=== bin_to_rns_9_8_7_flat ===
**bin_to_rns_9_8_7_flat: the metal 3 layer**

Bar = 20 um.
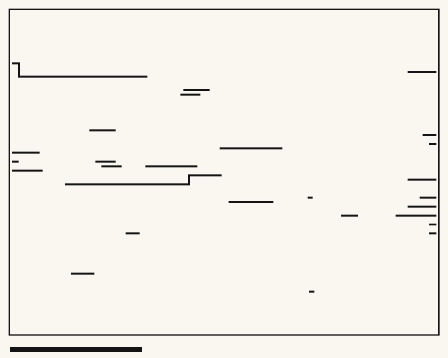

==> config.mk <==
export PLATFORM = sky130hd
export DESIGN_NAME = bin_to_rns_9_8_7_flat
export DESIGN_NICKNAME = d
export VERILOG_FILES = /design/src/rtl/bin_to_rns_9_8_7_if.sv /design/src/rtl/bin_to_rns_9_8_7.sv /design/src/flat_wrapper.sv
export SDC_FILE = /design/constraint.sdc
export NUM_CORES = 1
export LEC_CHECK = 0
export CORE_ASPECT_RATIO = 0.75
export CORE_UTILIZATION = 60
export CTS_BUF_LIST = sky130_fd_sc_hd__clkbuf_4 sky130_fd_sc_hd__clkbuf_8
export CTS_CLUSTER_DIAMETER = 50
export DETAILED_ROUTE_END_ITERATION = 10
export PLACE_DENSITY = 0.86
export SYNTH_ARGS = -nofsm -noshare
export SYNTH_HDL_FRONTEND = slang
export SYNTH_SLANG_ARGS = --single-unit
==> constraint.sdc <==
create_clock -name clk_in -period 3.49 [get_ports clk_in]
set_input_delay 0.8725 -clock clk_in [delete_from_list [all_inputs] [get_ports clk_in]]
set_output_delay 0.8725 -clock clk_in [all_outputs]
set_load 0.01 [all_outputs]
==> src/rtl/bin_to_rns_9_8_7_if.sv <==
// Handshake bundle for the binary-to-RNS {9,8,7} forward converter.
// The slave modport is the converter side; master is the producer/consumer side.
interface bin_to_rns_9_8_7_if;
    logic [8:0] x_in;
    logic       valid_in;
    logic       ready_out;
    logic [3:0] r1_out;
    logic [2:0] r2_out;
    logic [2:0] r3_out;
    logic       range_err_out;
    logic       valid_out;
    logic       ready_in;

    modport slave (
        input  x_in, valid_in, ready_in,
        output ready_out, r1_out, r2_out, r3_out, range_err_out, valid_out
    );

    modport master (
        output x_in, valid_in, ready_in,
        input  ready_out, r1_out, r2_out, r3_out, range_err_out, valid_out
    );
endinterface

==> src/rtl/bin_to_rns_9_8_7.sv <==
// Bit-serial (MSB first, Horner's rule) converter from a 9-bit binary value
// to residues mod {9, 8, 7}; one bit per cycle, one conditional subtract per modulus.
module bin_to_rns_9_8_7 #(
    parameter bit ERR_ZERO = 1'b1
) (
    input logic                    clk_in,
    input logic                    rst_n_in,
    bin_to_rns_9_8_7_if.slave      bus
);

    typedef enum logic [1:0] {IDLE, CONV, DONE} state_t;

    state_t     state;
    logic [8:0] shreg;
    logic [3:0] cnt;
    logic       range_err;
    logic [3:0] acc9;
    logic [2:0] acc7;
    logic [2:0] acc8;

    logic [3:0] nxt9;
    logic [2:0] nxt7;
    logic [2:0] nxt8;

    // 2*acc + b never exceeds 2*m - 1, so a single subtract keeps it in range.
    function automatic logic [3:0] step9(input logic [3:0] acc, input logic b);
        logic [4:0] t;
        t = {acc, b};
        if (t >= 5'd9) t = t - 5'd9;
        return t[3:0];
    endfunction

    function automatic logic [2:0] step7(input logic [2:0] acc, input logic b);
        logic [3:0] t;
        t = {acc, b};
        if (t >= 4'd7) t = t - 4'd7;
        return t[2:0];
    endfunction

    assign nxt9 = step9(acc9, shreg[8]);
    assign nxt7 = step7(acc7, shreg[8]);
    assign nxt8 = {acc8[1:0], shreg[8]};

    always_ff @(posedge clk_in) begin
        if (!rst_n_in) begin
            state             <= IDLE;
            bus.ready_out     <= 1'b1;
            bus.valid_out     <= 1'b0;
            bus.r1_out        <= 4'd0;
            bus.r2_out        <= 3'd0;
            bus.r3_out        <= 3'd0;
            bus.range_err_out <= 1'b0;
            shreg             <= 9'd0;
            cnt               <= 4'd0;
            range_err         <= 1'b0;
            acc9              <= 4'd0;
            acc7              <= 3'd0;
            acc8              <= 3'd0;
        end else begin
            case (state)
                IDLE: begin
                    if (bus.valid_in) begin
                        shreg         <= bus.x_in;
                        cnt           <= 4'd0;
                        range_err     <= &bus.x_in[8:3];
                        acc9          <= 4'd0;
                        acc7          <= 3'd0;
                        acc8          <= 3'd0;
                        bus.ready_out <= 1'b0;
                        state         <= CONV;
                    end
                end
                CONV: begin
                    acc9  <= nxt9;
                    acc7  <= nxt7;
                    acc8  <= nxt8;
                    shreg <= {shreg[7:0], 1'b0};
                    cnt   <= cnt + 4'd1;
                    // Outputs change only here, so they stay glitch-free during conversion.
                    if (cnt == 4'd8) begin
                        state             <= DONE;
                        bus.valid_out     <= 1'b1;
                        bus.range_err_out <= range_err;
                        if (range_err && ERR_ZERO) begin
                            bus.r1_out <= 4'd0;
                            bus.r2_out <= 3'd0;
                            bus.r3_out <= 3'd0;
                        end else begin
                            bus.r1_out <= nxt9;
                            bus.r2_out <= nxt8;
                            bus.r3_out <= nxt7;
                        end
                    end
                end
                DONE: begin
                    if (bus.ready_in) begin
                        bus.valid_out <= 1'b0;
                        bus.ready_out <= 1'b1;
                        state         <= IDLE;
                    end
                end
                default: begin
                    state         <= IDLE;
                    bus.ready_out <= 1'b1;
                    bus.valid_out <= 1'b0;
                end
            endcase
        end
    end

endmodule

==> src/flat_wrapper.sv <==
// flat-port wrapper written by rule: the top's interface ports become plain ports
module bin_to_rns_9_8_7_flat 
#(
    parameter bit ERR_ZERO = 1'b1
)
  (clk_in, rst_n_in, bus_x_in, bus_valid_in, bus_ready_in, bus_ready_out, bus_r1_out, bus_r2_out, bus_r3_out, bus_range_err_out, bus_valid_out);
  bin_to_rns_9_8_7_if bus_i ();
  input logic clk_in;
  input logic rst_n_in;
  input wire logic [$bits(bus_i.x_in)-1:0] bus_x_in;
  input wire logic [$bits(bus_i.valid_in)-1:0] bus_valid_in;
  input wire logic [$bits(bus_i.ready_in)-1:0] bus_ready_in;
  output wire logic [$bits(bus_i.ready_out)-1:0] bus_ready_out;
  output wire logic [$bits(bus_i.r1_out)-1:0] bus_r1_out;
  output wire logic [$bits(bus_i.r2_out)-1:0] bus_r2_out;
  output wire logic [$bits(bus_i.r3_out)-1:0] bus_r3_out;
  output wire logic [$bits(bus_i.range_err_out)-1:0] bus_range_err_out;
  output wire logic [$bits(bus_i.valid_out)-1:0] bus_valid_out;
  assign bus_i.x_in = bus_x_in;
  assign bus_i.valid_in = bus_valid_in;
  assign bus_i.ready_in = bus_ready_in;
  assign bus_ready_out = bus_i.ready_out;
  assign bus_r1_out = bus_i.r1_out;
  assign bus_r2_out = bus_i.r2_out;
  assign bus_r3_out = bus_i.r3_out;
  assign bus_range_err_out = bus_i.range_err_out;
  assign bus_valid_out = bus_i.valid_out;
  bin_to_rns_9_8_7 #(.ERR_ZERO(ERR_ZERO)) u_core (.clk_in(clk_in), .rst_n_in(rst_n_in), .bus(bus_i));
endmodule
=== mem_arbiter ===
[src/rtl/mem_arbiter.sv]
// Two-port round-robin arbiter for the single-port synchronous memory behind the SLC-3 core.
// Serialises one transaction at a time and routes read data back to the port that issued it.
module mem_arbiter #(
  parameter int unsigned DATA_WIDTH = 16,
  parameter int unsigned ADDR_WIDTH = 16,
  parameter int unsigned RD_LATENCY = 1
) (
  input  logic                  clk,
  input  logic                  reset,
  input  logic                  m0_req,
  input  logic                  m0_we,
  input  logic [ADDR_WIDTH-1:0] m0_addr,
  input  logic [DATA_WIDTH-1:0] m0_wdata,
  output logic                  m0_gnt,
  output logic                  m0_rvalid,
  output logic [DATA_WIDTH-1:0] m0_rdata,
  input  logic                  m1_req,
  input  logic                  m1_we,
  input  logic [ADDR_WIDTH-1:0] m1_addr,
  input  logic [DATA_WIDTH-1:0] m1_wdata,
  output logic                  m1_gnt,
  output logic                  m1_rvalid,
  output logic [DATA_WIDTH-1:0] m1_rdata,
  input  logic [DATA_WIDTH-1:0] mem_rdata,
  output logic [ADDR_WIDTH-1:0] mem_addr,
  output logic [DATA_WIDTH-1:0] mem_wdata,
  output logic                  mem_mem_ena,
  output logic                  mem_wr_ena,
  output logic                  busy
);

  localparam logic [2:0] LatInit = 3'(RD_LATENCY);

  typedef enum logic [1:0] {StIdle, StAccess, StWait} state_e;

  state_e                state_q, state_d;
  logic [2:0]            cnt_q, cnt_d;
  logic [ADDR_WIDTH-1:0] addr_q, addr_d;
  logic [DATA_WIDTH-1:0] wdata_q, wdata_d;
  logic                  we_q, we_d;
  logic                  owner_q, owner_d;
  logic                  last_owner_q, last_owner_d;
  logic [DATA_WIDTH-1:0] m0_rdata_q, m0_rdata_d;
  logic [DATA_WIDTH-1:0] m1_rdata_q, m1_rdata_d;
  logic                  m0_rvalid_q, m0_rvalid_d;
  logic                  m1_rvalid_q, m1_rvalid_d;
  logic                  pick_m1;

  // State register
  always_ff @(posedge clk or negedge reset) begin
    if (!reset) begin
      state_q      <= StIdle;
      cnt_q        <= 3'd0;
      addr_q       <= '0;
      wdata_q      <= '0;
      we_q         <= 1'b0;
      owner_q      <= 1'b0;
      last_owner_q <= 1'b1;
      m0_rdata_q   <= '0;
      m1_rdata_q   <= '0;
      m0_rvalid_q  <= 1'b0;
      m1_rvalid_q  <= 1'b0;
    end else begin
      state_q      <= state_d;
      cnt_q        <= cnt_d;
      addr_q       <= addr_d;
      wdata_q      <= wdata_d;
      we_q         <= we_d;
      owner_q      <= owner_d;
      last_owner_q <= last_owner_d;
      m0_rdata_q   <= m0_rdata_d;
      m1_rdata_q   <= m1_rdata_d;
      m0_rvalid_q  <= m0_rvalid_d;
      m1_rvalid_q  <= m1_rvalid_d;
    end
  end

  // Next-state logic
  always_comb begin
    state_d      = state_q;
    cnt_d        = cnt_q;
    addr_d       = addr_q;
    wdata_d      = wdata_q;
    we_d         = we_q;
    owner_d      = owner_q;
    last_owner_d = last_owner_q;
    m0_rdata_d   = m0_rdata_q;
    m1_rdata_d   = m1_rdata_q;
    m0_rvalid_d  = 1'b0;
    m1_rvalid_d  = 1'b0;
    // On a tie, port 1 wins only if port 0 was served last.
    pick_m1      = m1_req && (!m0_req || !last_owner_q);

    unique case (state_q)
      StIdle: begin
        if (m0_req || m1_req) begin
          owner_d = pick_m1;
          addr_d  = pick_m1 ? m1_addr  : m0_addr;
          wdata_d = pick_m1 ? m1_wdata : m0_wdata;
          we_d    = pick_m1 ? m1_we    : m0_we;
          state_d = StAccess;
        end
      end
      StAccess: begin
        last_owner_d = owner_q;
        if (we_q) begin
          state_d = StIdle;
        end else begin
          cnt_d   = LatInit;
          state_d = StWait;
        end
      end
      StWait: begin
        cnt_d = cnt_q - 3'd1;
        // Counter reaching zero marks the cycle mem_rdata is valid.
        if (cnt_q == 3'd1) begin
          if (owner_q) begin
            m1_rdata_d  = mem_rdata;
            m1_rvalid_d = 1'b1;
          end else begin
            m0_rdata_d  = mem_rdata;
            m0_rvalid_d = 1'b1;
          end
          state_d = StIdle;
        end
      end
      default: state_d = StIdle;
    endcase
  end

  // Output decode
  always_comb begin
    mem_mem_ena = (state_q == StAccess);
    mem_wr_ena  = (state_q == StAccess) && we_q;
    m0_gnt      = (state_q == StAccess) && !owner_q;
    m1_gnt      = (state_q == StAccess) && owner_q;
    busy        = (state_q != StIdle);
  end

  assign mem_addr  = addr_q;
  assign mem_wdata = wdata_q;
  assign m0_rdata  = m0_rdata_q;
  assign m1_rdata  = m1_rdata_q;
  assign m0_rvalid = m0_rvalid_q;
  assign m1_rvalid = m1_rvalid_q;

endmodule

[config.mk]
export PLATFORM = sky130hd
export DESIGN_NAME = mem_arbiter
export DESIGN_NICKNAME = d
export VERILOG_FILES = /design/src/rtl/mem_arbiter.sv
export SDC_FILE = /design/constraint.sdc
export NUM_CORES = 1
export LEC_CHECK = 0
export CAP_MARGIN = 20
export CORE_MARGIN = 5
export CORE_UTILIZATION = 38
export DETAILED_ROUTE_END_ITERATION = 10
export PLACE_DENSITY = 0.76
export SYNTH_ARGS = -nofsm -noshare
export SYNTH_HDL_FRONTEND = slang
export SYNTH_SLANG_ARGS = --single-unit
[constraint.sdc]
create_clock -name clk -period 1.5 [get_ports clk]
set_input_delay 0.15 -clock clk [delete_from_list [all_inputs] [get_ports clk]]
set_output_delay 0.15 -clock clk [all_outputs]
set_load 0.05 [all_outputs]
**bin_to_rns_9_8_7_flat: cells colored by class**

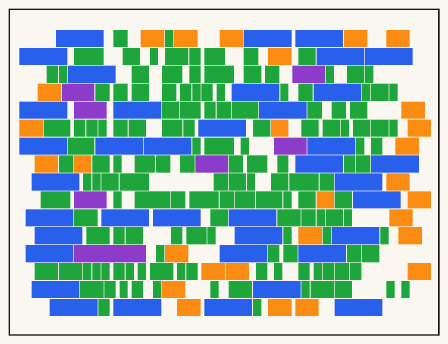
| class | color | cells |
|---|---|---|
| remaining buffers and delay cells | orange | 28 |
| combinational and other logic | green | 148 |
| clock drivers and dummy loads | purple | 7 |
| sequential cells | blue | 38 |

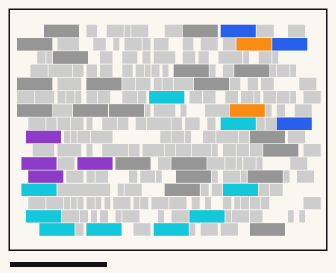
**Above:** bin_to_rns_9_8_7_flat (register map, names as in the netlist).
Bar = 20 um.
| netlist name | color | sequential cells |
|---|---|---|
| u_core.acc8 | orange | 2 |
| u_core.cnt | purple | 4 |
| u_core.shreg | cyan | 9 |
| u_core.bus.r2_out | blue | 3 |
not colored: 20
Layout Utilization: 78.6%
flop share of the area: 35.6%
seq pwr: 460 uW
area taken by flip-flops and latches: 761 sq um

## Picture notes: 'the metal 3 layer' of bin_to_rns_9_8_7_flat
nets with wire on the layer: 24
share of all routed wire: 3.2%

==> ci_impl_report.md, bin_to_rns_9_8_7_flat <==
### Flow metrics

| Metric | Value |
|---|---|
| Status | `complete, no violations` |
| Drt drc | `0` |
| Final GP Congestion | `0.801` |
| Slew Limit Fails | `0` |
| Tap Count | `36` |
| Vias in the first global route | `1458` |
| Grt ovf | `0` |
| Antenna violations before repair | `0` |
| Post-synth net total | `218` |
| Routing usage on met1 | `36.3%` |
| CP endpoint | `u_core.acc9[2]$_SDFFE_PN0P_` |
| Clock power frac | `40.2%` |
| Reg2Reg Launch Point | `u_core.cnt[0]$_SDFFE_PN0P_` |
| XOR-XNOR Cells, Area Fraction | `0.491%` |
| Reg clk slew, reported paths | `0.07 ns` |
## bin_to_rns_9_8_7_flat: through the flow
step	util [%]	hold slack, ns	power (mW)	setup WS [ns]	area, sq um
finish	78.6	0.454	0.923	1.40	2140
global route	78.6	0.489	0.962	1.34	2140
CTS	78.6	0.459	0.929	1.41	2140
detailed placement	74.4	0.447	0.560	1.11	2030
global placement	74.4	0.443	0.554	1.17	2030
floorplan	-	0.460	0.527	1.70	1780
## bin_to_rns_9_8_7_flat: critical path, cell delays in order
cell             delay, ns
clkdlybuf4s50_1       0.48
nor2_1                0.06
or2_2                 0.42
and3_1                0.23
a31o_2                0.20
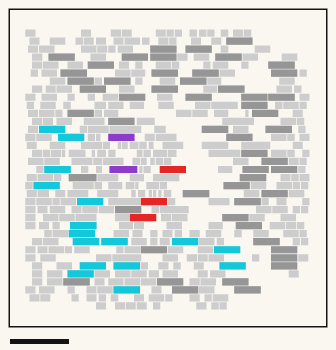
**Above:** mem_arbiter (register map, names as in the netlist).
Bar = 20 um.
| netlist name | color | sequential cells |
|---|---|---|
| state_q | purple | 2 |
| cnt_q | red | 3 |
| mem_wdata | cyan | 16 |
not colored: 53
area taken by flip-flops and latches: 1850 sq um
seq pwr: 3.64 mW

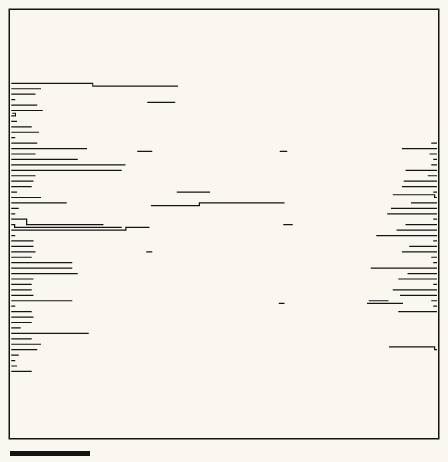
**Above:** mem_arbiter (the metal 3 layer).
Bar = 20 um.
main direction: horizontal
longest straight run: 28.5 um
nets with wire on the layer: 90
wire length on this layer: 761 um
share of all routed wire: 8.6%
grt met3 use: 5.78%
drt total wl: 8870 um
routed vias: 2447

==> ci_impl_report.md, mem_arbiter <==
### Flow metrics

| Metric | Value |
|---|---|
| Crit start category | `flop` |
| Logic area | `1710 sq um` |
| DR pass1 iterations | `4` |
| Non-clk bufs | `190` |
| Top cells by count | `dfrtp_1 (73), mux2_4 (67), mux2_2 (31), buf_6 (7), inv_1 (6)` |
| Flop count | `74` |
| NonClk Buf Share | `32.0%` |
| Largest class | `buffers` |
| Final Skew | `0.00595 ns` |
| Setup WS post-layout | `-0.114 ns` |
| Status | `finished, violations left` |
| Final setup vio count | `65` |
| Fin nets | `494` |
| Ys flop type | `dfrtp_1` |
| Failing checks | `negative setup slack` |
| Critical path fanouts, max | `5` |
==> mem_arbiter: cell families after synthesis <==
| family | count (synthesis) | share of synthesized area (%) |
|---|---|---|
| compound gates | 10 | 1.89 |
| flops | 74 | 51.7 |
| xor+xnor | 1 | 0.245 |
| mux | 98 | 37.8 |
| buf+inv | 18 | 4.86 |
| simple gates | 14 | 2.76 |
| fa+ha+maj | 2 | 0.698 |

=== demux8_rr_sched ===
**demux8_rr_sched: cells colored by class**

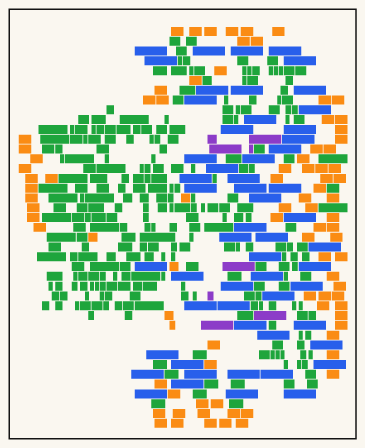

## config.mk

```make
export PLATFORM = sky130hd
export DESIGN_NAME = demux8_rr_sched
export DESIGN_NICKNAME = d
export VERILOG_FILES = /design/src/rtl/demux8_sched_pkg.sv /design/src/rtl/demux8_sched_rr_pick8.sv /design/src/rtl/demux8_rr_sched.sv
export SDC_FILE = /design/constraint.sdc
export NUM_CORES = 1
export LEC_CHECK = 0
export CORE_ASPECT_RATIO = 1.25
export CORE_MARGIN = 2
export CORE_UTILIZATION = 35
export CTS_CLUSTER_DIAMETER = 200
export DETAILED_ROUTE_END_ITERATION = 8
export PLACE_DENSITY = 0.67
export REMOVE_ABC_BUFFERS = 1
export SLEW_MARGIN = 40
export SYNTH_ARGS = -nofsm -noshare
export SYNTH_HDL_FRONTEND = slang
export SYNTH_SLANG_ARGS = --single-unit
```

## constraint.sdc

```tcl
create_clock -name clk -period 4.15 [get_ports clk]
set_input_delay 0.415 -clock clk [delete_from_list [all_inputs] [get_ports clk]]
set_output_delay 0.415 -clock clk [all_outputs]
set_load 0.005 [all_outputs]
```

## src/rtl/demux8_sched_pkg.sv

```systemverilog
// Shared definitions for the 1:8 demultiplexer sequencing controller.
//   NUM_LANES       : number of output lanes
//   SEL_W           : width of a lane index
//   sched_state_e   : controller state (IDLE = nothing held, HOLD = word held)
//   lane_onehot()   : lane index to one-hot lane vector
package demux8_sched_pkg;

    localparam int NUM_LANES = 8;
    localparam int SEL_W     = 3;

    typedef enum logic [0:0] {
        IDLE = 1'b0,
        HOLD = 1'b1
    } sched_state_e;

    function automatic logic [NUM_LANES-1:0] lane_onehot(input logic [SEL_W-1:0] sel);
        return {{(NUM_LANES-1){1'b0}}, 1'b1} << sel;
    endfunction

endpackage

```

## src/rtl/demux8_sched_rr_pick8.sv

```systemverilog
// Rotate-priority search over eight request bits, purely combinational.
//   req   [7:0] in  : candidate lanes
//   ptr   [2:0] in  : lane searched first; search continues ptr+1 .. ptr+7 (mod 8)
//   found       out : at least one request present
//   idx   [2:0] out : first requesting lane in search order (0 when none)
module rr_pick8
    import demux8_sched_pkg::*;
(
    input  logic [NUM_LANES-1:0] req,
    input  logic [SEL_W-1:0]     ptr,
    output logic                 found,
    output logic [SEL_W-1:0]     idx
);

    logic [SEL_W-1:0] cand_s;

    // Walk the search order from farthest to nearest so the nearest hit is written last.
    always_comb begin
        found  = |req;
        idx    = 3'd0;
        cand_s = 3'd0;
        for (int i = NUM_LANES - 1; i >= 0; i--) begin
            cand_s = ptr + 3'(i);
            idx    = req[cand_s] ? cand_s : idx;
        end
    end

endmodule

```

## src/rtl/demux8_rr_sched.sv

```systemverilog
// Sequencing controller for the 1:8 demultiplexer datapath. Accepts words on a
// valid/ready input, holds one word in an output register and delivers it to one
// of eight lanes chosen by round-robin over enabled lanes or by in_dest.
//   clk, rst_n            : clock, asynchronous active-low reset
//   in_valid/in_ready     : producer handshake (in_ready is combinational)
//   in_data, in_dest      : word and directed destination lane
//   rr_mode               : 1 = round-robin choice, 0 = directed by in_dest
//   lane_en               : per-lane enable mask
//   out_data/out_sel      : held word and its lane (registered)
//   out_valid/out_ready   : one-hot lane valid (registered) and per-lane ready
//   xfer_cnt/drop_cnt     : delivered words / directed words dropped, wrapping
module demux8_rr_sched
    import demux8_sched_pkg::*;
#(
    parameter int DATA_W = 8,
    parameter int CNT_W  = 16
) (
    input  logic                 clk,
    input  logic                 rst_n,
    input  logic                 in_valid,
    output logic                 in_ready,
    input  logic [DATA_W-1:0]    in_data,
    input  logic [SEL_W-1:0]     in_dest,
    input  logic                 rr_mode,
    input  logic [NUM_LANES-1:0] lane_en,
    output logic [DATA_W-1:0]    out_data,
    output logic [SEL_W-1:0]     out_sel,
    output logic [NUM_LANES-1:0] out_valid,
    input  logic [NUM_LANES-1:0] out_ready,
    output logic [CNT_W-1:0]     xfer_cnt,
    output logic [CNT_W-1:0]     drop_cnt
);

    sched_state_e          state_r, state_nxt_s;
    logic [SEL_W-1:0]      ptr_r;
    logic [DATA_W-1:0]     data_r;
    logic [SEL_W-1:0]      sel_r, sel_nxt_s;
    logic [NUM_LANES-1:0]  valid_r, valid_nxt_s;
    logic [CNT_W-1:0]      xfer_r, drop_r;

    logic                  pick_found_s;
    logic [SEL_W-1:0]      pick_idx_s;
    logic                  deliver_s, slot_free_s, ready_s, accept_s, load_s, drop_s;
    logic [SEL_W-1:0]      target_s;

    rr_pick8 u_pick (
        .req   (lane_en),
        .ptr   (ptr_r),
        .found (pick_found_s),
        .idx   (pick_idx_s)
    );

    // Handshake, delivery and load/drop decisions for the current cycle.
    always_comb begin
        deliver_s   = (state_r == HOLD) && out_ready[sel_r];
        slot_free_s = (state_r == IDLE) || deliver_s;
        if (rr_mode) begin
            ready_s  = pick_found_s && slot_free_s;
            target_s = pick_idx_s;
            accept_s = in_valid && ready_s;
            load_s   = accept_s;
            drop_s   = 1'b0;
        end else begin
            ready_s  = slot_free_s;
            target_s = in_dest;
            accept_s = in_valid && ready_s;
            // A directed word for a disabled lane is consumed but never held.
            load_s   = accept_s && lane_en[in_dest];
            drop_s   = accept_s && !lane_en[in_dest];
        end
    end

    // Next state, next lane and next one-hot valid.
    always_comb begin
        state_nxt_s = state_r;
        sel_nxt_s   = sel_r;
        case (state_r)
            IDLE: begin
                if (load_s) begin
                    state_nxt_s = HOLD;
                    sel_nxt_s   = target_s;
                end else begin
                    state_nxt_s = IDLE;
                end
            end
            HOLD: begin
                if (load_s) begin
                    state_nxt_s = HOLD;
                    sel_nxt_s   = target_s;
                end else if (deliver_s) begin
                    state_nxt_s = IDLE;
                end else begin
                    state_nxt_s = HOLD;
                end
            end
            default: begin
                state_nxt_s = IDLE;
            end
        endcase
        valid_nxt_s = (state_nxt_s == HOLD) ? lane_onehot(sel_nxt_s) : 8'h00;
    end

    // State register.
    always_ff @(posedge clk or negedge rst_n) begin
        if (!rst_n) begin
            state_r <= IDLE;
        end else begin
            state_r <= state_nxt_s;
        end
    end

    // Output registers, round-robin pointer and counters.
    always_ff @(posedge clk or negedge rst_n) begin
        if (!rst_n) begin
            ptr_r   <= 3'd0;
            data_r  <= '0;
            sel_r   <= 3'd0;
            valid_r <= 8'h00;
            xfer_r  <= '0;
            drop_r  <= '0;
        end else begin
            sel_r   <= sel_nxt_s;
            valid_r <= valid_nxt_s;
            if (load_s) begin
                data_r <= in_data;
            end
            // Only round-robin loads move the pointer past the chosen lane.
            if (load_s && rr_mode) begin
                ptr_r <= target_s + 3'd1;
            end
            if (deliver_s) begin
                xfer_r <= xfer_r + CNT_W'(1);
            end
            if (drop_s) begin
                drop_r <= drop_r + CNT_W'(1);
            end
        end
    end

    assign in_ready  = rst_n && ready_s;
    assign out_data  = data_r;
    assign out_sel   = sel_r;
    assign out_valid = valid_r;
    assign xfer_cnt  = xfer_r;
    assign drop_cnt  = drop_r;

endmodule
```

=== operand_fetch_stage ===
`config.mk`:
```
export PLATFORM = sky130hd
export DESIGN_NAME = operand_fetch_stage
export DESIGN_NICKNAME = d
export VERILOG_FILES = /design/src/rtl/operand_fetch_stage.sv
export SDC_FILE = /design/constraint.sdc
export NUM_CORES = 1
export LEC_CHECK = 0
export CORE_MARGIN = 8
export CORE_UTILIZATION = 43
export CTS_CLUSTER_DIAMETER = 30
export DETAILED_ROUTE_END_ITERATION = 16
export HOLD_SLACK_MARGIN = 0.15
export PLACE_DENSITY_LB_ADDON = 0.08
export SETUP_SLACK_MARGIN = 0.5
export SKIP_LAST_GASP = 1
export SLEW_MARGIN = 5
export SYNTH_ARGS = -nofsm -noshare
export SYNTH_HDL_FRONTEND = slang
export SYNTH_SLANG_ARGS = --single-unit
export TNS_END_PERCENT = 30
```
`constraint.sdc`:
```
create_clock -name Clk -period 10 [get_ports Clk]
set_clock_uncertainty 0.1 [all_clocks]
set_input_delay 1.5 -clock Clk [delete_from_list [all_inputs] [get_ports Clk]]
set_output_delay 1.5 -clock Clk [all_outputs]
set_load 0.02 [all_outputs]
```
`src/rtl/operand_fetch_stage.sv`:
```
// ID->EX stage: per-operand forwarding (EX > MEM > WB > register file), load-use
// stall detection, bubble insertion, and a saturating stall counter.
module operand_fetch_stage #(
   parameter int DW  = 32,
   parameter int AW  = 5,
   parameter int CW  = 8,
   parameter int SCW = 16
) (
   input  logic           Clk,
   input  logic           Rst,
   input  logic           DecValid,
   input  logic [AW-1:0]  RsAddr,
   input  logic [AW-1:0]  RtAddr,
   input  logic           UseRs,
   input  logic           UseRt,
   input  logic [DW-1:0]  RsData,
   input  logic [DW-1:0]  RtData,
   input  logic [DW-1:0]  DecImm,
   input  logic [AW-1:0]  DecWrAddr,
   input  logic           DecRegWr,
   input  logic           DecMemRead,
   input  logic [CW-1:0]  DecCtrl,
   input  logic           Flush,
   input  logic [DW-1:0]  ExResult,
   input  logic [AW-1:0]  MemWrAddr,
   input  logic           MemRegWr,
   input  logic [DW-1:0]  MemData,
   input  logic [AW-1:0]  WbWrAddr,
   input  logic           WbRegWr,
   input  logic [DW-1:0]  WbData,
   output logic           Stall,
   output logic           ExValid,
   output logic [DW-1:0]  ExRsVal,
   output logic [DW-1:0]  ExRtVal,
   output logic [DW-1:0]  ExImm,
   output logic [AW-1:0]  ExWrAddr,
   output logic           ExRegWr,
   output logic           ExMemRead,
   output logic [CW-1:0]  ExCtrl,
   output logic [SCW-1:0] StallCnt
);

   logic          exFwdEn;
   logic          hazard;
   logic          bubble;
   logic [DW-1:0] rsFwd;
   logic [DW-1:0] rtFwd;

   // A load in ID/EX has no result yet, so it never forwards from EX.
   function automatic logic [DW-1:0] selectOperand(
      input logic [AW-1:0] addr,
      input logic [DW-1:0] rfData,
      input logic          exEn,
      input logic [AW-1:0] exAddr,
      input logic [DW-1:0] exData,
      input logic          memEn,
      input logic [AW-1:0] memAddr,
      input logic [DW-1:0] memData,
      input logic          wbEn,
      input logic [AW-1:0] wbAddr,
      input logic [DW-1:0] wbData
   );
      if (addr == '0)                     return '0;
      else if (exEn && exAddr == addr)    return exData;
      else if (memEn && memAddr == addr)  return memData;
      else if (wbEn && wbAddr == addr)    return wbData;
      else                                return rfData;
   endfunction

   function automatic logic [SCW-1:0] satInc(input logic [SCW-1:0] v);
      return (&v) ? v : v + {{(SCW-1){1'b0}}, 1'b1};
   endfunction

   assign exFwdEn = ExValid & ExRegWr & ~ExMemRead;

   assign rsFwd = selectOperand(RsAddr, RsData, exFwdEn, ExWrAddr, ExResult,
                                MemRegWr, MemWrAddr, MemData, WbRegWr, WbWrAddr, WbData);
   assign rtFwd = selectOperand(RtAddr, RtData, exFwdEn, ExWrAddr, ExResult,
                                MemRegWr, MemWrAddr, MemData, WbRegWr, WbWrAddr, WbData);

   assign hazard = DecValid & ExValid & ExMemRead & (ExWrAddr != '0) &
                   ((UseRs & (RsAddr == ExWrAddr)) | (UseRt & (RtAddr == ExWrAddr)));
   assign Stall  = hazard & ~Flush;
   assign bubble = Flush | Stall | ~DecValid;

   // ID/EX register boundary
   always_ff @(posedge Clk or posedge Rst) begin
      if (Rst) begin
         ExValid   <= 1'b0;
         ExRsVal   <= '0;
         ExRtVal   <= '0;
         ExImm     <= '0;
         ExWrAddr  <= '0;
         ExRegWr   <= 1'b0;
         ExMemRead <= 1'b0;
         ExCtrl    <= '0;
         StallCnt  <= '0;
      end else begin
         if (Stall)
            StallCnt <= satInc(StallCnt);
         if (bubble) begin
            ExValid   <= 1'b0;
            ExRegWr   <= 1'b0;
            ExMemRead <= 1'b0;
         end else begin
            ExValid   <= 1'b1;
            ExRsVal   <= rsFwd;
            ExRtVal   <= rtFwd;
            ExImm     <= DecImm;
            ExWrAddr  <= DecWrAddr;
            ExRegWr   <= DecRegWr;
            ExMemRead <= DecMemRead;
            ExCtrl    <= DecCtrl;
         end
      end
   end

endmodule
```
**demux8_rr_sched: placement density heat map**

10 x 12 tiles, from white (low) to dark blue (high), 0 to 100% covered.
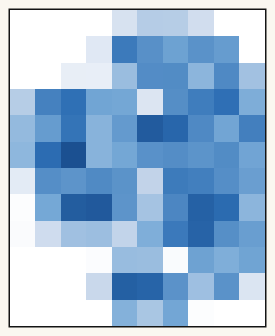
fullest tile: 87%
nearly empty tiles: 23%
emptiest ninth of the die: lower left
mean over tiles: 40%
tiles over 75% full: 9.2%
fp_density: 36.2%
Layout Utilization: 46.1%
core area: 10200 sq um

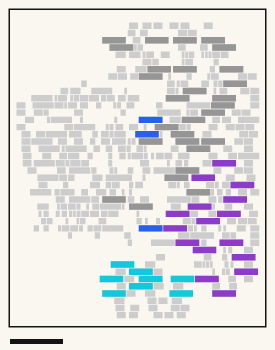
**Above:** demux8_rr_sched (register map, names as in the netlist).
Bar = 20 um.
| netlist name | color | sequential cells |
|---|---|---|
| out_sel | blue | 3 |
| xfer_cnt | purple | 16 |
| out_data | cyan | 8 |
seq pwr: 840 uW
area taken by flip-flops and latches: 1380 sq um
flop share of the area: 29.2%

About 'cells colored by class' of demux8_rr_sched:
| class | color | cells |
|---|---|---|
| sequential cells | blue | 55 |
| combinational and other logic | green | 260 |
| clock drivers and dummy loads | purple | 8 |
| remaining buffers and delay cells | orange | 86 |

==> ci_impl_report.md, demux8_rr_sched <==
### Flow metrics

| Metric | Value |
|---|---|
| Yosys top cell by instances | `dfrtp_1` |
| Min Tclk post-route | `3.29 ns` |
| IO Pins | `83` |
| Non-clk bufs | `86` |
| Element type at the critical path end | `flop` |
| Async set or reset register ratio after synthesis | `100%` |
| TritonCTS clock tree | `yes` |
| Ant. Diodes | `0` |
| Hold Buf Count CTS | `0` |
| Std-Cell Rows | `41` |
| Vias in the first global route | `2928` |
| Final setup TNS | `0 ns` |
| Gate Count Post-Synth | `339` |
| Least-Margin Pin Slew | `0.780 ns` |
| Grt ovf | `0` |
| Status | `complete, no violations` |
| R2r worst-path depth | `11` |
| RSZ-0062 raised after global routing | `false` |
| Drt drc | `0` |
| Largest net degree at the start of global routing | `56` |
| Final setup vio count | `0` |
| Maximum clock rate | `0.304 GHz` |
| Post-Layout Cell Count | `538` |
| Num CTS Buffers | `5` |
| Final GP Congestion | `0.856` |
| Cell taking the most area after synthesis | `dfrtp_1` |
| Reg2Reg Launch Point | `ptr_r[0]$_DFFE_PN0P_` |
| Synth flops | `55` |
| Clock Sinks | `55` |
demux8_rr_sched: per-layer routing:
metal | vias to the layer above | global-route usage, %
met4 | 0 | 4.29
li1 | 1378 | -
met3 | 17 | 1.39
met2 | 110 | 26.8
met5 | - | 0
met1 | 1450 | 20.2
demux8_rr_sched: critical path, stage by stage, from the launching register on:
cell     delay (ns)
dfrtp_1        0.36
inv_2          0.09
ha_1           0.48
buf_4          0.26
mux2_2         0.37
a22oi_1        0.21
or4bb_1        0.49
a31oi_1        0.18
o31ai_1        0.13
nor2_2         0.21
mux2i_4        0.15
nor3b_1        0.26
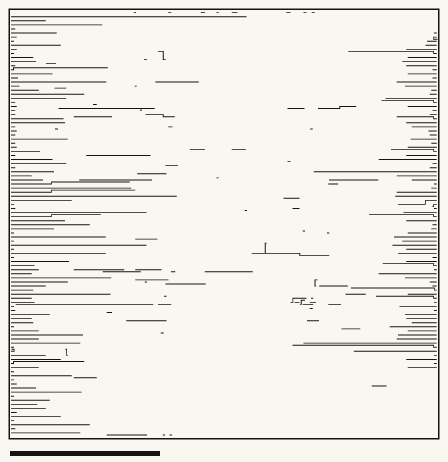
**Above:** operand_fetch_stage (the metal 3 layer).
Bar = 50 um.
share of all routed wire: 9.8%
wire length on this layer: 2680 um
grt met3 use: 10.2%
routed vias: 6754
drt total wl: 27200 um

==> ci_impl_report.md, operand_fetch_stage <==
### Flow metrics

| Metric | Value |
|---|---|
| Largest net degree at the start of global routing | `84` |
| Grt ovf | `0` |
| Status | `complete, no violations` |
| Cell taking the most area after synthesis | `dfrtp_1` |
| Buf/Inv on CP | `2` |
| Combinational Power Share | `28.7%` |
| Slew Limit Fails | `0` |
| Reg2Reg Launch Point | `ExWrAddr[2]$_DFFE_PP0N_` |
| Clock Latency Late Sink | `0.41 ns` |
| Chip area | `20400 sq um` |
| Cell depth of the worst hold path | `1` |
| Crit start category | `input pin` |
| Post-synth net total | `909` |
| RR Endpoint | `ExWrAddr[4]$_DFFE_PP0N_` |
| Element type at the critical path end | `output port` |
| Ys cells | `673` |
| Sw Ratio | `28.4%` |
| Vias in the first global route | `7071` |
| Hold Buf Count CTS | `0` |
| Synth cell types | `39` |
| Cycle use final | `51.5%` |
| IO Pins | `364` |
| Core area | `15800 sq um` |
| Root Buffer Master | `clkbuf_16` |
| Main kind of combinational logic by area | `AND-OR/OR-AND gates` |
| Fill cells | `1259` |
| Via density per instance | `5.42` |
| Max-cap check violation count | `0` |
| Internal power | `1.17 mW` |
| Critical path fanouts, max | `5` |
| Layout cell share with drive strength beyond 1 | `9.24%` |
| Number of enable flip-flop cells | `0` |
operand_fetch_stage: stage by stage:
| stage | hold WS, ns | power, mW | cells | area, sq um | setup WS [ns] |
|---|---|---|---|---|---|
| global route | 0.411 | 1.70 | 1246 | 11200 | 4.73 |
| detailed placement | 0.387 | 1.10 | 1214 | 10700 | 4.86 |
| global placement | 0.385 | 1.10 | 1214 | 10700 | 4.89 |
| CTS | 0.397 | 1.65 | 1244 | 11200 | 4.86 |
| finish | 0.398 | 1.64 | 1246 | 11200 | 4.85 |
| floorplan | 0.490 | 0.823 | 673 | 6900 | 4.99 |

=== operand_regfile_flat ===
**operand_regfile_flat: register map, names as in the netlist**

Bar = 20 um.
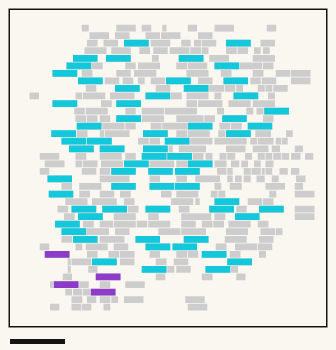

## config.mk

```make
export PLATFORM = sky130hd
export DESIGN_NAME = operand_regfile_flat
export DESIGN_NICKNAME = d
export VERILOG_FILES = /design/src/rtl/operand_regfile_pkg.sv /design/src/rtl/operand_regfile_if.sv /design/src/rtl/operand_regfile_status_reg.sv /design/src/rtl/operand_regfile.sv /design/src/flat_wrapper.sv
export SDC_FILE = /design/constraint.sdc
export NUM_CORES = 1
export LEC_CHECK = 0
export CAP_MARGIN = 30
export CORE_MARGIN = 4
export CORE_UTILIZATION = 35
export CTS_BUF_LIST = sky130_fd_sc_hd__clkbuf_4 sky130_fd_sc_hd__clkbuf_8 sky130_fd_sc_hd__clkbuf_16
export CTS_CLUSTER_SIZE = 16
export DETAILED_ROUTE_END_ITERATION = 8
export SLEW_MARGIN = 10
export SYNTH_ARGS = -nofsm -noshare
export SYNTH_HDL_FRONTEND = slang
export SYNTH_HIERARCHICAL = 1
export SYNTH_SLANG_ARGS = --single-unit
```

## constraint.sdc

```tcl
create_clock -name clk -period 1.9 [get_ports clk]
set_input_delay 0.285 -clock clk [delete_from_list [all_inputs] [get_ports clk]]
set_output_delay 0.285 -clock clk [all_outputs]
set_load 0.1 [all_outputs]
```

## src/rtl/operand_regfile_pkg.sv

```systemverilog
// Shared types for the operand register file, ALU wrapper and branch logic.
package regfile_pkg;

  localparam int PW   = 3;
  localparam int W    = 8;
  localparam int NREG = 2 ** PW;

  typedef logic [W-1:0]  word_t;
  typedef logic [PW-1:0] rptr_t;

  typedef struct packed {
    logic sc;
    logic cnd;
    logic zero;
    logic pari;
  } flags_t;

endpackage

```

## src/rtl/operand_regfile_if.sv

```systemverilog
// Bus between the issue/control side (master) and the operand register file (slave).
interface operand_regfile_if;
  import regfile_pkg::*;

  logic  wr_en;
  rptr_t wr_addr;
  word_t dat_in;
  rptr_t rd_addr_a;
  rptr_t rd_addr_b;
  word_t dat_out_a;
  word_t dat_out_b;
  logic  flag_we;
  logic  sc_clr;
  logic  sc_in;
  logic  cnd_in;
  logic  zero_in;
  logic  pari_in;
  logic  sc_q;
  logic  cnd_q;
  logic  zero_q;
  logic  pari_q;

  modport master (
    output wr_en, wr_addr, dat_in, rd_addr_a, rd_addr_b,
    output flag_we, sc_clr, sc_in, cnd_in, zero_in, pari_in,
    input  dat_out_a, dat_out_b, sc_q, cnd_q, zero_q, pari_q
  );

  modport slave (
    input  wr_en, wr_addr, dat_in, rd_addr_a, rd_addr_b,
    input  flag_we, sc_clr, sc_in, cnd_in, zero_in, pari_in,
    output dat_out_a, dat_out_b, sc_q, cnd_q, zero_q, pari_q
  );

endinterface

```

## src/rtl/operand_regfile_status_reg.sv

```systemverilog
// ALU status flags: captured together on flag_we, with a dedicated clear
// for the shift carry that overrides capture of that one bit.
module status_reg
  import regfile_pkg::*;
(
  input  logic   clk,
  input  logic   reset,
  input  logic   flag_we_i,
  input  logic   sc_clr_i,
  input  flags_t flags_i,
  output flags_t flags_o
);

  flags_t flags_q;
  flags_t flags_d;

  // Next flag state: capture or hold, then sc_clr overrides the carry bit only.
  always_comb begin
    flags_d = flags_q;
    if (flag_we_i) begin
      flags_d = flags_i;
    end else begin
      flags_d = flags_q;
    end
    if (sc_clr_i) begin
      flags_d.sc = 1'b0;
    end else if (flag_we_i) begin
      flags_d.sc = flags_i.sc;
    end else begin
      flags_d.sc = flags_q.sc;
    end
  end

  // Flag register; no bypass so a carry consumer always sees the prior capture.
  always_ff @(posedge clk or posedge reset) begin
    if (reset) begin
      flags_q <= '0;
    end else begin
      flags_q <= flags_d;
    end
  end

  assign flags_o = flags_q;

endmodule

```

## src/rtl/operand_regfile.sv

```systemverilog
// Operand register file: flip-flop array with two combinational read ports
// (write-through bypass) plus the ALU status flag register.
module operand_regfile
  import regfile_pkg::*;
(
  input  logic               clk,
  input  logic               reset,
  operand_regfile_if.slave   rf
);

  word_t  mem_q [NREG];
  word_t  mem_d [NREG];
  flags_t flags_in_s;
  flags_t flags_s;

  // Next array state: only the addressed register takes dat_in on a write.
  always_comb begin
    for (int i = 0; i < NREG; i++) begin
      if (rf.wr_en && (rf.wr_addr == rptr_t'(i))) begin
        mem_d[i] = rf.dat_in;
      end else begin
        mem_d[i] = mem_q[i];
      end
    end
  end

  // Register array; a write coincident with reset is discarded.
  always_ff @(posedge clk or posedge reset) begin
    if (reset) begin
      for (int i = 0; i < NREG; i++) begin
        mem_q[i] <= '0;
      end
    end else begin
      for (int i = 0; i < NREG; i++) begin
        mem_q[i] <= mem_d[i];
      end
    end
  end

  // Read port A with write-through bypass so a result is usable the same cycle.
  always_comb begin
    if (rf.wr_en && (rf.rd_addr_a == rf.wr_addr)) begin
      rf.dat_out_a = rf.dat_in;
    end else begin
      rf.dat_out_a = mem_q[rf.rd_addr_a];
    end
  end

  // Read port B, bypassed independently of port A.
  always_comb begin
    if (rf.wr_en && (rf.rd_addr_b == rf.wr_addr)) begin
      rf.dat_out_b = rf.dat_in;
    end else begin
      rf.dat_out_b = mem_q[rf.rd_addr_b];
    end
  end

  assign flags_in_s = '{sc: rf.sc_in, cnd: rf.cnd_in, zero: rf.zero_in, pari: rf.pari_in};

  status_reg u_status_reg (
    .clk       (clk),
    .reset     (reset),
    .flag_we_i (rf.flag_we),
    .sc_clr_i  (rf.sc_clr),
    .flags_i   (flags_in_s),
    .flags_o   (flags_s)
  );

  assign rf.sc_q   = flags_s.sc;
  assign rf.cnd_q  = flags_s.cnd;
  assign rf.zero_q = flags_s.zero;
  assign rf.pari_q = flags_s.pari;

endmodule

```

## src/flat_wrapper.sv

```systemverilog
// flat-port wrapper written by rule: the top's interface ports become plain ports
module operand_regfile_flat import regfile_pkg::*;
  (clk, reset, rf_wr_en, rf_wr_addr, rf_dat_in, rf_rd_addr_a, rf_rd_addr_b, rf_flag_we, rf_sc_clr, rf_sc_in, rf_cnd_in, rf_zero_in, rf_pari_in, rf_dat_out_a, rf_dat_out_b, rf_sc_q, rf_cnd_q, rf_zero_q, rf_pari_q);
  operand_regfile_if rf_i ();
  input  logic clk;
  input  logic reset;
  input wire logic [$bits(rf_i.wr_en)-1:0] rf_wr_en;
  input wire logic [$bits(rf_i.wr_addr)-1:0] rf_wr_addr;
  input wire logic [$bits(rf_i.dat_in)-1:0] rf_dat_in;
  input wire logic [$bits(rf_i.rd_addr_a)-1:0] rf_rd_addr_a;
  input wire logic [$bits(rf_i.rd_addr_b)-1:0] rf_rd_addr_b;
  input wire logic [$bits(rf_i.flag_we)-1:0] rf_flag_we;
  input wire logic [$bits(rf_i.sc_clr)-1:0] rf_sc_clr;
  input wire logic [$bits(rf_i.sc_in)-1:0] rf_sc_in;
  input wire logic [$bits(rf_i.cnd_in)-1:0] rf_cnd_in;
  input wire logic [$bits(rf_i.zero_in)-1:0] rf_zero_in;
  input wire logic [$bits(rf_i.pari_in)-1:0] rf_pari_in;
  output wire logic [$bits(rf_i.dat_out_a)-1:0] rf_dat_out_a;
  output wire logic [$bits(rf_i.dat_out_b)-1:0] rf_dat_out_b;
  output wire logic [$bits(rf_i.sc_q)-1:0] rf_sc_q;
  output wire logic [$bits(rf_i.cnd_q)-1:0] rf_cnd_q;
  output wire logic [$bits(rf_i.zero_q)-1:0] rf_zero_q;
  output wire logic [$bits(rf_i.pari_q)-1:0] rf_pari_q;
  assign rf_i.wr_en = rf_wr_en;
  assign rf_i.wr_addr = rf_wr_addr;
  assign rf_i.dat_in = rf_dat_in;
  assign rf_i.rd_addr_a = rf_rd_addr_a;
  assign rf_i.rd_addr_b = rf_rd_addr_b;
  assign rf_i.flag_we = rf_flag_we;
  assign rf_i.sc_clr = rf_sc_clr;
  assign rf_i.sc_in = rf_sc_in;
  assign rf_i.cnd_in = rf_cnd_in;
  assign rf_i.zero_in = rf_zero_in;
  assign rf_i.pari_in = rf_pari_in;
  assign rf_dat_out_a = rf_i.dat_out_a;
  assign rf_dat_out_b = rf_i.dat_out_b;
  assign rf_sc_q = rf_i.sc_q;
  assign rf_cnd_q = rf_i.cnd_q;
  assign rf_zero_q = rf_i.zero_q;
  assign rf_pari_q = rf_i.pari_q;
  operand_regfile u_core (.clk(clk), .reset(reset), .rf(rf_i));
endmodule
```

=== pipelined_carry_select_adder ===
`config.mk`:
```
export PLATFORM = sky130hd
export DESIGN_NAME = pipelined_carry_select_adder
export DESIGN_NICKNAME = d
export VERILOG_FILES = /design/src/rtl/csa_pkg.sv /design/src/rtl/csa_block.sv /design/src/rtl/pipelined_carry_select_adder.sv
export SDC_FILE = /design/constraint.sdc
export NUM_CORES = 1
export LEC_CHECK = 0
export ABC_AREA = 1
export ABC_CLOCK_PERIOD_IN_PS = 2700
export CAP_MARGIN = 20
export CORE_ASPECT_RATIO = 0.6
export CORE_MARGIN = 8
export CORE_UTILIZATION = 37
export CTS_CLUSTER_SIZE = 8
export DETAILED_ROUTE_END_ITERATION = 10
export SYNTH_ARGS = -nofsm -noshare
export SYNTH_HDL_FRONTEND = slang
export SYNTH_SLANG_ARGS = --single-unit
```
`constraint.sdc`:
```
create_clock -name clk -period 2.7 [get_ports clk]
set_input_delay 0.54 -clock clk [delete_from_list [all_inputs] [get_ports clk]]
set_output_delay 0.54 -clock clk [all_outputs]
set_load 0.02 [all_outputs]
```
`src/rtl/csa_pkg.sv`:
```
// Shared definitions for the pipelined carry-select adder: block count helper,
// layout of the per-stage pipeline record, and the add/subtract mode encoding.
package csa_pkg;

  typedef enum logic {
    ADD = 1'b0,
    SUB = 1'b1
  } mode_e;

  // Record layout, LSB first: valid, carry, partial sum, operand A, operand B.
  localparam int REC_VLD   = 0;
  localparam int REC_CARRY = 1;
  localparam int REC_SUM   = 2;

  function automatic int csa_nblk(input int width, input int block);
    return width / block;
  endfunction

  function automatic int rec_a_ofs(input int width);
    return REC_SUM + width;
  endfunction

  function automatic int rec_b_ofs(input int width);
    return REC_SUM + 2 * width;
  endfunction

  function automatic int rec_width(input int width);
    return REC_SUM + 3 * width;
  endfunction

endpackage

```
`src/rtl/csa_block.sv`:
```
// Combinational BLOCK-bit dual adder: produces both candidate results (carry-in
// 0 and carry-in 1) so the parent only has to select once the real carry lands.
module csa_block
  import csa_pkg::*;
#(
  parameter int BLOCK = 16
) (
  input  logic [BLOCK-1:0] a,
  input  logic [BLOCK-1:0] b,
  output logic [BLOCK-1:0] sum0,
  output logic [BLOCK-1:0] sum1,
  output logic             c0,
  output logic             c1
);

  assign {c0, sum0} = {1'b0, a} + {1'b0, b};
  assign {c1, sum1} = {1'b0, a} + {1'b0, b} + {{BLOCK{1'b0}}, 1'b1};

endmodule

```
`src/rtl/pipelined_carry_select_adder.sv`:
```
// Pipelined carry-select adder/subtractor with valid/ready on both sides.
// One BLOCK-bit slice is resolved per stage; the whole pipe advances together
// whenever the output register is empty or being drained.
// Optional: define CSA_OVERFLOW_EN to add the registered signed-overflow port ovf.
module pipelined_carry_select_adder
  import csa_pkg::*;
#(
  parameter int WIDTH = 64,
  parameter int BLOCK = 16
) (
  input  logic             clk,
  input  logic             rst_n,
  input  logic             in_valid,
  output logic             in_ready,
  input  logic [WIDTH-1:0] a,
  input  logic [WIDTH-1:0] b,
  input  logic             c_in,
  input  logic             sub,
  output logic             out_valid,
  input  logic             out_ready,
  output logic [WIDTH-1:0] sum,
`ifdef CSA_OVERFLOW_EN
  output logic             ovf,
`endif
  output logic             c_out
);

  localparam int NBLK  = csa_nblk(WIDTH, BLOCK);
  localparam int RW    = rec_width(WIDTH);
  localparam int A_OFS = rec_a_ofs(WIDTH);
  localparam int B_OFS = rec_b_ofs(WIDTH);

  if (BLOCK < 1 || WIDTH < BLOCK || (WIDTH % BLOCK) != 0) begin : g_bad_params
    $error("pipelined_carry_select_adder: WIDTH must be a non-zero multiple of BLOCK");
  end

  mode_e            mode;
  logic [WIDTH-1:0] b_eff;
  logic             cin0;
  logic             adv;
  logic             accept;

  logic [RW-1:0] src   [NBLK];
  logic [RW-1:0] rec_d [NBLK];
  logic [RW-1:0] rec_q [NBLK];

`ifdef CSA_OVERFLOW_EN
  logic ovf_d;
  logic ovf_q;
`endif

  assign mode   = mode_e'(sub);
  assign b_eff  = (mode == SUB) ? ~b : b;
  assign cin0   = (mode == SUB) ? 1'b1 : c_in;
  assign adv    = ~out_valid | out_ready;
  assign accept = in_valid & adv;

  assign in_ready  = adv;
  assign out_valid = rec_q[NBLK-1][REC_VLD];
  assign c_out     = rec_q[NBLK-1][REC_CARRY];
  assign sum       = rec_q[NBLK-1][REC_SUM +: WIDTH];

  for (genvar k = 0; k < NBLK; k++) begin : g_stage
    logic [BLOCK-1:0] blk_a, blk_b, s0, s1;
    logic             c0, c1, cin;
    logic [RW-1:0]    nxt;

    if (k == 0) begin : g_head
      assign src[k] = {b_eff, a, {WIDTH{1'b0}}, cin0, accept};
    end else begin : g_body
      assign src[k] = rec_q[k-1];
    end

    assign blk_a = src[k][A_OFS + k*BLOCK +: BLOCK];
    assign blk_b = src[k][B_OFS + k*BLOCK +: BLOCK];
    assign cin   = src[k][REC_CARRY];

    csa_block #(.BLOCK(BLOCK)) u_blk (
      .a    (blk_a),
      .b    (blk_b),
      .sum0 (s0),
      .sum1 (s1),
      .c0   (c0),
      .c1   (c1)
    );

    // Fold this block's selected result and carry into the travelling record.
    always_comb begin
      nxt                               = src[k];
      nxt[REC_SUM + k*BLOCK +: BLOCK]   = cin ? s1 : s0;
      nxt[REC_CARRY]                    = cin ? c1 : c0;
    end

    assign rec_d[k] = nxt;

`ifdef CSA_OVERFLOW_EN
    if (k == NBLK - 1) begin : g_ovf
      // Carry into the MSB recovered from a^b^sum at that bit, XOR carry out.
      assign ovf_d = blk_a[BLOCK-1] ^ blk_b[BLOCK-1]
                   ^ nxt[REC_SUM + WIDTH - 1] ^ nxt[REC_CARRY];
    end
`endif
  end

  // Pipeline registers: every stage shifts together on adv, bubbles included.
  always_ff @(posedge clk or negedge rst_n) begin
    if (!rst_n) begin
      for (int k = 0; k < NBLK; k++) rec_q[k] <= '0;
    end else if (adv) begin
      for (int k = 0; k < NBLK; k++) rec_q[k] <= rec_d[k];
    end
  end

`ifdef CSA_OVERFLOW_EN
  // Overflow flag registered alongside the final stage's sum.
  always_ff @(posedge clk or negedge rst_n) begin
    if (!rst_n)   ovf_q <= 1'b0;
    else if (adv) ovf_q <= ovf_d;
  end

  assign ovf = ovf_q;
`endif

endmodule

```
=== lcd_port_arbiter ===
===== src/rtl/lcd_arb_pkg.sv =====
// Shared types and sizes for the LCD character-buffer port arbiter.
package lcd_arb_pkg;

  localparam int LCD_ADDR_W   = 5;
  localparam int LCD_DATA_W   = 8;
  localparam int LCD_LINE_LEN = 16;

  typedef enum logic [1:0] {
    IDLE,
    ISSUE,
    COMPLETE,
    HOLD
  } arb_state_e;

endpackage


===== src/rtl/lcd_rr_picker.sv =====
// Combinational round-robin picker: first set request after 'last', wrapping.
module lcd_rr_picker #(
  parameter int NUM_REQ = 3,
  parameter int IDX_W   = $clog2(NUM_REQ)
) (
  input  logic [NUM_REQ-1:0] req,
  input  logic [IDX_W-1:0]   last,
  output logic [IDX_W-1:0]   winner,
  output logic               valid
);

  // Scan from lowest to highest priority so the nearest hit after 'last' wins.
  always_comb begin
    // NOTE: outputs get defaults before the loop so no path can infer a latch.
    winner = '0;
    valid  = 1'b0;
    for (int k = NUM_REQ; k >= 1; k--) begin
      if (req[(int'(last) + k) % NUM_REQ]) begin
        winner = IDX_W'((int'(last) + k) % NUM_REQ);
        valid  = 1'b1;
      end
    end
  end

endmodule


===== src/rtl/lcd_port_arbiter.sv =====
// Round-robin arbiter sharing the LCD controller character-buffer port,
// with per-owner lock for atomic multi-character writes and a lock timeout.
module lcd_port_arbiter
  import lcd_arb_pkg::*;
#(
  parameter int NUM_REQ      = 3,
  parameter int ADDR_W       = LCD_ADDR_W,
  parameter int DATA_W       = LCD_DATA_W,
  parameter int LOCK_TIMEOUT = 64
) (
  input  logic                      clk,
  input  logic                      rst,
  input  logic [NUM_REQ-1:0]        req,
  input  logic [NUM_REQ-1:0]        we,
  input  logic [NUM_REQ-1:0]        lock,
  input  logic [NUM_REQ*ADDR_W-1:0] addr,
  input  logic [NUM_REQ*DATA_W-1:0] wdata,
  output logic [NUM_REQ-1:0]        gnt,
  output logic [NUM_REQ-1:0]        ack,
  output logic [DATA_W-1:0]         rdata,
  output logic                      lock_timeout,
  output logic                      lcd_we,
  output logic [ADDR_W-1:0]         lcd_location,
  output logic [DATA_W-1:0]         lcd_data,
  input  logic [DATA_W-1:0]         lcd_read_data
);

  localparam int IDX_W = $clog2(NUM_REQ);
  localparam int CNT_W = (LOCK_TIMEOUT > 2) ? $clog2(LOCK_TIMEOUT) : 1;

  arb_state_e          state_q, state_d;
  logic [IDX_W-1:0]    winner_q, winner_d;
  logic [IDX_W-1:0]    last_q, last_d;
  logic [NUM_REQ-1:0]  gnt_q, gnt_d;
  logic [NUM_REQ-1:0]  ack_q, ack_d;
  logic [DATA_W-1:0]   rdata_q, rdata_d;
  logic                lock_timeout_q, lock_timeout_d;
  logic                lcd_we_q, lcd_we_d;
  logic [ADDR_W-1:0]   lcd_location_q, lcd_location_d;
  logic [DATA_W-1:0]   lcd_data_q, lcd_data_d;
  logic [CNT_W-1:0]    idle_cnt_q, idle_cnt_d;

  logic [IDX_W-1:0]    pick_idx;
  logic                pick_valid;

  lcd_rr_picker #(
    .NUM_REQ (NUM_REQ),
    .IDX_W   (IDX_W)
  ) u_picker (
    .req    (req),
    .last   (last_q),
    .winner (pick_idx),
    .valid  (pick_valid)
  );

  function automatic logic [NUM_REQ-1:0] to_onehot(input logic [IDX_W-1:0] idx);
    to_onehot      = '0;
    to_onehot[idx] = 1'b1;
  endfunction

  always_comb begin
    state_d        = state_q;
    winner_d       = winner_q;
    last_d         = last_q;
    gnt_d          = gnt_q;
    ack_d          = '0;
    rdata_d        = rdata_q;
    lock_timeout_d = 1'b0;
    lcd_we_d       = 1'b0;
    lcd_location_d = lcd_location_q;
    lcd_data_d     = lcd_data_q;
    idle_cnt_d     = idle_cnt_q;

    unique case (state_q)
      IDLE: begin
        idle_cnt_d = '0;
        if (pick_valid) begin
          winner_d       = pick_idx;
          gnt_d          = to_onehot(pick_idx);
          lcd_we_d       = we[pick_idx];
          lcd_location_d = addr[int'(pick_idx)*ADDR_W +: ADDR_W];
          lcd_data_d     = wdata[int'(pick_idx)*DATA_W +: DATA_W];
          state_d        = ISSUE;
        end
      end

      // Read data is captured even on writes; it is the pre-write cell value.
      ISSUE: begin
        rdata_d = lcd_read_data;
        ack_d   = to_onehot(winner_q);
        state_d = COMPLETE;
      end

      COMPLETE: begin
        if (lock[winner_q]) begin
          idle_cnt_d = '0;
          state_d    = HOLD;
        end else begin
          last_d  = winner_q;
          gnt_d   = '0;
          state_d = IDLE;
        end
      end

      HOLD: begin
        if (req[winner_q]) begin
          idle_cnt_d     = '0;
          lcd_we_d       = we[winner_q];
          lcd_location_d = addr[int'(winner_q)*ADDR_W +: ADDR_W];
          lcd_data_d     = wdata[int'(winner_q)*DATA_W +: DATA_W];
          state_d        = ISSUE;
        end else if (!lock[winner_q]) begin
          last_d  = winner_q;
          gnt_d   = '0;
          state_d = IDLE;
        end else if (idle_cnt_q == CNT_W'(LOCK_TIMEOUT - 1)) begin
          lock_timeout_d = 1'b1;
          last_d         = winner_q;
          gnt_d          = '0;
          state_d        = IDLE;
        end else begin
          idle_cnt_d = idle_cnt_q + CNT_W'(1);
        end
      end

      default: state_d = IDLE;
    endcase
  end

  always_ff @(posedge clk or posedge rst) begin
    if (rst) begin
      state_q        <= IDLE;
      winner_q       <= '0;
      last_q         <= IDX_W'(NUM_REQ - 1);
      gnt_q          <= '0;
      ack_q          <= '0;
      rdata_q        <= '0;
      lock_timeout_q <= 1'b0;
      lcd_we_q       <= 1'b0;
      lcd_location_q <= '0;
      lcd_data_q     <= '0;
      idle_cnt_q     <= '0;
    end else begin
      // NOTE: non-blocking only, so every flop samples pre-edge values together.
      state_q        <= state_d;
      winner_q       <= winner_d;
      last_q         <= last_d;
      gnt_q          <= gnt_d;
      ack_q          <= ack_d;
      rdata_q        <= rdata_d;
      lock_timeout_q <= lock_timeout_d;
      lcd_we_q       <= lcd_we_d;
      lcd_location_q <= lcd_location_d;
      lcd_data_q     <= lcd_data_d;
      idle_cnt_q     <= idle_cnt_d;
    end
  end

  assign gnt          = gnt_q;
  assign ack          = ack_q;
  assign rdata        = rdata_q;
  assign lock_timeout = lock_timeout_q;
  assign lcd_we       = lcd_we_q;
  assign lcd_location = lcd_location_q;
  assign lcd_data     = lcd_data_q;

endmodule


===== config.mk =====
export PLATFORM = sky130hd
export DESIGN_NAME = lcd_port_arbiter
export DESIGN_NICKNAME = d
export VERILOG_FILES = /design/src/rtl/lcd_arb_pkg.sv /design/src/rtl/lcd_rr_picker.sv /design/src/rtl/lcd_port_arbiter.sv
export SDC_FILE = /design/constraint.sdc
export NUM_CORES = 1
export LEC_CHECK = 0
export CAP_MARGIN = 20
export CORE_AREA = 2 2 83 85
export CTS_CLUSTER_DIAMETER = 50
export DETAILED_ROUTE_END_ITERATION = 12
export DIE_AREA = 0 0 85 87
export PLACE_DENSITY = 0.74
export SLEW_MARGIN = 20
export SYNTH_ARGS = -nofsm -noshare
export SYNTH_HDL_FRONTEND = slang
export SYNTH_SLANG_ARGS = --single-unit

===== constraint.sdc =====
create_clock -name clk -period 6.05 [get_ports clk]
set_input_delay 1.21 -clock clk [delete_from_list [all_inputs] [get_ports clk]]
set_output_delay 1.21 -clock clk [all_outputs]
set_load 0.02 [all_outputs]

**operand_regfile_flat: the metal 3 layer**

Bar = 20 um.
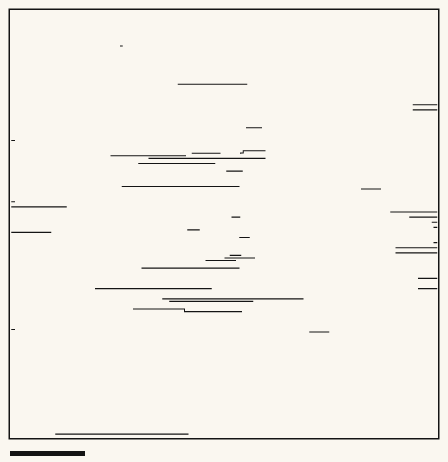
main direction: horizontal
share of all routed wire: 4.5%

About 'register map, names as in the netlist' of operand_regfile_flat:
| netlist name | color | sequential cells |
|---|---|---|
| u_core/u_status_reg/flags_o | purple | 4 |
| u_core/mem_q | cyan | 64 |

==> ci_impl_report.md, operand_regfile_flat <==
### Flow metrics

| Metric | Value |
|---|---|
| Grt ovf | `0` |
| Max_slew headroom | `77.0%` |
| Ys cells | `243` |
| TritonCTS clock tree | `yes` |
| Post-cts sizing count | `46` |
| Grt met3 use | `3.24%` |
| Initial DRC count | `126` |
| Log Warnings | `29` |
| Tap Count | `140` |
| Peak supply drop | `0.791 mV` |
| Num CTS Buffers | `9` |
| Final setup vio count | `16` |
| IO Pins | `46` |
| Worst hold path class | `input pin to async pin` |
| Critical path's slowest cell | `mux4_2` |
| Clock buffer cells | `11` |
| Top reg by flops | `u_core/mem_q` |
| Status | `finished, violations left` |
| Antenna viol nets, final | `0` |
| Core area | `10900 sq um` |
| Die Ht | `114 um` |
| Element type at the critical path end | `output port` |
| Inverters | `2` |
| Combinational Power Share | `41.6%` |
| Reg2Reg Launch Point | `u_core/mem_q[40]$_DFFE_PP0P_` |
| Top cells by area | `dfrtp_1 (43%), mux2_2 (28%), mux4_1 (12%)` |
| Failing checks | `negative setup slack` |
| Fp_density | `35.9%` |
| Ant. Diodes | `0` |
| Maximum clock rate | `0.455 GHz` |
| Flop pwr share | `30.7%` |
| Fin nets | `357` |
| Vias in the first global route | `2805` |
| Die X | `114 um` |
| Power, Total | `6.43 mW` |
| Static leakage | `2.42 nW` |
| Setup WS post-layout | `-0.298 ns` |
| Multi-In Gates | `151` |
| Clk. pwr | `1.78 mW` |
| Non-clk bufs | `99` |
| Final Skew | `0 ns` |
| Flop share of the area | `30.8%` |
operand_regfile_flat: stage by stage:
| step | cells | hold WS [ns] | setup WS (ns) | utilization [%] |
|---|---|---|---|---|
| final | 476 | 0.195 | -0.298 | 50.5 |
| after detailed placement | 449 | 0.502 | -0.699 | 46.1 |
| after CTS | 475 | 0.190 | -0.312 | 50.2 |
| after global routing | 476 | 0.222 | -0.351 | 50.5 |
| after floorplan | 243 | 0.0511 | -0.0428 | - |
| after global placement | 449 | 0.496 | -0.678 | 46.1 |
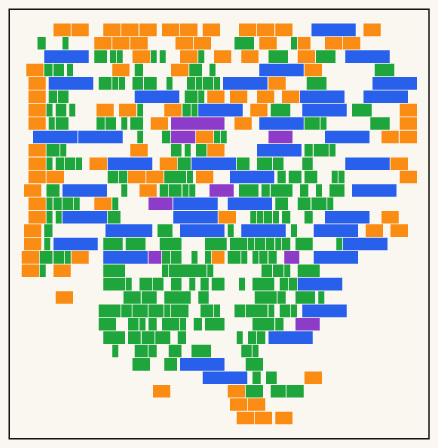
**Above:** lcd_port_arbiter (cells colored by class).
| class | color | cells |
|---|---|---|
| remaining buffers and delay cells | orange | 88 |
| sequential cells | blue | 41 |
| combinational and other logic | green | 215 |
| clock drivers and dummy loads | purple | 8 |

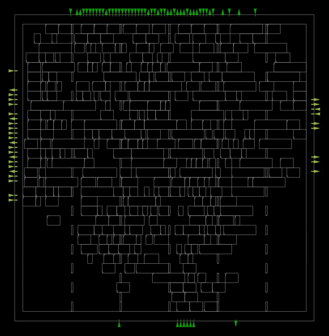
**Above:** lcd_port_arbiter (placement view).
Fill cells: 606
Post-Layout Cell Count: 432
Std-Cell Rows: 30
Layout Utilization: 53.4%
Tap Count: 80

==> ci_impl_report.md, lcd_port_arbiter <==
### Flow metrics

| Metric | Value |
|---|---|
| Log Warnings | `33` |
| Placed Area | `3390 sq um` |
| Synthesized area | `2500 sq um` |
| Via density per instance | `5.18` |
| Final hold violation count | `0` |
| DR pass1 iterations | `4` |
| Ant. Diodes | `0` |
| Static leakage | `1.47 nW` |
| Num CTS Buffers | `5` |
| Cell depth of the worst hold path | `1` |
| Post-synth net total | `339` |
| Per-cell routed wire length | `14.3 um` |
| Top cells by area | `dfrtp_1 (40%), mux2_2 (6.3%), nand2_1 (5.1%)` |
| Async set or reset register ratio after synthesis | `100%` |
| CP endpoint | `lcd_data[1]$_DFFE_PP0P_` |
| Top Metal Used | `met4` |
| Core area | `6570 sq um` |
| Element type at the critical path end | `flop` |
| Drt drc | `0` |
| Final Skew | `0.00983 ns` |
| Grt ovf | `0` |
| Slew Limit Fails | `0` |
| Flop-to-flop setup slack | `3.14 ns` |
| Clock tree buffer depth | `2` |
| Status | `complete, no violations` |
| Worst Setup SP | `req[1]` |
| I/O Buffers | `86` |
| XOR-XNOR Cells, Area Fraction | `1.05%` |
| Levels on crit path | `7` |
| Adder share | `5.00%` |
| Top-area cell share | `40.0%` |
| Clock buffer cells | `5` |
| Max-cap check violation count | `0` |
| Reg clk slew, reported paths | `0.09 ns` |
| Cell Pwr Density | `555 nW/um^2` |
| P_sw | `881 uW` |
| Maximum clock rate | `0.289 GHz` |
| Antenna viol nets, final | `0` |
| Top Layout Cells | `clkdlybuf4s50_1 (86), dfrtp_1 (40), nand2_1 (34)` |
| Least-Margin Pin Slew | `1.00 ns` |
| Mapped Avg Cell Area | `9.24 sq um` |
| RR Endpoint | `lcd_data[1]$_DFFE_PP0P_` |
| Worst hold path class | `flop to flop` |
| Critical Path, Cell by Cell | `clkdlybuf4s50_1 > mux2i_1 > o22a_1 > a311oi_2 > o31ai_4 > nand3_1 > a31oi_1` |
[lcd_port_arbiter: power by group through the flow]
stage | sequential (mW) | combinational (mW) | clock, mW
finish | 0.475 | 1.24 | 0.226
global placement | 0.475 | 1.22 | 0
floorplan | 0.564 | 0.820 | 0
global route | 0.491 | 1.36 | 0.245
detailed placement | 0.480 | 1.24 | 0
CTS | 0.477 | 1.25 | 0.234
[lcd_port_arbiter: layer usage]
metal,track usage (%),vias up
li1,-,1120
met1,20.1,1057
met2,30.0,52
met3,3.89,10
met4,5.63,0
met5,0,-
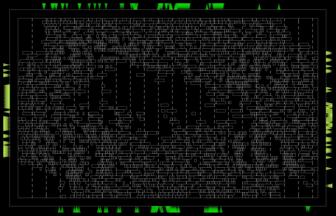
**Above:** pipelined_carry_select_adder (placement view).
Fill cells: 5196
Layout Utilization: 46.6%

==> ci_impl_report.md, pipelined_carry_select_adder <==
### Flow metrics

| Metric | Value |
|---|---|
| Clock tree buffer depth | `3` |
| Post-synth net total | `2786` |
| Clk. pwr | `5.57 mW` |
| Grt met2 use | `23.0%` |
| Status | `complete, no violations` |
| Core area | `52200 sq um` |
| Dpl cells | `3472` |
| Cell Pwr Density | `1170 nW/um^2` |
| Flop pwr share | `32.0%` |
| DP Worst Slack | `-0.428 ns` |
| Min Tclk post-route | `2.56 ns` |
| Drt total wl | `49000 um` |
| I/O Buffers | `200` |
| Fp_density | `37.2%` |
| Clock Sinks | `360` |
| Clock Latency Late Sink | `0.57 ns` |
| Routing usage on met1 | `24.9%` |
pipelined_carry_select_adder: cells by family after synthesis:
family / count (synthesis) / share of synthesized area, %
fa+ha+maj: 74 / 4.93
xor+xnor: 87 / 3.93
buf+inv: 381 / 7.47
simple gates: 1392 / 29.7
flops: 360 / 46.4
compound gates: 284 / 7.59
pipelined_carry_select_adder: state kept, by name (all words and copies together) (netlist names):
signal	count
g_stage.nxt	195
sum	64
g_stage.blk_a	48
g_stage.blk_b	48
g_stage.cin	3
c_out	1
out_valid	1

=== dac_wave_sequencer ===
[config.mk]
export PLATFORM = sky130hd
export DESIGN_NAME = dac_wave_sequencer
export DESIGN_NICKNAME = d
export VERILOG_FILES = /design/src/rtl/dac_seq_pkg.sv /design/src/rtl/dac_seq_ram.sv /design/src/rtl/dac_wave_sequencer.sv
export SDC_FILE = /design/constraint.sdc
export NUM_CORES = 2
export LEC_CHECK = 0
export CAP_MARGIN = 20
export CORE_MARGIN = 2
export CORE_UTILIZATION = 40
export CTS_BUF_LIST = sky130_fd_sc_hd__clkbuf_4
export CTS_CLUSTER_DIAMETER = 80
export DETAILED_ROUTE_END_ITERATION = 12
export SLEW_MARGIN = 5
export SYNTH_ARGS = -nofsm -noshare
export SYNTH_HDL_FRONTEND = slang
export SYNTH_SLANG_ARGS = --single-unit
[constraint.sdc]
create_clock -name tx_clk -period 7.5 [get_ports tx_clk]
set_input_delay 2.25 -clock tx_clk [delete_from_list [all_inputs] [get_ports tx_clk]]
set_output_delay 2.25 -clock tx_clk [all_outputs]
set_load 0.005 [all_outputs]
[src/rtl/dac_seq_pkg.sv]
// Shared definitions for the AD7849 sample feeder.
// Holds the playback FSM encoding and the default widths.
package dac_seq_pkg;

  localparam int ADDR_W_DEF = 8;
  localparam int DATA_W_DEF = 16;
  localparam int GAP_W_DEF  = 16;

  typedef enum logic [2:0] {
    S_IDLE,
    S_RD,
    S_ARM,
    S_WAIT_DONE,
    S_WAIT_CLR,
    S_GAP
  } state_t;

endpackage

[src/rtl/dac_seq_ram.sv]
// Waveform store: simple dual-port RAM, synchronous write, registered read.
// A write and a read of the same address in one cycle return the old word.
module dac_seq_ram
  import dac_seq_pkg::*;
#(
  parameter int ADDR_W = ADDR_W_DEF,
  parameter int DATA_W = DATA_W_DEF
) (
  input  logic              tx_clk,
  input  logic              wr_en,
  input  logic [ADDR_W-1:0] wr_addr,
  input  logic [DATA_W-1:0] wr_data,
  input  logic [ADDR_W-1:0] rd_addr,
  output logic [DATA_W-1:0] rd_data
);

  logic [DATA_W-1:0] mem [2**ADDR_W];

  // NOTE: the array has no reset so it maps onto block RAM; contents are defined only once written.
  always_ff @(posedge tx_clk) begin
    if (wr_en) begin
      mem[wr_addr] <= wr_data;
    end
    rd_data <= mem[rd_addr];
  end

endmodule

[src/rtl/dac_wave_sequencer.sv]
// Plays a RAM-held waveform into the AD7849 serializer over its trig/done handshake,
// single-shot or looped, with a programmable gap between samples.
module dac_wave_sequencer
  import dac_seq_pkg::*;
#(
  parameter int ADDR_W = ADDR_W_DEF,
  parameter int DATA_W = DATA_W_DEF,
  parameter int GAP_W  = GAP_W_DEF
) (
  input  logic              tx_clk,
  input  logic              OPB_RST,
  input  logic              WR_EN,
  input  logic [ADDR_W-1:0] WR_ADDR,
  input  logic [DATA_W-1:0] WR_DATA,
  input  logic              START,
  input  logic              STOP,
  input  logic              LOOP,
  input  logic [ADDR_W:0]   LENGTH,
  input  logic [GAP_W-1:0]  GAP,
  input  logic              DAC_DONE,
  output logic              DAC_TRIG,
  output logic [DATA_W-1:0] DAC_DATA,
  output logic              BUSY,
  output logic [ADDR_W-1:0] SAMPLE_IDX,
  output logic              SEQ_DONE
);

  localparam logic [ADDR_W:0]   DEPTH   = {1'b1, {ADDR_W{1'b0}}};
  localparam logic [ADDR_W:0]   LEN_ONE = {{ADDR_W{1'b0}}, 1'b1};
  localparam logic [ADDR_W-1:0] IDX_ONE = {{(ADDR_W-1){1'b0}}, 1'b1};
  localparam logic [GAP_W-1:0]  GAP_ONE = {{(GAP_W-1){1'b0}}, 1'b1};

  state_t            state_q, state_d;
  logic [ADDR_W-1:0] idx_q, idx_d;
  logic [GAP_W-1:0]  gap_cnt_q, gap_cnt_d;
  logic              trig_q, trig_d;
  logic [DATA_W-1:0] data_q, data_d;
  logic              seq_done_q, seq_done_d;
  logic              stop_pend_q, stop_pend_d;
  logic              load_shadow;

  logic [ADDR_W:0]   len_q;
  logic              loop_q;
  logic [GAP_W-1:0]  gap_q;

  logic [ADDR_W:0]   len_clamped;
  logic              is_last;
  logic [DATA_W-1:0] ram_q;

  dac_seq_ram #(
    .ADDR_W (ADDR_W),
    .DATA_W (DATA_W)
  ) u_ram (
    .tx_clk  (tx_clk),
    .wr_en   (WR_EN),
    .wr_addr (WR_ADDR),
    .wr_data (WR_DATA),
    .rd_addr (idx_q),
    .rd_data (ram_q)
  );

  assign len_clamped = (LENGTH > DEPTH) ? DEPTH : LENGTH;
  assign is_last     = ({1'b0, idx_q} == (len_q - LEN_ONE));

  // NOTE: every variable gets a default before the case so no path leaves one unassigned (no latches).
  always_comb begin
    state_d     = state_q;
    idx_d       = idx_q;
    gap_cnt_d   = gap_cnt_q;
    trig_d      = trig_q;
    data_d      = data_q;
    seq_done_d  = 1'b0;
    stop_pend_d = stop_pend_q;
    load_shadow = 1'b0;

    unique case (state_q)
      S_IDLE: begin
        if (START && !STOP && (LENGTH != '0)) begin
          load_shadow = 1'b1;
          idx_d       = '0;
          stop_pend_d = 1'b0;
          state_d     = S_RD;
        end
      end
      S_RD: begin
        if (STOP) begin
          seq_done_d = 1'b1;
          state_d    = S_IDLE;
        end else begin
          state_d = S_ARM;
        end
      end
      S_ARM: begin
        if (STOP) begin
          seq_done_d = 1'b1;
          state_d    = S_IDLE;
        end else begin
          data_d  = ram_q;
          trig_d  = 1'b1;
          state_d = S_WAIT_DONE;
        end
      end
      S_WAIT_DONE: begin
        // A stop here must let the DAC frame finish; trig only drops on done.
        if (STOP) begin
          stop_pend_d = 1'b1;
        end
        if (DAC_DONE) begin
          trig_d  = 1'b0;
          state_d = S_WAIT_CLR;
        end
      end
      S_WAIT_CLR: begin
        if (STOP) begin
          stop_pend_d = 1'b1;
        end
        if (!DAC_DONE) begin
          if (stop_pend_q || STOP || (is_last && !loop_q)) begin
            seq_done_d = 1'b1;
            state_d    = S_IDLE;
          end else begin
            idx_d     = is_last ? '0 : idx_q + IDX_ONE;
            gap_cnt_d = gap_q;
            state_d   = S_GAP;
          end
        end
      end
      S_GAP: begin
        if (STOP) begin
          seq_done_d = 1'b1;
          state_d    = S_IDLE;
        end else if (gap_cnt_q == '0) begin
          state_d = S_RD;
        end else begin
          gap_cnt_d = gap_cnt_q - GAP_ONE;
        end
      end
      default: state_d = S_IDLE;
    endcase
  end

  // NOTE: sequential state uses <= so every register samples pre-edge values regardless of block order.
  always_ff @(posedge tx_clk or posedge OPB_RST) begin
    if (OPB_RST) begin
      state_q     <= S_IDLE;
      idx_q       <= '0;
      gap_cnt_q   <= '0;
      trig_q      <= 1'b0;
      data_q      <= '0;
      seq_done_q  <= 1'b0;
      stop_pend_q <= 1'b0;
      len_q       <= '0;
      loop_q      <= 1'b0;
      gap_q       <= '0;
    end else begin
      state_q     <= state_d;
      idx_q       <= idx_d;
      gap_cnt_q   <= gap_cnt_d;
      trig_q      <= trig_d;
      data_q      <= data_d;
      seq_done_q  <= seq_done_d;
      stop_pend_q <= stop_pend_d;
      if (load_shadow) begin
        len_q  <= len_clamped;
        loop_q <= LOOP;
        gap_q  <= GAP;
      end
    end
  end

  assign DAC_TRIG   = trig_q;
  assign DAC_DATA   = data_q;
  assign BUSY       = (state_q != S_IDLE);
  assign SAMPLE_IDX = idx_q;
  assign SEQ_DONE   = seq_done_q;

endmodule

=== fir_mac_accumulator_flat ===
`src/rtl/fir_mac_accumulator_if.sv`:
```
// Product-in / sample-out bundle between the tap multiplier, the MAC accumulator and the DAC side.
interface fir_mac_accumulator_if #(
  parameter int unsigned WIDTH     = 16,
  parameter int unsigned OUT_WIDTH = 16
);
  logic signed [WIDTH-1:0]     iMul;
  logic                        iMulValid;
  logic                        iSampleStart;
  logic                        oAccReady;
  logic signed [OUT_WIDTH-1:0] oOut;
  logic                        oOutValid;
  logic                        iOutReady;
  logic                        oSat;
  logic                        oDrop;

  modport master (
    output iMul, iMulValid, iSampleStart, iOutReady,
    input  oAccReady, oOut, oOutValid, oSat, oDrop
  );

  modport slave (
    input  iMul, iMulValid, iSampleStart, iOutReady,
    output oAccReady, oOut, oOutValid, oSat, oDrop
  );
endinterface

```
`src/rtl/fir_mac_accumulator.sv`:
```
// Sums NUM_PROD signed products per sample, then shifts, saturates and hands off via valid/ready.
// Define FIR_ACC_ROUND_EN to round half up before the shift instead of truncating.
module fir_mac_accumulator #(
  parameter int unsigned WIDTH     = 16,
  parameter int unsigned NUM_PROD  = 4,
  parameter int unsigned ACC_WIDTH = 20,
  parameter int unsigned OUT_WIDTH = 16,
  parameter int unsigned SHIFT     = 1
) (
  input logic                  iClk12M,
  input logic                  iRst,
  fir_mac_accumulator_if.slave bus
);

  localparam int unsigned CntW = $clog2(NUM_PROD);

`ifdef FIR_ACC_ROUND_EN
  localparam bit RoundEn = 1'b1;
`else
  localparam bit RoundEn = 1'b0;
`endif

  localparam int unsigned RndBit = (SHIFT > 0) ? SHIFT - 1 : 0;
  localparam logic [ACC_WIDTH:0] RndAdd =
      (RoundEn && (SHIFT > 0)) ? ((ACC_WIDTH + 1)'(1) << RndBit) : '0;
  localparam logic signed [ACC_WIDTH:0] SatMax = (ACC_WIDTH + 1)'((2 ** (OUT_WIDTH - 1)) - 1);
  localparam logic signed [ACC_WIDTH:0] SatMin = ~SatMax;

  typedef enum logic [0:0] {StAcc, StHold} state_e;

  state_e                      state_q, state_d;
  logic signed [ACC_WIDTH-1:0] acc_q, acc_d, acc_base, mul_ext, sum;
  logic [CntW-1:0]             cnt_q, cnt_d, cnt_base;
  logic signed [OUT_WIDTH-1:0] out_q, out_d, hold_q, hold_d, res;
  logic                        sat_q, sat_d, hold_sat_q, hold_sat_d, res_sat;
  logic                        out_valid_q, out_valid_d, drop_q, drop_d;
  logic signed [ACC_WIDTH:0]   sum_wide, scaled;
  logic                        accept, last, out_free;

  assign mul_ext  = {{(ACC_WIDTH - WIDTH){bus.iMul[WIDTH-1]}}, bus.iMul};
  // A sample-start folds into this cycle's product so it begins the new group.
  assign acc_base = bus.iSampleStart ? '0 : acc_q;
  assign cnt_base = bus.iSampleStart ? '0 : cnt_q;
  assign sum      = acc_base + mul_ext;
  assign accept   = bus.iMulValid && (state_q == StAcc);
  assign last     = accept && (cnt_base == CntW'(NUM_PROD - 1));
  assign out_free = !out_valid_q || bus.iOutReady;

  always_comb begin
    sum_wide = {sum[ACC_WIDTH-1], sum} + RndAdd;
    scaled   = sum_wide >>> SHIFT;
    res_sat  = 1'b1;
    if (scaled > SatMax) begin
      res = SatMax[OUT_WIDTH-1:0];
    end else if (scaled < SatMin) begin
      res = SatMin[OUT_WIDTH-1:0];
    end else begin
      res     = scaled[OUT_WIDTH-1:0];
      res_sat = 1'b0;
    end
  end

  always_comb begin
    state_d     = state_q;
    acc_d       = acc_q;
    cnt_d       = cnt_q;
    out_d       = out_q;
    sat_d       = sat_q;
    hold_d      = hold_q;
    hold_sat_d  = hold_sat_q;
    out_valid_d = out_valid_q;
    drop_d      = bus.iMulValid && (state_q == StHold);

    if (out_valid_q && bus.iOutReady) begin
      out_valid_d = 1'b0;
    end

    unique case (state_q)
      StAcc: begin
        if (accept) begin
          if (last) begin
            acc_d = '0;
            cnt_d = '0;
            if (out_free) begin
              out_d       = res;
              sat_d       = res_sat;
              out_valid_d = 1'b1;
            end else begin
              hold_d     = res;
              hold_sat_d = res_sat;
              state_d    = StHold;
            end
          end else begin
            acc_d = sum;
            cnt_d = cnt_base + CntW'(1);
          end
        end else if (bus.iSampleStart) begin
          acc_d = '0;
          cnt_d = '0;
        end
      end
      StHold: begin
        // The output register is always full here; the held result replaces it on transfer.
        if (bus.iOutReady) begin
          out_d       = hold_q;
          sat_d       = hold_sat_q;
          out_valid_d = 1'b1;
          state_d     = StAcc;
        end
      end
      default: state_d = StAcc;
    endcase
  end

  always_ff @(posedge iClk12M) begin
    if (iRst) begin
      state_q     <= StAcc;
      acc_q       <= '0;
      cnt_q       <= '0;
      out_q       <= '0;
      sat_q       <= 1'b0;
      hold_q      <= '0;
      hold_sat_q  <= 1'b0;
      out_valid_q <= 1'b0;
      drop_q      <= 1'b0;
    end else begin
      state_q     <= state_d;
      acc_q       <= acc_d;
      cnt_q       <= cnt_d;
      out_q       <= out_d;
      sat_q       <= sat_d;
      hold_q      <= hold_d;
      hold_sat_q  <= hold_sat_d;
      out_valid_q <= out_valid_d;
      drop_q      <= drop_d;
    end
  end

  assign bus.oAccReady = (state_q == StAcc);
  assign bus.oOut      = out_q;
  assign bus.oOutValid = out_valid_q;
  assign bus.oSat      = sat_q;
  assign bus.oDrop     = drop_q;

endmodule
```
`src/flat_wrapper.sv`:
```
// flat-port wrapper written by rule: the top's interface ports become plain ports
module fir_mac_accumulator_flat 
#(
  parameter int unsigned WIDTH     = 16,
  parameter int unsigned NUM_PROD  = 4,
  parameter int unsigned ACC_WIDTH = 20,
  parameter int unsigned OUT_WIDTH = 16,
  parameter int unsigned SHIFT     = 1
)
  (iClk12M, iRst, bus_iMul, bus_iMulValid, bus_iSampleStart, bus_iOutReady, bus_oAccReady, bus_oOut, bus_oOutValid, bus_oSat, bus_oDrop);
  fir_mac_accumulator_if #(.WIDTH(WIDTH), .OUT_WIDTH(OUT_WIDTH)) bus_i ();
  input logic iClk12M;
  input logic iRst;
  input wire logic [$bits(bus_i.iMul)-1:0] bus_iMul;
  input wire logic [$bits(bus_i.iMulValid)-1:0] bus_iMulValid;
  input wire logic [$bits(bus_i.iSampleStart)-1:0] bus_iSampleStart;
  input wire logic [$bits(bus_i.iOutReady)-1:0] bus_iOutReady;
  output wire logic [$bits(bus_i.oAccReady)-1:0] bus_oAccReady;
  output wire logic [$bits(bus_i.oOut)-1:0] bus_oOut;
  output wire logic [$bits(bus_i.oOutValid)-1:0] bus_oOutValid;
  output wire logic [$bits(bus_i.oSat)-1:0] bus_oSat;
  output wire logic [$bits(bus_i.oDrop)-1:0] bus_oDrop;
  assign bus_i.iMul = bus_iMul;
  assign bus_i.iMulValid = bus_iMulValid;
  assign bus_i.iSampleStart = bus_iSampleStart;
  assign bus_i.iOutReady = bus_iOutReady;
  assign bus_oAccReady = bus_i.oAccReady;
  assign bus_oOut = bus_i.oOut;
  assign bus_oOutValid = bus_i.oOutValid;
  assign bus_oSat = bus_i.oSat;
  assign bus_oDrop = bus_i.oDrop;
  fir_mac_accumulator #(.WIDTH(WIDTH), .NUM_PROD(NUM_PROD), .ACC_WIDTH(ACC_WIDTH), .OUT_WIDTH(OUT_WIDTH), .SHIFT(SHIFT)) u_core (.iClk12M(iClk12M), .iRst(iRst), .bus(bus_i));
endmodule
```
`config.mk`:
```
export PLATFORM = sky130hd
export DESIGN_NAME = fir_mac_accumulator_flat
export DESIGN_NICKNAME = d
export VERILOG_FILES = /design/src/rtl/fir_mac_accumulator_if.sv /design/src/rtl/fir_mac_accumulator.sv /design/src/flat_wrapper.sv
export SDC_FILE = /design/constraint.sdc
export NUM_CORES = 1
export LEC_CHECK = 0
export CAP_MARGIN = 20
export CORE_MARGIN = 4
export CORE_UTILIZATION = 40
export DETAILED_ROUTE_END_ITERATION = 6
export GPL_ROUTABILITY_DRIVEN = 0
export PLACE_DENSITY = 0.63
export SYNTH_ARGS = -nofsm -noshare
export SYNTH_HDL_FRONTEND = slang
export SYNTH_SLANG_ARGS = --single-unit
```
`constraint.sdc`:
```
create_clock -name iClk12M -period 4 [get_ports iClk12M]
set_input_delay 1 -clock iClk12M [delete_from_list [all_inputs] [get_ports iClk12M]]
set_output_delay 1 -clock iClk12M [all_outputs]
set_load 0.005 [all_outputs]
```

==> layout pictures side by side <==
Register map, names as in the netlist.
Plate I
Bar = 20 um.
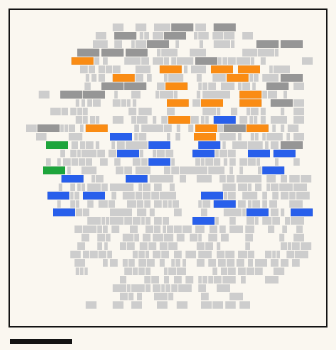
Plate II
Bar = 200 um.
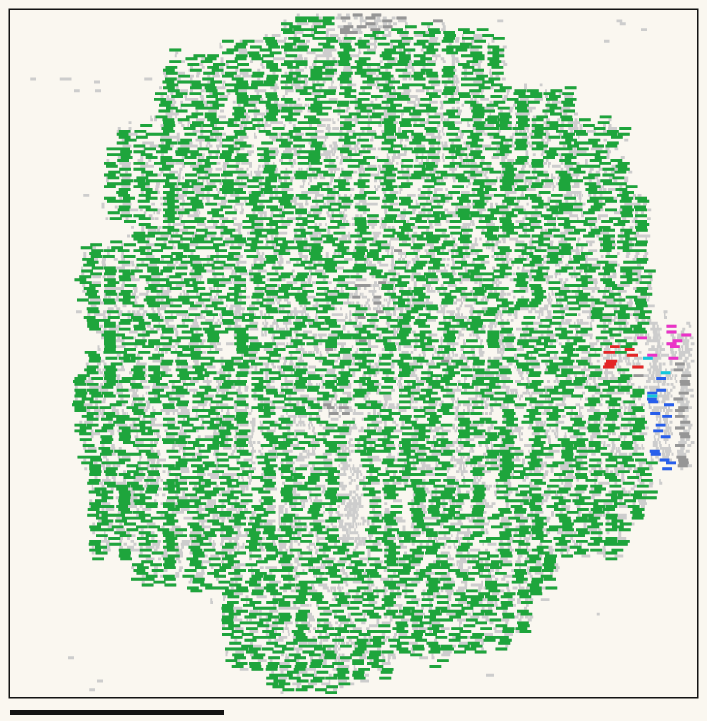
- most sequential cells: Plate II
- most cells: Plate II
Plate II: dac_wave_sequencer
Plate I: fir_mac_accumulator_flat

**fir_mac_accumulator_flat: cells colored by class**

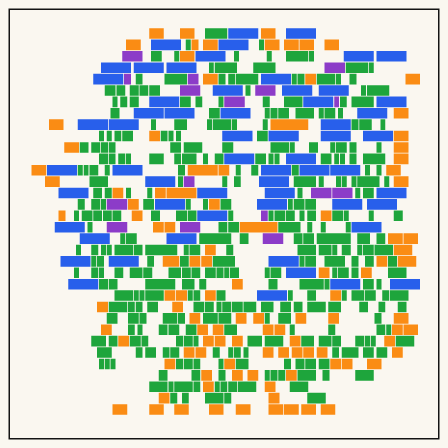
| class | color | cells |
|---|---|---|
| remaining buffers and delay cells | orange | 106 |
| clock drivers and dummy loads | purple | 16 |
| sequential cells | blue | 59 |
| combinational and other logic | green | 344 |
flop share of the area: 24.8%
fin area: 4760 sq um

==> ci_impl_report.md, fir_mac_accumulator_flat <==
### Flow metrics

| Metric | Value |
|---|---|
| Fin nets | `562` |
| Log Warnings | `26` |
| Maximum clock rate | `0.257 GHz` |
| Buffers inserted by post-CTS timing repair | `1` |
| Clock Latency Late Sink | `0.34 ns` |
| Root Buffer Master | `clkbuf_8` |
| Final hold violation count | `0` |
| Die Ht | `102 um` |
| Levels on crit path | `17` |
| Grt met2 use | `31.3%` |
| Buf/Inv on CP | `5` |
| Clock power frac | `32.9%` |
| Gate Count Post-Synth | `427` |
| Post-cts sizing count | `4` |
| DP Worst Slack | `-0.671 ns` |
| Top cell excl fill/tap | `buf_4` |
| Placed Area | `4460 sq um` |
| Ys cells | `427` |
| Via density per instance | `5.40` |
| Top cells by count | `dfxtp_1 (59), nor2_1 (53), nand2_1 (45), a21oi_1 (28), nor2b_1 (28)` |
| Status | `complete, no violations` |
| CTS HTree Levels | `3` |
| I/O Buffers | `40` |
| Peak supply drop | `0.155 mV` |
| Synth Seq Share | `33.3%` |
| Crit path max-delay family | `AND-OR/OR-AND gates` |
| Element type at the critical path end | `flop` |
| Post-synth net total | `469` |
| Routing usage on met1 | `25.1%` |
| Critical Path, Cell by Cell | `clkbuf_2 > nor2b_1 > ha_2 > inv_1 > fa_2 > nand2b_4 > a21oi_4 > o211ai_2 > and2_4 > or2_0 > a311o_1 > buf_4 > o31ai_4 > buf_6 > clkbuf_16 > nand2_1 > a211oi_1` |
| Hold Buf Count CTS | `0` |
| CP endpoint | `u_core.hold_q[8]$_SDFFE_PP0P_` |
| XOR-XNOR Cells, Area Fraction | `3.46%` |
| Mapped Avg Cell Area | `8.31 sq um` |
| Max-cap check violation count | `0` |
| RR Endpoint | `u_core.hold_q[8]$_SDFFE_PP0P_` |
| Final setup vio count | `0` |
| Least-Margin Pin Slew | `0.861 ns` |
| Total track usage | `19.1%` |
| Worst hold path class | `flop to flop` |
| Number of enable flip-flop cells | `0` |
| TritonCTS clock tree | `yes` |
fir_mac_accumulator_flat: final cells by class:
cell class | count | area [sq um] | share of cell area, %
flip-flops and latches | 59 | 1180 | 24.8
well taps | 108 | 135 | 2.84
inverters | 8 | 30.0 | 0.631
multi-input cells | 336 | 2280 | 47.9
clock inverters | 4 | 25.0 | 0.526
clock buffers | 12 | 155 | 3.26
repair buffers | 106 | 955 | 20.1
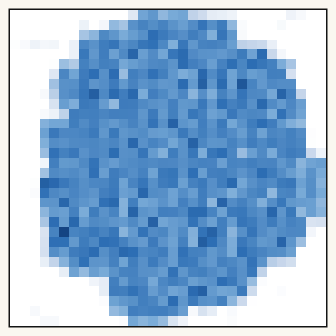
**Above:** dac_wave_sequencer (placement density heat map).
32 x 32 tiles, from white (low) to dark blue (high), 0 to 100% covered.
nearly empty tiles: 26%
mean over tiles: 43%
tiles over 75% full: 4.8%
fullest tile: 92%

==> ci_impl_report.md, dac_wave_sequencer <==
### Flow metrics

| Metric | Value |
|---|---|
| Antenna viol nets, final | `0` |
| Clock tree buffer depth | `5` |
| Adder share | `0.0230%` |
| Grt met3 use | `6.20%` |
| Post-Layout Cell Count | `15300` |
| Top-area cell share | `75.4%` |
| DP Worst Slack | `1.31 ns` |
| Cell depth of the worst hold path | `1` |
| Number of enable flip-flop cells | `4096` |
| Buffers inserted by post-CTS timing repair | `0` |
| Grt ovf | `0` |
| DR pass1 iterations | `6` |
| Critical path class | `flop to output port` |
| Mapped Avg Cell Area | `20.4 sq um` |
| Root Buffer Master | `clkbuf_4` |
| Gate Count Post-Synth | `8013` |
| Total track usage | `23.9%` |
| Critical Path AT | `3.71 ns` |
| Flop count | `4184` |
| Ant. Diodes | `44` |
| R2r worst-path depth | `11` |
| Main kind of combinational logic by area | `multiplexers` |
| Internal power | `40.7 mW` |
| CTS HTree Levels | `7` |
| Status | `complete, no violations` |
| Met2 routed WL | `234000 um` |
| XOR-XNOR Cells, Area Fraction | `0.0537%` |
| NonClk Buf Share | `2.35%` |
| Slew Limit Fails | `0` |
| Die X | `643 um` |
| Met3 WL post-DR | `53700 um` |
| Fp_density | `40.2%` |
| I/O Buffers | `82` |
| Drt total wl | `499000 um` |
| Top Metal Used | `met5` |
| Power, Total | `57.6 mW` |
| Post-Synth AOI/OAI Area | `4.08%` |
| Reg clk slew, reported paths | `0.06 ns` |
| Routing usage on met1 | `31.5%` |
| Max-cap check violation count | `0` |
dac_wave_sequencer: worst max path at each step:
stage,to,cells after the start,start
after global routing,SAMPLE_IDX[0],2,SAMPLE_IDX[0]$_DFFE_PP0P_
after global placement,u_ram.mem[51][7]$_DFFE_PP_,5,WR_ADDR[3]
after floorplan,u_ram.mem[237][0]$_DFFE_PP_,6,WR_ADDR[0]
after detailed placement,u_ram.mem[250][5]$_DFFE_PP_,5,WR_ADDR[1]
final,SAMPLE_IDX[0],2,SAMPLE_IDX[0]$_DFFE_PP0P_
after CTS,SAMPLE_IDX[0],2,SAMPLE_IDX[0]$_DFFE_PP0P_

=== program_counter_unit ===
`src/rtl/program_counter_unit.sv`:
```
// Program-counter stage for the fetch path.
// Holds the current instruction address and picks the next one from these
// sources: sequential step, branch, jump, call/return through a small
// circular return-address stack (RAS), or the exception vector.
// Priority per edge: reset > exception > stall > ret > call/jump > branch > sequential.
module program_counter_unit #(
    parameter int                    ADDR_WIDTH       = 32,
    parameter int                    INSTR_BYTES      = 4,
    parameter logic [ADDR_WIDTH-1:0] RESET_VECTOR     = 32'h0000_0000,
    parameter logic [ADDR_WIDTH-1:0] EXCEPTION_VECTOR = 32'h8000_0180,
    parameter int                    RAS_DEPTH        = 4
) (
    input  logic                          clock,
    input  logic                          reset,
    input  logic                          stall,
    input  logic                          exception,
    input  logic                          branch_taken,
    input  logic [ADDR_WIDTH-1:0]         branch_target,
    input  logic                          jump,
    input  logic                          call,
    input  logic                          ret,
    input  logic [ADDR_WIDTH-1:0]         jump_target,
    output logic [ADDR_WIDTH-1:0]         instruction_address,
    output logic [ADDR_WIDTH-1:0]         next_sequential_address,
    output logic [$clog2(RAS_DEPTH):0]    ras_count,
    output logic                          ras_underflow,
    output logic                          misaligned_fault
);

    localparam int PTR_W = $clog2(RAS_DEPTH);
    localparam int CNT_W = PTR_W + 1;
    localparam logic [ADDR_WIDTH-1:0] LOW_MASK = ADDR_WIDTH'(INSTR_BYTES - 1);
    localparam logic [CNT_W-1:0]      FULL_CNT = CNT_W'(RAS_DEPTH);

    // Registered state
    logic [ADDR_WIDTH-1:0] pc_q;
    logic [PTR_W-1:0]      ptr_q;        // next free slot; top entry is ptr_q-1
    logic [CNT_W-1:0]      count_q;
    logic                  underflow_q;
    logic                  misalign_q;
    logic [ADDR_WIDTH-1:0] ras_mem [RAS_DEPTH];

    // Next-state values
    logic [ADDR_WIDTH-1:0] pc_d;
    logic [PTR_W-1:0]      ptr_d;
    logic [CNT_W-1:0]      count_d;
    logic                  underflow_d;
    logic                  misalign_d;
    logic                  wr_en;
    logic [PTR_W-1:0]      wr_idx;
    logic [ADDR_WIDTH-1:0] wr_data;

    // Derived addresses
    logic [ADDR_WIDTH-1:0] seq_addr;
    logic [ADDR_WIDTH-1:0] jump_aligned;
    logic [ADDR_WIDTH-1:0] branch_aligned;
    logic                  jump_misaligned;
    logic                  branch_misaligned;
    logic [PTR_W-1:0]      top_idx;
    logic [ADDR_WIDTH-1:0] ras_top;
    logic                  ras_empty;
    logic                  ras_full;

    // Target alignment, sequential step and stack-top lookup
    always_comb begin
        seq_addr          = pc_q + ADDR_WIDTH'(INSTR_BYTES);
        jump_aligned      = jump_target & ~LOW_MASK;
        branch_aligned    = branch_target & ~LOW_MASK;
        jump_misaligned   = |(jump_target & LOW_MASK);
        branch_misaligned = |(branch_target & LOW_MASK);
        top_idx           = ptr_q - PTR_W'(1);
        ras_top           = ras_mem[top_idx];
        ras_empty         = (count_q == '0);
        ras_full          = (count_q == FULL_CNT);
    end

    // Next-address selection and stack bookkeeping in priority order
    always_comb begin
        pc_d        = seq_addr;
        ptr_d       = ptr_q;
        count_d     = count_q;
        underflow_d = 1'b0;
        misalign_d  = 1'b0;
        wr_en       = 1'b0;
        wr_idx      = ptr_q;
        wr_data     = seq_addr;

        if (exception) begin
            // Exception overrides stall; the stack is left alone.
            pc_d = EXCEPTION_VECTOR;
        end else if (stall) begin
            // Any redirect presented this cycle is dropped.
            pc_d = pc_q;
        end else if (ret) begin
            if (!ras_empty) begin
                pc_d = ras_top;
                if (call) begin
                    // Pop and push cancel: overwrite the top slot in place.
                    wr_en  = 1'b1;
                    wr_idx = top_idx;
                end else begin
                    ptr_d   = top_idx;
                    count_d = count_q - CNT_W'(1);
                end
            end else begin
                // Empty stack: fall back to the jump target.
                pc_d        = jump_aligned;
                underflow_d = 1'b1;
                misalign_d  = jump_misaligned;
                if (call) begin
                    wr_en   = 1'b1;
                    wr_idx  = ptr_q;
                    ptr_d   = ptr_q + PTR_W'(1);
                    count_d = CNT_W'(1);
                end
            end
        end else if (call) begin
            // A full stack wraps and overwrites its oldest entry.
            pc_d       = jump_aligned;
            misalign_d = jump_misaligned;
            wr_en      = 1'b1;
            wr_idx     = ptr_q;
            ptr_d      = ptr_q + PTR_W'(1);
            count_d    = ras_full ? count_q : count_q + CNT_W'(1);
        end else if (jump) begin
            pc_d       = jump_aligned;
            misalign_d = jump_misaligned;
        end else if (branch_taken) begin
            pc_d       = branch_aligned;
            misalign_d = branch_misaligned;
        end
    end

    // PC, stack pointer, count and pulse registers
    always_ff @(posedge clock) begin
        if (reset) begin
            pc_q        <= RESET_VECTOR;
            ptr_q       <= '0;
            count_q     <= '0;
            underflow_q <= 1'b0;
            misalign_q  <= 1'b0;
        end else begin
            pc_q        <= pc_d;
            ptr_q       <= ptr_d;
            count_q     <= count_d;
            underflow_q <= underflow_d;
            misalign_q  <= misalign_d;
        end
    end

    // Stack storage; contents past ras_count are don't-care so no reset needed
    always_ff @(posedge clock) begin
        if (!reset && wr_en) begin
            ras_mem[wr_idx] <= wr_data;
        end
    end

    assign instruction_address     = pc_q;
    assign next_sequential_address = seq_addr;
    assign ras_count               = count_q;
    assign ras_underflow           = underflow_q;
    assign misaligned_fault        = misalign_q;

endmodule

```
`config.mk`:
```
export PLATFORM = sky130hd
export DESIGN_NAME = program_counter_unit
export DESIGN_NICKNAME = d
export VERILOG_FILES = /design/src/rtl/program_counter_unit.sv
export SDC_FILE = /design/constraint.sdc
export NUM_CORES = 1
export LEC_CHECK = 0
export ABC_CLOCK_PERIOD_IN_PS = 3200
export CAP_MARGIN = 20
export CORE_ASPECT_RATIO = 0.75
export CORE_MARGIN = 10
export CORE_UTILIZATION = 48
export CTS_CLUSTER_DIAMETER = 150
export DETAILED_ROUTE_END_ITERATION = 10
export HOLD_SLACK_MARGIN = 0.06
export PLACE_DENSITY = 0.77
export SLEW_MARGIN = 15
export SYNTH_ARGS = -nofsm -noshare
export SYNTH_HDL_FRONTEND = slang
export SYNTH_SLANG_ARGS = --single-unit
export TNS_END_PERCENT = 20
```
`constraint.sdc`:
```
create_clock -name clock -period 3.2 [get_ports clock]
set_input_delay 0.64 -clock clock [delete_from_list [all_inputs] [get_ports clock]]
set_output_delay 0.64 -clock clock [all_outputs]
set_load 0.02 [all_outputs]
```
=== pip_hazard_ctrl ===
===== src/rtl/pip_ctrl_pkg.sv =====
// Shared types and constants for the pipeline hazard controller.
package pip_ctrl_pkg;

  typedef enum logic [1:0] {
    RUN      = 2'd0,
    MEM_WAIT = 2'd1,
    ERROR    = 2'd2
  } state_t;

  localparam logic [1:0] FWD_RF  = 2'b00;
  localparam logic [1:0] FWD_MEM = 2'b10;
  localparam logic [1:0] FWD_WB  = 2'b01;

  localparam logic [4:0] ZERO_REG = 5'd0;

  // Pipeline register controls, MSB first in this order.
  typedef struct packed {
    logic pc_en;
    logic if_id_en;
    logic id_ex_en;
    logic ex_mem_en;
    logic mem_wb_en;
    logic if_id_flush;
    logic id_ex_flush;
    logic mem_wb_bubble;
  } ctrl_t;

  localparam ctrl_t CTRL_NORMAL   = ctrl_t'(8'b1111_1000);
  localparam ctrl_t CTRL_BRANCH   = ctrl_t'(8'b1111_1110);
  localparam ctrl_t CTRL_LOAD_USE = ctrl_t'(8'b0011_1010);
  localparam ctrl_t CTRL_FREEZE   = ctrl_t'(8'b0000_1001);
  localparam ctrl_t CTRL_ERROR    = ctrl_t'(8'b0000_0001);

endpackage


===== src/rtl/pip_fwd_unit.sv =====
// Forwarding select for one EX operand; MEM result wins over WB.
module pip_fwd_unit
  import pip_ctrl_pkg::*;
(
  input  logic [4:0] src_ad,
  input  logic [4:0] mem_rd_ad,
  input  logic       mem_rdEn,
  input  logic [4:0] wb_rd_ad,
  input  logic       wb_rdEn,
  output logic [1:0] fwd_sel
);

  // Priority compare against the younger (MEM) then older (WB) producer.
  always_comb begin
    fwd_sel = FWD_RF;
    if (mem_rdEn && (mem_rd_ad != ZERO_REG) && (mem_rd_ad == src_ad))
      fwd_sel = FWD_MEM;
    else if (wb_rdEn && (wb_rd_ad != ZERO_REG) && (wb_rd_ad == src_ad))
      fwd_sel = FWD_WB;
  end

endmodule


===== src/rtl/pip_hazard_ctrl.sv =====
// Pipeline sequencing controller: stalls, flushes, memory waits and forwarding.
module pip_hazard_ctrl
  import pip_ctrl_pkg::*;
#(
  parameter int unsigned MEM_TIMEOUT = 16,
  parameter int unsigned CNT_W       = 32
) (
  input  logic             clk,
  input  logic             rst_n,
  input  logic [4:0]       id_rs1_ad,
  input  logic [4:0]       id_rs2_ad,
  input  logic [4:0]       ex_rs1_ad,
  input  logic [4:0]       ex_rs2_ad,
  input  logic [4:0]       ex_rd_ad,
  input  logic             ex_rdEn,
  input  logic             ex_DMread,
  input  logic             ex_branch_taken,
  input  logic [4:0]       mem_rd_ad,
  input  logic             mem_rdEn,
  input  logic [4:0]       wb_rd_ad,
  input  logic             wb_rdEn,
  input  logic             mem_dmem_req,
  input  logic             dmem_ready,
  output logic             pc_en,
  output logic             if_id_en,
  output logic             id_ex_en,
  output logic             ex_mem_en,
  output logic             mem_wb_en,
  output logic             if_id_flush,
  output logic             id_ex_flush,
  output logic             mem_wb_bubble,
  output logic [1:0]       fwd_a,
  output logic [1:0]       fwd_b,
  output logic [CNT_W-1:0] stall_cycles,
  output logic             err_timeout
);

  localparam int unsigned WC_W = (MEM_TIMEOUT > 2) ? $clog2(MEM_TIMEOUT) : 1;
  localparam logic [WC_W-1:0] WAIT_LAST = WC_W'(MEM_TIMEOUT - 1);

  state_t          state, state_next;
  logic [WC_W-1:0] wait_cnt, wait_next;
  ctrl_t           run_ctrl, ctrl;
  logic            load_use;
  logic [1:0]      fwd_a_raw, fwd_b_raw;

  pip_fwd_unit u_fwd_a (
    .src_ad    (ex_rs1_ad),
    .mem_rd_ad (mem_rd_ad),
    .mem_rdEn  (mem_rdEn),
    .wb_rd_ad  (wb_rd_ad),
    .wb_rdEn   (wb_rdEn),
    .fwd_sel   (fwd_a_raw)
  );

  pip_fwd_unit u_fwd_b (
    .src_ad    (ex_rs2_ad),
    .mem_rd_ad (mem_rd_ad),
    .mem_rdEn  (mem_rdEn),
    .wb_rd_ad  (wb_rd_ad),
    .wb_rdEn   (wb_rdEn),
    .fwd_sel   (fwd_b_raw)
  );

  // Controls when memory is not holding the pipe: branch beats load-use.
  always_comb begin
    load_use = ex_DMread && ex_rdEn && (ex_rd_ad != ZERO_REG) &&
               ((ex_rd_ad == id_rs1_ad) || (ex_rd_ad == id_rs2_ad));
    run_ctrl = CTRL_NORMAL;
    if (ex_branch_taken)
      run_ctrl = CTRL_BRANCH;
    else if (load_use)
      run_ctrl = CTRL_LOAD_USE;
  end

  // Next-state and Mealy control outputs; everything held low during reset.
  always_comb begin
    state_next = state;
    wait_next  = wait_cnt;
    ctrl       = CTRL_ERROR;
    unique case (state)
      RUN: begin
        if (mem_dmem_req && !dmem_ready) begin
          ctrl       = CTRL_FREEZE;
          state_next = MEM_WAIT;
          wait_next  = WC_W'(1);
        end else begin
          ctrl = run_ctrl;
        end
      end
      MEM_WAIT: begin
        if (dmem_ready) begin
          ctrl       = run_ctrl;
          state_next = RUN;
        end else begin
          ctrl = CTRL_FREEZE;
          if (wait_cnt == WAIT_LAST)
            state_next = ERROR;
          else
            wait_next = wait_cnt + WC_W'(1);
        end
      end
      ERROR: begin
        ctrl = CTRL_ERROR;
      end
      default: begin
        ctrl       = CTRL_ERROR;
        state_next = RUN;
      end
    endcase
    if (!rst_n)
      ctrl = '0;
  end

  assign pc_en         = ctrl.pc_en;
  assign if_id_en      = ctrl.if_id_en;
  assign id_ex_en      = ctrl.id_ex_en;
  assign ex_mem_en     = ctrl.ex_mem_en;
  assign mem_wb_en     = ctrl.mem_wb_en;
  assign if_id_flush   = ctrl.if_id_flush;
  assign id_ex_flush   = ctrl.id_ex_flush;
  assign mem_wb_bubble = ctrl.mem_wb_bubble;
  assign fwd_a         = rst_n ? fwd_a_raw : FWD_RF;
  assign fwd_b         = rst_n ? fwd_b_raw : FWD_RF;
  assign err_timeout   = (state == ERROR);

  // State and wait-cycle register.
  always_ff @(posedge clk or negedge rst_n) begin
    if (!rst_n) begin
      state    <= RUN;
      wait_cnt <= '0;
    end else begin
      state    <= state_next;
      wait_cnt <= wait_next;
    end
  end

  // Saturating count of cycles in which the PC was held.
  always_ff @(posedge clk or negedge rst_n) begin
    if (!rst_n)
      stall_cycles <= '0;
    else if (!pc_en && (stall_cycles != '1))
      stall_cycles <= stall_cycles + CNT_W'(1);
  end

endmodule


===== config.mk =====
export PLATFORM = sky130hd
export DESIGN_NAME = pip_hazard_ctrl
export DESIGN_NICKNAME = d
export VERILOG_FILES = /design/src/rtl/pip_ctrl_pkg.sv /design/src/rtl/pip_fwd_unit.sv /design/src/rtl/pip_hazard_ctrl.sv
export SDC_FILE = /design/constraint.sdc
export NUM_CORES = 1
export LEC_CHECK = 0
export CAP_MARGIN = 20
export CELL_PAD_IN_SITES_DETAIL_PLACEMENT = 0
export CELL_PAD_IN_SITES_GLOBAL_PLACEMENT = 1
export CORE_UTILIZATION = 36
export CTS_CLUSTER_DIAMETER = 80
export CTS_CLUSTER_SIZE = 20
export DETAILED_ROUTE_END_ITERATION = 10
export PLACE_DENSITY_LB_ADDON = 0.12
export SYNTH_ARGS = -nofsm -noshare
export SYNTH_HDL_FRONTEND = slang
export SYNTH_SLANG_ARGS = --single-unit

===== constraint.sdc =====
create_clock -name clk -period 6.5 [get_ports clk]
set_input_delay 1.3 -clock clk [delete_from_list [all_inputs] [get_ports clk]]
set_output_delay 1.3 -clock clk [all_outputs]
set_load 0.05 [all_outputs]

**program_counter_unit: placement view**

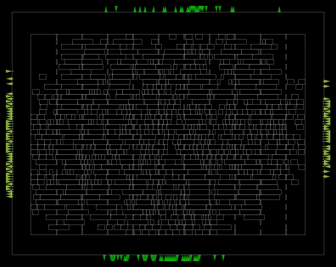
Post-Layout Cell Count: 1094
core area: 16200 sq um

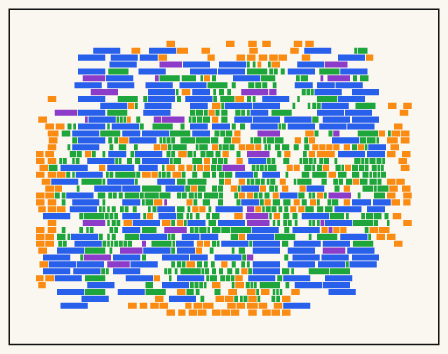
**Above:** program_counter_unit (cells colored by class).
| class | color | cells |
|---|---|---|
| sequential cells | blue | 167 |
| combinational and other logic | green | 471 |
| remaining buffers and delay cells | orange | 214 |
| clock drivers and dummy loads | purple | 32 |
Std-Cell Rows: 40
Layout Utilization: 66.4%

==> ci_impl_report.md, program_counter_unit <==
### Flow metrics

| Metric | Value |
|---|---|
| Ys cells | `685` |
| Hold Buf Count CTS | `0` |
| Hold path start | `instruction_address[0]$_SDFFE_PP0N_` |
| Synth Seq Share | `57.9%` |
| Worst Setup SP | `instruction_address[17]$_SDFFE_PP0N_` |
| Status | `finished, violations left` |
| Critical Path AT | `2.70 ns` |
| Number of enable flip-flop cells | `128` |
| Top Layout Cells | `edfxtp_1 (128), clkdlybuf4s50_1 (117), buf_4 (73)` |
| Initial DRC count | `859` |
| Highest-power group | `sequential cells` |
| TritonCTS clock tree | `yes` |
| Final setup vio count | `3` |
| Final hold violation count | `0` |
| Adder share | `0.627%` |
| Seq pwr | `2.41 mW` |
| Grt met2 use | `35.9%` |
| DR pass1 iterations | `5` |
| Antenna viol nets, final | `0` |
| Placed Area | `10100 sq um` |
| Routing usage on met1 | `30.9%` |
| Reg2Reg Launch Point | `ptr_q[0]$_SDFFE_PP0P_` |
| Failing checks | `negative setup slack` |
| Final Skew | `0.00930 ns` |
| Flop-to-flop setup slack | `0.68 ns` |
| Max-cap check violation count | `0` |
| Routed vias | `6969` |
| Clock tree buffer depth | `2` |
| Inverters | `18` |
| NonClk Buf Share | `18.3%` |
| Hold slack | `0.543 ns` |
| Synthesis area per yosys | `7980 sq um` |
| Maximum clock rate | `0.300 GHz` |
| Tap Count | `210` |
| Cell taking the most area after synthesis | `edfxtp_1` |
| Buffers inserted by post-CTS timing repair | `0` |
| Drt total wl | `27100 um` |
| Setup WS post-layout | `-0.136 ns` |
| Largest net degree at the start of global routing | `32` |
| Total track usage | `23.8%` |
| Area taken by flip-flops and latches | `4630 sq um` |
| Num CTS Buffers | `17` |
| Post-cts sizing count | `30` |
| Die Ht | `132 um` |
| Via density per instance | `6.37` |
program_counter_unit: registers in the layout (all words and copies together) (netlist names):
register,cells
ras_count,3
ras_mem,128
misaligned_fault,1
ras_underflow,1
ptr_q,2
instruction_address,32
program_counter_unit: critical path, cell delays in order (launching register included):
cell and delay (ns):
dfxtp_1 0.40, nand4_1 0.33, nor3_4 0.37, nand4_1 0.15
xnor2_1 0.18, buf_4 0.20, clkdlybuf4s50_1 0.63
program_counter_unit: layer usage:
metal	up-vias	part of all wire, %
li1	2950	-
met5	-	0
met4	0	2.4
met2	534	46
met3	64	14
met1	3421	38
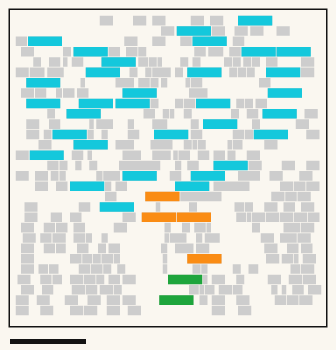
**Above:** pip_hazard_ctrl (register map, names as in the netlist).
Bar = 20 um.
| netlist name | color | sequential cells |
|---|---|---|
| stall_cycles | cyan | 32 |
| wait_cnt | orange | 4 |
| state | green | 2 |
seq pwr: 301 uW
area taken by flip-flops and latches: 951 sq um
flop share of the area: 27.7%
Layout Utilization: 54.1%

==> ci_impl_report.md, pip_hazard_ctrl <==
### Flow metrics

| Metric | Value |
|---|---|
| R2r worst-path depth | `6` |
| Antenna violations before repair | `0` |
| Worst hold path class | `flop to flop` |
| Status | `complete, no violations` |
| Cycle use final | `78.8%` |
| Combinational Power Share | `31.9%` |
| Largest register FFs | `32` |
| Cell taking the most area after synthesis | `dfrtp_1` |
| Final setup vio count | `0` |
| Final setup TNS | `0 ns` |
| Met3 WL post-DR | `305 um` |
| Top cells by count | `dfrtp_1 (38), xnor2_1 (35), xor2_1 (26), nand4_1 (19), nand3_1 (16)` |
| Grt met3 use | `3.38%` |
| Reg2Reg Launch Point | `stall_cycles[0]$_DFFE_PN0P_` |
| RR Endpoint | `stall_cycles[1]$_DFFE_PN0P_` |
| Synthesized area | `2360 sq um` |
| Final GP Congestion | `0.729` |
| P_sw | `271 uW` |
| Global-route wire length before repair | `9230 um` |
| Synthesis area per yosys | `2360 sq um` |
| Least-Margin Pin Slew | `0.738 ns` |
| Post-synth mux share | `0.953%` |
| Hold slack | `0.492 ns` |
| Top reg by flops | `stall_cycles` |
| Top-area cell share | `40.2%` |
| Internal power | `535 uW` |
| Gate Count Post-Synth | `228` |
| Most Crowded Layer GR | `met2` |
pip_hazard_ctrl: final cells by class:
cell class	instances	area [sq um]	area share (%)
multi-input combinational	180	1360	39.5
clock buffer	6	82.6	2.40
tap	77	96.3	2.80
clock inverter	2	60.1	1.75
inverter	2	7.51	0.218
timing repair buffer	89	883	25.7
sequential	38	951	27.7
pip_hazard_ctrl: worst max-delay path, cell delays in order:
cell	delay (ns)
clkdlybuf4s50_1	0.47
or4_1	0.53
o21ai_0	0.24
nor4_1	0.12
nor4_1	0.31
clkdlybuf4s50_1	0.85

==> screenshots <==
The metal 3 layer.
picture 1
Bar = 50 um.
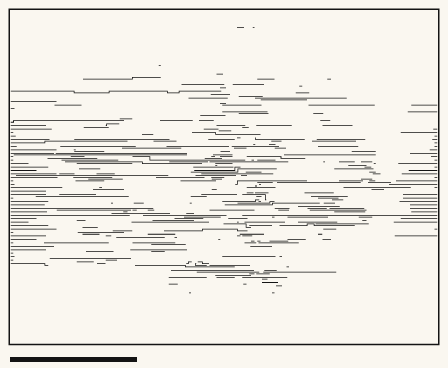
picture 2
Bar = 20 um.
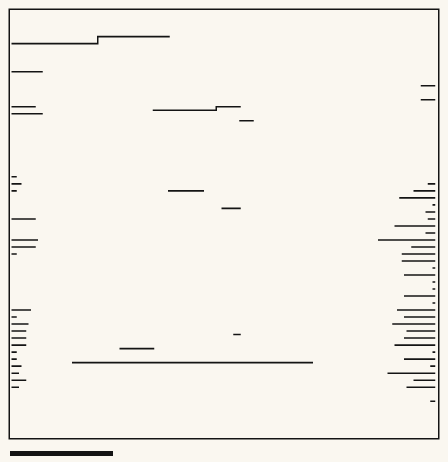
The one with the largest die is picture 1.
Picture 2 is pip_hazard_ctrl.
Picture 1 is program_counter_unit.

Key to picture 1:
share of all routed wire: 14%
main direction: horizontal
longest straight run: 76.7 um
wire length on this layer: 3710 um
nets with wire on the layer: 213


=== downcounter ===
**downcounter: placement density heat map**

8 x 9 tiles, from white (low) to dark blue (high), 0 to 100% covered.
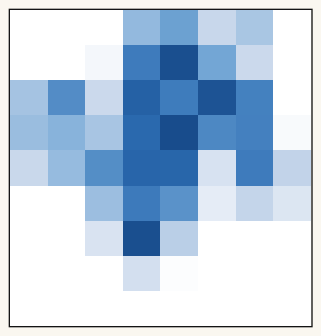

==> src/rtl/downcounter_pkg.sv <==
// Shared counter constants and single-bit gate helpers for the ripple-borrow counters.
// Every gate in the borrow chain goes through these helpers, so the counter needs no arithmetic operators.
package downcounter_pkg;

  localparam int CNT_DEFAULT_N = 4;
  localparam int CNT_MAX_N     = 32;

  localparam logic [CNT_MAX_N-1:0] CNT_ZERO     = '0;
  localparam logic [CNT_MAX_N-1:0] CNT_ALL_ONES = '1;

  function automatic logic g_inv(input logic a);
    return ~a;
  endfunction

  function automatic logic g_and2(input logic a, input logic b);
    return a & b;
  endfunction

  function automatic logic g_xor2(input logic a, input logic b);
    return a ^ b;
  endfunction

  // sel=1 selects b, sel=0 selects a
  function automatic logic g_mux2(input logic sel, input logic a, input logic b);
    return sel ? b : a;
  endfunction

endpackage

==> src/rtl/tflipflop_ar.sv <==
// Toggle flip-flop with asynchronous active-high reset; one instance holds each counter bit.
module tflipflop_ar (
  input  logic clk,
  input  logic reset,
  input  logic t,
  output logic q
);

  always_ff @(posedge clk or posedge reset) begin
    if (reset) begin
      q <= 1'b0;
    end else if (t) begin
      q <= ~q;
    end
  end

endmodule

==> src/rtl/downcounter.sv <==
// N-bit cascadable down-counter built from toggle flip-flops and a per-bit borrow chain.
// Supports a synchronous parallel load and an optional stop-at-zero (oneshot) mode.
module downcounter
  import downcounter_pkg::*;
#(
  parameter int N = CNT_DEFAULT_N
) (
  input  logic         clk,
  input  logic         reset,
  input  logic         en,
  input  logic         load,
  input  logic [N-1:0] d,
  input  logic         oneshot,
  output logic [N-1:0] q,
  output logic         zero,
  output logic         borrow
);

  logic [N:0]   b;
  logic [N-1:0] t;
  logic         is_zero;
  logic         hold;

  assign is_zero = (q == CNT_ZERO[N-1:0]);

  // At zero the whole borrow chain is high, so every bit would toggle to all-ones;
  // oneshot mode suppresses that toggle so the count parks at zero.
  assign hold = g_and2(oneshot, is_zero);

  assign b[0] = en;

  genvar i;
  generate
    for (i = 0; i < N; i++) begin : g_bit
      assign b[i+1] = g_and2(b[i], g_inv(q[i]));

      // A load toggles exactly the bits that differ from d, which makes the flop land on d.
      assign t[i] = g_mux2(load,
                           g_and2(b[i], g_inv(hold)),
                           g_xor2(q[i], d[i]));

      tflipflop_ar u_tff (
        .clk   (clk),
        .reset (reset),
        .t     (t[i]),
        .q     (q[i])
      );
    end
  endgenerate

  assign zero   = is_zero;
  assign borrow = g_and2(b[N], g_and2(g_inv(load), g_inv(oneshot)));

endmodule

==> config.mk <==
export PLATFORM = sky130hd
export DESIGN_NAME = downcounter
export DESIGN_NICKNAME = d
export VERILOG_FILES = /design/src/rtl/downcounter_pkg.sv /design/src/rtl/tflipflop_ar.sv /design/src/rtl/downcounter.sv
export SDC_FILE = /design/constraint.sdc
export NUM_CORES = 1
export LEC_CHECK = 0
export CAP_MARGIN = 20
export CORE_AREA = 2 2 39 41
export CTS_CLUSTER_DIAMETER = 60
export DETAILED_ROUTE_END_ITERATION = 8
export DIE_AREA = 0 0 41 43
export PLACE_DENSITY = 0.61
export SKIP_LAST_GASP = 1
export SYNTH_ARGS = -nofsm -noshare
export SYNTH_HDL_FRONTEND = slang
export SYNTH_HIERARCHICAL = 1
export SYNTH_SLANG_ARGS = --single-unit
==> constraint.sdc <==
create_clock -name clk -period 1.89 [get_ports clk]
set_input_delay 0.378 -clock clk [delete_from_list [all_inputs] [get_ports clk]]
set_output_delay 0.378 -clock clk [all_outputs]
set_load 0.01 [all_outputs]
=== hazard_ctrl ===
`config.mk`:
```
export PLATFORM = sky130hd
export DESIGN_NAME = hazard_ctrl
export DESIGN_NICKNAME = d
export VERILOG_FILES = /design/src/rtl/hazard_ctrl.sv
export SDC_FILE = /design/constraint.sdc
export NUM_CORES = 1
export LEC_CHECK = 0
export CAP_MARGIN = 20
export CORE_ASPECT_RATIO = 0.7
export CORE_MARGIN = 3
export CORE_UTILIZATION = 26
export CTS_CLUSTER_DIAMETER = 80
export DETAILED_ROUTE_END_ITERATION = 10
export PLACE_DENSITY_LB_ADDON = 0.2
export SLEW_MARGIN = 20
export SYNTH_ARGS = -nofsm -noshare
export SYNTH_HDL_FRONTEND = slang
export SYNTH_SLANG_ARGS = --single-unit
export TNS_END_PERCENT = 20
```
`constraint.sdc`:
```
create_clock -name clk -period 5.28 [get_ports clk]
set_input_delay 1.056 -clock clk [delete_from_list [all_inputs] [get_ports clk]]
set_output_delay 1.056 -clock clk [all_outputs]
set_load 0.01 [all_outputs]
```
`src/rtl/hazard_ctrl.sv`:
```
// hazard_ctrl: in-order pipeline hazard unit. Tracks DEPTH stages after decode
// (stage 0 = execute, stage DEPTH-1 = writeback), resolves memory-wait freezes,
// taken-branch flushes and load-use stalls, and picks forwarding sources for
// the instruction sitting in decode.
//
// Handshake: there is no valid/ready pair on this block. inst_valid_i qualifies
// inst_i; when stall_o=1 upstream must present the same inst_i again next cycle,
// and when flush_o=1 the decode instruction is dropped (stage 0 takes a bubble).
module hazard_ctrl #(
  parameter  int DEPTH = 3,
  localparam int SELW  = $clog2(DEPTH + 1)
) (
  input  logic             clk,
  input  logic             rst,
  input  logic [31:0]      inst_i,
  input  logic             inst_valid_i,
  input  logic             mem_ready_i,
  input  logic             branch_taken_i,
  output logic             stall_o,
  output logic             flush_o,
  output logic [SELW-1:0]  fwd_a_sel_o,
  output logic [SELW-1:0]  fwd_b_sel_o,
  output logic [DEPTH-1:0] stage_valid_o,
  output logic             wb_en_o,
  output logic [4:0]       wb_rd_o,
  output logic [31:0]      retired_o
);

  localparam logic [6:0] OP_LUI    = 7'b0110111;
  localparam logic [6:0] OP_AUIPC  = 7'b0010111;
  localparam logic [6:0] OP_JAL    = 7'b1101111;
  localparam logic [6:0] OP_JALR   = 7'b1100111;
  localparam logic [6:0] OP_BRANCH = 7'b1100011;
  localparam logic [6:0] OP_LOAD   = 7'b0000011;
  localparam logic [6:0] OP_STORE  = 7'b0100011;
  localparam logic [6:0] OP_REG    = 7'b0110011;

  // An instruction writes the register file unless it is a branch, a store or
  // an all-zero opcode, and only when its destination is not x0.
  function automatic logic f_writer(input logic [31:0] ins);
    return (ins[6:0] != OP_BRANCH) && (ins[6:0] != OP_STORE) &&
           (ins[6:0] != 7'b0000000) && (ins[11:7] != 5'd0);
  endfunction

  function automatic logic f_uses_rs1(input logic [31:0] ins);
    return (ins[6:0] != OP_LUI) && (ins[6:0] != OP_AUIPC) && (ins[6:0] != OP_JAL);
  endfunction

  function automatic logic f_uses_rs2(input logic [31:0] ins);
    return (ins[6:0] == OP_REG) || (ins[6:0] == OP_STORE) || (ins[6:0] == OP_BRANCH);
  endfunction

  logic [31:0]      r_inst [DEPTH];
  logic [DEPTH-1:0] r_valid;
  logic [31:0]      r_retired;

  logic             w_freeze;
  logic             w_flush;
  logic             w_load_use;
  logic             w_ctl0;
  logic             w_rs1_used;
  logic             w_rs2_used;
  logic [4:0]       w_rs1;
  logic [4:0]       w_rs2;
  logic [4:0]       w_rd0;
  logic [SELW-1:0]  w_fwd_a;
  logic [SELW-1:0]  w_fwd_b;
  logic             w_retire;

  // Hazard detection; priority is freeze > flush > load-use.
  always_comb begin
    w_rs1      = inst_i[19:15];
    w_rs2      = inst_i[24:20];
    w_rd0      = r_inst[0][11:7];
    w_rs1_used = inst_valid_i && f_uses_rs1(inst_i);
    w_rs2_used = inst_valid_i && f_uses_rs2(inst_i);
    w_ctl0     = (r_inst[0][6:0] == OP_BRANCH) || (r_inst[0][6:0] == OP_JAL) ||
                 (r_inst[0][6:0] == OP_JALR);
    w_freeze   = !mem_ready_i && r_valid[1];
    w_flush    = !w_freeze && r_valid[0] && w_ctl0 && branch_taken_i;
    w_load_use = !w_freeze && !w_flush && r_valid[0] &&
                 (r_inst[0][6:0] == OP_LOAD) && f_writer(r_inst[0]) &&
                 ((w_rs1_used && (w_rs1 == w_rd0)) || (w_rs2_used && (w_rs2 == w_rd0)));
    w_retire   = r_valid[DEPTH-1] && !w_freeze;
  end

  // Forwarding select: youngest matching writer wins, so scan oldest-to-youngest
  // and let later hits override. A load in stage 0 has no data yet.
  always_comb begin
    w_fwd_a = '0;
    w_fwd_b = '0;
    for (int k = DEPTH - 1; k >= 0; k--) begin
      if (r_valid[k] && f_writer(r_inst[k]) &&
          ((k != 0) || (r_inst[k][6:0] != OP_LOAD))) begin
        if (w_rs1_used && (r_inst[k][11:7] == w_rs1)) w_fwd_a = SELW'(k + 1);
        if (w_rs2_used && (r_inst[k][11:7] == w_rs2)) w_fwd_b = SELW'(k + 1);
      end
    end
  end

  // Output drive; everything is held at zero while reset is asserted.
  always_comb begin
    stall_o       = !rst && (w_freeze || w_load_use);
    flush_o       = !rst && w_flush;
    fwd_a_sel_o   = rst ? '0 : w_fwd_a;
    fwd_b_sel_o   = rst ? '0 : w_fwd_b;
    stage_valid_o = r_valid;
    wb_en_o       = !rst && r_valid[DEPTH-1] && f_writer(r_inst[DEPTH-1]) && !w_freeze;
    wb_rd_o       = (!rst && r_valid[DEPTH-1]) ? r_inst[DEPTH-1][11:7] : 5'd0;
    retired_o     = r_retired;
  end

  // Stage registers: hold on freeze, otherwise shift; stage 0 takes a bubble
  // on flush or load-use.
  always_ff @(posedge clk or posedge rst) begin
    if (rst) begin
      r_valid <= '0;
      for (int k = 0; k < DEPTH; k++) r_inst[k] <= '0;
    end else if (!w_freeze) begin
      for (int k = DEPTH - 1; k > 0; k--) begin
        r_inst[k]  <= r_inst[k-1];
        r_valid[k] <= r_valid[k-1];
      end
      if (w_flush || w_load_use) begin
        r_inst[0]  <= '0;
        r_valid[0] <= 1'b0;
      end else begin
        r_inst[0]  <= inst_i;
        r_valid[0] <= inst_valid_i;
      end
    end
  end

  // Retirement counter: counts real instructions leaving writeback, wraps.
  always_ff @(posedge clk or posedge rst) begin
    if (rst)           r_retired <= '0;
    else if (w_retire) r_retired <= r_retired + 32'd1;
  end

endmodule

```
=== ppu_spr_slot_sched ===
File: src/rtl/ppu_spr_slot_sched.sv
// ---------------------------------------------------------------------------
// ppu_spr_slot_sched
//
// Per-scanline sprite slot scheduler for the PPU pixel pipeline. Each of the
// eight slots holds one sprite's X delay counter, two pattern shift registers,
// a palette, a priority bit and a remaining-pixel count. The slots count down
// X on every visible pixel and then shift out eight pixels, after which they
// are transparent until they are reloaded. The block also tracks the pixel X
// position on the current line and keeps the sticky sprite-0 hit flag.
//
// Ports
//   clk_i             single clock, all state updates on its rising edge
//   rst_i             synchronous active-high reset
//   pixel_en_i        one visible-pixel tick
//   line_start_i      start of visible scanline, sets pixel X to 0
//   load_en_i         slot load strobe
//   load_slot_i       slot index to load
//   load_x_i          sprite X delay
//   load_pat_lo_i     pattern plane 0 (MSB is the leftmost pixel)
//   load_pat_hi_i     pattern plane 1 (MSB is the leftmost pixel)
//   load_attr_i       attributes: [1:0] palette, [5] priority, [6] hflip
//   load_spr0_i       the sprite loaded into slot 0 is sprite 0
//   left_clip_i       suppress sprite-0 hits at X < 8
//   status_clear_i    clear the sticky hit flag
//   sprite_0_hit_i    raw hit from the pixel mux
//   spr_pal_idx_o     per slot {palette, hi bit, lo bit}, 0 when not active
//   spr_priority_o    per slot stored priority bit
//   slot_0_is_spr_0_o slot 0 currently holds sprite 0
//   spr0_hit_flag_o   sticky sprite-0 hit flag
//   spr_active_o      per slot: X delay elapsed and pixels left to shift
//
// Build option
//   PPU_SPR_HFLIP_EN  when defined, attr[6]=1 bit-reverses both patterns as
//                     they are loaded. When undefined attr[6] is ignored and
//                     the producer delivers already-flipped patterns.
// ---------------------------------------------------------------------------
module ppu_spr_slot_sched #(
    parameter int NUM_SLOTS = 8
) (
    input  logic       clk_i,
    input  logic       rst_i,
    input  logic       pixel_en_i,
    input  logic       line_start_i,
    input  logic       load_en_i,
    input  logic [2:0] load_slot_i,
    input  logic [7:0] load_x_i,
    input  logic [7:0] load_pat_lo_i,
    input  logic [7:0] load_pat_hi_i,
    input  logic [7:0] load_attr_i,
    input  logic       load_spr0_i,
    input  logic       left_clip_i,
    input  logic       status_clear_i,
    input  logic       sprite_0_hit_i,
    output logic [3:0] spr_pal_idx_o [0:NUM_SLOTS-1],
    output logic       spr_priority_o [0:NUM_SLOTS-1],
    output logic       slot_0_is_spr_0_o,
    output logic       spr0_hit_flag_o,
    output logic [NUM_SLOTS-1:0] spr_active_o
);

    // -----------------------------------------------------------------------
    // Pattern data as it will be stored
    // -----------------------------------------------------------------------
    logic [7:0] pat_lo_load;
    logic [7:0] pat_hi_load;

`ifdef PPU_SPR_HFLIP_EN
    logic [7:0] pat_lo_rev;
    logic [7:0] pat_hi_rev;
    logic       unused_attr;

    for (genvar gi = 0; gi < 8; gi++) begin : g_rev
        assign pat_lo_rev[gi] = load_pat_lo_i[7-gi];
        assign pat_hi_rev[gi] = load_pat_hi_i[7-gi];
    end

    assign pat_lo_load = load_attr_i[6] ? pat_lo_rev : load_pat_lo_i;
    assign pat_hi_load = load_attr_i[6] ? pat_hi_rev : load_pat_hi_i;
    assign unused_attr = ^{load_attr_i[7], load_attr_i[4:2]};
`else
    logic unused_attr;

    assign pat_lo_load = load_pat_lo_i;
    assign pat_hi_load = load_pat_hi_i;
    assign unused_attr = ^{load_attr_i[7:6], load_attr_i[4:2]};
`endif

    // -----------------------------------------------------------------------
    // Sprite slots
    // -----------------------------------------------------------------------
    for (genvar gi = 0; gi < NUM_SLOTS; gi++) begin : g_slot
        logic [7:0] x_cnt_reg;
        logic [7:0] pat_lo_reg;
        logic [7:0] pat_hi_reg;
        logic [1:0] pal_reg;
        logic       prio_reg;
        logic [3:0] remain_reg;
        logic       load_sel;
        logic       active;

        assign load_sel = load_en_i && (load_slot_i == 3'(gi));

        // A load on this slot takes precedence over a pixel step in the same
        // cycle; the step for this slot is simply lost.
        always_ff @(posedge clk_i) begin
            if (rst_i) begin
                x_cnt_reg  <= 8'd0;
                pat_lo_reg <= 8'd0;
                pat_hi_reg <= 8'd0;
                pal_reg    <= 2'd0;
                prio_reg   <= 1'b0;
                remain_reg <= 4'd0;
            end else if (load_sel) begin
                x_cnt_reg  <= load_x_i;
                pat_lo_reg <= pat_lo_load;
                pat_hi_reg <= pat_hi_load;
                pal_reg    <= load_attr_i[1:0];
                prio_reg   <= load_attr_i[5];
                remain_reg <= 4'd8;
            end else if (pixel_en_i) begin
                if (x_cnt_reg != 8'd0) begin
                    x_cnt_reg <= x_cnt_reg - 8'd1;
                end else if (remain_reg != 4'd0) begin
                    pat_lo_reg <= {pat_lo_reg[6:0], 1'b0};
                    pat_hi_reg <= {pat_hi_reg[6:0], 1'b0};
                    remain_reg <= remain_reg - 4'd1;
                end
            end
        end

        // Output is taken from the current register state so the mux sees the
        // pixel of this tick without added latency.
        assign active             = (x_cnt_reg == 8'd0) && (remain_reg != 4'd0);
        assign spr_active_o[gi]   = active;
        assign spr_pal_idx_o[gi]  = active ? {pal_reg, pat_hi_reg[7], pat_lo_reg[7]} : 4'h0;
        assign spr_priority_o[gi] = prio_reg;
    end

    // -----------------------------------------------------------------------
    // Slot 0 sprite-0 marker
    // -----------------------------------------------------------------------
    logic slot0_spr0_reg;

    always_ff @(posedge clk_i) begin
        if (rst_i) begin
            slot0_spr0_reg <= 1'b0;
        end else if (load_en_i && (load_slot_i == 3'd0)) begin
            slot0_spr0_reg <= load_spr0_i;
        end
    end

    assign slot_0_is_spr_0_o = slot0_spr0_reg;

    // -----------------------------------------------------------------------
    // Pixel X position, saturating at 255 so the last column never wraps
    // back into the left-clip window.
    // -----------------------------------------------------------------------
    logic [7:0] pix_x_reg;

    always_ff @(posedge clk_i) begin
        if (rst_i) begin
            pix_x_reg <= 8'd0;
        end else if (line_start_i) begin
            pix_x_reg <= 8'd0;
        end else if (pixel_en_i && (pix_x_reg != 8'hFF)) begin
            pix_x_reg <= pix_x_reg + 8'd1;
        end
    end

    // -----------------------------------------------------------------------
    // Sticky sprite-0 hit. Hits in column 255 and, when clipping, in the
    // left 8 columns are ignored. A set beats a coincident clear.
    // -----------------------------------------------------------------------
    logic hit_set;
    logic hit_flag_reg;

    assign hit_set = pixel_en_i && sprite_0_hit_i && (pix_x_reg != 8'hFF)
                     && !(left_clip_i && (pix_x_reg < 8'd8));

    always_ff @(posedge clk_i) begin
        if (rst_i) begin
            hit_flag_reg <= 1'b0;
        end else if (hit_set) begin
            hit_flag_reg <= 1'b1;
        end else if (status_clear_i) begin
            hit_flag_reg <= 1'b0;
        end
    end

    assign spr0_hit_flag_o = hit_flag_reg;

endmodule

File: config.mk
export PLATFORM = sky130hd
export DESIGN_NAME = ppu_spr_slot_sched
export DESIGN_NICKNAME = d
export VERILOG_FILES = /design/src/rtl/ppu_spr_slot_sched.sv
export SDC_FILE = /design/constraint.sdc
export NUM_CORES = 1
export LEC_CHECK = 0
export CAP_MARGIN = 10
export CORE_MARGIN = 8
export CORE_UTILIZATION = 45
export CTS_CLUSTER_DIAMETER = 150
export DETAILED_ROUTE_END_ITERATION = 10
export MAX_ROUTING_LAYER = met4
export SLEW_MARGIN = 15
export SYNTH_ARGS = -nofsm -noshare
export SYNTH_HDL_FRONTEND = slang
export SYNTH_SLANG_ARGS = --single-unit
File: constraint.sdc
create_clock -name clk_i -period 4.4 [get_ports clk_i]
set_clock_uncertainty 0.1 [all_clocks]
set_input_delay 0.88 -clock clk_i [delete_from_list [all_inputs] [get_ports clk_i]]
set_output_delay 0.88 -clock clk_i [all_outputs]
set_load 0.005 [all_outputs]
**downcounter: metal 2**

Bar = 10 um.
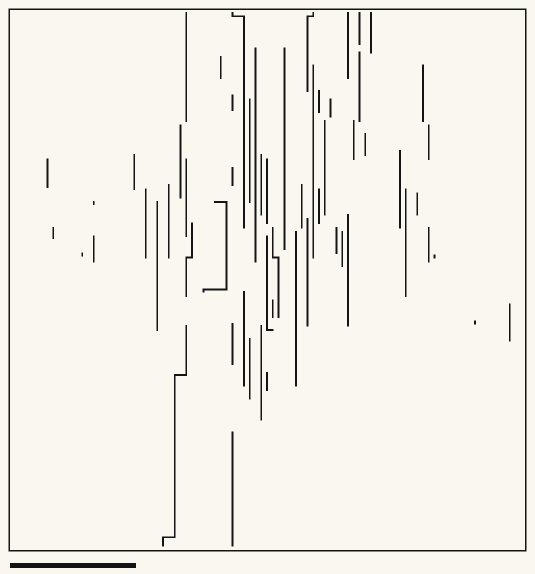
share of all routed wire: 49%
wire length on this layer: 332 um
routed vias: 277
grt met2 use: 13.1%

## Picture notes: 'placement density heat map' of downcounter
nearly empty tiles: 42%
densest ninth of the die: center
mean over tiles: 28%
core area: 1380 sq um
Layout Utilization: 37.1%
fp_density: 20.8%

==> ci_impl_report.md, downcounter <==
### Flow metrics

| Metric | Value |
|---|---|
| Status | `complete, no violations` |
| Mapped Avg Cell Area | `9.28 sq um` |
| Flop pwr share | `22.8%` |
| Synth cell types | `13` |
| Reg2Reg Launch Point | `g_bit[3].u_tff/q$_DFFE_PP0P_` |
| Hold slack | `0.363 ns` |
| Max_slew headroom | `76.0%` |
| Slew Limit Fails | `0` |
| Synthesis area per yosys | `288 sq um` |
| Post-Layout Cell Count | `70` |
| Fill cells | `153` |
| Layout overhead on the synthesized area | `78.3%` |
| Clock Latency Late Sink | `0.23 ns` |
| Min Tclk post-route | `1.89 ns` |
| Final setup TNS | `0 ns` |
downcounter: layout by cell type, fill, tap and decap left out:
cell type and instances:
clkdlybuf4s50_1 12, xor2_1 8, buf_4 6, inv_1 5, nand2_1 4, dfrtp_1 4, clkbuf_4 3, o21ai_1 2
buf_2 2, or4_4 1, inv_2 1, o21ai_4 1, o31ai_1 1, o41ai_1 1, or4_1 1, nor4b_2 1
buf_6 1
downcounter: layout make-up:
class                   count  area (sq um)  area share, %
flip-flops and latches      4           100           19.5
inverters                   6          22.5           4.39
repair buffers             21           186           36.3
well taps                  16          20.0           3.90
multi-input cells          20           161           31.5
clock buffers               3          22.5           4.39
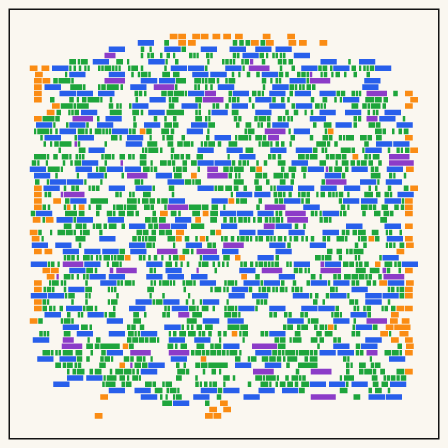
**Above:** ppu_spr_slot_sched (cells colored by class).
| class | color | cells |
|---|---|---|
| remaining buffers and delay cells | orange | 112 |
| combinational and other logic | green | 1189 |
| sequential cells | blue | 258 |
| clock drivers and dummy loads | purple | 56 |
fin area: 14700 sq um
Layout Utilization: 52.8%

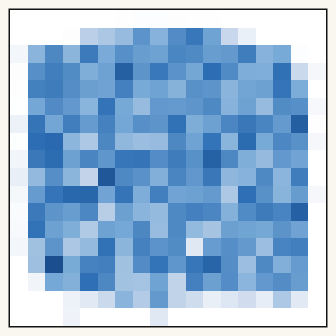
**Above:** ppu_spr_slot_sched (placement density heat map).
18 x 18 tiles, from white (low) to dark blue (high), 0 to 100% covered.
nearly empty tiles: 19%
fullest tile: 88%
mean over tiles: 42%
tiles over 75% full: 4.3%
densest ninth of the die: center

==> ci_impl_report.md, ppu_spr_slot_sched <==
### Flow metrics

| Metric | Value |
|---|---|
| Status | `complete, no violations` |
| XOR-XNOR Cells, Area Fraction | `1.79%` |
| Final hold violation count | `0` |
| Top cells by area | `dfxtp_1 (41%), nand2_1 (9.4%), a21oi_1 (4.1%)` |
| Worst path required time | `3.42 ns` |
| Final setup TNS | `0 ns` |
| Vias in the first global route | `10300` |
| Fin nets | `1660` |
| Critical Path, Cell by Cell | `or4_1 > nor3_1 > and2_1 > clkdlybuf4s50_1` |
| Post-synth mux share | `2.20%` |
| Cycle use final | `89.5%` |
| Fill cells | `2691` |
| Static leakage | `5.06 nW` |
| Cell depth of the worst hold path | `2` |
| Largest net degree at the start of global routing | `170` |
| Buffers inserted by post-CTS timing repair | `0` |
| Top Metal Used | `met4` |
| Top cells by count | `nand2_1 (318), dfxtp_1 (258), nor2_1 (128), a21oi_1 (103), clkbuf_1 (84)` |
| Grt met3 use | `3.58%` |
| Clock Sinks | `258` |
| Yosys top cell by instances | `nand2_1` |
| Global-route wire length before repair | `57100 um` |
| Hold slack | `0.347 ns` |
| Number of enable flip-flop cells | `0` |
| Final setup vio count | `0` |
| Fp_density | `45.8%` |
| Met2 routed WL | `15500 um` |
| Layout cell share with drive strength beyond 1 | `7.86%` |
| Post-Synth AOI/OAI Area | `20.3%` |
| Worst Setup SP | `g_slot[0].x_cnt_reg[2]$_SDFFE_PP0P_` |
| DP Worst Slack | `0.970 ns` |
| Core area | `27800 sq um` |
| Critical path fanouts, max | `8` |
| Top-area cell share | `40.6%` |
| Synth cell types | `69` |
| Mapped Avg Cell Area | `8.03 sq um` |
| Final GP Congestion | `0.814` |
| Root Buffer Master | `clkbuf_16` |
| Layout overhead on the synthesized area | `15.3%` |
| Std-Cell Rows | `61` |
| Synth flops | `258` |
| DP Wirelength | `21500 um` |
| Post-Layout Cell Count | `1995` |
-- ppu_spr_slot_sched: where the power goes --
group	total [mW]	leakage (nW)	internal (mW)	switching [mW]
logic	2.44	2.44	1.09	1.34
clock network	2.61	0.521	1.63	0.981
registers	2.97	2.10	2.66	0.313
total	8.02	5.06	5.38	2.64
-- ppu_spr_slot_sched: final cells by class --
class,count,share of cell area [%]
Tap cell,378,3.22
Clock inverter,7,0.750
Multi-Input combinational cell,1148,46.0
Clock buffer,49,6.43
Sequential cell,258,35.2
Antenna cell,2,0.0341
Inverter,41,1.05
Timing Repair Buffer,112,7.29
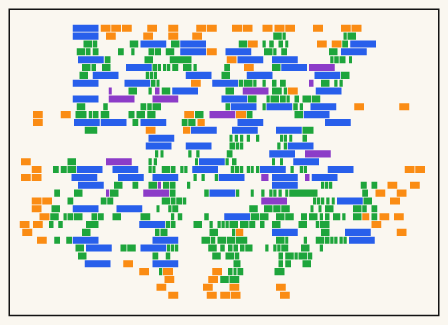
**Above:** hazard_ctrl (cells colored by class).
| class | color | cells |
|---|---|---|
| remaining buffers and delay cells | orange | 77 |
| combinational and other logic | green | 303 |
| sequential cells | blue | 71 |
| clock drivers and dummy loads | purple | 16 |

==> ci_impl_report.md, hazard_ctrl <==
### Flow metrics

| Metric | Value |
|---|---|
| Post-Layout Cell Count | `652` |
| Maximum clock rate | `0.210 GHz` |
| Non-clk bufs | `77` |
| Sw Ratio | `30.3%` |
| Mapped Avg Cell Area | `9.55 sq um` |
| Adder share | `0.339%` |
| P_sw | `488 uW` |
| Ys flop type | `dfrtp_1` |
| Die Ht | `106 um` |
| Yosys Warn Count | `0` |
| Status | `complete, no violations` |
| Fin area | `4890 sq um` |
| Most Crowded Layer GR | `met1` |
| Placed Area | `4630 sq um` |
| Fill cells | `1411` |
| R2r worst-path depth | `6` |
| Clock Latency Late Sink | `0.33 ns` |
==> hazard_ctrl: power by group through the flow <==
| stage | Clock [mW] | Sequential (mW) | Combinational (mW) |
|---|---|---|---|
| after floorplan | 0 | 0.718 | 0.211 |
| after global placement | 0 | 0.743 | 0.347 |
| after detailed placement | 0 | 0.744 | 0.355 |
| after CTS | 0.548 | 0.735 | 0.356 |
| after global routing | 0.573 | 0.751 | 0.393 |
| final | 0.527 | 0.735 | 0.350 |
==> hazard_ctrl: registers in the layout, summed over array words and instances, names as in the netlist <==
register / count
r_inst: 36
retired_o: 32
stage_valid_o: 3

==> notes/layouts.md <==
Pictures saved along the way, in no particular order.

The metal 3 layer.
panel A
Bar = 10 um.
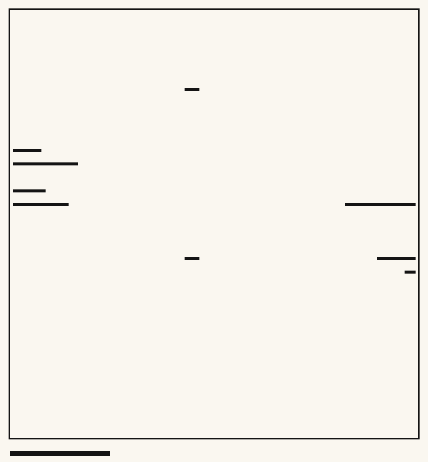
panel B
Bar = 50 um.
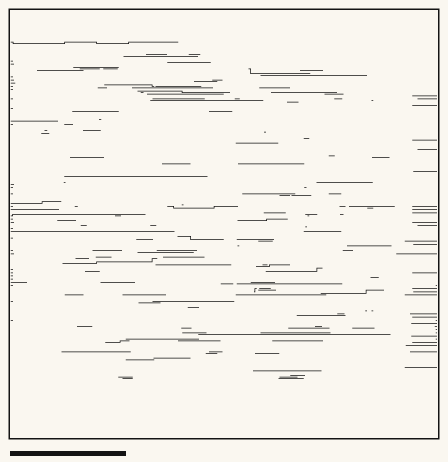
panel C
Bar = 50 um.
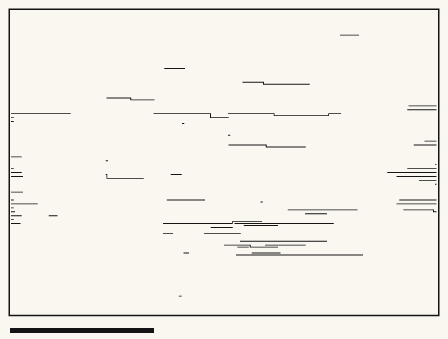
The one with the smallest die is panel A.
The one with the largest die is panel B.
Panel B comes from ppu_spr_slot_sched.
Panel C comes from hazard_ctrl.
Panel A comes from downcounter.


=== xbar_port_sched ===
**xbar_port_sched: placement view**

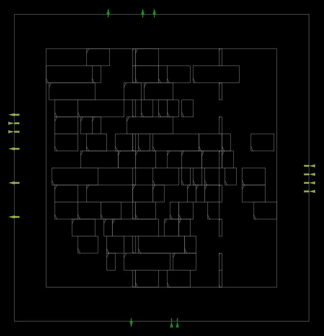

--- src/rtl/xbar_port_sched.sv ---
`default_nettype none
// ============================================================================
// Module   : xbar_port_sched
// Purpose  : Per-output-port round-robin scheduler for the crossbar. Grants
//            one of N requesting inputs and holds that grant for a whole
//            packet, until the last beat is accepted at the output. The
//            binary grant index drives the output data mux select.
// Ports    : clk         - clock, rising edge
//            rst         - synchronous active-high reset
//            req         - per-input request vector [N]
//            beat_fire   - output handshake completed this cycle
//            beat_last   - firing beat is the last of its packet
//            grant       - registered one-hot grant [N]
//            grant_valid - registered OR of grant
//            grant_idx   - registered binary index of the granted input
//            pkt_done    - registered one-cycle pulse after packet release
//            wdog_err    - sticky watchdog error (XBAR_SCHED_WDOG_EN only)
// Options  : XBAR_SCHED_WDOG_EN - enables the BUSY watchdog and wdog_err.
// Revision : 1.0 - initial release
// ============================================================================
module xbar_port_sched #(
    parameter int N           = 4,
    parameter int IDXW        = $clog2(N),
    parameter int WDOG_CYCLES = 256
) (
    input  logic            clk,
    input  logic            rst,
    input  logic [N-1:0]    req,
    input  logic            beat_fire,
    input  logic            beat_last,
    output logic [N-1:0]    grant,
    output logic            grant_valid,
    output logic [IDXW-1:0] grant_idx,
    output logic            pkt_done
`ifdef XBAR_SCHED_WDOG_EN
    ,
    output logic            wdog_err
`endif
);

    localparam logic [0:0] c_IDLE = 1'b0;
    localparam logic [0:0] c_BUSY = 1'b1;

    logic [0:0]      r_state;
    logic [0:0]      w_state_nxt;
    logic [IDXW-1:0] r_ptr;
    logic [IDXW-1:0] w_ptr_nxt;
    logic [N-1:0]    r_grant;
    logic [N-1:0]    w_grant_nxt;
    logic            r_grant_valid;
    logic            w_grant_valid_nxt;
    logic [IDXW-1:0] r_grant_idx;
    logic [IDXW-1:0] w_grant_idx_nxt;
    logic            r_pkt_done;
    logic            w_pkt_done_nxt;

    logic            w_win_found;
    logic [IDXW-1:0] w_win_idx;
    logic            w_rel_beat;
    logic            w_wdog_to;

    assign w_rel_beat = beat_fire & beat_last;

    // Round-robin search starting at r_ptr. Iterating from the farthest
    // offset down lets the nearest requester overwrite earlier hits, so no
    // early exit is needed.
    always_comb begin
        int j;
        w_win_found = 1'b0;
        w_win_idx   = '0;
        j           = 0;
        for (int k = N - 1; k >= 0; k--) begin
            j = int'(r_ptr) + k;
            if (j >= N) begin
                j = j - N;
            end
            if (req[j[IDXW-1:0]]) begin
                w_win_found = 1'b1;
                w_win_idx   = j[IDXW-1:0];
            end
        end
    end

`ifdef XBAR_SCHED_WDOG_EN
    localparam int                c_WDW       = (WDOG_CYCLES > 1) ? $clog2(WDOG_CYCLES) : 1;
    localparam logic [c_WDW-1:0] c_WDOG_LAST = c_WDW'(WDOG_CYCLES - 1);

    logic [c_WDW-1:0] r_wcnt;
    logic             r_wdog_err;

    // A last beat on the timeout edge wins: that is a normal release.
    assign w_wdog_to = (r_state == c_BUSY) && (r_wcnt == c_WDOG_LAST) && !w_rel_beat;

    always_ff @(posedge clk) begin
        if (rst) begin
            r_wcnt     <= '0;
            r_wdog_err <= 1'b0;
        end else begin
            if (r_state == c_IDLE) begin
                r_wcnt <= '0;
            end else begin
                r_wcnt <= r_wcnt + 1'b1;
            end
            if (w_wdog_to) begin
                r_wdog_err <= 1'b1;
            end
        end
    end

    assign wdog_err = r_wdog_err;
`else
    logic w_unused_wdog;
    assign w_unused_wdog = ^WDOG_CYCLES;
    assign w_wdog_to     = 1'b0;
`endif

    // State register (together with the registered outputs it qualifies)
    always_ff @(posedge clk) begin
        if (rst) begin
            r_state       <= c_IDLE;
            r_ptr         <= '0;
            r_grant       <= '0;
            r_grant_valid <= 1'b0;
            r_grant_idx   <= '0;
            r_pkt_done    <= 1'b0;
        end else begin
            r_state       <= w_state_nxt;
            r_ptr         <= w_ptr_nxt;
            r_grant       <= w_grant_nxt;
            r_grant_valid <= w_grant_valid_nxt;
            r_grant_idx   <= w_grant_idx_nxt;
            r_pkt_done    <= w_pkt_done_nxt;
        end
    end

    // Next-state logic
    always_comb begin
        w_state_nxt = r_state;
        case (r_state)
            c_IDLE: begin
                if (w_win_found) begin
                    w_state_nxt = c_BUSY;
                end
            end
            c_BUSY: begin
                if (w_rel_beat || w_wdog_to) begin
                    w_state_nxt = c_IDLE;
                end
            end
            default: w_state_nxt = c_IDLE;
        endcase
    end

    // Next values of the registered outputs and the round-robin pointer.
    // The pointer only moves on release, so a held grant never skews it.
    always_comb begin
        w_grant_nxt       = r_grant;
        w_grant_valid_nxt = r_grant_valid;
        w_grant_idx_nxt   = r_grant_idx;
        w_pkt_done_nxt    = 1'b0;
        w_ptr_nxt         = r_ptr;
        case (r_state)
            c_IDLE: begin
                if (w_win_found) begin
                    w_grant_nxt            = '0;
                    w_grant_nxt[w_win_idx] = 1'b1;
                    w_grant_valid_nxt      = 1'b1;
                    w_grant_idx_nxt        = w_win_idx;
                end
            end
            c_BUSY: begin
                if (w_rel_beat || w_wdog_to) begin
                    w_grant_nxt       = '0;
                    w_grant_valid_nxt = 1'b0;
                    w_grant_idx_nxt   = '0;
                    w_pkt_done_nxt    = w_rel_beat;
                    w_ptr_nxt         = (r_grant_idx == IDXW'(N - 1)) ? '0 : r_grant_idx + 1'b1;
                end
            end
            default: begin
                w_grant_nxt       = '0;
                w_grant_valid_nxt = 1'b0;
                w_grant_idx_nxt   = '0;
            end
        endcase
    end

    assign grant       = r_grant;
    assign grant_valid = r_grant_valid;
    assign grant_idx   = r_grant_idx;
    assign pkt_done    = r_pkt_done;

endmodule
`default_nettype wire

--- config.mk ---
export PLATFORM = sky130hd
export DESIGN_NAME = xbar_port_sched
export DESIGN_NICKNAME = d
export VERILOG_FILES = /design/src/rtl/xbar_port_sched.sv
export SDC_FILE = /design/constraint.sdc
export NUM_CORES = 1
export LEC_CHECK = 0
export ABC_CLOCK_PERIOD_IN_PS = 4100
export CORE_AREA = 5 5 42 44
export DETAILED_ROUTE_END_ITERATION = 8
export DIE_AREA = 0 0 47 49
export HOLD_SLACK_MARGIN = 0.05
export PLACE_DENSITY = 0.82
export REMOVE_ABC_BUFFERS = 1
export SLEW_MARGIN = 10
export SYNTH_ARGS = -nofsm -noshare
export SYNTH_HDL_FRONTEND = slang
export SYNTH_SLANG_ARGS = --single-unit
export TNS_END_PERCENT = 1
--- constraint.sdc ---
create_clock -name clk -period 4.1 [get_ports clk]
set_clock_uncertainty 0.15 [all_clocks]
set_input_delay 0.41 -clock clk [delete_from_list [all_inputs] [get_ports clk]]
set_output_delay 0.41 -clock clk [all_outputs]
set_load 0.1 [all_outputs]
=== tx_symbol_framer ===
`config.mk`:
```
export PLATFORM = sky130hd
export DESIGN_NAME = tx_symbol_framer
export DESIGN_NICKNAME = d
export VERILOG_FILES = /design/src/rtl/tx_pkg.sv /design/src/rtl/sync_fifo.sv /design/src/rtl/tx_symbol_framer.sv
export SDC_FILE = /design/constraint.sdc
export NUM_CORES = 1
export LEC_CHECK = 0
export CAP_MARGIN = 20
export CORE_MARGIN = 2
export CORE_UTILIZATION = 62
export CTS_CLUSTER_DIAMETER = 60
export DETAILED_ROUTE_END_ITERATION = 12
export PLACE_DENSITY = 0.8
export SLEW_MARGIN = 20
export SYNTH_ARGS = -nofsm -noshare
export SYNTH_HDL_FRONTEND = slang
export SYNTH_HIERARCHICAL = 1
export SYNTH_SLANG_ARGS = --single-unit
```
`constraint.sdc`:
```
create_clock -name clk -period 4.7 [get_ports clk]
set_input_delay 0.705 -clock clk [delete_from_list [all_inputs] [get_ports clk]]
set_output_delay 0.705 -clock clk [all_outputs]
set_load 0.01 [all_outputs]
```
`src/rtl/tx_pkg.sv`:
```
// tx_pkg: shared state encodings and symbol constants for the QPSK framer.
package tx_pkg;
  localparam logic [2:0] ST_IDLE = 3'd0;
  localparam logic [2:0] ST_PRE  = 3'd1;
  localparam logic [2:0] ST_SYNC = 3'd2;
  localparam logic [2:0] ST_PAY  = 3'd3;
  localparam logic [2:0] ST_TAIL = 3'd4;
  localparam logic [1:0] PRE_A = 2'b01;
  localparam logic [1:0] PRE_B = 2'b10;
  localparam logic [1:0] TAIL_SYM = 2'b00;
  localparam logic [15:0] DEF_SYNC_WORD = 16'hD391;
  localparam int SYMS_PER_BYTE = 4;
endpackage

```
`src/rtl/sync_fifo.sv`:
```
// sync_fifo: first-word-fall-through FIFO; pushes when full and pops when empty are dropped.
module sync_fifo #(
  parameter int W = 9,
  parameter int DEPTH = 16
) (
  input  logic                     clk,
  input  logic                     reset,
  input  logic                     push_i,
  input  logic [W-1:0]             wdata_i,
  input  logic                     pop_i,
  output logic [W-1:0]             head_o,
  output logic                     full_o,
  output logic                     empty_o,
  output logic [$clog2(DEPTH):0]   count_o
);
  localparam int AW = $clog2(DEPTH);
  logic [W-1:0] mem_q [DEPTH];
  logic [AW-1:0] wptr_q, rptr_q;
  logic [AW:0] count_q;
  logic do_push, do_pop;
  assign full_o = count_q == (AW+1)'(DEPTH);
  assign empty_o = count_q == '0;
  assign count_o = count_q;
  assign head_o = mem_q[rptr_q];
  assign do_push = push_i && !full_o;
  assign do_pop = pop_i && !empty_o;
  always_ff @(posedge clk) if (do_push) mem_q[wptr_q] <= wdata_i;
  always_ff @(posedge clk) begin
    if (reset) begin
      wptr_q <= '0;
      rptr_q <= '0;
      count_q <= '0;
    end else begin
      wptr_q <= do_push ? wptr_q + 1'b1 : wptr_q;
      rptr_q <= do_pop ? rptr_q + 1'b1 : rptr_q;
      count_q <= count_q + {{AW{1'b0}}, do_push} - {{AW{1'b0}}, do_pop};
    end
  end
endmodule

```
`src/rtl/tx_symbol_framer.sv`:
```
// tx_symbol_framer: frames FIFO'd payload bytes as preamble/sync/payload/tail and
// serialises them MSB-first into 2-bit QPSK symbols, one strobe every SPS clocks.
module tx_symbol_framer import tx_pkg::*; #(
  parameter int          SPS          = 8,
  parameter int          PREAMBLE_LEN = 16,
  parameter logic [15:0] SYNC_WORD    = DEF_SYNC_WORD,
  parameter int          TAIL_LEN     = 5,
  parameter int          FIFO_DEPTH   = 16
) (
  input  logic       clk,
  input  logic       reset,
  input  logic [7:0] in_data,
  input  logic       in_valid,
  input  logic       in_last,
  output logic       in_ready,
  output logic [1:0] sym_out,
  output logic       sym_valid,
  output logic       tx_busy,
  output logic       underrun
);
  logic [2:0] state_q, state_d;
  logic [7:0] tick_q, tick_d, idx_q, idx_d, byte_q, byte_d;
  logic last_q, last_d, ur_q, ur_set, pop, boundary, tick_end;
  logic [1:0] sym_q, sym_new;
  logic [15:0] sw;
  logic [8:0] head;
  logic full, empty;
  logic [$clog2(FIFO_DEPTH):0] fifo_count;
  sync_fifo #(.W(9), .DEPTH(FIFO_DEPTH)) u_fifo (
    .clk(clk), .reset(reset), .push_i(in_valid), .wdata_i({in_last, in_data}),
    .pop_i(pop), .head_o(head), .full_o(full), .empty_o(empty), .count_o(fifo_count)
  );
  assign in_ready = !full;
  assign sym_valid = boundary;
  assign sym_out = boundary ? sym_new : sym_q;
  assign tx_busy = state_q != ST_IDLE;
  assign underrun = ur_q | ur_set;
  // state_q/idx_q name the symbol that the next boundary will emit
  always_comb begin
    boundary = state_q != ST_IDLE && tick_q == '0;
    tick_end = tick_q == 8'(SPS-1);
    state_d = state_q;
    idx_d = idx_q;
    byte_d = byte_q;
    last_d = last_q;
    pop = 1'b0;
    ur_set = 1'b0;
    sym_new = sym_q;
    sw = SYNC_WORD << {idx_q[2:0], 1'b0};
    if (state_q == ST_IDLE) begin
      state_d = fifo_count != '0 ? ST_PRE : ST_IDLE;
      idx_d = '0;
    end else if (boundary) begin
      case (state_q)
        ST_PRE: begin
          sym_new = idx_q[0] ? PRE_B : PRE_A;
          state_d = idx_q == 8'(PREAMBLE_LEN-1) ? ST_SYNC : ST_PRE;
          idx_d = idx_q == 8'(PREAMBLE_LEN-1) ? '0 : idx_q + 8'd1;
        end
        ST_SYNC: begin
          sym_new = sw[15:14];
          state_d = idx_q == 8'd7 ? ST_PAY : ST_SYNC;
          idx_d = idx_q == 8'd7 ? '0 : idx_q + 8'd1;
        end
        ST_PAY: begin
          if (idx_q == '0) begin
            pop = !empty;
            ur_set = empty;
            sym_new = empty ? TAIL_SYM : head[7:6];
            state_d = empty ? ST_TAIL : ST_PAY;
            byte_d = {head[5:0], 2'b00};
            last_d = head[8];
            idx_d = 8'd1;
          end else begin
            sym_new = byte_q[7:6];
            byte_d = {byte_q[5:0], 2'b00};
            state_d = idx_q == 8'(SYMS_PER_BYTE-1) && last_q ? ST_TAIL : ST_PAY;
            idx_d = idx_q == 8'(SYMS_PER_BYTE-1) ? '0 : idx_q + 8'd1;
          end
        end
        default: begin
          sym_new = TAIL_SYM;
          idx_d = idx_q + 8'd1;
        end
      endcase
    end else if (state_q == ST_TAIL && tick_end && idx_q == 8'(TAIL_LEN)) begin
      state_d = ST_IDLE;
      idx_d = '0;
    end
    tick_d = (state_q == ST_IDLE || state_d == ST_IDLE || tick_end) ? '0 : tick_q + 8'd1;
  end
  always_ff @(posedge clk) begin
    if (reset) begin
      state_q <= ST_IDLE;
      tick_q <= '0;
      idx_q <= '0;
      byte_q <= '0;
      last_q <= 1'b0;
      sym_q <= '0;
      ur_q <= 1'b0;
    end else begin
      state_q <= state_d;
      tick_q <= tick_d;
      idx_q <= idx_d;
      byte_q <= byte_d;
      last_q <= last_d;
      sym_q <= sym_out;
      ur_q <= underrun;
    end
  end
endmodule

```
=== cdb_arbiter ===
### config.mk
export PLATFORM = sky130hd
export DESIGN_NAME = cdb_arbiter
export DESIGN_NICKNAME = d
export VERILOG_FILES = /design/src/rtl/cdb_arbiter.sv
export SDC_FILE = /design/constraint.sdc
export NUM_CORES = 1
export LEC_CHECK = 0
export ABC_AREA = 1
export CAP_MARGIN = 15
export CELL_PAD_IN_SITES_DETAIL_PLACEMENT = 1
export CELL_PAD_IN_SITES_GLOBAL_PLACEMENT = 2
export CORE_AREA = 2 2 135 137
export CTS_CLUSTER_DIAMETER = 50
export DETAILED_ROUTE_END_ITERATION = 16
export DIE_AREA = 0 0 137 139
export PLACE_DENSITY = 0.9
export SYNTH_ARGS = -nofsm -noshare
export SYNTH_HDL_FRONTEND = slang
export SYNTH_SLANG_ARGS = --single-unit
### constraint.sdc
create_clock -name clk1 -period 3.3 [get_ports clk1]
set_input_delay 0.66 -clock clk1 [delete_from_list [all_inputs] [get_ports clk1]]
set_output_delay 0.66 -clock clk1 [all_outputs]
set_load 0.03 [all_outputs]
### src/rtl/cdb_arbiter.sv
// Common data bus arbiter: per-producer result queues with round-robin grant
// and a registered broadcast of {tag, value} to the ROB and reservation stations.
module cdb_arbiter #(
    parameter int NSRC   = 3,
    parameter int TAG_W  = 3,
    parameter int DATA_W = 16,
    parameter int DEPTH  = 2
) (
    input  logic                     clk1,
    input  logic                     rst,
    input  logic                     flush,
    input  logic [NSRC-1:0]          req_valid,
    input  logic [NSRC*TAG_W-1:0]    req_tag,
    input  logic [NSRC*DATA_W-1:0]   req_data,
    output logic [NSRC-1:0]          req_ready,
    output logic                     cdb_valid,
    output logic [TAG_W-1:0]         cdb_tag,
    output logic [DATA_W-1:0]        cdb_data,
    output logic [1:0]               cdb_src,
    output logic                     busy
);

    localparam int PW = $clog2(DEPTH);
    localparam int CW = PW + 1;

    localparam logic [CW-1:0] FULL = CW'(DEPTH);
    localparam logic [1:0]    LAST = 2'(NSRC - 1);
    localparam logic [2:0]    NS3  = 3'(NSRC);

    logic [TAG_W-1:0]  mem_tag  [NSRC][DEPTH];
    logic [DATA_W-1:0] mem_data [NSRC][DEPTH];

    logic [PW-1:0] wr_ptr [NSRC];
    logic [PW-1:0] rd_ptr [NSRC];
    logic [CW-1:0] count  [NSRC];

    logic [1:0] rr_ptr;

    logic [NSRC-1:0] nonempty;
    logic [NSRC-1:0] push;
    logic [NSRC-1:0] pop;

    logic       found;
    logic [1:0] win;
    logic [2:0] cand;

    logic [TAG_W-1:0]  head_tag;
    logic [DATA_W-1:0] head_data;

    // Queue status taken from registered counts only, so ready never
    // depends on this cycle's valid or on this cycle's pop.
    always_comb begin
        nonempty  = '0;
        req_ready = '0;
        push      = '0;
        for (int i = 0; i < NSRC; i++) begin
            nonempty[i]  = (count[i] != '0);
            req_ready[i] = (count[i] < FULL);
            push[i]      = req_valid[i] & req_ready[i] & ~flush;
        end
        busy = |nonempty;
    end

    // Round-robin search starting at rr_ptr; first non-empty queue wins.
    always_comb begin
        found = 1'b0;
        win   = '0;
        cand  = '0;
        for (int k = 0; k < NSRC; k++) begin
            cand = {1'b0, rr_ptr} + 3'(k);
            if (cand >= NS3) begin
                cand = cand - NS3;
            end
            if (!found && nonempty[cand[1:0]]) begin
                found = 1'b1;
                win   = cand[1:0];
            end
        end
        pop = '0;
        if (found && !flush) begin
            pop[win] = 1'b1;
        end
        head_tag  = mem_tag[win][rd_ptr[win]];
        head_data = mem_data[win][rd_ptr[win]];
    end

    // Queue storage; contents need no reset because counts gate every read.
    always_ff @(posedge clk1) begin
        for (int i = 0; i < NSRC; i++) begin
            if (push[i]) begin
                mem_tag[i][wr_ptr[i]]  <= req_tag[i*TAG_W +: TAG_W];
                mem_data[i][wr_ptr[i]] <= req_data[i*DATA_W +: DATA_W];
            end
        end
    end

    // Pointers, occupancy and round-robin pointer; flush wins over push/pop.
    always_ff @(posedge clk1 or posedge rst) begin
        if (rst) begin
            for (int i = 0; i < NSRC; i++) begin
                wr_ptr[i] <= '0;
                rd_ptr[i] <= '0;
                count[i]  <= '0;
            end
            rr_ptr <= '0;
        end else if (flush) begin
            for (int i = 0; i < NSRC; i++) begin
                wr_ptr[i] <= '0;
                rd_ptr[i] <= '0;
                count[i]  <= '0;
            end
            rr_ptr <= '0;
        end else begin
            for (int i = 0; i < NSRC; i++) begin
                if (push[i]) begin
                    wr_ptr[i] <= wr_ptr[i] + PW'(1);
                end
                if (pop[i]) begin
                    rd_ptr[i] <= rd_ptr[i] + PW'(1);
                end
                unique case ({push[i], pop[i]})
                    2'b10:   count[i] <= count[i] + CW'(1);
                    2'b01:   count[i] <= count[i] - CW'(1);
                    default: count[i] <= count[i];
                endcase
            end
            if (found) begin
                rr_ptr <= (win == LAST) ? 2'd0 : win + 2'd1;
            end
        end
    end

    // Registered broadcast; payload holds its last value when idle.
    always_ff @(posedge clk1 or posedge rst) begin
        if (rst) begin
            cdb_valid <= 1'b0;
            cdb_tag   <= '0;
            cdb_data  <= '0;
            cdb_src   <= '0;
        end else if (flush) begin
            cdb_valid <= 1'b0;
        end else if (found) begin
            cdb_valid <= 1'b1;
            cdb_tag   <= head_tag;
            cdb_data  <= head_data;
            cdb_src   <= win;
        end else begin
            cdb_valid <= 1'b0;
        end
    end

endmodule

=== if_id_queue ===
--- src/rtl/if_id_queue.sv ---
// if_id_queue
// -----------
// Instruction buffer between fetch and decode. It holds {pc, instruction}
// pairs pushed by fetch and presents the oldest one to decode through a
// valid/ready handshake. When the buffer is empty, decode sees pc=0 and a
// canonical NOP, so the immediate generator and control decode get benign
// input. A flush discards every entry, including wrong-path fetches.
//
// Parameters:
//   DEPTH     number of entries (power of two, >= 2)
//   PTR_W     log2(DEPTH)
//   NOP_INSTR instruction presented while empty (addi x0,x0,0)
//
// Ports:
//   clk_i         clock, rising edge
//   rst_i         asynchronous reset, active low
//   flush_i       drop all entries at the next edge (has priority)
//   push_valid_i  fetch offers {push_pc_i, push_instr_i}
//   push_ready_o  queue not full (depends on count only)
//   push_pc_i     PC of the offered instruction
//   push_instr_i  offered instruction word
//   pop_valid_o   head entry valid (queue not empty)
//   pop_ready_i   decode consumes the head
//   pop_pc_o      head PC, 0 when empty
//   pop_instr_o   head instruction, NOP_INSTR when empty
//   count_o       number of valid entries, 0..DEPTH

module if_id_queue #(
  parameter int unsigned DEPTH     = 2,
  parameter int unsigned PTR_W     = 1,
  parameter logic [31:0] NOP_INSTR = 32'h0000_0013
) (
  input  logic             clk_i,
  input  logic             rst_i,
  input  logic             flush_i,
  input  logic             push_valid_i,
  output logic             push_ready_o,
  input  logic [31:0]      push_pc_i,
  input  logic [31:0]      push_instr_i,
  output logic             pop_valid_o,
  input  logic             pop_ready_i,
  output logic [31:0]      pop_pc_o,
  output logic [31:0]      pop_instr_o,
  output logic [PTR_W:0]   count_o
);

  localparam logic [PTR_W:0] FULL_CNT = (PTR_W + 1)'(DEPTH);

  logic [31:0]      pc_mem    [DEPTH];
  logic [31:0]      instr_mem [DEPTH];

  logic [PTR_W-1:0] wr_ptr;
  logic [PTR_W-1:0] rd_ptr;
  logic [PTR_W:0]   count;

  logic             full;
  logic             empty;
  logic             push_fire;
  logic             pop_fire;

  assign full      = (count == FULL_CNT);
  assign empty     = (count == '0);

  // Acceptance is decided from count alone: a pop in the same cycle does
  // not open a slot for a push while full.
  assign push_fire = push_valid_i & ~full;
  assign pop_fire  = pop_ready_i & ~empty;

  // Pointers and occupancy. Flush outranks any push/pop in the same cycle.
  always_ff @(posedge clk_i or negedge rst_i) begin
    if (!rst_i) begin
      wr_ptr <= '0;
      rd_ptr <= '0;
      count  <= '0;
    end else if (flush_i) begin
      wr_ptr <= '0;
      rd_ptr <= '0;
      count  <= '0;
    end else begin
      if (push_fire) begin
        wr_ptr <= wr_ptr + 1'b1;
      end
      if (pop_fire) begin
        rd_ptr <= rd_ptr + 1'b1;
      end
      case ({push_fire, pop_fire})
        2'b10:   count <= count + 1'b1;
        2'b01:   count <= count - 1'b1;
        default: count <= count;
      endcase
    end
  end

  // Entry storage carries no reset; validity is tracked by count only.
  // Writes are suppressed on flush so a flushed push leaves no trace.
  always_ff @(posedge clk_i) begin
    if (push_fire && !flush_i) begin
      pc_mem[wr_ptr]    <= push_pc_i;
      instr_mem[wr_ptr] <= push_instr_i;
    end
  end

  // Outputs come from registered state only: no push-to-pop bypass.
  always_comb begin
    push_ready_o = ~full;
    pop_valid_o  = ~empty;
    count_o      = count;
    if (empty) begin
      pop_pc_o    = '0;
      pop_instr_o = NOP_INSTR;
    end else begin
      pop_pc_o    = pc_mem[rd_ptr];
      pop_instr_o = instr_mem[rd_ptr];
    end
  end

endmodule

--- config.mk ---
export PLATFORM = sky130hd
export DESIGN_NAME = if_id_queue
export DESIGN_NICKNAME = d
export VERILOG_FILES = /design/src/rtl/if_id_queue.sv
export SDC_FILE = /design/constraint.sdc
export NUM_CORES = 1
export LEC_CHECK = 0
export CAP_MARGIN = 20
export CORE_MARGIN = 2
export CORE_UTILIZATION = 40
export DETAILED_ROUTE_END_ITERATION = 8
export GPL_ROUTABILITY_DRIVEN = 0
export PLACE_DENSITY = 0.68
export SYNTH_ARGS = -nofsm -noshare
export SYNTH_HDL_FRONTEND = slang
export SYNTH_SLANG_ARGS = --single-unit
--- constraint.sdc ---
create_clock -name clk_i -period 14.8 [get_ports clk_i]
set_input_delay 1.48 -clock clk_i [delete_from_list [all_inputs] [get_ports clk_i]]
set_output_delay 1.48 -clock clk_i [all_outputs]
set_load 0.005 [all_outputs]
**xbar_port_sched: register map, names as in the netlist**

Bar = 10 um.
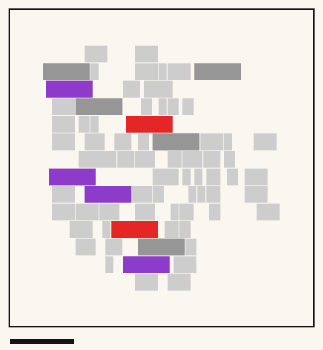
| netlist name | color | sequential cells |
|---|---|---|
| grant | purple | 4 |
| grant_idx | red | 2 |
area taken by flip-flops and latches: 220 sq um
seq pwr: 117 uW
flop share of the area: 31.4%
Layout Utilization: 50.0%

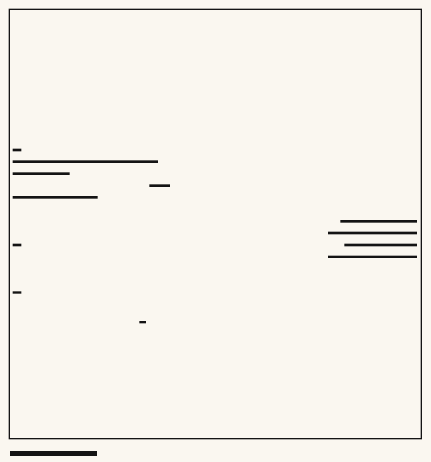
**Above:** xbar_port_sched (the metal 3 layer).
Bar = 10 um.
wire length on this layer: 72.7 um
share of all routed wire: 6.4%
nets with wire on the layer: 11
main direction: horizontal

## Picture notes: 'placement view' of xbar_port_sched
Fill cells: 148
core area: 1400 sq um
Post-Layout Cell Count: 89

==> ci_impl_report.md, xbar_port_sched <==
### Flow metrics

| Metric | Value |
|---|---|
| Top Layout Cells | `clkdlybuf4s50_1 (15), dfxtp_1 (11), nor2_1 (7), a21oi_1 (7)` |
| Met3 WL post-DR | `72 um` |
| Setup WS post-layout | `1.74 ns` |
| Simple-Gate Area Share | `25.7%` |
| Worst hold path class | `flop to flop` |
| Yosys Warn Count | `0` |
| Routed vias | `469` |
| Internal power | `172 uW` |
| Tap Count | `16` |
| DR pass1 iterations | `4` |
| Root Buffer Master | `clkbuf_4` |
| Clk. pwr | `71.6 uW` |
| Dpl cells | `85` |
| Adder share | `2.36%` |
| P_sw | `87.6 uW` |
| Top cells by area | `dfxtp_1 (42%), a21oi_1 (6.6%), nor2_1 (5.0%)` |
| Highest-power group | `sequential cells` |
| Combinational Power Share | `27.5%` |
| Final hold violation count | `0` |
| Final GP Congestion | `0.801` |
| Std-Cell Rows | `14` |
| Cycle use final | `57.6%` |
| Grt ovf | `0` |
| Fin nets | `83` |
| XOR-XNOR Cells, Area Fraction | `0%` |
| Antenna violations before repair | `0` |
| Power, Total | `260 uW` |
| Top cell excl fill/tap | `clkdlybuf4s50_1` |
| Drt total wl | `1140 um` |
| Fin area | `701 sq um` |
| Status | `complete, no violations` |
| Critical path's slowest cell | `clkdlybuf4s50_1` |
| Layout overhead on the synthesized area | `32.1%` |
| Critical path fanouts, max | `4` |
| Most Crowded Layer GR | `met2` |
| Critical Path, Cell by Cell | `clkdlybuf4s50_1` |
| Maximum clock rate | `0.423 GHz` |
| Slew Limit Fails | `0` |
| Fp_density | `37.9%` |
| Logic area | `277 sq um` |
| Final setup TNS | `0 ns` |
| Combinational power | `71.6 uW` |
| Ys flop type | `dfxtp_1` |
==> xbar_port_sched: final timing paths <==
kind / end / from
worst min-delay path: grant_valid$_SDFFE_PP0P_ / grant_valid$_SDFFE_PP0P_
worst min register to register: grant_valid$_SDFFE_PP0P_ / grant_valid$_SDFFE_PP0P_
worst max-delay path: grant_idx[0] / grant_idx[0]$_SDFFE_PP0P_
worst max register to register: grant[3]$_SDFFE_PP0P_ / r_ptr[1]$_SDFFE_PP0P_
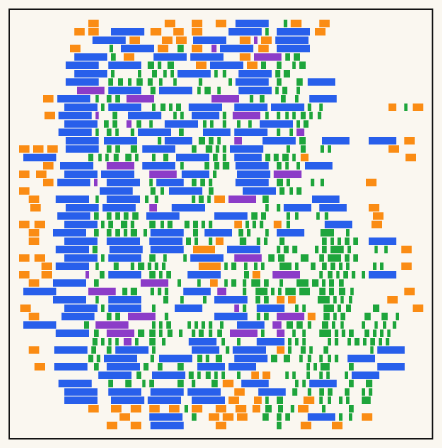
**Above:** cdb_arbiter (cells colored by class).
| class | color | cells |
|---|---|---|
| remaining buffers and delay cells | orange | 105 |
| clock drivers and dummy loads | purple | 32 |
| sequential cells | blue | 150 |
| combinational and other logic | green | 449 |

==> ci_impl_report.md, cdb_arbiter <==
### Flow metrics

| Metric | Value |
|---|---|
| Final hold violation count | `0` |
| Final setup vio count | `0` |
| Flop share of the area | `52.3%` |
| Seq pwr | `2.56 mW` |
| Clock tree buffer depth | `2` |
| Ys cells | `626` |
| Non-clk bufs | `105` |
| Status | `complete, no violations` |
| Top cells by area | `edfxtp_1 (52%), dfrtp_1 (14%), nand2_1 (12%)` |
| P_sw | `4.41 mW` |
| Critical Path, Cell by Cell | `inv_1 > ha_1 > inv_2 > nand2_1 > nand3_1 > nand2_2 > nand3_1 > nand3_1 > nor2_1 > nand2_1 > nand2_1 > o21ai_0 > nand2_1 > nand2_1` |
| Global-route wire length before repair | `28600 um` |
| RR Endpoint | `count[5]$_DFFE_PP0P_` |
| Async set or reset register ratio after synthesis | `24.0%` |
| Main kind of combinational logic by area | `simple AND/OR/NAND/NOR gates` |
| RSZ-0062 raised after global routing | `false` |
| CTS HTree Levels | `4` |
| Element type at the critical path end | `flop` |
| Via density per instance | `5.02` |
| Setup WS post-layout | `0.580 ns` |
| Logic area | `1990 sq um` |
| Routed vias | `4849` |
| Final Skew | `0.00781 ns` |
| Yosys top cell by instances | `nand2_1` |
| DP Worst Slack | `0.625 ns` |
| Worst path required time | `3.61 ns` |
| Highest-power group | `combinational logic` |
| Hold slack | `0.492 ns` |
| Flop pwr share | `26.9%` |
| Fin area | `8280 sq um` |
| Initial DRC count | `274` |
| Layout overhead on the synthesized area | `26.1%` |
| Cell taking the most area after synthesis | `edfxtp_1` |
| Antenna viol nets, final | `0` |
| Fp_density | `37.2%` |
[cdb_arbiter: layer usage]
metal  share of wire, %  up-vias
li1                   -     2302
met2                 51      153
met3                5.1       45
met4                3.0        0
met5                  0        -
met1                 41     2349
[cdb_arbiter: state kept, by name (all words and copies together) (netlist names), 3 cells and up]
name      flops
cdb_data     16
cdb_tag       3
count         6
mem_data     96
mem_tag      18
rd_ptr        3
wr_ptr        3
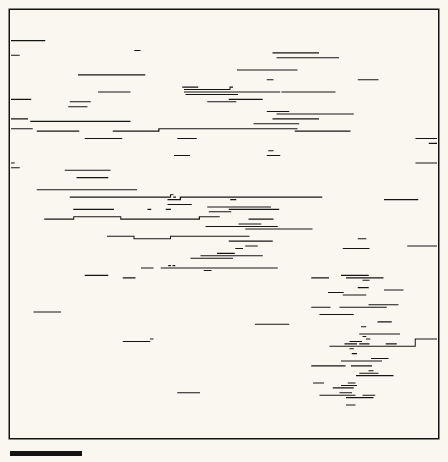
**Above:** tx_symbol_framer (the metal 3 layer).
Bar = 20 um.
wire length on this layer: 1110 um
share of all routed wire: 6.8%
nets with wire on the layer: 78

==> ci_impl_report.md, tx_symbol_framer <==
### Flow metrics

| Metric | Value |
|---|---|
| Cycle use final | `84.9%` |
| Yosys Warn Count | `6` |
| Met2 routed WL | `8190 um` |
| Async set or reset register ratio after synthesis | `0%` |
| Critical path's slowest cell | `nor2_1` |
| Top Layout Cells | `edfxtp_1 (144), dfxtp_1 (45), nor2_1 (43)` |
| Placed Area | `8520 sq um` |
| Layout Utilization | `69.4%` |
| Layout overhead on the synthesized area | `10.6%` |
| Synth flops | `190` |
| Top cells by count | `edfxtp_1 (144), dfxtp_1 (46), nor2_1 (43), nand2_1 (28), nand3_1 (27)` |
| Final setup vio count | `0` |
| Yosys top cell by instances | `edfxtp_1` |
| Post-synth net total | `590` |
| Layout cell share with drive strength beyond 1 | `12.5%` |
| Least-Margin Pin Slew | `1.06 ns` |
| I/O Buffers | `17` |
| Status | `complete, no violations` |
| Vias in the first global route | `4747` |
| Static leakage | `3.07 nW` |
| Multi-input combinational area share | `30.1%` |
| Grt met2 use | `40.9%` |
| CP endpoint | `underrun` |
| Mapped Avg Cell Area | `14.6 sq um` |
| Hold path start | `tick_q[0]$_SDFF_PP0_` |
-- tx_symbol_framer: logic make-up after synthesis --
| kind of cell | synth area share, % |
|---|---|
| adder cells (fa/ha/maj) | 2.84 |
| multiplexers | 11.2 |
| AND/OR/NAND/NOR | 11.3 |
| XOR/XNOR | 1.71 |
| buffers and inverters | 3.10 |
| AND-OR/OR-AND | 5.92 |
| flip-flops | 63.9 |
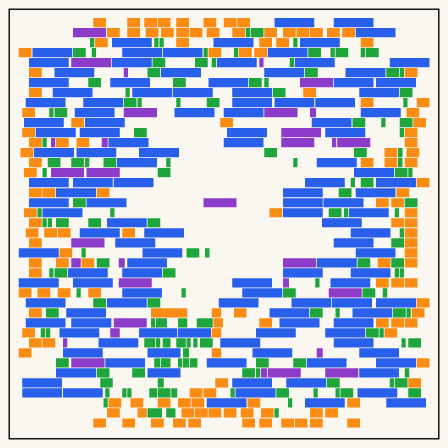
**Above:** if_id_queue (cells colored by class).
| class | color | cells |
|---|---|---|
| combinational and other logic | green | 151 |
| clock drivers and dummy loads | purple | 32 |
| remaining buffers and delay cells | orange | 142 |
| sequential cells | blue | 132 |

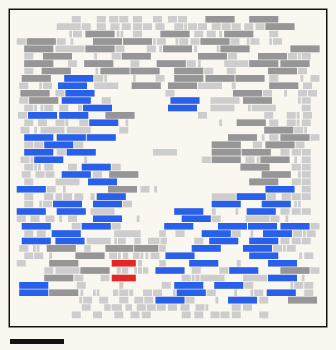
**Above:** if_id_queue (register map, names as in the netlist).
Bar = 20 um.
| netlist name | color | sequential cells |
|---|---|---|
| pc_mem | blue | 64 |
| count_o | red | 2 |
not colored: 66

==> ci_impl_report.md, if_id_queue <==
### Flow metrics

| Metric | Value |
|---|---|
| Status | `complete, no violations` |
| Max_slew headroom | `53.3%` |
| R2r worst-path depth | `5` |
| Global-route wire length before repair | `14600 um` |
| DR pass1 iterations | `4` |
| Top Layout Cells | `clkdlybuf4s50_1 (136), edfxtp_1 (128), mux2i_1 (65)` |
| DP Worst Slack | `11.16 ns` |
| Post-synth mux share | `12.9%` |
| Critical path's slowest cell | `buf_4` |
| Cell Pwr Density | `128 nW/um^2` |
| Buf/Inv on CP | `3` |
| Critical path class | `flop to output port` |
| Top cells by count | `edfxtp_1 (128), mux2i_1 (65), nor2_1 (62), buf_2 (7), buf_4 (6)` |
| Hold path start | `wr_ptr$_DFFE_PN0P_` |
| Flop share of the area | `55.0%` |
| Top cell excl fill/tap | `clkdlybuf4s50_1` |
| Initial DRC count | `203` |
| Antenna violations before repair | `0` |
if_id_queue: stage by stage:
| step | cells | total power, mW | utilization [%] |
|---|---|---|---|
| after floorplan | 296 | 0.481 | - |
| after global placement | 596 | 0.537 | 52.9 |
| after detailed placement | 596 | 0.539 | 52.9 |
| after CTS | 628 | 0.926 | 57.3 |
| after global routing | 629 | 0.953 | 57.5 |
| final | 629 | 0.915 | 57.5 |
if_id_queue: routing by layer:
metal  vias up  GRT usage, %  part of all wire [%]
met5         -             0                     0
met4         0          6.67                   1.4
met3        12          5.66                   6.0
met2        95          23.7                    50
met1      1412          17.9                    43
li1       1399             -                     -

==> screenshots <==
Placement view.
shot_01.png
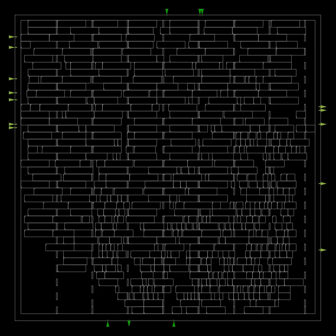
shot_02.png
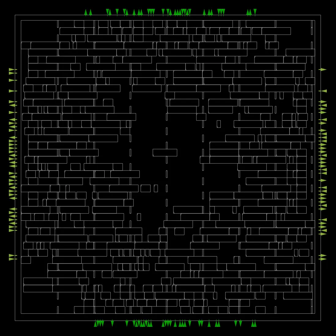
shot_03.png
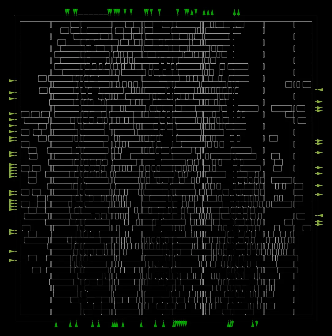
shot_03.png comes from cdb_arbiter.
shot_01.png comes from tx_symbol_framer.
shot_02.png comes from if_id_queue.
Of these, lowest utilization: shot_03.png


=== pipelined_adder_tree ===
**pipelined_adder_tree: placement view**

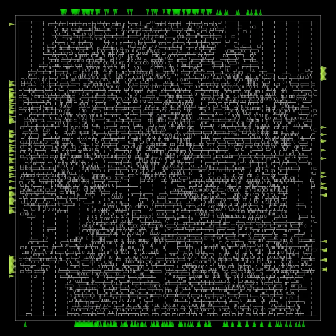

<file path="src/rtl/adder_tree_pkg.sv">
// Shared helpers for the pipelined adder tree: depth, per-level entry
// counts and the signed saturation bounds.
package adder_tree_pkg;

    function automatic int tree_levels(input int n);
        return $clog2(n);
    endfunction

    function automatic int level_active(input int n, input int l);
        return (n + (1 << l) - 1) >> l;
    endfunction

    function automatic logic signed [127:0] sat_max(input int w);
        return (128'sd1 <<< (w - 1)) - 128'sd1;
    endfunction

    function automatic logic signed [127:0] sat_min(input int w);
        return -(128'sd1 <<< (w - 1));
    endfunction

endpackage

</file>
<file path="src/rtl/adder_tree_level.sv">
// One registered reduction level: pairwise adds, odd entry passes through,
// valid travels with data, everything holds while advance is low.
module adder_tree_level
    import adder_tree_pkg::*;
#(
    parameter  int W           = 32,
    parameter  int ENTRIES_IN  = 2,
    localparam int ENTRIES_OUT = (ENTRIES_IN + 1) / 2
) (
    input  logic                              clk,
    input  logic                              rst_n,
    input  logic                              advance,
    input  logic                              in_valid,
    input  logic [ENTRIES_IN-1:0][W-1:0]      in_data,
    output logic                              out_valid,
    output logic [ENTRIES_OUT-1:0][W-1:0]     out_data
);

    logic [ENTRIES_OUT-1:0][W-1:0] pair_sum;
    logic [ENTRIES_OUT-1:0][W-1:0] data_d;
    logic [ENTRIES_OUT-1:0][W-1:0] data_q;
    logic                          valid_d;
    logic                          valid_q;

    for (genvar i = 0; i < ENTRIES_OUT; i++) begin : g_pair
        if (2 * i + 1 < ENTRIES_IN) begin : g_add
            assign pair_sum[i] = in_data[2*i] + in_data[2*i+1];
        end else begin : g_pass
            assign pair_sum[i] = in_data[2*i];
        end
    end

    always_comb begin
        valid_d = valid_q;
        data_d  = data_q;
        if (advance) begin
            valid_d = in_valid;
            data_d  = pair_sum;
        end
    end

    always_ff @(posedge clk or negedge rst_n) begin
        if (!rst_n) begin
            valid_q <= 1'b0;
            data_q  <= '0;
        end else begin
            valid_q <= valid_d;
            data_q  <= data_d;
        end
    end

    assign out_valid = valid_q;
    assign out_data  = data_q;

endmodule

</file>
<file path="src/rtl/pipelined_adder_tree.sv">
// Pipelined signed adder tree with a global-stall valid/ready handshake.
// Define ADDER_TREE_SAT_EN to clamp out-of-range sums instead of wrapping.
module pipelined_adder_tree
    import adder_tree_pkg::*;
#(
    parameter int N     = 8,
    parameter int IN_W  = 32,
    parameter int OUT_W = 32
) (
    input  logic                    clk,
    input  logic                    rst_n,
    input  logic                    in_valid,
    output logic                    in_ready,
    input  logic signed [IN_W-1:0]  in_data [0:N-1],
    output logic                    out_valid,
    input  logic                    out_ready,
    output logic signed [OUT_W-1:0] out_sum,
    output logic                    out_ovf
);

    localparam int LEVELS = tree_levels(N);
    localparam int SUM_W  = IN_W + LEVELS;
    localparam logic signed [SUM_W-1:0] SUM_MAX = SUM_W'(sat_max(OUT_W));
    localparam logic signed [SUM_W-1:0] SUM_MIN = SUM_W'(sat_min(OUT_W));

    logic                        advance;
    logic                        s0_valid_d;
    logic                        s0_valid_q;
    logic [N-1:0][SUM_W-1:0]     s0_data_d;
    logic [N-1:0][SUM_W-1:0]     s0_data_q;
    logic signed [SUM_W-1:0]     full_sum;
    logic                        too_big;
    logic                        too_small;

    assign advance  = out_ready | ~out_valid;
    assign in_ready = advance;

    always_comb begin
        s0_valid_d = s0_valid_q;
        s0_data_d  = s0_data_q;
        if (advance) begin
            s0_valid_d = in_valid;
            for (int i = 0; i < N; i++) begin
                s0_data_d[i] = {{LEVELS{in_data[i][IN_W-1]}}, in_data[i]};
            end
        end
    end

    always_ff @(posedge clk or negedge rst_n) begin
        if (!rst_n) begin
            s0_valid_q <= 1'b0;
            s0_data_q  <= '0;
        end else begin
            s0_valid_q <= s0_valid_d;
            s0_data_q  <= s0_data_d;
        end
    end

    for (genvar g = 0; g < LEVELS; g++) begin : g_lvl
        localparam int EIN  = level_active(N, g);
        localparam int EOUT = level_active(N, g + 1);

        logic [EIN-1:0][SUM_W-1:0]  d_in;
        logic                       v_in;
        logic [EOUT-1:0][SUM_W-1:0] d_out;
        logic                       v_out;

        if (g == 0) begin : g_first
            assign d_in = s0_data_q;
            assign v_in = s0_valid_q;
        end else begin : g_chain
            assign d_in = g_lvl[g-1].d_out;
            assign v_in = g_lvl[g-1].v_out;
        end

        adder_tree_level #(
            .W          (SUM_W),
            .ENTRIES_IN (EIN)
        ) u_level (
            .clk       (clk),
            .rst_n     (rst_n),
            .advance   (advance),
            .in_valid  (v_in),
            .in_data   (d_in),
            .out_valid (v_out),
            .out_data  (d_out)
        );
    end

    assign full_sum  = g_lvl[LEVELS-1].d_out[0];
    assign out_valid = g_lvl[LEVELS-1].v_out;
    assign too_big   = full_sum > SUM_MAX;
    assign too_small = full_sum < SUM_MIN;

    always_comb begin
        out_ovf = out_valid & (too_big | too_small);
`ifdef ADDER_TREE_SAT_EN
        if (too_big) begin
            out_sum = SUM_MAX[OUT_W-1:0];
        end else if (too_small) begin
            out_sum = SUM_MIN[OUT_W-1:0];
        end else begin
            out_sum = full_sum[OUT_W-1:0];
        end
`else
        out_sum = full_sum[OUT_W-1:0];
`endif
    end

endmodule

</file>
<file path="config.mk">
export PLATFORM = sky130hd
export DESIGN_NAME = pipelined_adder_tree
export DESIGN_NICKNAME = d
export VERILOG_FILES = /design/src/rtl/adder_tree_pkg.sv /design/src/rtl/adder_tree_level.sv /design/src/rtl/pipelined_adder_tree.sv
export SDC_FILE = /design/constraint.sdc
export NUM_CORES = 1
export LEC_CHECK = 0
export ABC_AREA = 1
export CORE_MARGIN = 4
export CORE_UTILIZATION = 30
export CTS_CLUSTER_SIZE = 30
export DETAILED_ROUTE_END_ITERATION = 8
export PLACE_DENSITY = 0.45
export SETUP_SLACK_MARGIN = 0.1
export SLEW_MARGIN = 25
export SYNTH_ARGS = -nofsm -noshare
export SYNTH_HDL_FRONTEND = slang
export SYNTH_SLANG_ARGS = --single-unit
</file>
<file path="constraint.sdc">
create_clock -name clk -period 3.2 [get_ports clk]
set_clock_uncertainty 0.15 [all_clocks]
set_input_delay 0.48 -clock clk [delete_from_list [all_inputs] [get_ports clk]]
set_output_delay 0.48 -clock clk [all_outputs]
set_load 0.05 [all_outputs]
</file>
=== joystick_spi_responder_flat ===
<file path="config.mk">
export PLATFORM = sky130hd
export DESIGN_NAME = joystick_spi_responder_flat
export DESIGN_NICKNAME = d
export VERILOG_FILES = /design/src/rtl/joystick_pkg.sv /design/src/rtl/joystick_spi_responder_if.sv /design/src/rtl/spi_sync_edge.sv /design/src/rtl/joystick_spi_responder.sv /design/src/flat_wrapper.sv
export SDC_FILE = /design/constraint.sdc
export NUM_CORES = 1
export LEC_CHECK = 0
export ABC_AREA = 1
export CORE_MARGIN = 2
export CORE_UTILIZATION = 50
export CTS_BUF_LIST = sky130_fd_sc_hd__clkbuf_8
export DETAILED_ROUTE_END_ITERATION = 16
export PLACE_DENSITY = 0.83
export SLEW_MARGIN = 40
export SYNTH_ARGS = -nofsm -noshare
export SYNTH_HDL_FRONTEND = slang
export SYNTH_SLANG_ARGS = --single-unit
</file>
<file path="constraint.sdc">
create_clock -name clk -period 5.4 [get_ports clk]
set_clock_uncertainty 0.2 [all_clocks]
set_input_delay 1.08 -clock clk [delete_from_list [all_inputs] [get_ports clk]]
set_output_delay 1.08 -clock clk [all_outputs]
set_load 0.03 [all_outputs]
</file>
<file path="src/rtl/joystick_pkg.sv">
// Shared definitions for the joystick SPI responder: frame size, LED command prefix,
// responder states and the byte map of the reply frame.
package joystick_pkg;

    localparam int          JSTK_NUM_BYTES = 5;
    localparam logic [5:0]  LED_CMD_PREFIX = 6'b100000;

    typedef enum logic [1:0] {
        ST_WAIT_IDLE = 2'd0,
        ST_IDLE      = 2'd1,
        ST_SHIFT     = 2'd2,
        ST_END       = 2'd3
    } jstk_state_e;

    function automatic logic [7:0] frame_byte(
        input logic [3:0] idx,
        input logic [9:0] x,
        input logic [9:0] y,
        input logic [2:0] b
    );
        logic [7:0] v;
        case (idx)
            4'd0:    v = x[7:0];
            4'd1:    v = {6'b000000, x[9:8]};
            4'd2:    v = y[7:0];
            4'd3:    v = {6'b000000, y[9:8]};
            4'd4:    v = {5'b00000, b};
            default: v = 8'h00;
        endcase
        return v;
    endfunction

endpackage

</file>
<file path="src/rtl/joystick_spi_responder_if.sv">
// SPI wires between the joystick master and the responder.
interface joystick_spi_responder_if;
    import joystick_pkg::*;

    logic joystick_SS;
    logic joystick_SCLK;
    logic joystick_MOSI;
    logic joystick_MISO;

    modport master (output joystick_SS, output joystick_SCLK, output joystick_MOSI, input joystick_MISO);
    modport slave  (input joystick_SS, input joystick_SCLK, input joystick_MOSI, output joystick_MISO);
endinterface

</file>
<file path="src/rtl/spi_sync_edge.sv">
// Multi-stage synchronizer for an asynchronous SPI wire with rise/fall pulses on the
// synchronized value.
module spi_sync_edge
    import joystick_pkg::*;
#(
    parameter int STAGES = 2
) (
    input  logic clk,
    input  logic rst,
    input  logic i_d,
    output logic o_q,
    output logic o_rise,
    output logic o_fall
);
    logic [STAGES-1:0] r_sync;
    logic              r_prev;

    // Synchronizer chain plus one delayed copy for edge detection
    always_ff @(posedge clk or posedge rst) begin
        if (rst) begin
            r_sync <= '0;
            r_prev <= 1'b0;
        end else begin
            r_sync <= {r_sync[STAGES-2:0], i_d};
            r_prev <= r_sync[STAGES-1];
        end
    end

    assign o_q    = r_sync[STAGES-1];
    assign o_rise = r_sync[STAGES-1] & ~r_prev;
    assign o_fall = ~r_sync[STAGES-1] & r_prev;
endmodule

</file>
<file path="src/rtl/joystick_spi_responder.sv">
// SPI-slave stand-in for the joystick Pmod: replies with programmable X/Y/button bytes
// and latches the LED command carried in the first byte of a valid frame.
module joystick_spi_responder
    import joystick_pkg::*;
#(
    parameter int NUM_BYTES   = JSTK_NUM_BYTES,
    parameter int SYNC_STAGES = 2
) (
    input  logic                     clk,
    input  logic                     rst,
    input  logic [9:0]               x_pos,
    input  logic [9:0]               y_pos,
    input  logic [2:0]               btn,
    joystick_spi_responder_if.slave  spi,
    output logic [1:0]               led,
    output logic                     frame_done,
    output logic                     frame_err
);
    localparam logic [3:0] NB_IDX = 4'(NUM_BYTES);
    localparam logic [2:0] NB_CNT = 3'(NUM_BYTES);

    jstk_state_e r_state;
    jstk_state_e w_state_next;

    logic w_ss_q, w_ss_rise, w_ss_fall;
    logic w_sclk_q, w_sclk_rise, w_sclk_fall;
    logic [SYNC_STAGES-1:0] r_mosi_sync;

    logic [7:0] r_tx_sr, r_rx_sr, r_cmd;
    logic [3:0] r_bit_cnt;
    logic [2:0] r_byte_cnt;
    logic [9:0] r_x, r_y;
    logic [2:0] r_btn;
    logic       r_miso, r_frame_done, r_frame_err;
    logic [1:0] r_led;

    logic [3:0] w_next_idx;
    logic [7:0] w_next_byte, w_b0;
    logic       w_valid;

    spi_sync_edge #(.STAGES(SYNC_STAGES)) u_ss_sync (
        .clk(clk), .rst(rst), .i_d(spi.joystick_SS),
        .o_q(w_ss_q), .o_rise(w_ss_rise), .o_fall(w_ss_fall)
    );

    spi_sync_edge #(.STAGES(SYNC_STAGES)) u_sclk_sync (
        .clk(clk), .rst(rst), .i_d(spi.joystick_SCLK),
        .o_q(w_sclk_q), .o_rise(w_sclk_rise), .o_fall(w_sclk_fall)
    );

    // MOSI synchronizer, same depth as SCLK so data lines up with the detected edge
    always_ff @(posedge clk or posedge rst) begin
        if (rst) begin
            r_mosi_sync <= '0;
        end else begin
            r_mosi_sync <= {r_mosi_sync[SYNC_STAGES-2:0], spi.joystick_MOSI};
        end
    end

    // Byte index widened so a saturated byte counter cannot wrap back to B0
    assign w_next_idx  = {1'b0, r_byte_cnt} + 4'd1;
    assign w_next_byte = (w_next_idx >= NB_IDX) ? 8'h00 : frame_byte(w_next_idx, r_x, r_y, r_btn);
    assign w_b0        = frame_byte(4'd0, x_pos, y_pos, btn);
    assign w_valid     = (r_byte_cnt == NB_CNT) && (r_bit_cnt == 4'd0);

    // State register
    always_ff @(posedge clk or posedge rst) begin
        if (rst) begin
            r_state <= ST_WAIT_IDLE;
        end else begin
            r_state <= w_state_next;
        end
    end

    // Next-state logic; SS rise beats any SCLK edge in the same cycle
    always_comb begin
        w_state_next = r_state;
        case (r_state)
            ST_WAIT_IDLE: if (w_ss_q)    w_state_next = ST_IDLE;  else w_state_next = ST_WAIT_IDLE;
            ST_IDLE:      if (w_ss_fall) w_state_next = ST_SHIFT; else w_state_next = ST_IDLE;
            ST_SHIFT:     if (w_ss_rise) w_state_next = ST_END;   else w_state_next = ST_SHIFT;
            ST_END:       w_state_next = ST_IDLE;
            default:      w_state_next = ST_WAIT_IDLE;
        endcase
    end

    // Shift registers, counters, snapshot and registered outputs
    always_ff @(posedge clk or posedge rst) begin
        if (rst) begin
            r_tx_sr <= 8'h00; r_rx_sr <= 8'h00; r_cmd <= 8'h00;
            r_bit_cnt <= 4'd0; r_byte_cnt <= 3'd0;
            r_x <= 10'd0; r_y <= 10'd0; r_btn <= 3'd0;
            r_miso <= 1'b0; r_led <= 2'b00;
            r_frame_done <= 1'b0; r_frame_err <= 1'b0;
        end else begin
            r_frame_done <= 1'b0;
            r_frame_err  <= 1'b0;
            case (r_state)
                ST_WAIT_IDLE: r_miso <= 1'b0;
                ST_IDLE: begin
                    if (w_ss_fall) begin
                        r_x <= x_pos; r_y <= y_pos; r_btn <= btn;
                        r_tx_sr <= w_b0;
                        r_miso <= w_b0[7];
                        r_bit_cnt <= 4'd0;
                        r_byte_cnt <= 3'd0;
                    end else begin
                        r_miso <= 1'b0;
                    end
                end
                ST_SHIFT: begin
                    if (w_ss_rise) begin
                        r_miso <= r_miso;
                    end else if (w_sclk_rise && w_sclk_q) begin
                        r_rx_sr <= {r_rx_sr[6:0], r_mosi_sync[SYNC_STAGES-1]};
                        r_bit_cnt <= r_bit_cnt + 4'd1;
                    end else if (w_sclk_fall) begin
                        if (r_bit_cnt == 4'd8) begin
                            r_byte_cnt <= (r_byte_cnt == 3'd7) ? 3'd7 : r_byte_cnt + 3'd1;
                            r_bit_cnt <= 4'd0;
                            if (r_byte_cnt == 3'd0) r_cmd <= r_rx_sr; else r_cmd <= r_cmd;
                            r_tx_sr <= w_next_byte;
                            r_miso <= w_next_byte[7];
                        end else begin
                            r_tx_sr <= {r_tx_sr[6:0], 1'b0};
                            r_miso <= r_tx_sr[6];
                        end
                    end else begin
                        r_miso <= r_miso;
                    end
                end
                ST_END: begin
                    r_miso <= 1'b0;
                    if (w_valid) begin
                        r_frame_done <= 1'b1;
                        if (r_cmd[7:2] == LED_CMD_PREFIX) r_led <= r_cmd[1:0]; else r_led <= r_led;
                    end else begin
                        r_frame_err <= 1'b1;
                    end
                end
                default: r_miso <= 1'b0;
            endcase
        end
    end

    assign spi.joystick_MISO = r_miso;
    assign led               = r_led;
    assign frame_done        = r_frame_done;
    assign frame_err         = r_frame_err;
endmodule

</file>
<file path="src/flat_wrapper.sv">
// flat-port wrapper written by rule: the top's interface ports become plain ports
module joystick_spi_responder_flat import joystick_pkg::*;
#(
    parameter int NUM_BYTES   = JSTK_NUM_BYTES,
    parameter int SYNC_STAGES = 2
)
  (clk, rst, x_pos, y_pos, btn, led, frame_done, frame_err, spi_joystick_SS, spi_joystick_SCLK, spi_joystick_MOSI, spi_joystick_MISO);
  joystick_spi_responder_if spi_i ();
  input  logic clk;
  input  logic rst;
  input  logic [9:0] x_pos;
  input  logic [9:0] y_pos;
  input  logic [2:0] btn;
  output logic [1:0] led;
  output logic frame_done;
  output logic frame_err;
  input wire logic [$bits(spi_i.joystick_SS)-1:0] spi_joystick_SS;
  input wire logic [$bits(spi_i.joystick_SCLK)-1:0] spi_joystick_SCLK;
  input wire logic [$bits(spi_i.joystick_MOSI)-1:0] spi_joystick_MOSI;
  output wire logic [$bits(spi_i.joystick_MISO)-1:0] spi_joystick_MISO;
  assign spi_i.joystick_SS = spi_joystick_SS;
  assign spi_i.joystick_SCLK = spi_joystick_SCLK;
  assign spi_i.joystick_MOSI = spi_joystick_MOSI;
  assign spi_joystick_MISO = spi_i.joystick_MISO;
  joystick_spi_responder #(.NUM_BYTES(NUM_BYTES), .SYNC_STAGES(SYNC_STAGES)) u_core (.clk(clk), .rst(rst), .x_pos(x_pos), .y_pos(y_pos), .btn(btn), .spi(spi_i), .led(led), .frame_done(frame_done), .frame_err(frame_err));
endmodule
</file>
=== multi_mic_beamforming ===
File: config.mk
export PLATFORM = sky130hd
export DESIGN_NAME = multi_mic_beamforming
export DESIGN_NICKNAME = d
export VERILOG_FILES = /design/src/rtl/mic_pkg.sv /design/src/rtl/pdm_delay_line.sv /design/src/rtl/multi_mic_beamforming.sv
export SDC_FILE = /design/constraint.sdc
export NUM_CORES = 1
export LEC_CHECK = 0
export CAP_MARGIN = 20
export CORE_MARGIN = 5
export CORE_UTILIZATION = 40
export DETAILED_ROUTE_END_ITERATION = 8
export PLACE_DENSITY = 0.67
export SLEW_MARGIN = 25
export SYNTH_ARGS = -nofsm -noshare
export SYNTH_HDL_FRONTEND = slang
export SYNTH_SLANG_ARGS = --single-unit
File: constraint.sdc
create_clock -name s_clk -period 11.1 [get_ports s_clk]
set_input_delay 2.22 -clock s_clk [delete_from_list [all_inputs] [get_ports s_clk]]
set_output_delay 2.22 -clock s_clk [all_outputs]
set_load 0.05 [all_outputs]
File: src/rtl/mic_pkg.sv
// Shared types and sizing helpers for the multi-microphone PDM beamformer.
// Holds the FSM state type, width helpers and the PDM-to-bipolar mapping.
`timescale 1ns/1ps
package mic_pkg;

    typedef enum logic [1:0] {
        ST_IDLE,
        ST_ACCUM,
        ST_DUMP
    } bf_state_t;

    localparam int BIPOLAR_ONE  = 1;
    localparam int BIPOLAR_ZERO = -1;

    function automatic int delay_width(input int max_delay);
        return (max_delay > 1) ? $clog2(max_delay) : 1;
    endfunction

    // Room for WINDOW_SIZE frames of s*s, each below (N_MICS+1)^2.
    function automatic int acc_width(input int n_mics, input int window_size);
        return 2 * $clog2(n_mics + 1) + $clog2(window_size);
    endfunction

    function automatic int bipolar(input logic pdm_bit);
        return pdm_bit ? BIPOLAR_ONE : BIPOLAR_ZERO;
    endfunction

endpackage

File: src/rtl/pdm_delay_line.sv
// Per-microphone history of PDM bits with a selectable tap (MAX_DELAY >= 2).
// Tap 0 is the incoming bit, tap d is the bit shifted in d frames earlier.
`timescale 1ns/1ps
module pdm_delay_line #(
    parameter int MAX_DELAY = 16,
    parameter int DW        = 4
) (
    input  logic          s_clk,
    input  logic          rst,
    input  logic          shift_en,
    input  logic          din,
    input  logic [DW-1:0] sel,
    output logic          tap
);

    logic [MAX_DELAY-2:0] past;
    logic [MAX_DELAY-1:0] hist;

    assign hist = {past, din};
    assign tap  = hist[sel];

    // NOTE: the history is reset like any control register; a stale history
    // would otherwise leak the previous window into the first frames after reset.
    always_ff @(posedge s_clk or posedge rst) begin
        if (rst) begin
            past <= '0;
        end else if (shift_en) begin
            past <= hist[MAX_DELAY-2:0];
        end
    end

endmodule

File: src/rtl/multi_mic_beamforming.sv
// Delay-and-sum beamformer over stereo PDM lines, integrating s*s per window.
// Optional MULTI_MIC_BEAMFORMING_PEAK_EN adds a peak_power output.
`timescale 1ns/1ps
module multi_mic_beamforming
    import mic_pkg::*;
#(
    parameter int  N_MICS      = 4,
    parameter int  WINDOW_SIZE = 256,
    parameter int  MAX_DELAY   = 16,
    localparam int DW          = delay_width(MAX_DELAY),
    localparam int ACC_W       = acc_width(N_MICS, WINDOW_SIZE)
) (
    input  logic                   s_clk,
    input  logic                   rst,
    input  logic                   mic_clk,
    input  logic [N_MICS/2-1:0]    mic_data,
    input  logic [N_MICS*DW-1:0]   cfg_delay,
    input  logic                   cfg_valid,
    output logic                   cfg_ready,
    output logic [ACC_W-1:0]       power,
    output logic                   power_valid
`ifdef MULTI_MIC_BEAMFORMING_PEAK_EN
    ,
    output logic [ACC_W-1:0]       peak_power
`endif
);

    localparam int HALF  = N_MICS / 2;
    localparam int CNT_W = $clog2(WINDOW_SIZE);
    localparam int SQ_W  = 2 * $clog2(N_MICS + 1);
    localparam logic [CNT_W-1:0] LAST_FRAME = CNT_W'(WINDOW_SIZE - 1);

    bf_state_t           state_q, state_d;
    logic                clk_meta, clk_sync, clk_prev;
    logic [HALF-1:0]     data_meta, data_sync, even_bits;
    logic                mic_rise, mic_fall, frame_stb;
    logic [N_MICS-1:0]   frame_bits, taps;
    logic [N_MICS*DW-1:0] active_delay, pending_delay;
    logic [CNT_W-1:0]    frame_cnt;
    logic [ACC_W-1:0]    acc;
    logic [SQ_W-1:0]     frame_sq;
    int                  frame_sum;

    // NOTE: sequential state uses non-blocking assignments so every flop
    // samples the pre-edge value of its neighbours.
    always_ff @(posedge s_clk or posedge rst) begin
        if (rst) begin
            clk_meta  <= 1'b0;
            clk_sync  <= 1'b0;
            clk_prev  <= 1'b0;
            data_meta <= '0;
            data_sync <= '0;
            even_bits <= '0;
        end else begin
            clk_meta  <= mic_clk;
            clk_sync  <= clk_meta;
            clk_prev  <= clk_sync;
            data_meta <= mic_data;
            data_sync <= data_meta;
            if (mic_rise) begin
                even_bits <= data_sync;
            end
        end
    end

    assign mic_rise  = clk_sync & ~clk_prev;
    assign mic_fall  = ~clk_sync & clk_prev;
    assign frame_stb = mic_fall && (state_q != ST_IDLE);

    // Odd mics arrive with the completing falling edge, even mics were held.
    for (genvar k = 0; k < HALF; k++) begin : g_frame
        assign frame_bits[2*k]   = even_bits[k];
        assign frame_bits[2*k+1] = data_sync[k];
    end

    for (genvar i = 0; i < N_MICS; i++) begin : g_line
        pdm_delay_line #(
            .MAX_DELAY (MAX_DELAY),
            .DW        (DW)
        ) u_line (
            .s_clk    (s_clk),
            .rst      (rst),
            .shift_en (frame_stb),
            .din      (frame_bits[i]),
            .sel      (active_delay[i*DW +: DW]),
            .tap      (taps[i])
        );
    end

    always_comb begin
        frame_sum = 0;
        for (int i = 0; i < N_MICS; i++) begin
            frame_sum = frame_sum + bipolar(taps[i]);
        end
        frame_sq = SQ_W'(frame_sum * frame_sum);
    end

    always_ff @(posedge s_clk or posedge rst) begin
        if (rst) begin
            state_q <= ST_IDLE;
        end else begin
            state_q <= state_d;
        end
    end

    // NOTE: next state gets its default before the case so no path leaves it
    // unassigned, which would otherwise infer a latch.
    always_comb begin
        state_d = state_q;
        case (state_q)
            ST_IDLE:  if (mic_rise) state_d = ST_ACCUM;
            ST_ACCUM: if (frame_stb && frame_cnt == LAST_FRAME) state_d = ST_DUMP;
            ST_DUMP:  state_d = ST_ACCUM;
            default:  state_d = ST_IDLE;
        endcase
    end

    always_ff @(posedge s_clk or posedge rst) begin
        if (rst) begin
            acc         <= '0;
            frame_cnt   <= '0;
            power       <= '0;
            power_valid <= 1'b0;
        end else begin
            power_valid <= 1'b0;
            case (state_q)
                ST_ACCUM: begin
                    if (frame_stb) begin
                        acc       <= acc + ACC_W'(frame_sq);
                        frame_cnt <= (frame_cnt == LAST_FRAME) ? '0 : frame_cnt + CNT_W'(1);
                    end
                end
                ST_DUMP: begin
                    power       <= acc;
                    power_valid <= 1'b1;
                    // A frame landing on the dump cycle opens the new window.
                    if (frame_stb) begin
                        acc       <= ACC_W'(frame_sq);
                        frame_cnt <= CNT_W'(1);
                    end else begin
                        acc       <= '0;
                        frame_cnt <= '0;
                    end
                end
                default: ;
            endcase
        end
    end

    // Steering delays only switch at a window boundary.
    always_ff @(posedge s_clk or posedge rst) begin
        if (rst) begin
            cfg_ready     <= 1'b1;
            pending_delay <= '0;
            active_delay  <= '0;
        end else if (state_q == ST_DUMP && !cfg_ready) begin
            active_delay <= pending_delay;
            cfg_ready    <= 1'b1;
        end else if (cfg_valid && cfg_ready) begin
            pending_delay <= cfg_delay;
            cfg_ready     <= 1'b0;
        end
    end

`ifdef MULTI_MIC_BEAMFORMING_PEAK_EN
    always_ff @(posedge s_clk or posedge rst) begin
        if (rst) begin
            peak_power <= '0;
        end else if (state_q == ST_DUMP && acc > peak_power) begin
            peak_power <= acc;
        end
    end
`else
    // Without peak tracking the window power is the only result.
`endif

endmodule
**multi_mic_beamforming: placement view**

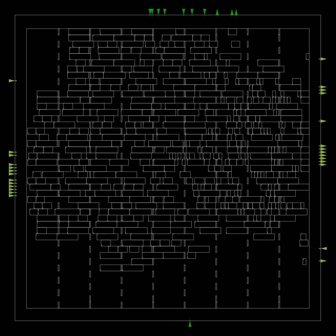
flop count: 137
Std-Cell Rows: 45
Layout Utilization: 47.9%

==> ci_impl_report.md, multi_mic_beamforming <==
### Flow metrics

| Metric | Value |
|---|---|
| Multi-In Gates | `275` |
| Logic area | `2570 sq um` |
| Core area | `15100 sq um` |
| Final setup vio count | `0` |
| Final Skew | `0.00892 ns` |
| Ant. Diodes | `0` |
| Post-Layout Cell Count | `683` |
| Top Metal Used | `met4` |
| Max-cap check violation count | `0` |
| Top cells by count | `dfrtp_1 (136), mux2_2 (85), nand2_1 (53), nor2_1 (14), mux4_1 (13)` |
| CP endpoint | `acc[11]$_DFFE_PP0P_` |
| Final hold violation count | `0` |
| Status | `complete, no violations` |
| Critical Path, Cell by Cell | `mux4_1 > mux4_2 > fa_1 > inv_1 > fa_1 > ha_1 > ha_1 > xnor2_1 > and2_1 > ha_1 > a21oi_1 > and2_1 > or4_1 > a21oi_1` |
| Least-Margin Pin Slew | `0.986 ns` |
| Reg2Reg Launch Point | `active_delay[8]$_DFFE_PP0P_` |
| Top cell excl fill/tap | `dfrtp_1` |
| Power, Total | `1.54 mW` |
| Top-area cell share | `55.5%` |
| Routing usage on met1 | `17.8%` |
| RR Endpoint | `acc[11]$_DFFE_PP0P_` |
| Peak supply drop | `0.119 mV` |
| Flop-to-flop setup slack | `6.15 ns` |
| Critical path class | `flop to flop` |
| Final setup TNS | `0 ns` |
| Dpl cells | `652` |
[multi_mic_beamforming: registers in the layout, summed over array words and instances (netlist names), 2 cells and up]
signal              flops
even_bits               2
active_delay           16
pending_delay          16
state_q                 2
data_sync               2
power                  12
frame_cnt               8
g_line.u_line.past     60
acc                    12
data_meta               2
[multi_mic_beamforming: cell families (layout without fill, tap and decap cells)]
logic type,after synthesis,after routing
xor+xnor,3,3
fa+ha+maj,14,14
simple gates,98,98
other cells,1,2
flops,137,137
compound gates,36,36
buf+inv,33,83
mux,122,122
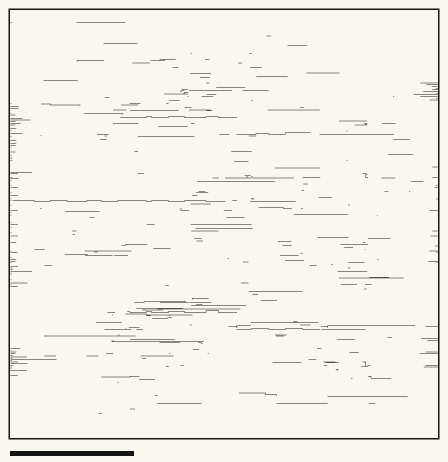
**Above:** pipelined_adder_tree (the metal 3 layer).
Bar = 100 um.
main direction: horizontal
share of all routed wire: 3.6%
nets with wire on the layer: 264
wire length on this layer: 4250 um
drt total wl: 119000 um
routed vias: 32100

About 'placement view' of pipelined_adder_tree:
flop count: 497
core area: 113000 sq um
Layout Utilization: 36.3%
Fill cells: 12500

==> ci_impl_report.md, pipelined_adder_tree <==
### Flow metrics

| Metric | Value |
|---|---|
| Cell taking the most area after synthesis | `dfrtp_1` |
| Fp_density | `30.4%` |
| Layout cell share with drive strength beyond 1 | `3.91%` |
| Static leakage | `21.3 nW` |
| Adder share | `8.71%` |
| IO Pins | `295` |
| Combinational Power Share | `62.0%` |
| Peak supply drop | `0.518 mV` |
| Fin area | `41100 sq um` |
| RR Endpoint | `g_lvl[0].u_level.out_data[127]$_DFFE_PN0P_` |
| Chip area | `120000 sq um` |
| DP Wirelength | `96100 um` |
| Critical Path AT | `2.17 ns` |
| Logic area | `19000 sq um` |
| Internal power | `23.7 mW` |
| Placed Area | `38900 sq um` |
| Top Layout Cells | `nand2_1 (2247), inv_1 (556), dfrtp_1 (497)` |
| Critical path's slowest cell | `clkdlybuf4s50_1` |
| Critical path's largest stage delay | `0.81 ns` |
| Drt drc | `0` |
| Post-Layout Cell Count | `6942` |
| Most Crowded Layer GR | `met2` |
| Final setup vio count | `0` |
| Via density per instance | `4.62` |
| Total track usage | `19.5%` |
| Clock buffer cells | `82` |
| Async set or reset register ratio after synthesis | `100%` |
| Die Ht | `346 um` |
| Multi-In Gates | `3935` |
| DR pass1 iterations | `7` |
| Status | `complete, no violations` |
[pipelined_adder_tree: worst register-to-register path: cells and delay by family, from the launching register on]
| family | cells | cell delay [ns] |
|---|---|---|
| adders and majority gates | 2 | 0.77 |
| and+or+nand+nor | 10 | 1.07 |
| DFF | 1 | 0.39 |
[pipelined_adder_tree: power by group through the flow]
stage	Sequential [mW]	Clock (mW)	Combinational (mW)
final	11.2	7.54	30.5
after global routing	11.5	8.05	34.5
after CTS	11.2	7.80	30.7
after detailed placement	11.3	0	30.6
after global placement	11.3	0	30.5
after floorplan	10.2	0	21.7
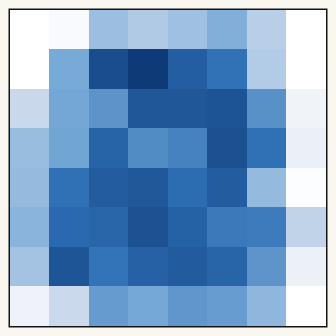
**Above:** joystick_spi_responder_flat (placement density heat map).
8 x 8 tiles, from white (low) to dark blue (high), 0 to 100% covered.
fullest tile: 96%
mean over tiles: 52%
nearly empty tiles: 9.4%
tiles over 75% full: 31%
fp_density: 52.5%
Layout Utilization: 62.2%

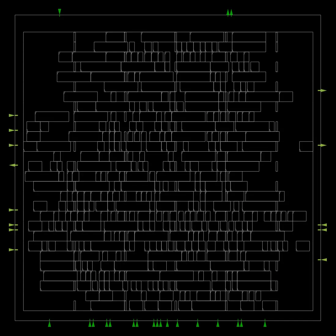
**Above:** joystick_spi_responder_flat (placement view).
Std-Cell Rows: 28
flop count: 68
Fill cells: 512
core area: 6030 sq um

==> ci_impl_report.md, joystick_spi_responder_flat <==
### Flow metrics

| Metric | Value |
|---|---|
| Fin area | `3750 sq um` |
| Peak supply drop | `0.179 mV` |
| Post-synth mux share | `0%` |
| Most Crowded Layer GR | `met2` |
| Log Warnings | `33` |
| Hold slack | `0.156 ns` |
| Status | `complete, no violations` |
| Flop pwr share | `51.9%` |
| Least-Margin Pin Slew | `0.495 ns` |
| Crit start category | `flop` |
| Tap Count | `75` |
| Simple-Gate Area Share | `25.1%` |
| TritonCTS clock tree | `yes` |
| Synth cell types | `28` |
| Critical path fanouts, max | `2` |
| Buf/Inv on CP | `1` |
| Drt drc | `0` |
| Ant. Diodes | `0` |
| Clock-cell share of area | `5.61%` |
| Seq pwr | `612 uW` |
| Sw Ratio | `25.1%` |
| Hold worst-path end | `u_core.r_mosi_sync[1]$_DFF_PP0_` |
| Vias in the first global route | `2419` |
| P_sw | `296 uW` |
| Grt ovf | `0` |
| Ys cells | `374` |
| Crit path max-delay family | `buffers and inverters` |
| Clock power frac | `36.3%` |
| Highest-power group | `sequential cells` |
| Ys flop type | `dfrtp_1` |
| Hold Buf Count CTS | `0` |
| Placed Area | `3540 sq um` |
| CTS HTree Levels | `3` |
==> joystick_spi_responder_flat: synthesized netlist by cell type, types with 2 or more instances <==
cell	n	area (sq um)
dfrtp_1	68	1700
buf_2	6	30.0
inv_2	3	11.3
nand2_1	98	368
o22ai_1	3	18.8
inv_1	41	154
nor2_1	42	158
o21ai_1	7	35.0
nand2_4	2	22.5
o2bb2ai_1	3	26.3
nand3_1	25	125
o21ai_0	27	135
nor2_4	2	22.5
nor3b_1	2	15.0
clkbuf_1	2	7.51
nand4_1	9	56.3
a21oi_1	14	70.1
ha_1	10	125

=== maxnet_controller ===
**maxnet_controller: the metal 3 layer**

Bar = 20 um.
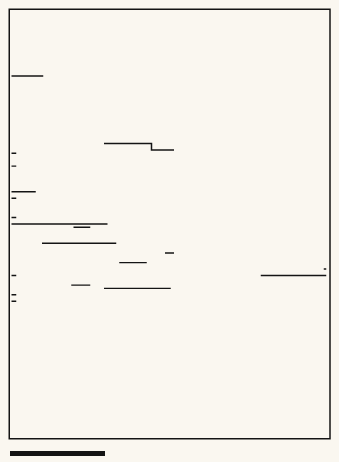

<file path="config.mk">
export PLATFORM = sky130hd
export DESIGN_NAME = maxnet_controller
export DESIGN_NICKNAME = d
export VERILOG_FILES = /design/src/rtl/maxnet_controller.sv
export SDC_FILE = /design/constraint.sdc
export NUM_CORES = 1
export LEC_CHECK = 0
export CORE_ASPECT_RATIO = 1.4
export CORE_MARGIN = 5
export CORE_UTILIZATION = 35
export CTS_CLUSTER_DIAMETER = 200
export DETAILED_ROUTE_END_ITERATION = 8
export GPL_ROUTABILITY_DRIVEN = 0
export HOLD_SLACK_MARGIN = 0.15
export PLACE_DENSITY = 0.56
export SLEW_MARGIN = 20
export SYNTH_ARGS = -nofsm -noshare
export SYNTH_HDL_FRONTEND = slang
export SYNTH_SLANG_ARGS = --single-unit
export TNS_END_PERCENT = 50
</file>
<file path="constraint.sdc">
create_clock -name clk -period 4.4 [get_ports clk]
set_input_delay 1.32 -clock clk [delete_from_list [all_inputs] [get_ports clk]]
set_output_delay 1.32 -clock clk [all_outputs]
set_load 0.005 [all_outputs]
</file>
<file path="src/rtl/maxnet_controller.sv">
// Sequencing controller for a MaxNet winner-take-all datapath: loads the
// initial activations, then repeats PLU update iterations until one winner remains.
module maxnet_controller #(
    parameter int MAX_ITER    = 255,
    parameter int PLU_TIMEOUT = 64,
    parameter int CNT_W       = 8
) (
    input  logic             clk,
    input  logic             rst,
    input  logic             go,
    input  logic             abort,
    input  logic             plu_done,
    input  logic             finish,
    output logic             rst_plu,
    output logic             eps_reg_we,
    output logic             we_prim,
    output logic             we_a_reg,
    output logic             mux_sel,
    output logic             start,
    output logic             busy,
    output logic             done,
    output logic             error,
    output logic [1:0]       err_code,
    output logic [CNT_W-1:0] iter_count
);

    typedef enum logic [3:0] {
        S_IDLE   = 4'd0,
        S_LOAD   = 4'd1,
        S_CLR    = 4'd2,
        S_START  = 4'd3,
        S_WAIT   = 4'd4,
        S_UPDATE = 4'd5,
        S_CHECK  = 4'd6,
        S_DONE   = 4'd7,
        S_FAIL   = 4'd8
    } state_t;

    localparam logic [CNT_W-1:0] ITER_LIM = CNT_W'(MAX_ITER);
    localparam logic [CNT_W-1:0] TMO_LAST = CNT_W'(PLU_TIMEOUT - 1);
    localparam logic [CNT_W-1:0] CNT_MAX  = {CNT_W{1'b1}};
    localparam logic [CNT_W-1:0] CNT_ONE  = CNT_W'(1);
    localparam logic [CNT_W-1:0] CNT_ZERO = {CNT_W{1'b0}};

    state_t           state_r;
    state_t           state_nxt_s;
    logic [CNT_W-1:0] tmo_r;
    logic [CNT_W-1:0] tmo_nxt_s;
    logic [CNT_W-1:0] iter_nxt_s;
    logic [1:0]       err_nxt_s;

    // Output vector {rst_plu, eps_reg_we, we_prim, we_a_reg, mux_sel, start, busy, done, error}
    function automatic logic [8:0] decode(input state_t s);
        logic [8:0] v;
        case (s)
            S_IDLE:   v = 9'b000000000;
            S_LOAD:   v = 9'b011100100;
            S_CLR:    v = 9'b100000100;
            S_START:  v = 9'b000001100;
            S_WAIT:   v = 9'b000000100;
            S_UPDATE: v = 9'b000110100;
            S_CHECK:  v = 9'b000000100;
            S_DONE:   v = 9'b000000110;
            S_FAIL:   v = 9'b000000101;
            default:  v = 9'b000000000;
        endcase
        return v;
    endfunction

    // Next-state, counter and error-code logic; abort outranks every transition
    always_comb begin
        state_nxt_s = state_r;
        tmo_nxt_s   = tmo_r;
        iter_nxt_s  = iter_count;
        err_nxt_s   = err_code;
        if ((state_r != S_IDLE) && abort) begin
            state_nxt_s = S_IDLE;
        end else begin
            case (state_r)
                S_IDLE: begin
                    // err_code and iter_count are cleared on the accepting edge so LOAD starts clean
                    if (go && !abort) begin
                        state_nxt_s = S_LOAD;
                        iter_nxt_s  = CNT_ZERO;
                        err_nxt_s   = 2'b00;
                    end else begin
                        state_nxt_s = S_IDLE;
                    end
                end
                S_LOAD:  state_nxt_s = S_CLR;
                S_CLR:   state_nxt_s = S_START;
                S_START: begin
                    tmo_nxt_s   = CNT_ZERO;
                    state_nxt_s = S_WAIT;
                end
                S_WAIT: begin
                    if (tmo_r != CNT_MAX) begin
                        tmo_nxt_s = tmo_r + CNT_ONE;
                    end else begin
                        tmo_nxt_s = tmo_r;
                    end
                    if (plu_done) begin
                        state_nxt_s = S_UPDATE;
                    end else if (tmo_r == TMO_LAST) begin
                        err_nxt_s   = 2'b10;
                        state_nxt_s = S_FAIL;
                    end else begin
                        state_nxt_s = S_WAIT;
                    end
                end
                S_UPDATE: begin
                    if (iter_count != CNT_MAX) begin
                        iter_nxt_s = iter_count + CNT_ONE;
                    end else begin
                        iter_nxt_s = iter_count;
                    end
                    state_nxt_s = S_CHECK;
                end
                S_CHECK: begin
                    if (finish) begin
                        state_nxt_s = S_DONE;
                    end else if (iter_count == ITER_LIM) begin
                        err_nxt_s   = 2'b01;
                        state_nxt_s = S_FAIL;
                    end else begin
                        state_nxt_s = S_CLR;
                    end
                end
                S_DONE:  state_nxt_s = S_IDLE;
                S_FAIL:  state_nxt_s = S_IDLE;
                default: state_nxt_s = S_IDLE;
            endcase
        end
    end

    // State and counters, with the strobes registered from the next state so they align with it
    always_ff @(posedge clk) begin
        if (rst) begin
            state_r    <= S_IDLE;
            tmo_r      <= CNT_ZERO;
            iter_count <= CNT_ZERO;
            err_code   <= 2'b00;
            {rst_plu, eps_reg_we, we_prim, we_a_reg, mux_sel, start, busy, done, error} <= 9'b000000000;
        end else begin
            state_r    <= state_nxt_s;
            tmo_r      <= tmo_nxt_s;
            iter_count <= iter_nxt_s;
            err_code   <= err_nxt_s;
            {rst_plu, eps_reg_we, we_prim, we_a_reg, mux_sel, start, busy, done, error} <= decode(state_nxt_s);
        end
    end

endmodule

</file>
=== ce_burst_gen_flat ===
==> config.mk <==
export PLATFORM = sky130hd
export DESIGN_NAME = ce_burst_gen_flat
export DESIGN_NICKNAME = d
export VERILOG_FILES = /design/src/rtl/ce_burst_gen_pkg.sv /design/src/rtl/ce_burst_gen_if.sv /design/src/rtl/ce_burst_gen_prescaler.sv /design/src/rtl/ce_burst_gen.sv /design/src/flat_wrapper.sv
export SDC_FILE = /design/constraint.sdc
export NUM_CORES = 1
export LEC_CHECK = 0
export CORE_MARGIN = 4
export CORE_UTILIZATION = 45
export CTS_BUF_LIST = sky130_fd_sc_hd__clkbuf_2 sky130_fd_sc_hd__clkbuf_4 sky130_fd_sc_hd__clkbuf_8
export CTS_CLUSTER_DIAMETER = 50
export DETAILED_ROUTE_END_ITERATION = 12
export PLACE_DENSITY = 0.68
export SYNTH_ARGS = -nofsm -noshare
export SYNTH_HDL_FRONTEND = slang
export SYNTH_SLANG_ARGS = --single-unit
==> constraint.sdc <==
create_clock -name CLK -period 2.3 [get_ports CLK]
set_clock_uncertainty 0.15 [all_clocks]
set_input_delay 0.46 -clock CLK [delete_from_list [all_inputs] [get_ports CLK]]
set_output_delay 0.46 -clock CLK [all_outputs]
set_load 0.02 [all_outputs]
==> src/rtl/ce_burst_gen_pkg.sv <==
// Shared types and defaults for the clock-enable burst generator.
package ce_burst_gen_pkg;

    localparam int DEF_DIV_WIDTH = 8;
    localparam int DEF_CNT_WIDTH = 8;

    typedef enum logic [1:0] {
        IDLE = 2'd0,
        RUN  = 2'd1,
        DONE = 2'd2
    } state_e;

endpackage

==> src/rtl/ce_burst_gen_if.sv <==
// Control/status bundle between a burst requester and ce_burst_gen.
interface ce_burst_gen_if
    import ce_burst_gen_pkg::*;
#(
    parameter int DIV_WIDTH = DEF_DIV_WIDTH,
    parameter int CNT_WIDTH = DEF_CNT_WIDTH
);

    logic                 start;
    logic                 stop;
    logic [DIV_WIDTH-1:0] div;
    logic [CNT_WIDTH-1:0] burst_len;
    logic                 CE;
    logic                 busy;
    logic                 done;
    logic [CNT_WIDTH-1:0] pulse_count;

    modport master (
        output start,
        output stop,
        output div,
        output burst_len,
        input  CE,
        input  busy,
        input  done,
        input  pulse_count
    );

    modport slave (
        input  start,
        input  stop,
        input  div,
        input  burst_len,
        output CE,
        output busy,
        output done,
        output pulse_count
    );

endinterface

==> src/rtl/ce_burst_gen_prescaler.sv <==
// Divider counter: counts 0..div_q and flags the terminal count.
module ce_prescaler
    import ce_burst_gen_pkg::*;
#(
    parameter int DIV_WIDTH = DEF_DIV_WIDTH
) (
    input  logic                 CLK,
    input  logic                 ASYNCRESET,
    input  logic                 clr,
    input  logic                 en,
    input  logic [DIV_WIDTH-1:0] div_q,
    output logic                 term
);

    logic [DIV_WIDTH-1:0] pc_q;
    logic [DIV_WIDTH-1:0] pc_d;

    assign term = (pc_q == div_q);

    always_comb begin
        pc_d = pc_q;
        if (clr) begin
            pc_d = '0;
        end else if (en) begin
            pc_d = term ? '0 : pc_q + DIV_WIDTH'(1);
        end
    end

    always_ff @(posedge CLK or posedge ASYNCRESET) begin
        if (ASYNCRESET) begin
            pc_q <= '0;
        end else begin
            pc_q <= pc_d;
        end
    end

endmodule

==> src/rtl/ce_burst_gen.sv <==
// Burst FSM: emits one-cycle CE strobes every div+1 cycles, burst_len times.
module ce_burst_gen
    import ce_burst_gen_pkg::*;
#(
    parameter int DIV_WIDTH = DEF_DIV_WIDTH,
    parameter int CNT_WIDTH = DEF_CNT_WIDTH
) (
    input  logic         CLK,
    input  logic         ASYNCRESET,
    ce_burst_gen_if.slave bus
);

    state_e               state_q;
    state_e               state_d;
    logic                 ce_q;
    logic                 ce_d;
    logic [CNT_WIDTH-1:0] pulse_count_q;
    logic [CNT_WIDTH-1:0] pulse_count_d;
    logic [CNT_WIDTH-1:0] len_q;
    logic [CNT_WIDTH-1:0] len_d;
    logic [DIV_WIDTH-1:0] div_q;
    logic [DIV_WIDTH-1:0] div_d;
    logic                 pc_clr;
    logic                 pc_en;
    logic                 pc_term;
    logic                 last_pulse;

    ce_prescaler #(
        .DIV_WIDTH (DIV_WIDTH)
    ) u_prescaler (
        .CLK        (CLK),
        .ASYNCRESET (ASYNCRESET),
        .clr        (pc_clr),
        .en         (pc_en),
        .div_q      (div_q),
        .term       (pc_term)
    );

    // count+1 cannot wrap: count stays below len_q while running
    assign last_pulse = ((pulse_count_q + CNT_WIDTH'(1)) == len_q);

    always_comb begin
        state_d       = state_q;
        ce_d          = 1'b0;
        pulse_count_d = pulse_count_q;
        len_d         = len_q;
        div_d         = div_q;
        pc_clr        = 1'b0;
        pc_en         = 1'b0;
        unique case (state_q)
            IDLE: begin
                if (!bus.stop && bus.start) begin
                    pulse_count_d = '0;
                    if (bus.burst_len != '0) begin
                        div_d   = bus.div;
                        len_d   = bus.burst_len;
                        pc_clr  = 1'b1;
                        state_d = RUN;
                    end else begin
                        state_d = DONE;
                    end
                end
            end
            RUN: begin
                // stop wins over a coincident terminal count
                if (bus.stop) begin
                    state_d = IDLE;
                end else begin
                    pc_en = 1'b1;
                    if (pc_term) begin
                        ce_d          = 1'b1;
                        pulse_count_d = pulse_count_q + CNT_WIDTH'(1);
                        if (last_pulse) begin
                            state_d = DONE;
                        end
                    end
                end
            end
            DONE: begin
                state_d = IDLE;
            end
            default: begin
                state_d = IDLE;
            end
        endcase
    end

    always_ff @(posedge CLK or posedge ASYNCRESET) begin
        if (ASYNCRESET) begin
            state_q       <= IDLE;
            ce_q          <= 1'b0;
            pulse_count_q <= '0;
            len_q         <= '0;
            div_q         <= '0;
        end else begin
            state_q       <= state_d;
            ce_q          <= ce_d;
            pulse_count_q <= pulse_count_d;
            len_q         <= len_d;
            div_q         <= div_d;
        end
    end

    assign bus.CE          = ce_q;
    assign bus.busy        = (state_q == RUN);
    assign bus.done        = (state_q == DONE);
    assign bus.pulse_count = pulse_count_q;

endmodule

==> src/flat_wrapper.sv <==
// flat-port wrapper written by rule: the top's interface ports become plain ports
module ce_burst_gen_flat import ce_burst_gen_pkg::*;
#(
    parameter int DIV_WIDTH = DEF_DIV_WIDTH,
    parameter int CNT_WIDTH = DEF_CNT_WIDTH
)
  (CLK, ASYNCRESET, bus_start, bus_stop, bus_div, bus_burst_len, bus_CE, bus_busy, bus_done, bus_pulse_count);
  ce_burst_gen_if #(.DIV_WIDTH(DIV_WIDTH), .CNT_WIDTH(CNT_WIDTH)) bus_i ();
  input  logic CLK;
  input  logic ASYNCRESET;
  input wire logic [$bits(bus_i.start)-1:0] bus_start;
  input wire logic [$bits(bus_i.stop)-1:0] bus_stop;
  input wire logic [$bits(bus_i.div)-1:0] bus_div;
  input wire logic [$bits(bus_i.burst_len)-1:0] bus_burst_len;
  output wire logic [$bits(bus_i.CE)-1:0] bus_CE;
  output wire logic [$bits(bus_i.busy)-1:0] bus_busy;
  output wire logic [$bits(bus_i.done)-1:0] bus_done;
  output wire logic [$bits(bus_i.pulse_count)-1:0] bus_pulse_count;
  assign bus_i.start = bus_start;
  assign bus_i.stop = bus_stop;
  assign bus_i.div = bus_div;
  assign bus_i.burst_len = bus_burst_len;
  assign bus_CE = bus_i.CE;
  assign bus_busy = bus_i.busy;
  assign bus_done = bus_i.done;
  assign bus_pulse_count = bus_i.pulse_count;
  ce_burst_gen #(.DIV_WIDTH(DIV_WIDTH), .CNT_WIDTH(CNT_WIDTH)) u_core (.CLK(CLK), .ASYNCRESET(ASYNCRESET), .bus(bus_i));
endmodule
=== matrix_reader ===
## config.mk

```make
export PLATFORM = sky130hd
export DESIGN_NAME = matrix_reader
export DESIGN_NICKNAME = d
export VERILOG_FILES = /design/src/rtl/matrix_pkg.sv /design/src/rtl/matrix_reader_strobe_timer.sv /design/src/rtl/matrix_reader.sv
export SDC_FILE = /design/constraint.sdc
export NUM_CORES = 1
export LEC_CHECK = 0
export ABC_AREA = 1
export CAP_MARGIN = 5
export CORE_MARGIN = 3
export CORE_UTILIZATION = 55
export CTS_BUF_LIST = sky130_fd_sc_hd__clkbuf_8 sky130_fd_sc_hd__clkbuf_16
export DETAILED_ROUTE_END_ITERATION = 8
export PLACE_DENSITY = 0.82
export SYNTH_ARGS = -nofsm -noshare
export SYNTH_HDL_FRONTEND = slang
export SYNTH_SLANG_ARGS = --single-unit
```

## constraint.sdc

```tcl
create_clock -name clk -period 4.2 [get_ports clk]
set_input_delay 1.26 -clock clk [delete_from_list [all_inputs] [get_ports clk]]
set_output_delay 1.26 -clock clk [all_outputs]
set_load 0.005 [all_outputs]
```

## src/rtl/matrix_pkg.sv

```systemverilog
// matrix_pkg: shared state encoding and command constants for the LED matrix readback engine
package matrix_pkg;
  typedef enum logic [2:0] {IDLE, CSEL, CMD, TURN, RDBIT, CSREL, DONE} state_t;
  localparam logic [2:0] CMD_READ = 3'b110;
  localparam int ADDR_W = 7;
endpackage

```

## src/rtl/matrix_reader_strobe_timer.sv

```systemverilog
// strobe_timer: half-period countdown that wraps at zero and toggles a phase bit
module strobe_timer #(
  parameter int HALF = 4
) (
  input  logic clk,
  input  logic reset,
  input  logic i_load,
  output logic o_end,
  output logic o_phase
);
  localparam int CW = $clog2(HALF);
  logic [CW-1:0] r_cnt;
  logic r_phase;
  always_ff @(posedge clk or negedge reset)
    if (!reset) begin
      r_cnt <= CW'(HALF - 1);
      r_phase <= 1'b0;
    end else if (i_load) begin
      r_cnt <= CW'(HALF - 1);
      r_phase <= 1'b0;
    end else if (r_cnt == '0) begin
      r_cnt <= CW'(HALF - 1);
      r_phase <= ~r_phase;
    end else begin
      r_cnt <= r_cnt - 1'b1;
    end
  assign o_end = r_cnt == '0;
  assign o_phase = r_phase;
endmodule

```

## src/rtl/matrix_reader.sv

```systemverilog
// matrix_reader: issues READ (110 + addr) to one driver chip and assembles the returned nibbles
module matrix_reader
  import matrix_pkg::*;
#(
  parameter int NCHIP = 4,
  parameter int HALF = 4
) (
  input  logic              clk,
  input  logic              reset,
  input  logic              start,
  input  logic [1:0]        chip,
  input  logic [ADDR_W-1:0] addr,
  input  logic [ADDR_W-1:0] count,
  output logic              busy,
  output logic              done,
  output logic              err,
  output logic              nib_valid,
  output logic [3:0]        nib,
  output logic [ADDR_W-1:0] nib_addr,
  output logic [NCHIP-1:0]  cs_n,
  output logic              wr_n,
  output logic              rd_n,
  output logic              data_o,
  output logic              data_oe,
  input  logic              data_i
);
  state_t r_state;
  logic [1:0] r_sync;
  logic [ADDR_W-1:0] r_addr, r_cnt, r_nib_addr;
  logic [9:0] r_sh;
  logic [3:0] r_bit, r_nib;
  logic [2:0] r_shift;
  logic [NCHIP-1:0] r_cs_n;
  logic r_busy, r_done, r_err, r_nib_valid, r_wr_n, r_rd_n, r_data_o, r_data_oe;
  logic w_end, w_phase, w_load, w_din;
  // The timer wraps by itself; only entries into multi-phase states need the phase cleared
  assign w_load = r_state == IDLE || r_state == DONE || (w_end && (r_state == CSEL || r_state == TURN));
  assign w_din = r_sync[1];
  strobe_timer #(.HALF(HALF)) u_timer (
    .clk(clk), .reset(reset), .i_load(w_load), .o_end(w_end), .o_phase(w_phase)
  );
  always_ff @(posedge clk or negedge reset)
    if (!reset) begin
      r_state <= IDLE;
      r_sync <= '0;
      r_addr <= '0;
      r_cnt <= '0;
      r_sh <= '0;
      r_bit <= '0;
      r_shift <= '0;
      r_nib <= '0;
      r_nib_addr <= '0;
      r_cs_n <= '1;
      r_busy <= 1'b0;
      r_done <= 1'b0;
      r_err <= 1'b0;
      r_nib_valid <= 1'b0;
      r_wr_n <= 1'b1;
      r_rd_n <= 1'b1;
      r_data_o <= 1'b0;
      r_data_oe <= 1'b0;
    end else begin
      r_sync <= {r_sync[0], data_i};
      r_done <= 1'b0;
      r_nib_valid <= 1'b0;
      case (r_state)
        IDLE: if (start) begin
          r_busy <= 1'b1;
          r_err <= 1'b0;
          if (count == '0) begin
            r_state <= DONE;
            r_done <= 1'b1;
          end else if (int'(chip) >= NCHIP) begin
            r_state <= DONE;
            r_done <= 1'b1;
            r_err <= 1'b1;
          end else begin
            r_state <= CSEL;
            r_addr <= addr;
            r_cnt <= count;
            r_sh <= {CMD_READ, addr};
            r_cs_n <= ~(NCHIP'(1) << chip);
            r_data_oe <= 1'b1;
          end
        end
        CSEL: if (w_end) begin
          r_state <= CMD;
          r_wr_n <= 1'b0;
          r_data_o <= r_sh[9];
          r_sh <= {r_sh[8:0], 1'b0};
          r_bit <= '0;
        end
        CMD: if (w_end) begin
          if (!w_phase) r_wr_n <= 1'b1;
          else if (r_bit == 4'd9) begin
            r_state <= TURN;
            r_data_oe <= 1'b0;
            r_data_o <= 1'b0;
          end else begin
            r_bit <= r_bit + 1'b1;
            r_wr_n <= 1'b0;
            r_data_o <= r_sh[9];
            r_sh <= {r_sh[8:0], 1'b0};
          end
        end
        TURN: if (w_end) begin
          r_state <= RDBIT;
          r_rd_n <= 1'b0;
          r_bit <= '0;
        end
        RDBIT: if (w_end) begin
          if (!w_phase) r_rd_n <= 1'b1;
          else if (r_bit == 4'd3) begin
            r_nib_valid <= 1'b1;
            r_nib <= {w_din, r_shift};
            r_nib_addr <= r_addr;
            r_addr <= r_addr + 1'b1;
            r_cnt <= r_cnt - 1'b1;
            r_bit <= '0;
            if (r_cnt == 7'd1) begin
              r_state <= CSREL;
              r_cs_n <= '1;
            end else r_rd_n <= 1'b0;
          end else begin
            r_shift[r_bit[1:0]] <= w_din;
            r_bit <= r_bit + 1'b1;
            r_rd_n <= 1'b0;
          end
        end
        CSREL: if (w_end) begin
          r_state <= DONE;
          r_done <= 1'b1;
        end
        DONE: begin
          r_state <= IDLE;
          r_busy <= 1'b0;
          r_err <= 1'b0;
        end
        default: r_state <= IDLE;
      endcase
    end
  assign busy = r_busy;
  assign done = r_done;
  assign err = r_err;
  assign nib_valid = r_nib_valid;
  assign nib = r_nib;
  assign nib_addr = r_nib_addr;
  assign cs_n = r_cs_n;
  assign wr_n = r_wr_n;
  assign rd_n = r_rd_n;
  assign data_o = r_data_o;
  assign data_oe = r_data_oe;
endmodule

```

=== bf16_range_index_pipe ===
--- config.mk ---
export PLATFORM = sky130hd
export DESIGN_NAME = bf16_range_index_pipe
export DESIGN_NICKNAME = d
export VERILOG_FILES = /design/src/rtl/bf16_range_index_pipe.sv
export SDC_FILE = /design/constraint.sdc
export NUM_CORES = 1
export LEC_CHECK = 0
export CAP_MARGIN = 40
export CORE_MARGIN = 2
export CORE_UTILIZATION = 54
export CTS_CLUSTER_SIZE = 40
export DETAILED_ROUTE_END_ITERATION = 8
export PLACE_DENSITY_LB_ADDON = 0.3
export SLEW_MARGIN = 20
export SYNTH_ARGS = -nofsm -noshare
export SYNTH_HDL_FRONTEND = slang
export SYNTH_SLANG_ARGS = --single-unit
export TNS_END_PERCENT = 20
--- constraint.sdc ---
create_clock -name clk -period 5.98 [get_ports clk]
set_input_delay 0.897 -clock clk [delete_from_list [all_inputs] [get_ports clk]]
set_output_delay 0.897 -clock clk [all_outputs]
set_load 0.02 [all_outputs]
--- src/rtl/bf16_range_index_pipe.sv ---
// Two-stage valid/ready pipeline mapping a bfloat16 magnitude onto an
// octave-segmented LUT index, with tag passthrough and saturating event counters.
module bf16_range_index_pipe #(
  parameter int IDX_W   = 5,
  parameter int MAX_EXP = 128,
  parameter int TAG_W   = 4,
  parameter int CNT_W   = 16
) (
  input  logic             clk,
  input  logic             rst,
  input  logic             in_valid,
  output logic             in_ready,
  input  logic [15:0]      in_x,
  input  logic [TAG_W-1:0] in_tag,
  input  logic             cfg_neg_clamp,
  output logic             out_valid,
  input  logic             out_ready,
  output logic [IDX_W-1:0] out_index,
  output logic [TAG_W-1:0] out_tag,
  output logic             out_ovf,
  output logic             out_unf,
  output logic             out_neg,
  input  logic             cnt_clr,
  output logic [CNT_W-1:0] ovf_cnt,
  output logic [CNT_W-1:0] neg_cnt
);

  localparam int               SH_W    = $clog2(IDX_W);
  localparam logic [8:0]       TOP_E   = 9'(MAX_EXP);
  localparam logic [8:0]       LOW_E   = 9'(MAX_EXP - IDX_W + 1);
  localparam logic [SH_W-1:0]  TOP_LO  = SH_W'(MAX_EXP);
  localparam logic [3:0]       SH_BASE = 4'(8 - IDX_W);
  localparam logic [CNT_W-1:0] CNT_MAX = {CNT_W{1'b1}};

  // Handshake: a word moves across an interface when valid && ready on the
  // same rising edge. A stage loads whenever it is empty or its downstream
  // stage is loading; in_ready is that S1 enable, so it depends on out_ready.
  logic en1, en2, out_hs;

  logic             s1_v_q, s1_v_d;
  logic             s1_ovf_q, s1_ovf_d;
  logic             s1_unf_q, s1_unf_d;
  logic [SH_W-1:0]  s1_d_q, s1_d_d;
  logic [6:0]       s1_mant_q, s1_mant_d;
  logic             s1_neg_q, s1_neg_d;
  logic [TAG_W-1:0] s1_tag_q, s1_tag_d;
  logic             s1_clamp_q, s1_clamp_d;

  logic             s2_v_q, s2_v_d;
  logic [IDX_W-1:0] s2_index_q, s2_index_d;
  logic [TAG_W-1:0] s2_tag_q, s2_tag_d;
  logic             s2_ovf_q, s2_ovf_d;
  logic             s2_unf_q, s2_unf_d;
  logic             s2_neg_q, s2_neg_d;

  logic [CNT_W-1:0] ovf_cnt_q, ovf_cnt_d;
  logic [CNT_W-1:0] neg_cnt_q, neg_cnt_d;

  logic [8:0]       e9;
  logic [IDX_W-1:0] seg_idx;
  logic [IDX_W-1:0] idx_asm;

  always_comb begin
    en2    = !s2_v_q || out_ready;
    en1    = !s1_v_q || en2;
    out_hs = s2_v_q && out_ready;
    e9     = {1'b0, in_x[14:7]};
  end

  // Stage 1: classify the exponent; d only needs its low bits since it is
  // consumed solely when the word lies inside the indexed range.
  always_comb begin
    s1_v_d     = s1_v_q;
    s1_ovf_d   = s1_ovf_q;
    s1_unf_d   = s1_unf_q;
    s1_d_d     = s1_d_q;
    s1_mant_d  = s1_mant_q;
    s1_neg_d   = s1_neg_q;
    s1_tag_d   = s1_tag_q;
    s1_clamp_d = s1_clamp_q;
    if (en1) begin
      s1_v_d     = in_valid;
      s1_ovf_d   = e9 > TOP_E;
      s1_unf_d   = e9 < LOW_E;
      s1_d_d     = TOP_LO - in_x[7 +: SH_W];
      s1_mant_d  = in_x[6:0];
      s1_neg_d   = in_x[15];
      s1_tag_d   = in_tag;
      s1_clamp_d = cfg_neg_clamp;
    end
  end

  // Stage 2: the hidden one plus leading mantissa bits, shifted down by octave.
  always_comb begin
    seg_idx = IDX_W'({1'b1, s1_mant_q} >> (SH_BASE + 4'(s1_d_q)));
    if (s1_clamp_q && s1_neg_q) begin
      idx_asm = '0;
    end else if (s1_ovf_q) begin
      idx_asm = '1;
    end else if (s1_unf_q) begin
      idx_asm = '0;
    end else begin
      idx_asm = seg_idx;
    end
  end

  always_comb begin
    s2_v_d     = s2_v_q;
    s2_index_d = s2_index_q;
    s2_tag_d   = s2_tag_q;
    s2_ovf_d   = s2_ovf_q;
    s2_unf_d   = s2_unf_q;
    s2_neg_d   = s2_neg_q;
    if (en2) begin
      s2_v_d     = s1_v_q;
      s2_index_d = idx_asm;
      s2_tag_d   = s1_tag_q;
      s2_ovf_d   = s1_ovf_q;
      s2_unf_d   = s1_unf_q;
      s2_neg_d   = s1_neg_q;
    end
  end

  // Clear wins over a same-cycle increment.
  always_comb begin
    ovf_cnt_d = ovf_cnt_q;
    neg_cnt_d = neg_cnt_q;
    if (cnt_clr) begin
      ovf_cnt_d = '0;
      neg_cnt_d = '0;
    end else begin
      if (out_hs && s2_ovf_q && ovf_cnt_q != CNT_MAX) ovf_cnt_d = ovf_cnt_q + CNT_W'(1);
      if (out_hs && s2_neg_q && neg_cnt_q != CNT_MAX) neg_cnt_d = neg_cnt_q + CNT_W'(1);
    end
  end

  always_ff @(posedge clk or posedge rst) begin
    if (rst) begin
      s1_v_q     <= 1'b0;
      s1_ovf_q   <= 1'b0;
      s1_unf_q   <= 1'b0;
      s1_d_q     <= '0;
      s1_mant_q  <= '0;
      s1_neg_q   <= 1'b0;
      s1_tag_q   <= '0;
      s1_clamp_q <= 1'b0;
      s2_v_q     <= 1'b0;
      s2_index_q <= '0;
      s2_tag_q   <= '0;
      s2_ovf_q   <= 1'b0;
      s2_unf_q   <= 1'b0;
      s2_neg_q   <= 1'b0;
      ovf_cnt_q  <= '0;
      neg_cnt_q  <= '0;
    end else begin
      s1_v_q     <= s1_v_d;
      s1_ovf_q   <= s1_ovf_d;
      s1_unf_q   <= s1_unf_d;
      s1_d_q     <= s1_d_d;
      s1_mant_q  <= s1_mant_d;
      s1_neg_q   <= s1_neg_d;
      s1_tag_q   <= s1_tag_d;
      s1_clamp_q <= s1_clamp_d;
      s2_v_q     <= s2_v_d;
      s2_index_q <= s2_index_d;
      s2_tag_q   <= s2_tag_d;
      s2_ovf_q   <= s2_ovf_d;
      s2_unf_q   <= s2_unf_d;
      s2_neg_q   <= s2_neg_d;
      ovf_cnt_q  <= ovf_cnt_d;
      neg_cnt_q  <= neg_cnt_d;
    end
  end

  assign in_ready  = en1;
  assign out_valid = s2_v_q;
  assign out_index = s2_index_q;
  assign out_tag   = s2_tag_q;
  assign out_ovf   = s2_ovf_q;
  assign out_unf   = s2_unf_q;
  assign out_neg   = s2_neg_q;
  assign ovf_cnt   = ovf_cnt_q;
  assign neg_cnt   = neg_cnt_q;

endmodule

**ce_burst_gen_flat: the metal 3 layer**

Bar = 20 um.
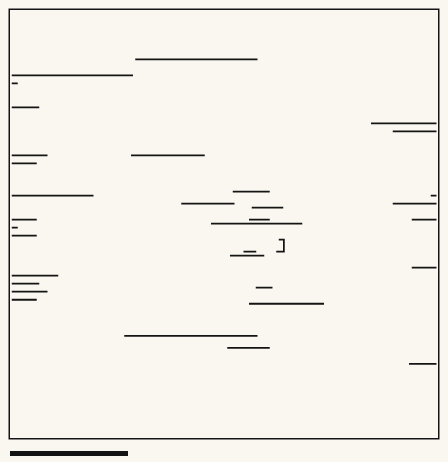
nets with wire on the layer: 30
share of all routed wire: 5.7%
wire length on this layer: 243 um
longest straight run: 22.3 um
grt met3 use: 5.51%
drt total wl: 4270 um
routed vias: 1535

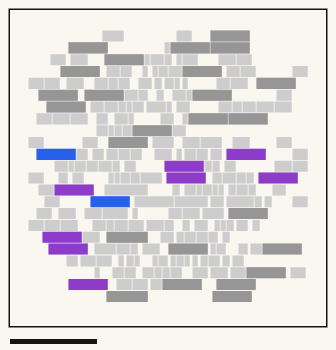
**Above:** ce_burst_gen_flat (register map, names as in the netlist).
Bar = 20 um.
| netlist name | color | sequential cells |
|---|---|---|
| u_core.len_q | purple | 8 |
| u_core.state_q | blue | 2 |

==> ci_impl_report.md, ce_burst_gen_flat <==
### Flow metrics

| Metric | Value |
|---|---|
| Ys cells | `180` |
| Top Metal Used | `met4` |
| P_sw | `467 uW` |
| Ant. Diodes | `0` |
| Largest net degree at the start of global routing | `21` |
| Min Tclk post-route | `2.24 ns` |
| DR pass1 iterations | `4` |
| Clock tree buffer depth | `2` |
| Status | `complete, no violations` |
| Critical path fanouts, max | `5` |
| Placed Area | `2340 sq um` |
| Flop-to-flop setup slack | `0.08 ns` |
| Hold slack | `0.343 ns` |
| Yosys top cell by instances | `dfrtp_1` |
| Critical path's largest stage delay | `0.65 ns` |
| Cell Pwr Density | `644 nW/um^2` |
| Met3 WL post-DR | `242 um` |
| Num CTS Buffers | `5` |
| Setup WS post-layout | `0.0556 ns` |
-- ce_burst_gen_flat: power by group through the flow --
stage / combinational, mW / sequential (mW) / clock, mW
2_1_floorplan: 0.238 / 0.791 / 0
3_5_place_dp: 0.344 / 0.810 / 0
6_report: 0.360 / 0.802 / 0.456
4_1_cts: 0.347 / 0.798 / 0.471
3_3_place_gp: 0.336 / 0.807 / 0
5_1_grt: 0.398 / 0.817 / 0.502
-- ce_burst_gen_flat: layout make-up --
type	count	area share (%)
tap	50	2.49
clock buffer	7	3.34
timing repair buffer	51	18.5
clock inverter	1	0.199
sequential	35	35.0
inverter	5	0.747
multi-input combinational	133	39.7
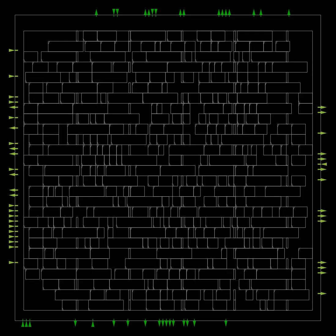
**Above:** bf16_range_index_pipe (placement view).
Tap Count: 72
Layout Utilization: 74.3%
flop share of the area: 36.8%
flop count: 61

==> ci_impl_report.md, bf16_range_index_pipe <==
### Flow metrics

| Metric | Value |
|---|---|
| Num CTS Buffers | `9` |
| Logic area | `1540 sq um` |
| Core area | `5570 sq um` |
| Yosys top cell by instances | `dfrtp_1` |
| Status | `complete, no violations` |
| Clock buffer cells | `10` |
| Die X | `80.4 um` |
| Critical path class | `input pin to output port` |
| Most Crowded Layer GR | `met2` |
| Max_slew headroom | `40.5%` |
| RR Endpoint | `ovf_cnt[12]$_DFFE_PP0P_` |
| Buffers inserted by post-CTS timing repair | `0` |
| Critical path fanouts, max | `20` |
| TritonCTS clock tree | `yes` |
| Clock Latency Late Sink | `0.34 ns` |
| Clock Sinks | `61` |
| Routed vias | `2713` |
| Crit start category | `input pin` |
| Final hold violation count | `0` |
| RSZ-0062 raised after global routing | `false` |
| Combinational power | `151 uW` |
| Antenna viol nets, final | `0` |
| Critical Path, Cell by Cell | `clkdlybuf4s50_1 > and2b_2 > nand2_1 > clkdlybuf4s50_1` |
| Area taken by flip-flops and latches | `1530 sq um` |
| Synth Seq Share | `48.5%` |
| Gate Count Post-Synth | `303` |
| Ys cells | `303` |
| Met3 WL post-DR | `328 um` |
| Critical path's largest stage delay | `0.73 ns` |
| Cell taking the most area after synthesis | `dfrtp_1` |
| Final setup vio count | `0` |
| Worst path required time | `5.08 ns` |
| Element type at the critical path end | `output port` |
| Top-area cell share | `48.5%` |
| Met1 WL | `3000 um` |
| Fp_density | `56.5%` |
bf16_range_index_pipe: kinds of logic (layout without fill, tap and decap cells):
logic type / count (synthesis) / after routing / synth area share (%)
flip-flops: 61 / 61 / 48.5
AND-OR/OR-AND: 71 / 71 / 15.1
AND/OR/NAND/NOR: 118 / 118 / 22.7
XOR/XNOR: 1 / 1 / 0.278
buffers and inverters: 22 / 98 / 2.70
multiplexers: 27 / 27 / 9.46
adder cells (fa/ha/maj): 3 / 3 / 1.19
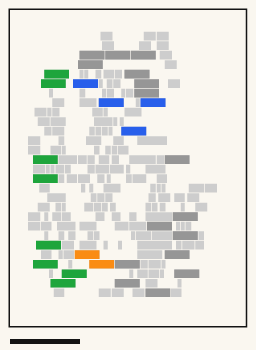
**Above:** maxnet_controller (register map, names as in the netlist).
Bar = 20 um.
| netlist name | color | sequential cells |
|---|---|---|
| iter_count | green | 8 |
| err_code | orange | 2 |
| state_r | blue | 4 |
not colored: 16

Notes on 'the metal 3 layer' of maxnet_controller above:
longest straight run: 20.0 um
nets with wire on the layer: 15
main direction: horizontal

==> ci_impl_report.md, maxnet_controller <==
### Flow metrics

| Metric | Value |
|---|---|
| Status | `complete, no violations` |
| CP endpoint | `tmo_r[2]$_SDFFE_PP0P_` |
| Reg2Reg Launch Point | `state_r[1]$_SDFF_PP0_` |
| Final setup vio count | `0` |
| Hold Buf Count CTS | `0` |
| Internal power | `449 uW` |
| CTS HTree Levels | `2` |
| Die X | `67.5 um` |
| Layout overhead on the synthesized area | `21.7%` |
| Log Warnings | `26` |
| Power, Total | `604 uW` |
| Antenna viol nets, final | `0` |
| Peak supply drop | `0.173 mV` |
| Post-synth mux share | `2.55%` |
| Element type at the critical path end | `flop` |
| IO Pins | `25` |
| Routed vias | `1336` |
| Tap Count | `62` |
| R2r worst-path depth | `5` |
| Highest-power group | `sequential cells` |
| Core area | `4500 sq um` |
| Top-area cell share | `37.1%` |
| Adder share | `1.55%` |
| Critical Path, Cell by Cell | `clkdlybuf4s50_1 > nor2b_1 > a21oi_4 > a21bo_2 > a21oi_1` |
| Logic area | `933 sq um` |
| Mapped Avg Cell Area | `9.57 sq um` |
| Top Metal Used | `met4` |
| Most Crowded Layer GR | `met2` |
| Post-Layout Cell Count | `255` |
| Synth Seq Share | `37.1%` |
| Grt ovf | `0` |
| Multi-input combinational area share | `47.4%` |
| Clk. pwr | `222 uW` |
| Multi-In Gates | `125` |
| Met1 WL | `1430 um` |
| Final Skew | `0.00351 ns` |
| Critical path's slowest cell | `clkdlybuf4s50_1` |
| Final setup TNS | `0 ns` |
| Root Buffer Master | `clkbuf_8` |
| Ant. Diodes | `0` |
| Post-synth net total | `177` |
| Total track usage | `12.6%` |
-- maxnet_controller: per-stage QoR --
| stage | hold slack [ns] | setup WS, ns | util [%] |
|---|---|---|---|
| 2_1_floorplan | 0.466 | 1.98 | - |
| 3_3_place_gp | 0.484 | 1.13 | 41.7 |
| 3_5_place_dp | 0.482 | 1.07 | 41.7 |
| 4_1_cts | 0.491 | 1.35 | 43.7 |
| 5_1_grt | 0.525 | 1.22 | 43.7 |
| 6_report | 0.480 | 1.35 | 43.7 |
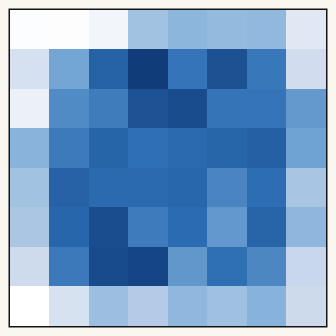
**Above:** matrix_reader (placement density heat map).
8 x 8 tiles, from white (low) to dark blue (high), 0 to 100% covered.
nearly empty tiles: 4.7%
mean over tiles: 55%
fullest tile: 95%
densest ninth of the die: center
emptiest ninth of the die: upper left
Layout Utilization: 69.8%
fp_density: 58.5%

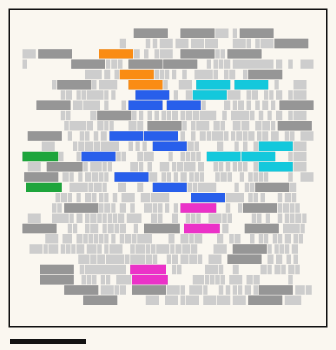
**Above:** matrix_reader (register map, names as in the netlist).
Bar = 20 um.
| netlist name | color | sequential cells |
|---|---|---|
| cs_n | magenta | 4 |
| r_addr | cyan | 7 |
| r_sh | blue | 10 |
| u_timer.r_cnt | green | 2 |
| r_shift | orange | 3 |

==> ci_impl_report.md, matrix_reader <==
### Flow metrics

| Metric | Value |
|---|---|
| Status | `complete, no violations` |
| Initial DRC count | `267` |
| Grt ovf | `0` |
| Hold slack | `0.354 ns` |
| Top cells by area | `dfrtp_1 (40%), nand2_1 (19%), dfstp_2 (6.3%)` |
| Maximum clock rate | `0.342 GHz` |
| Cell Pwr Density | `704 nW/um^2` |
| Vias in the first global route | `2958` |
| Post-Synth AOI/OAI Area | `7.23%` |
| Logic area | `1530 sq um` |
| Seq pwr | `985 uW` |
| Mapped Avg Cell Area | `7.45 sq um` |
| Cycle use final | `69.6%` |
| Critical path's largest stage delay | `0.57 ns` |
| Std-Cell Rows | `27` |
| Hold path start | `r_sync[0]$_DFF_PN0_` |
| Async set or reset register ratio after synthesis | `100%` |
| Worst path required time | `4.43 ns` |
| Dpl cells | `548` |
| Post-synth net total | `474` |
| Levels on crit path | `8` |
| Peak supply drop | `0.479 mV` |
| Multi-In Gates | `327` |
| Buffers inserted by post-CTS timing repair | `0` |
| Largest register FFs | `10` |
| Synthesized area | `3320 sq um` |
| R2r worst-path depth | `9` |
| Critical path fanouts, max | `11` |
| Worst Setup SP | `start` |
| P_sw | `1.21 mW` |
| Clock buffer cells | `9` |
| Global-route wire length before repair | `13100 um` |
| Top Layout Cells | `nand2_1 (172), dfrtp_1 (53), inv_1 (43)` |
| Die X | `83.7 um` |
| Fill cells | `455` |
| Buf/Inv on CP | `2` |
| Critical path's slowest cell | `nor2_1` |
| Hold Buf Count CTS | `0` |
| Max-cap check violation count | `0` |
-- matrix_reader: cells by family after synthesis --
| family | Yosys count |
|---|---|
| simple gates | 270 |
| flops | 61 |
| buf+inv | 58 |
| compound gates | 45 |
| fa+ha+maj | 8 |
| xor+xnor | 2 |
| other cells | 1 |
| mux | 1 |
-- matrix_reader: metrics by stage --
step,instance area [sq um],worst slack [ns]
2_1_floorplan,3320,2.04
4_1_cts,3960,1.33
6_report,3960,1.28
3_3_place_gp,3750,0.966
3_5_place_dp,3750,0.977
5_1_grt,3960,1.08


==> notes/layouts.md <==
Pictures saved along the way, in no particular order.

Placement density heat map.
image #1
8 x 9 tiles, from white (low) to dark blue (high), 0 to 100% covered.
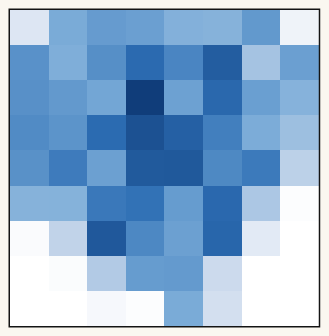
image #2
12 x 12 tiles, from white (low) to dark blue (high), 0 to 100% covered.
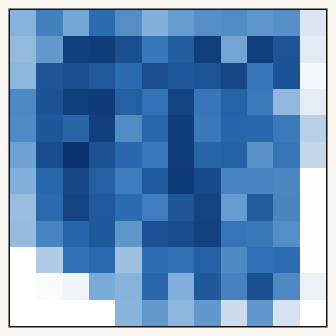
image #3
14 x 14 tiles, from white (low) to dark blue (high), 0 to 100% covered.
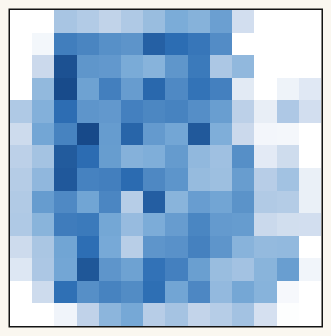
image #4
8 x 8 tiles, from white (low) to dark blue (high), 0 to 100% covered.
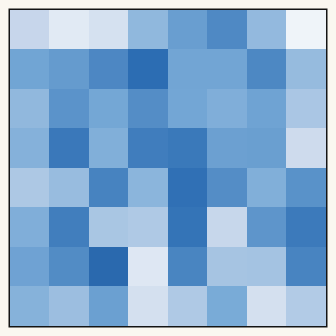
image #5
6 x 5 tiles, from white (low) to dark blue (high), 0 to 100% covered.
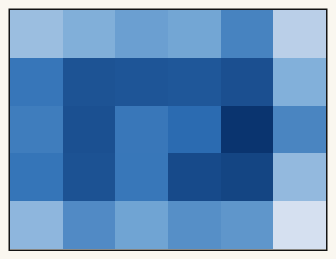
image #6
31 x 19 tiles, from white (low) to dark blue (high), 0 to 100% covered.
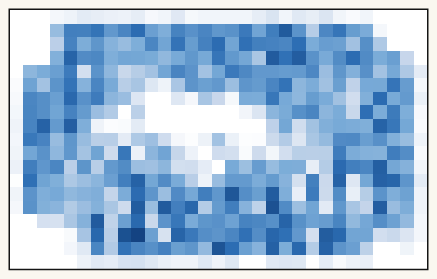
image #2: tx_symbol_framer
image #4: pip_hazard_ctrl
image #6: pipelined_carry_select_adder
image #1: lcd_port_arbiter
image #5: bin_to_rns_9_8_7_flat
image #3: cdb_arbiter

Key to image #4:
tiles over 75% full: 3.1%
densest ninth of the die: center
fullest tile: 77%
mean over tiles: 49%


## Gallery

Placement density heat map.
(a)
13 x 13 tiles, from white (low) to dark blue (high), 0 to 100% covered.
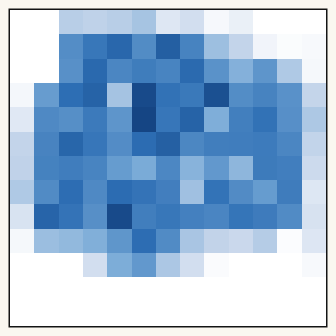
(b)
15 x 11 tiles, from white (low) to dark blue (high), 0 to 100% covered.
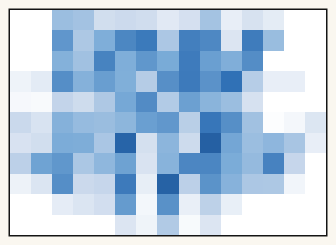
(c)
35 x 35 tiles, from white (low) to dark blue (high), 0 to 100% covered.
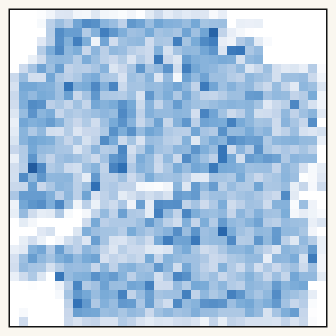
(d)
9 x 10 tiles, from white (low) to dark blue (high), 0 to 100% covered.
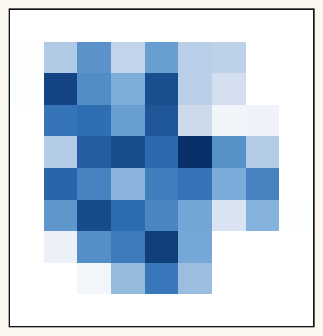
(e)
14 x 14 tiles, from white (low) to dark blue (high), 0 to 100% covered.
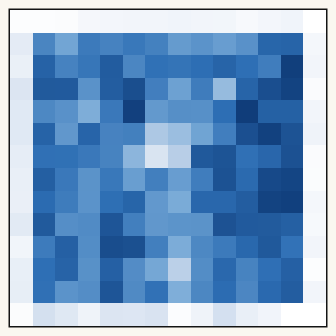
(f)
17 x 13 tiles, from white (low) to dark blue (high), 0 to 100% covered.
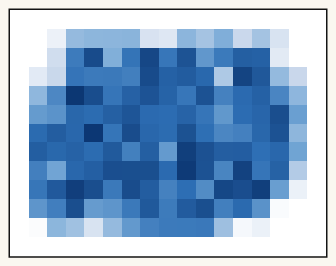
(b): hazard_ctrl
(d): xbar_port_sched
(f): program_counter_unit
(c): pipelined_adder_tree
(e): operand_fetch_stage
(a): multi_mic_beamforming

Power figures rest on the tool's default switching activity, not on a simulated workload.
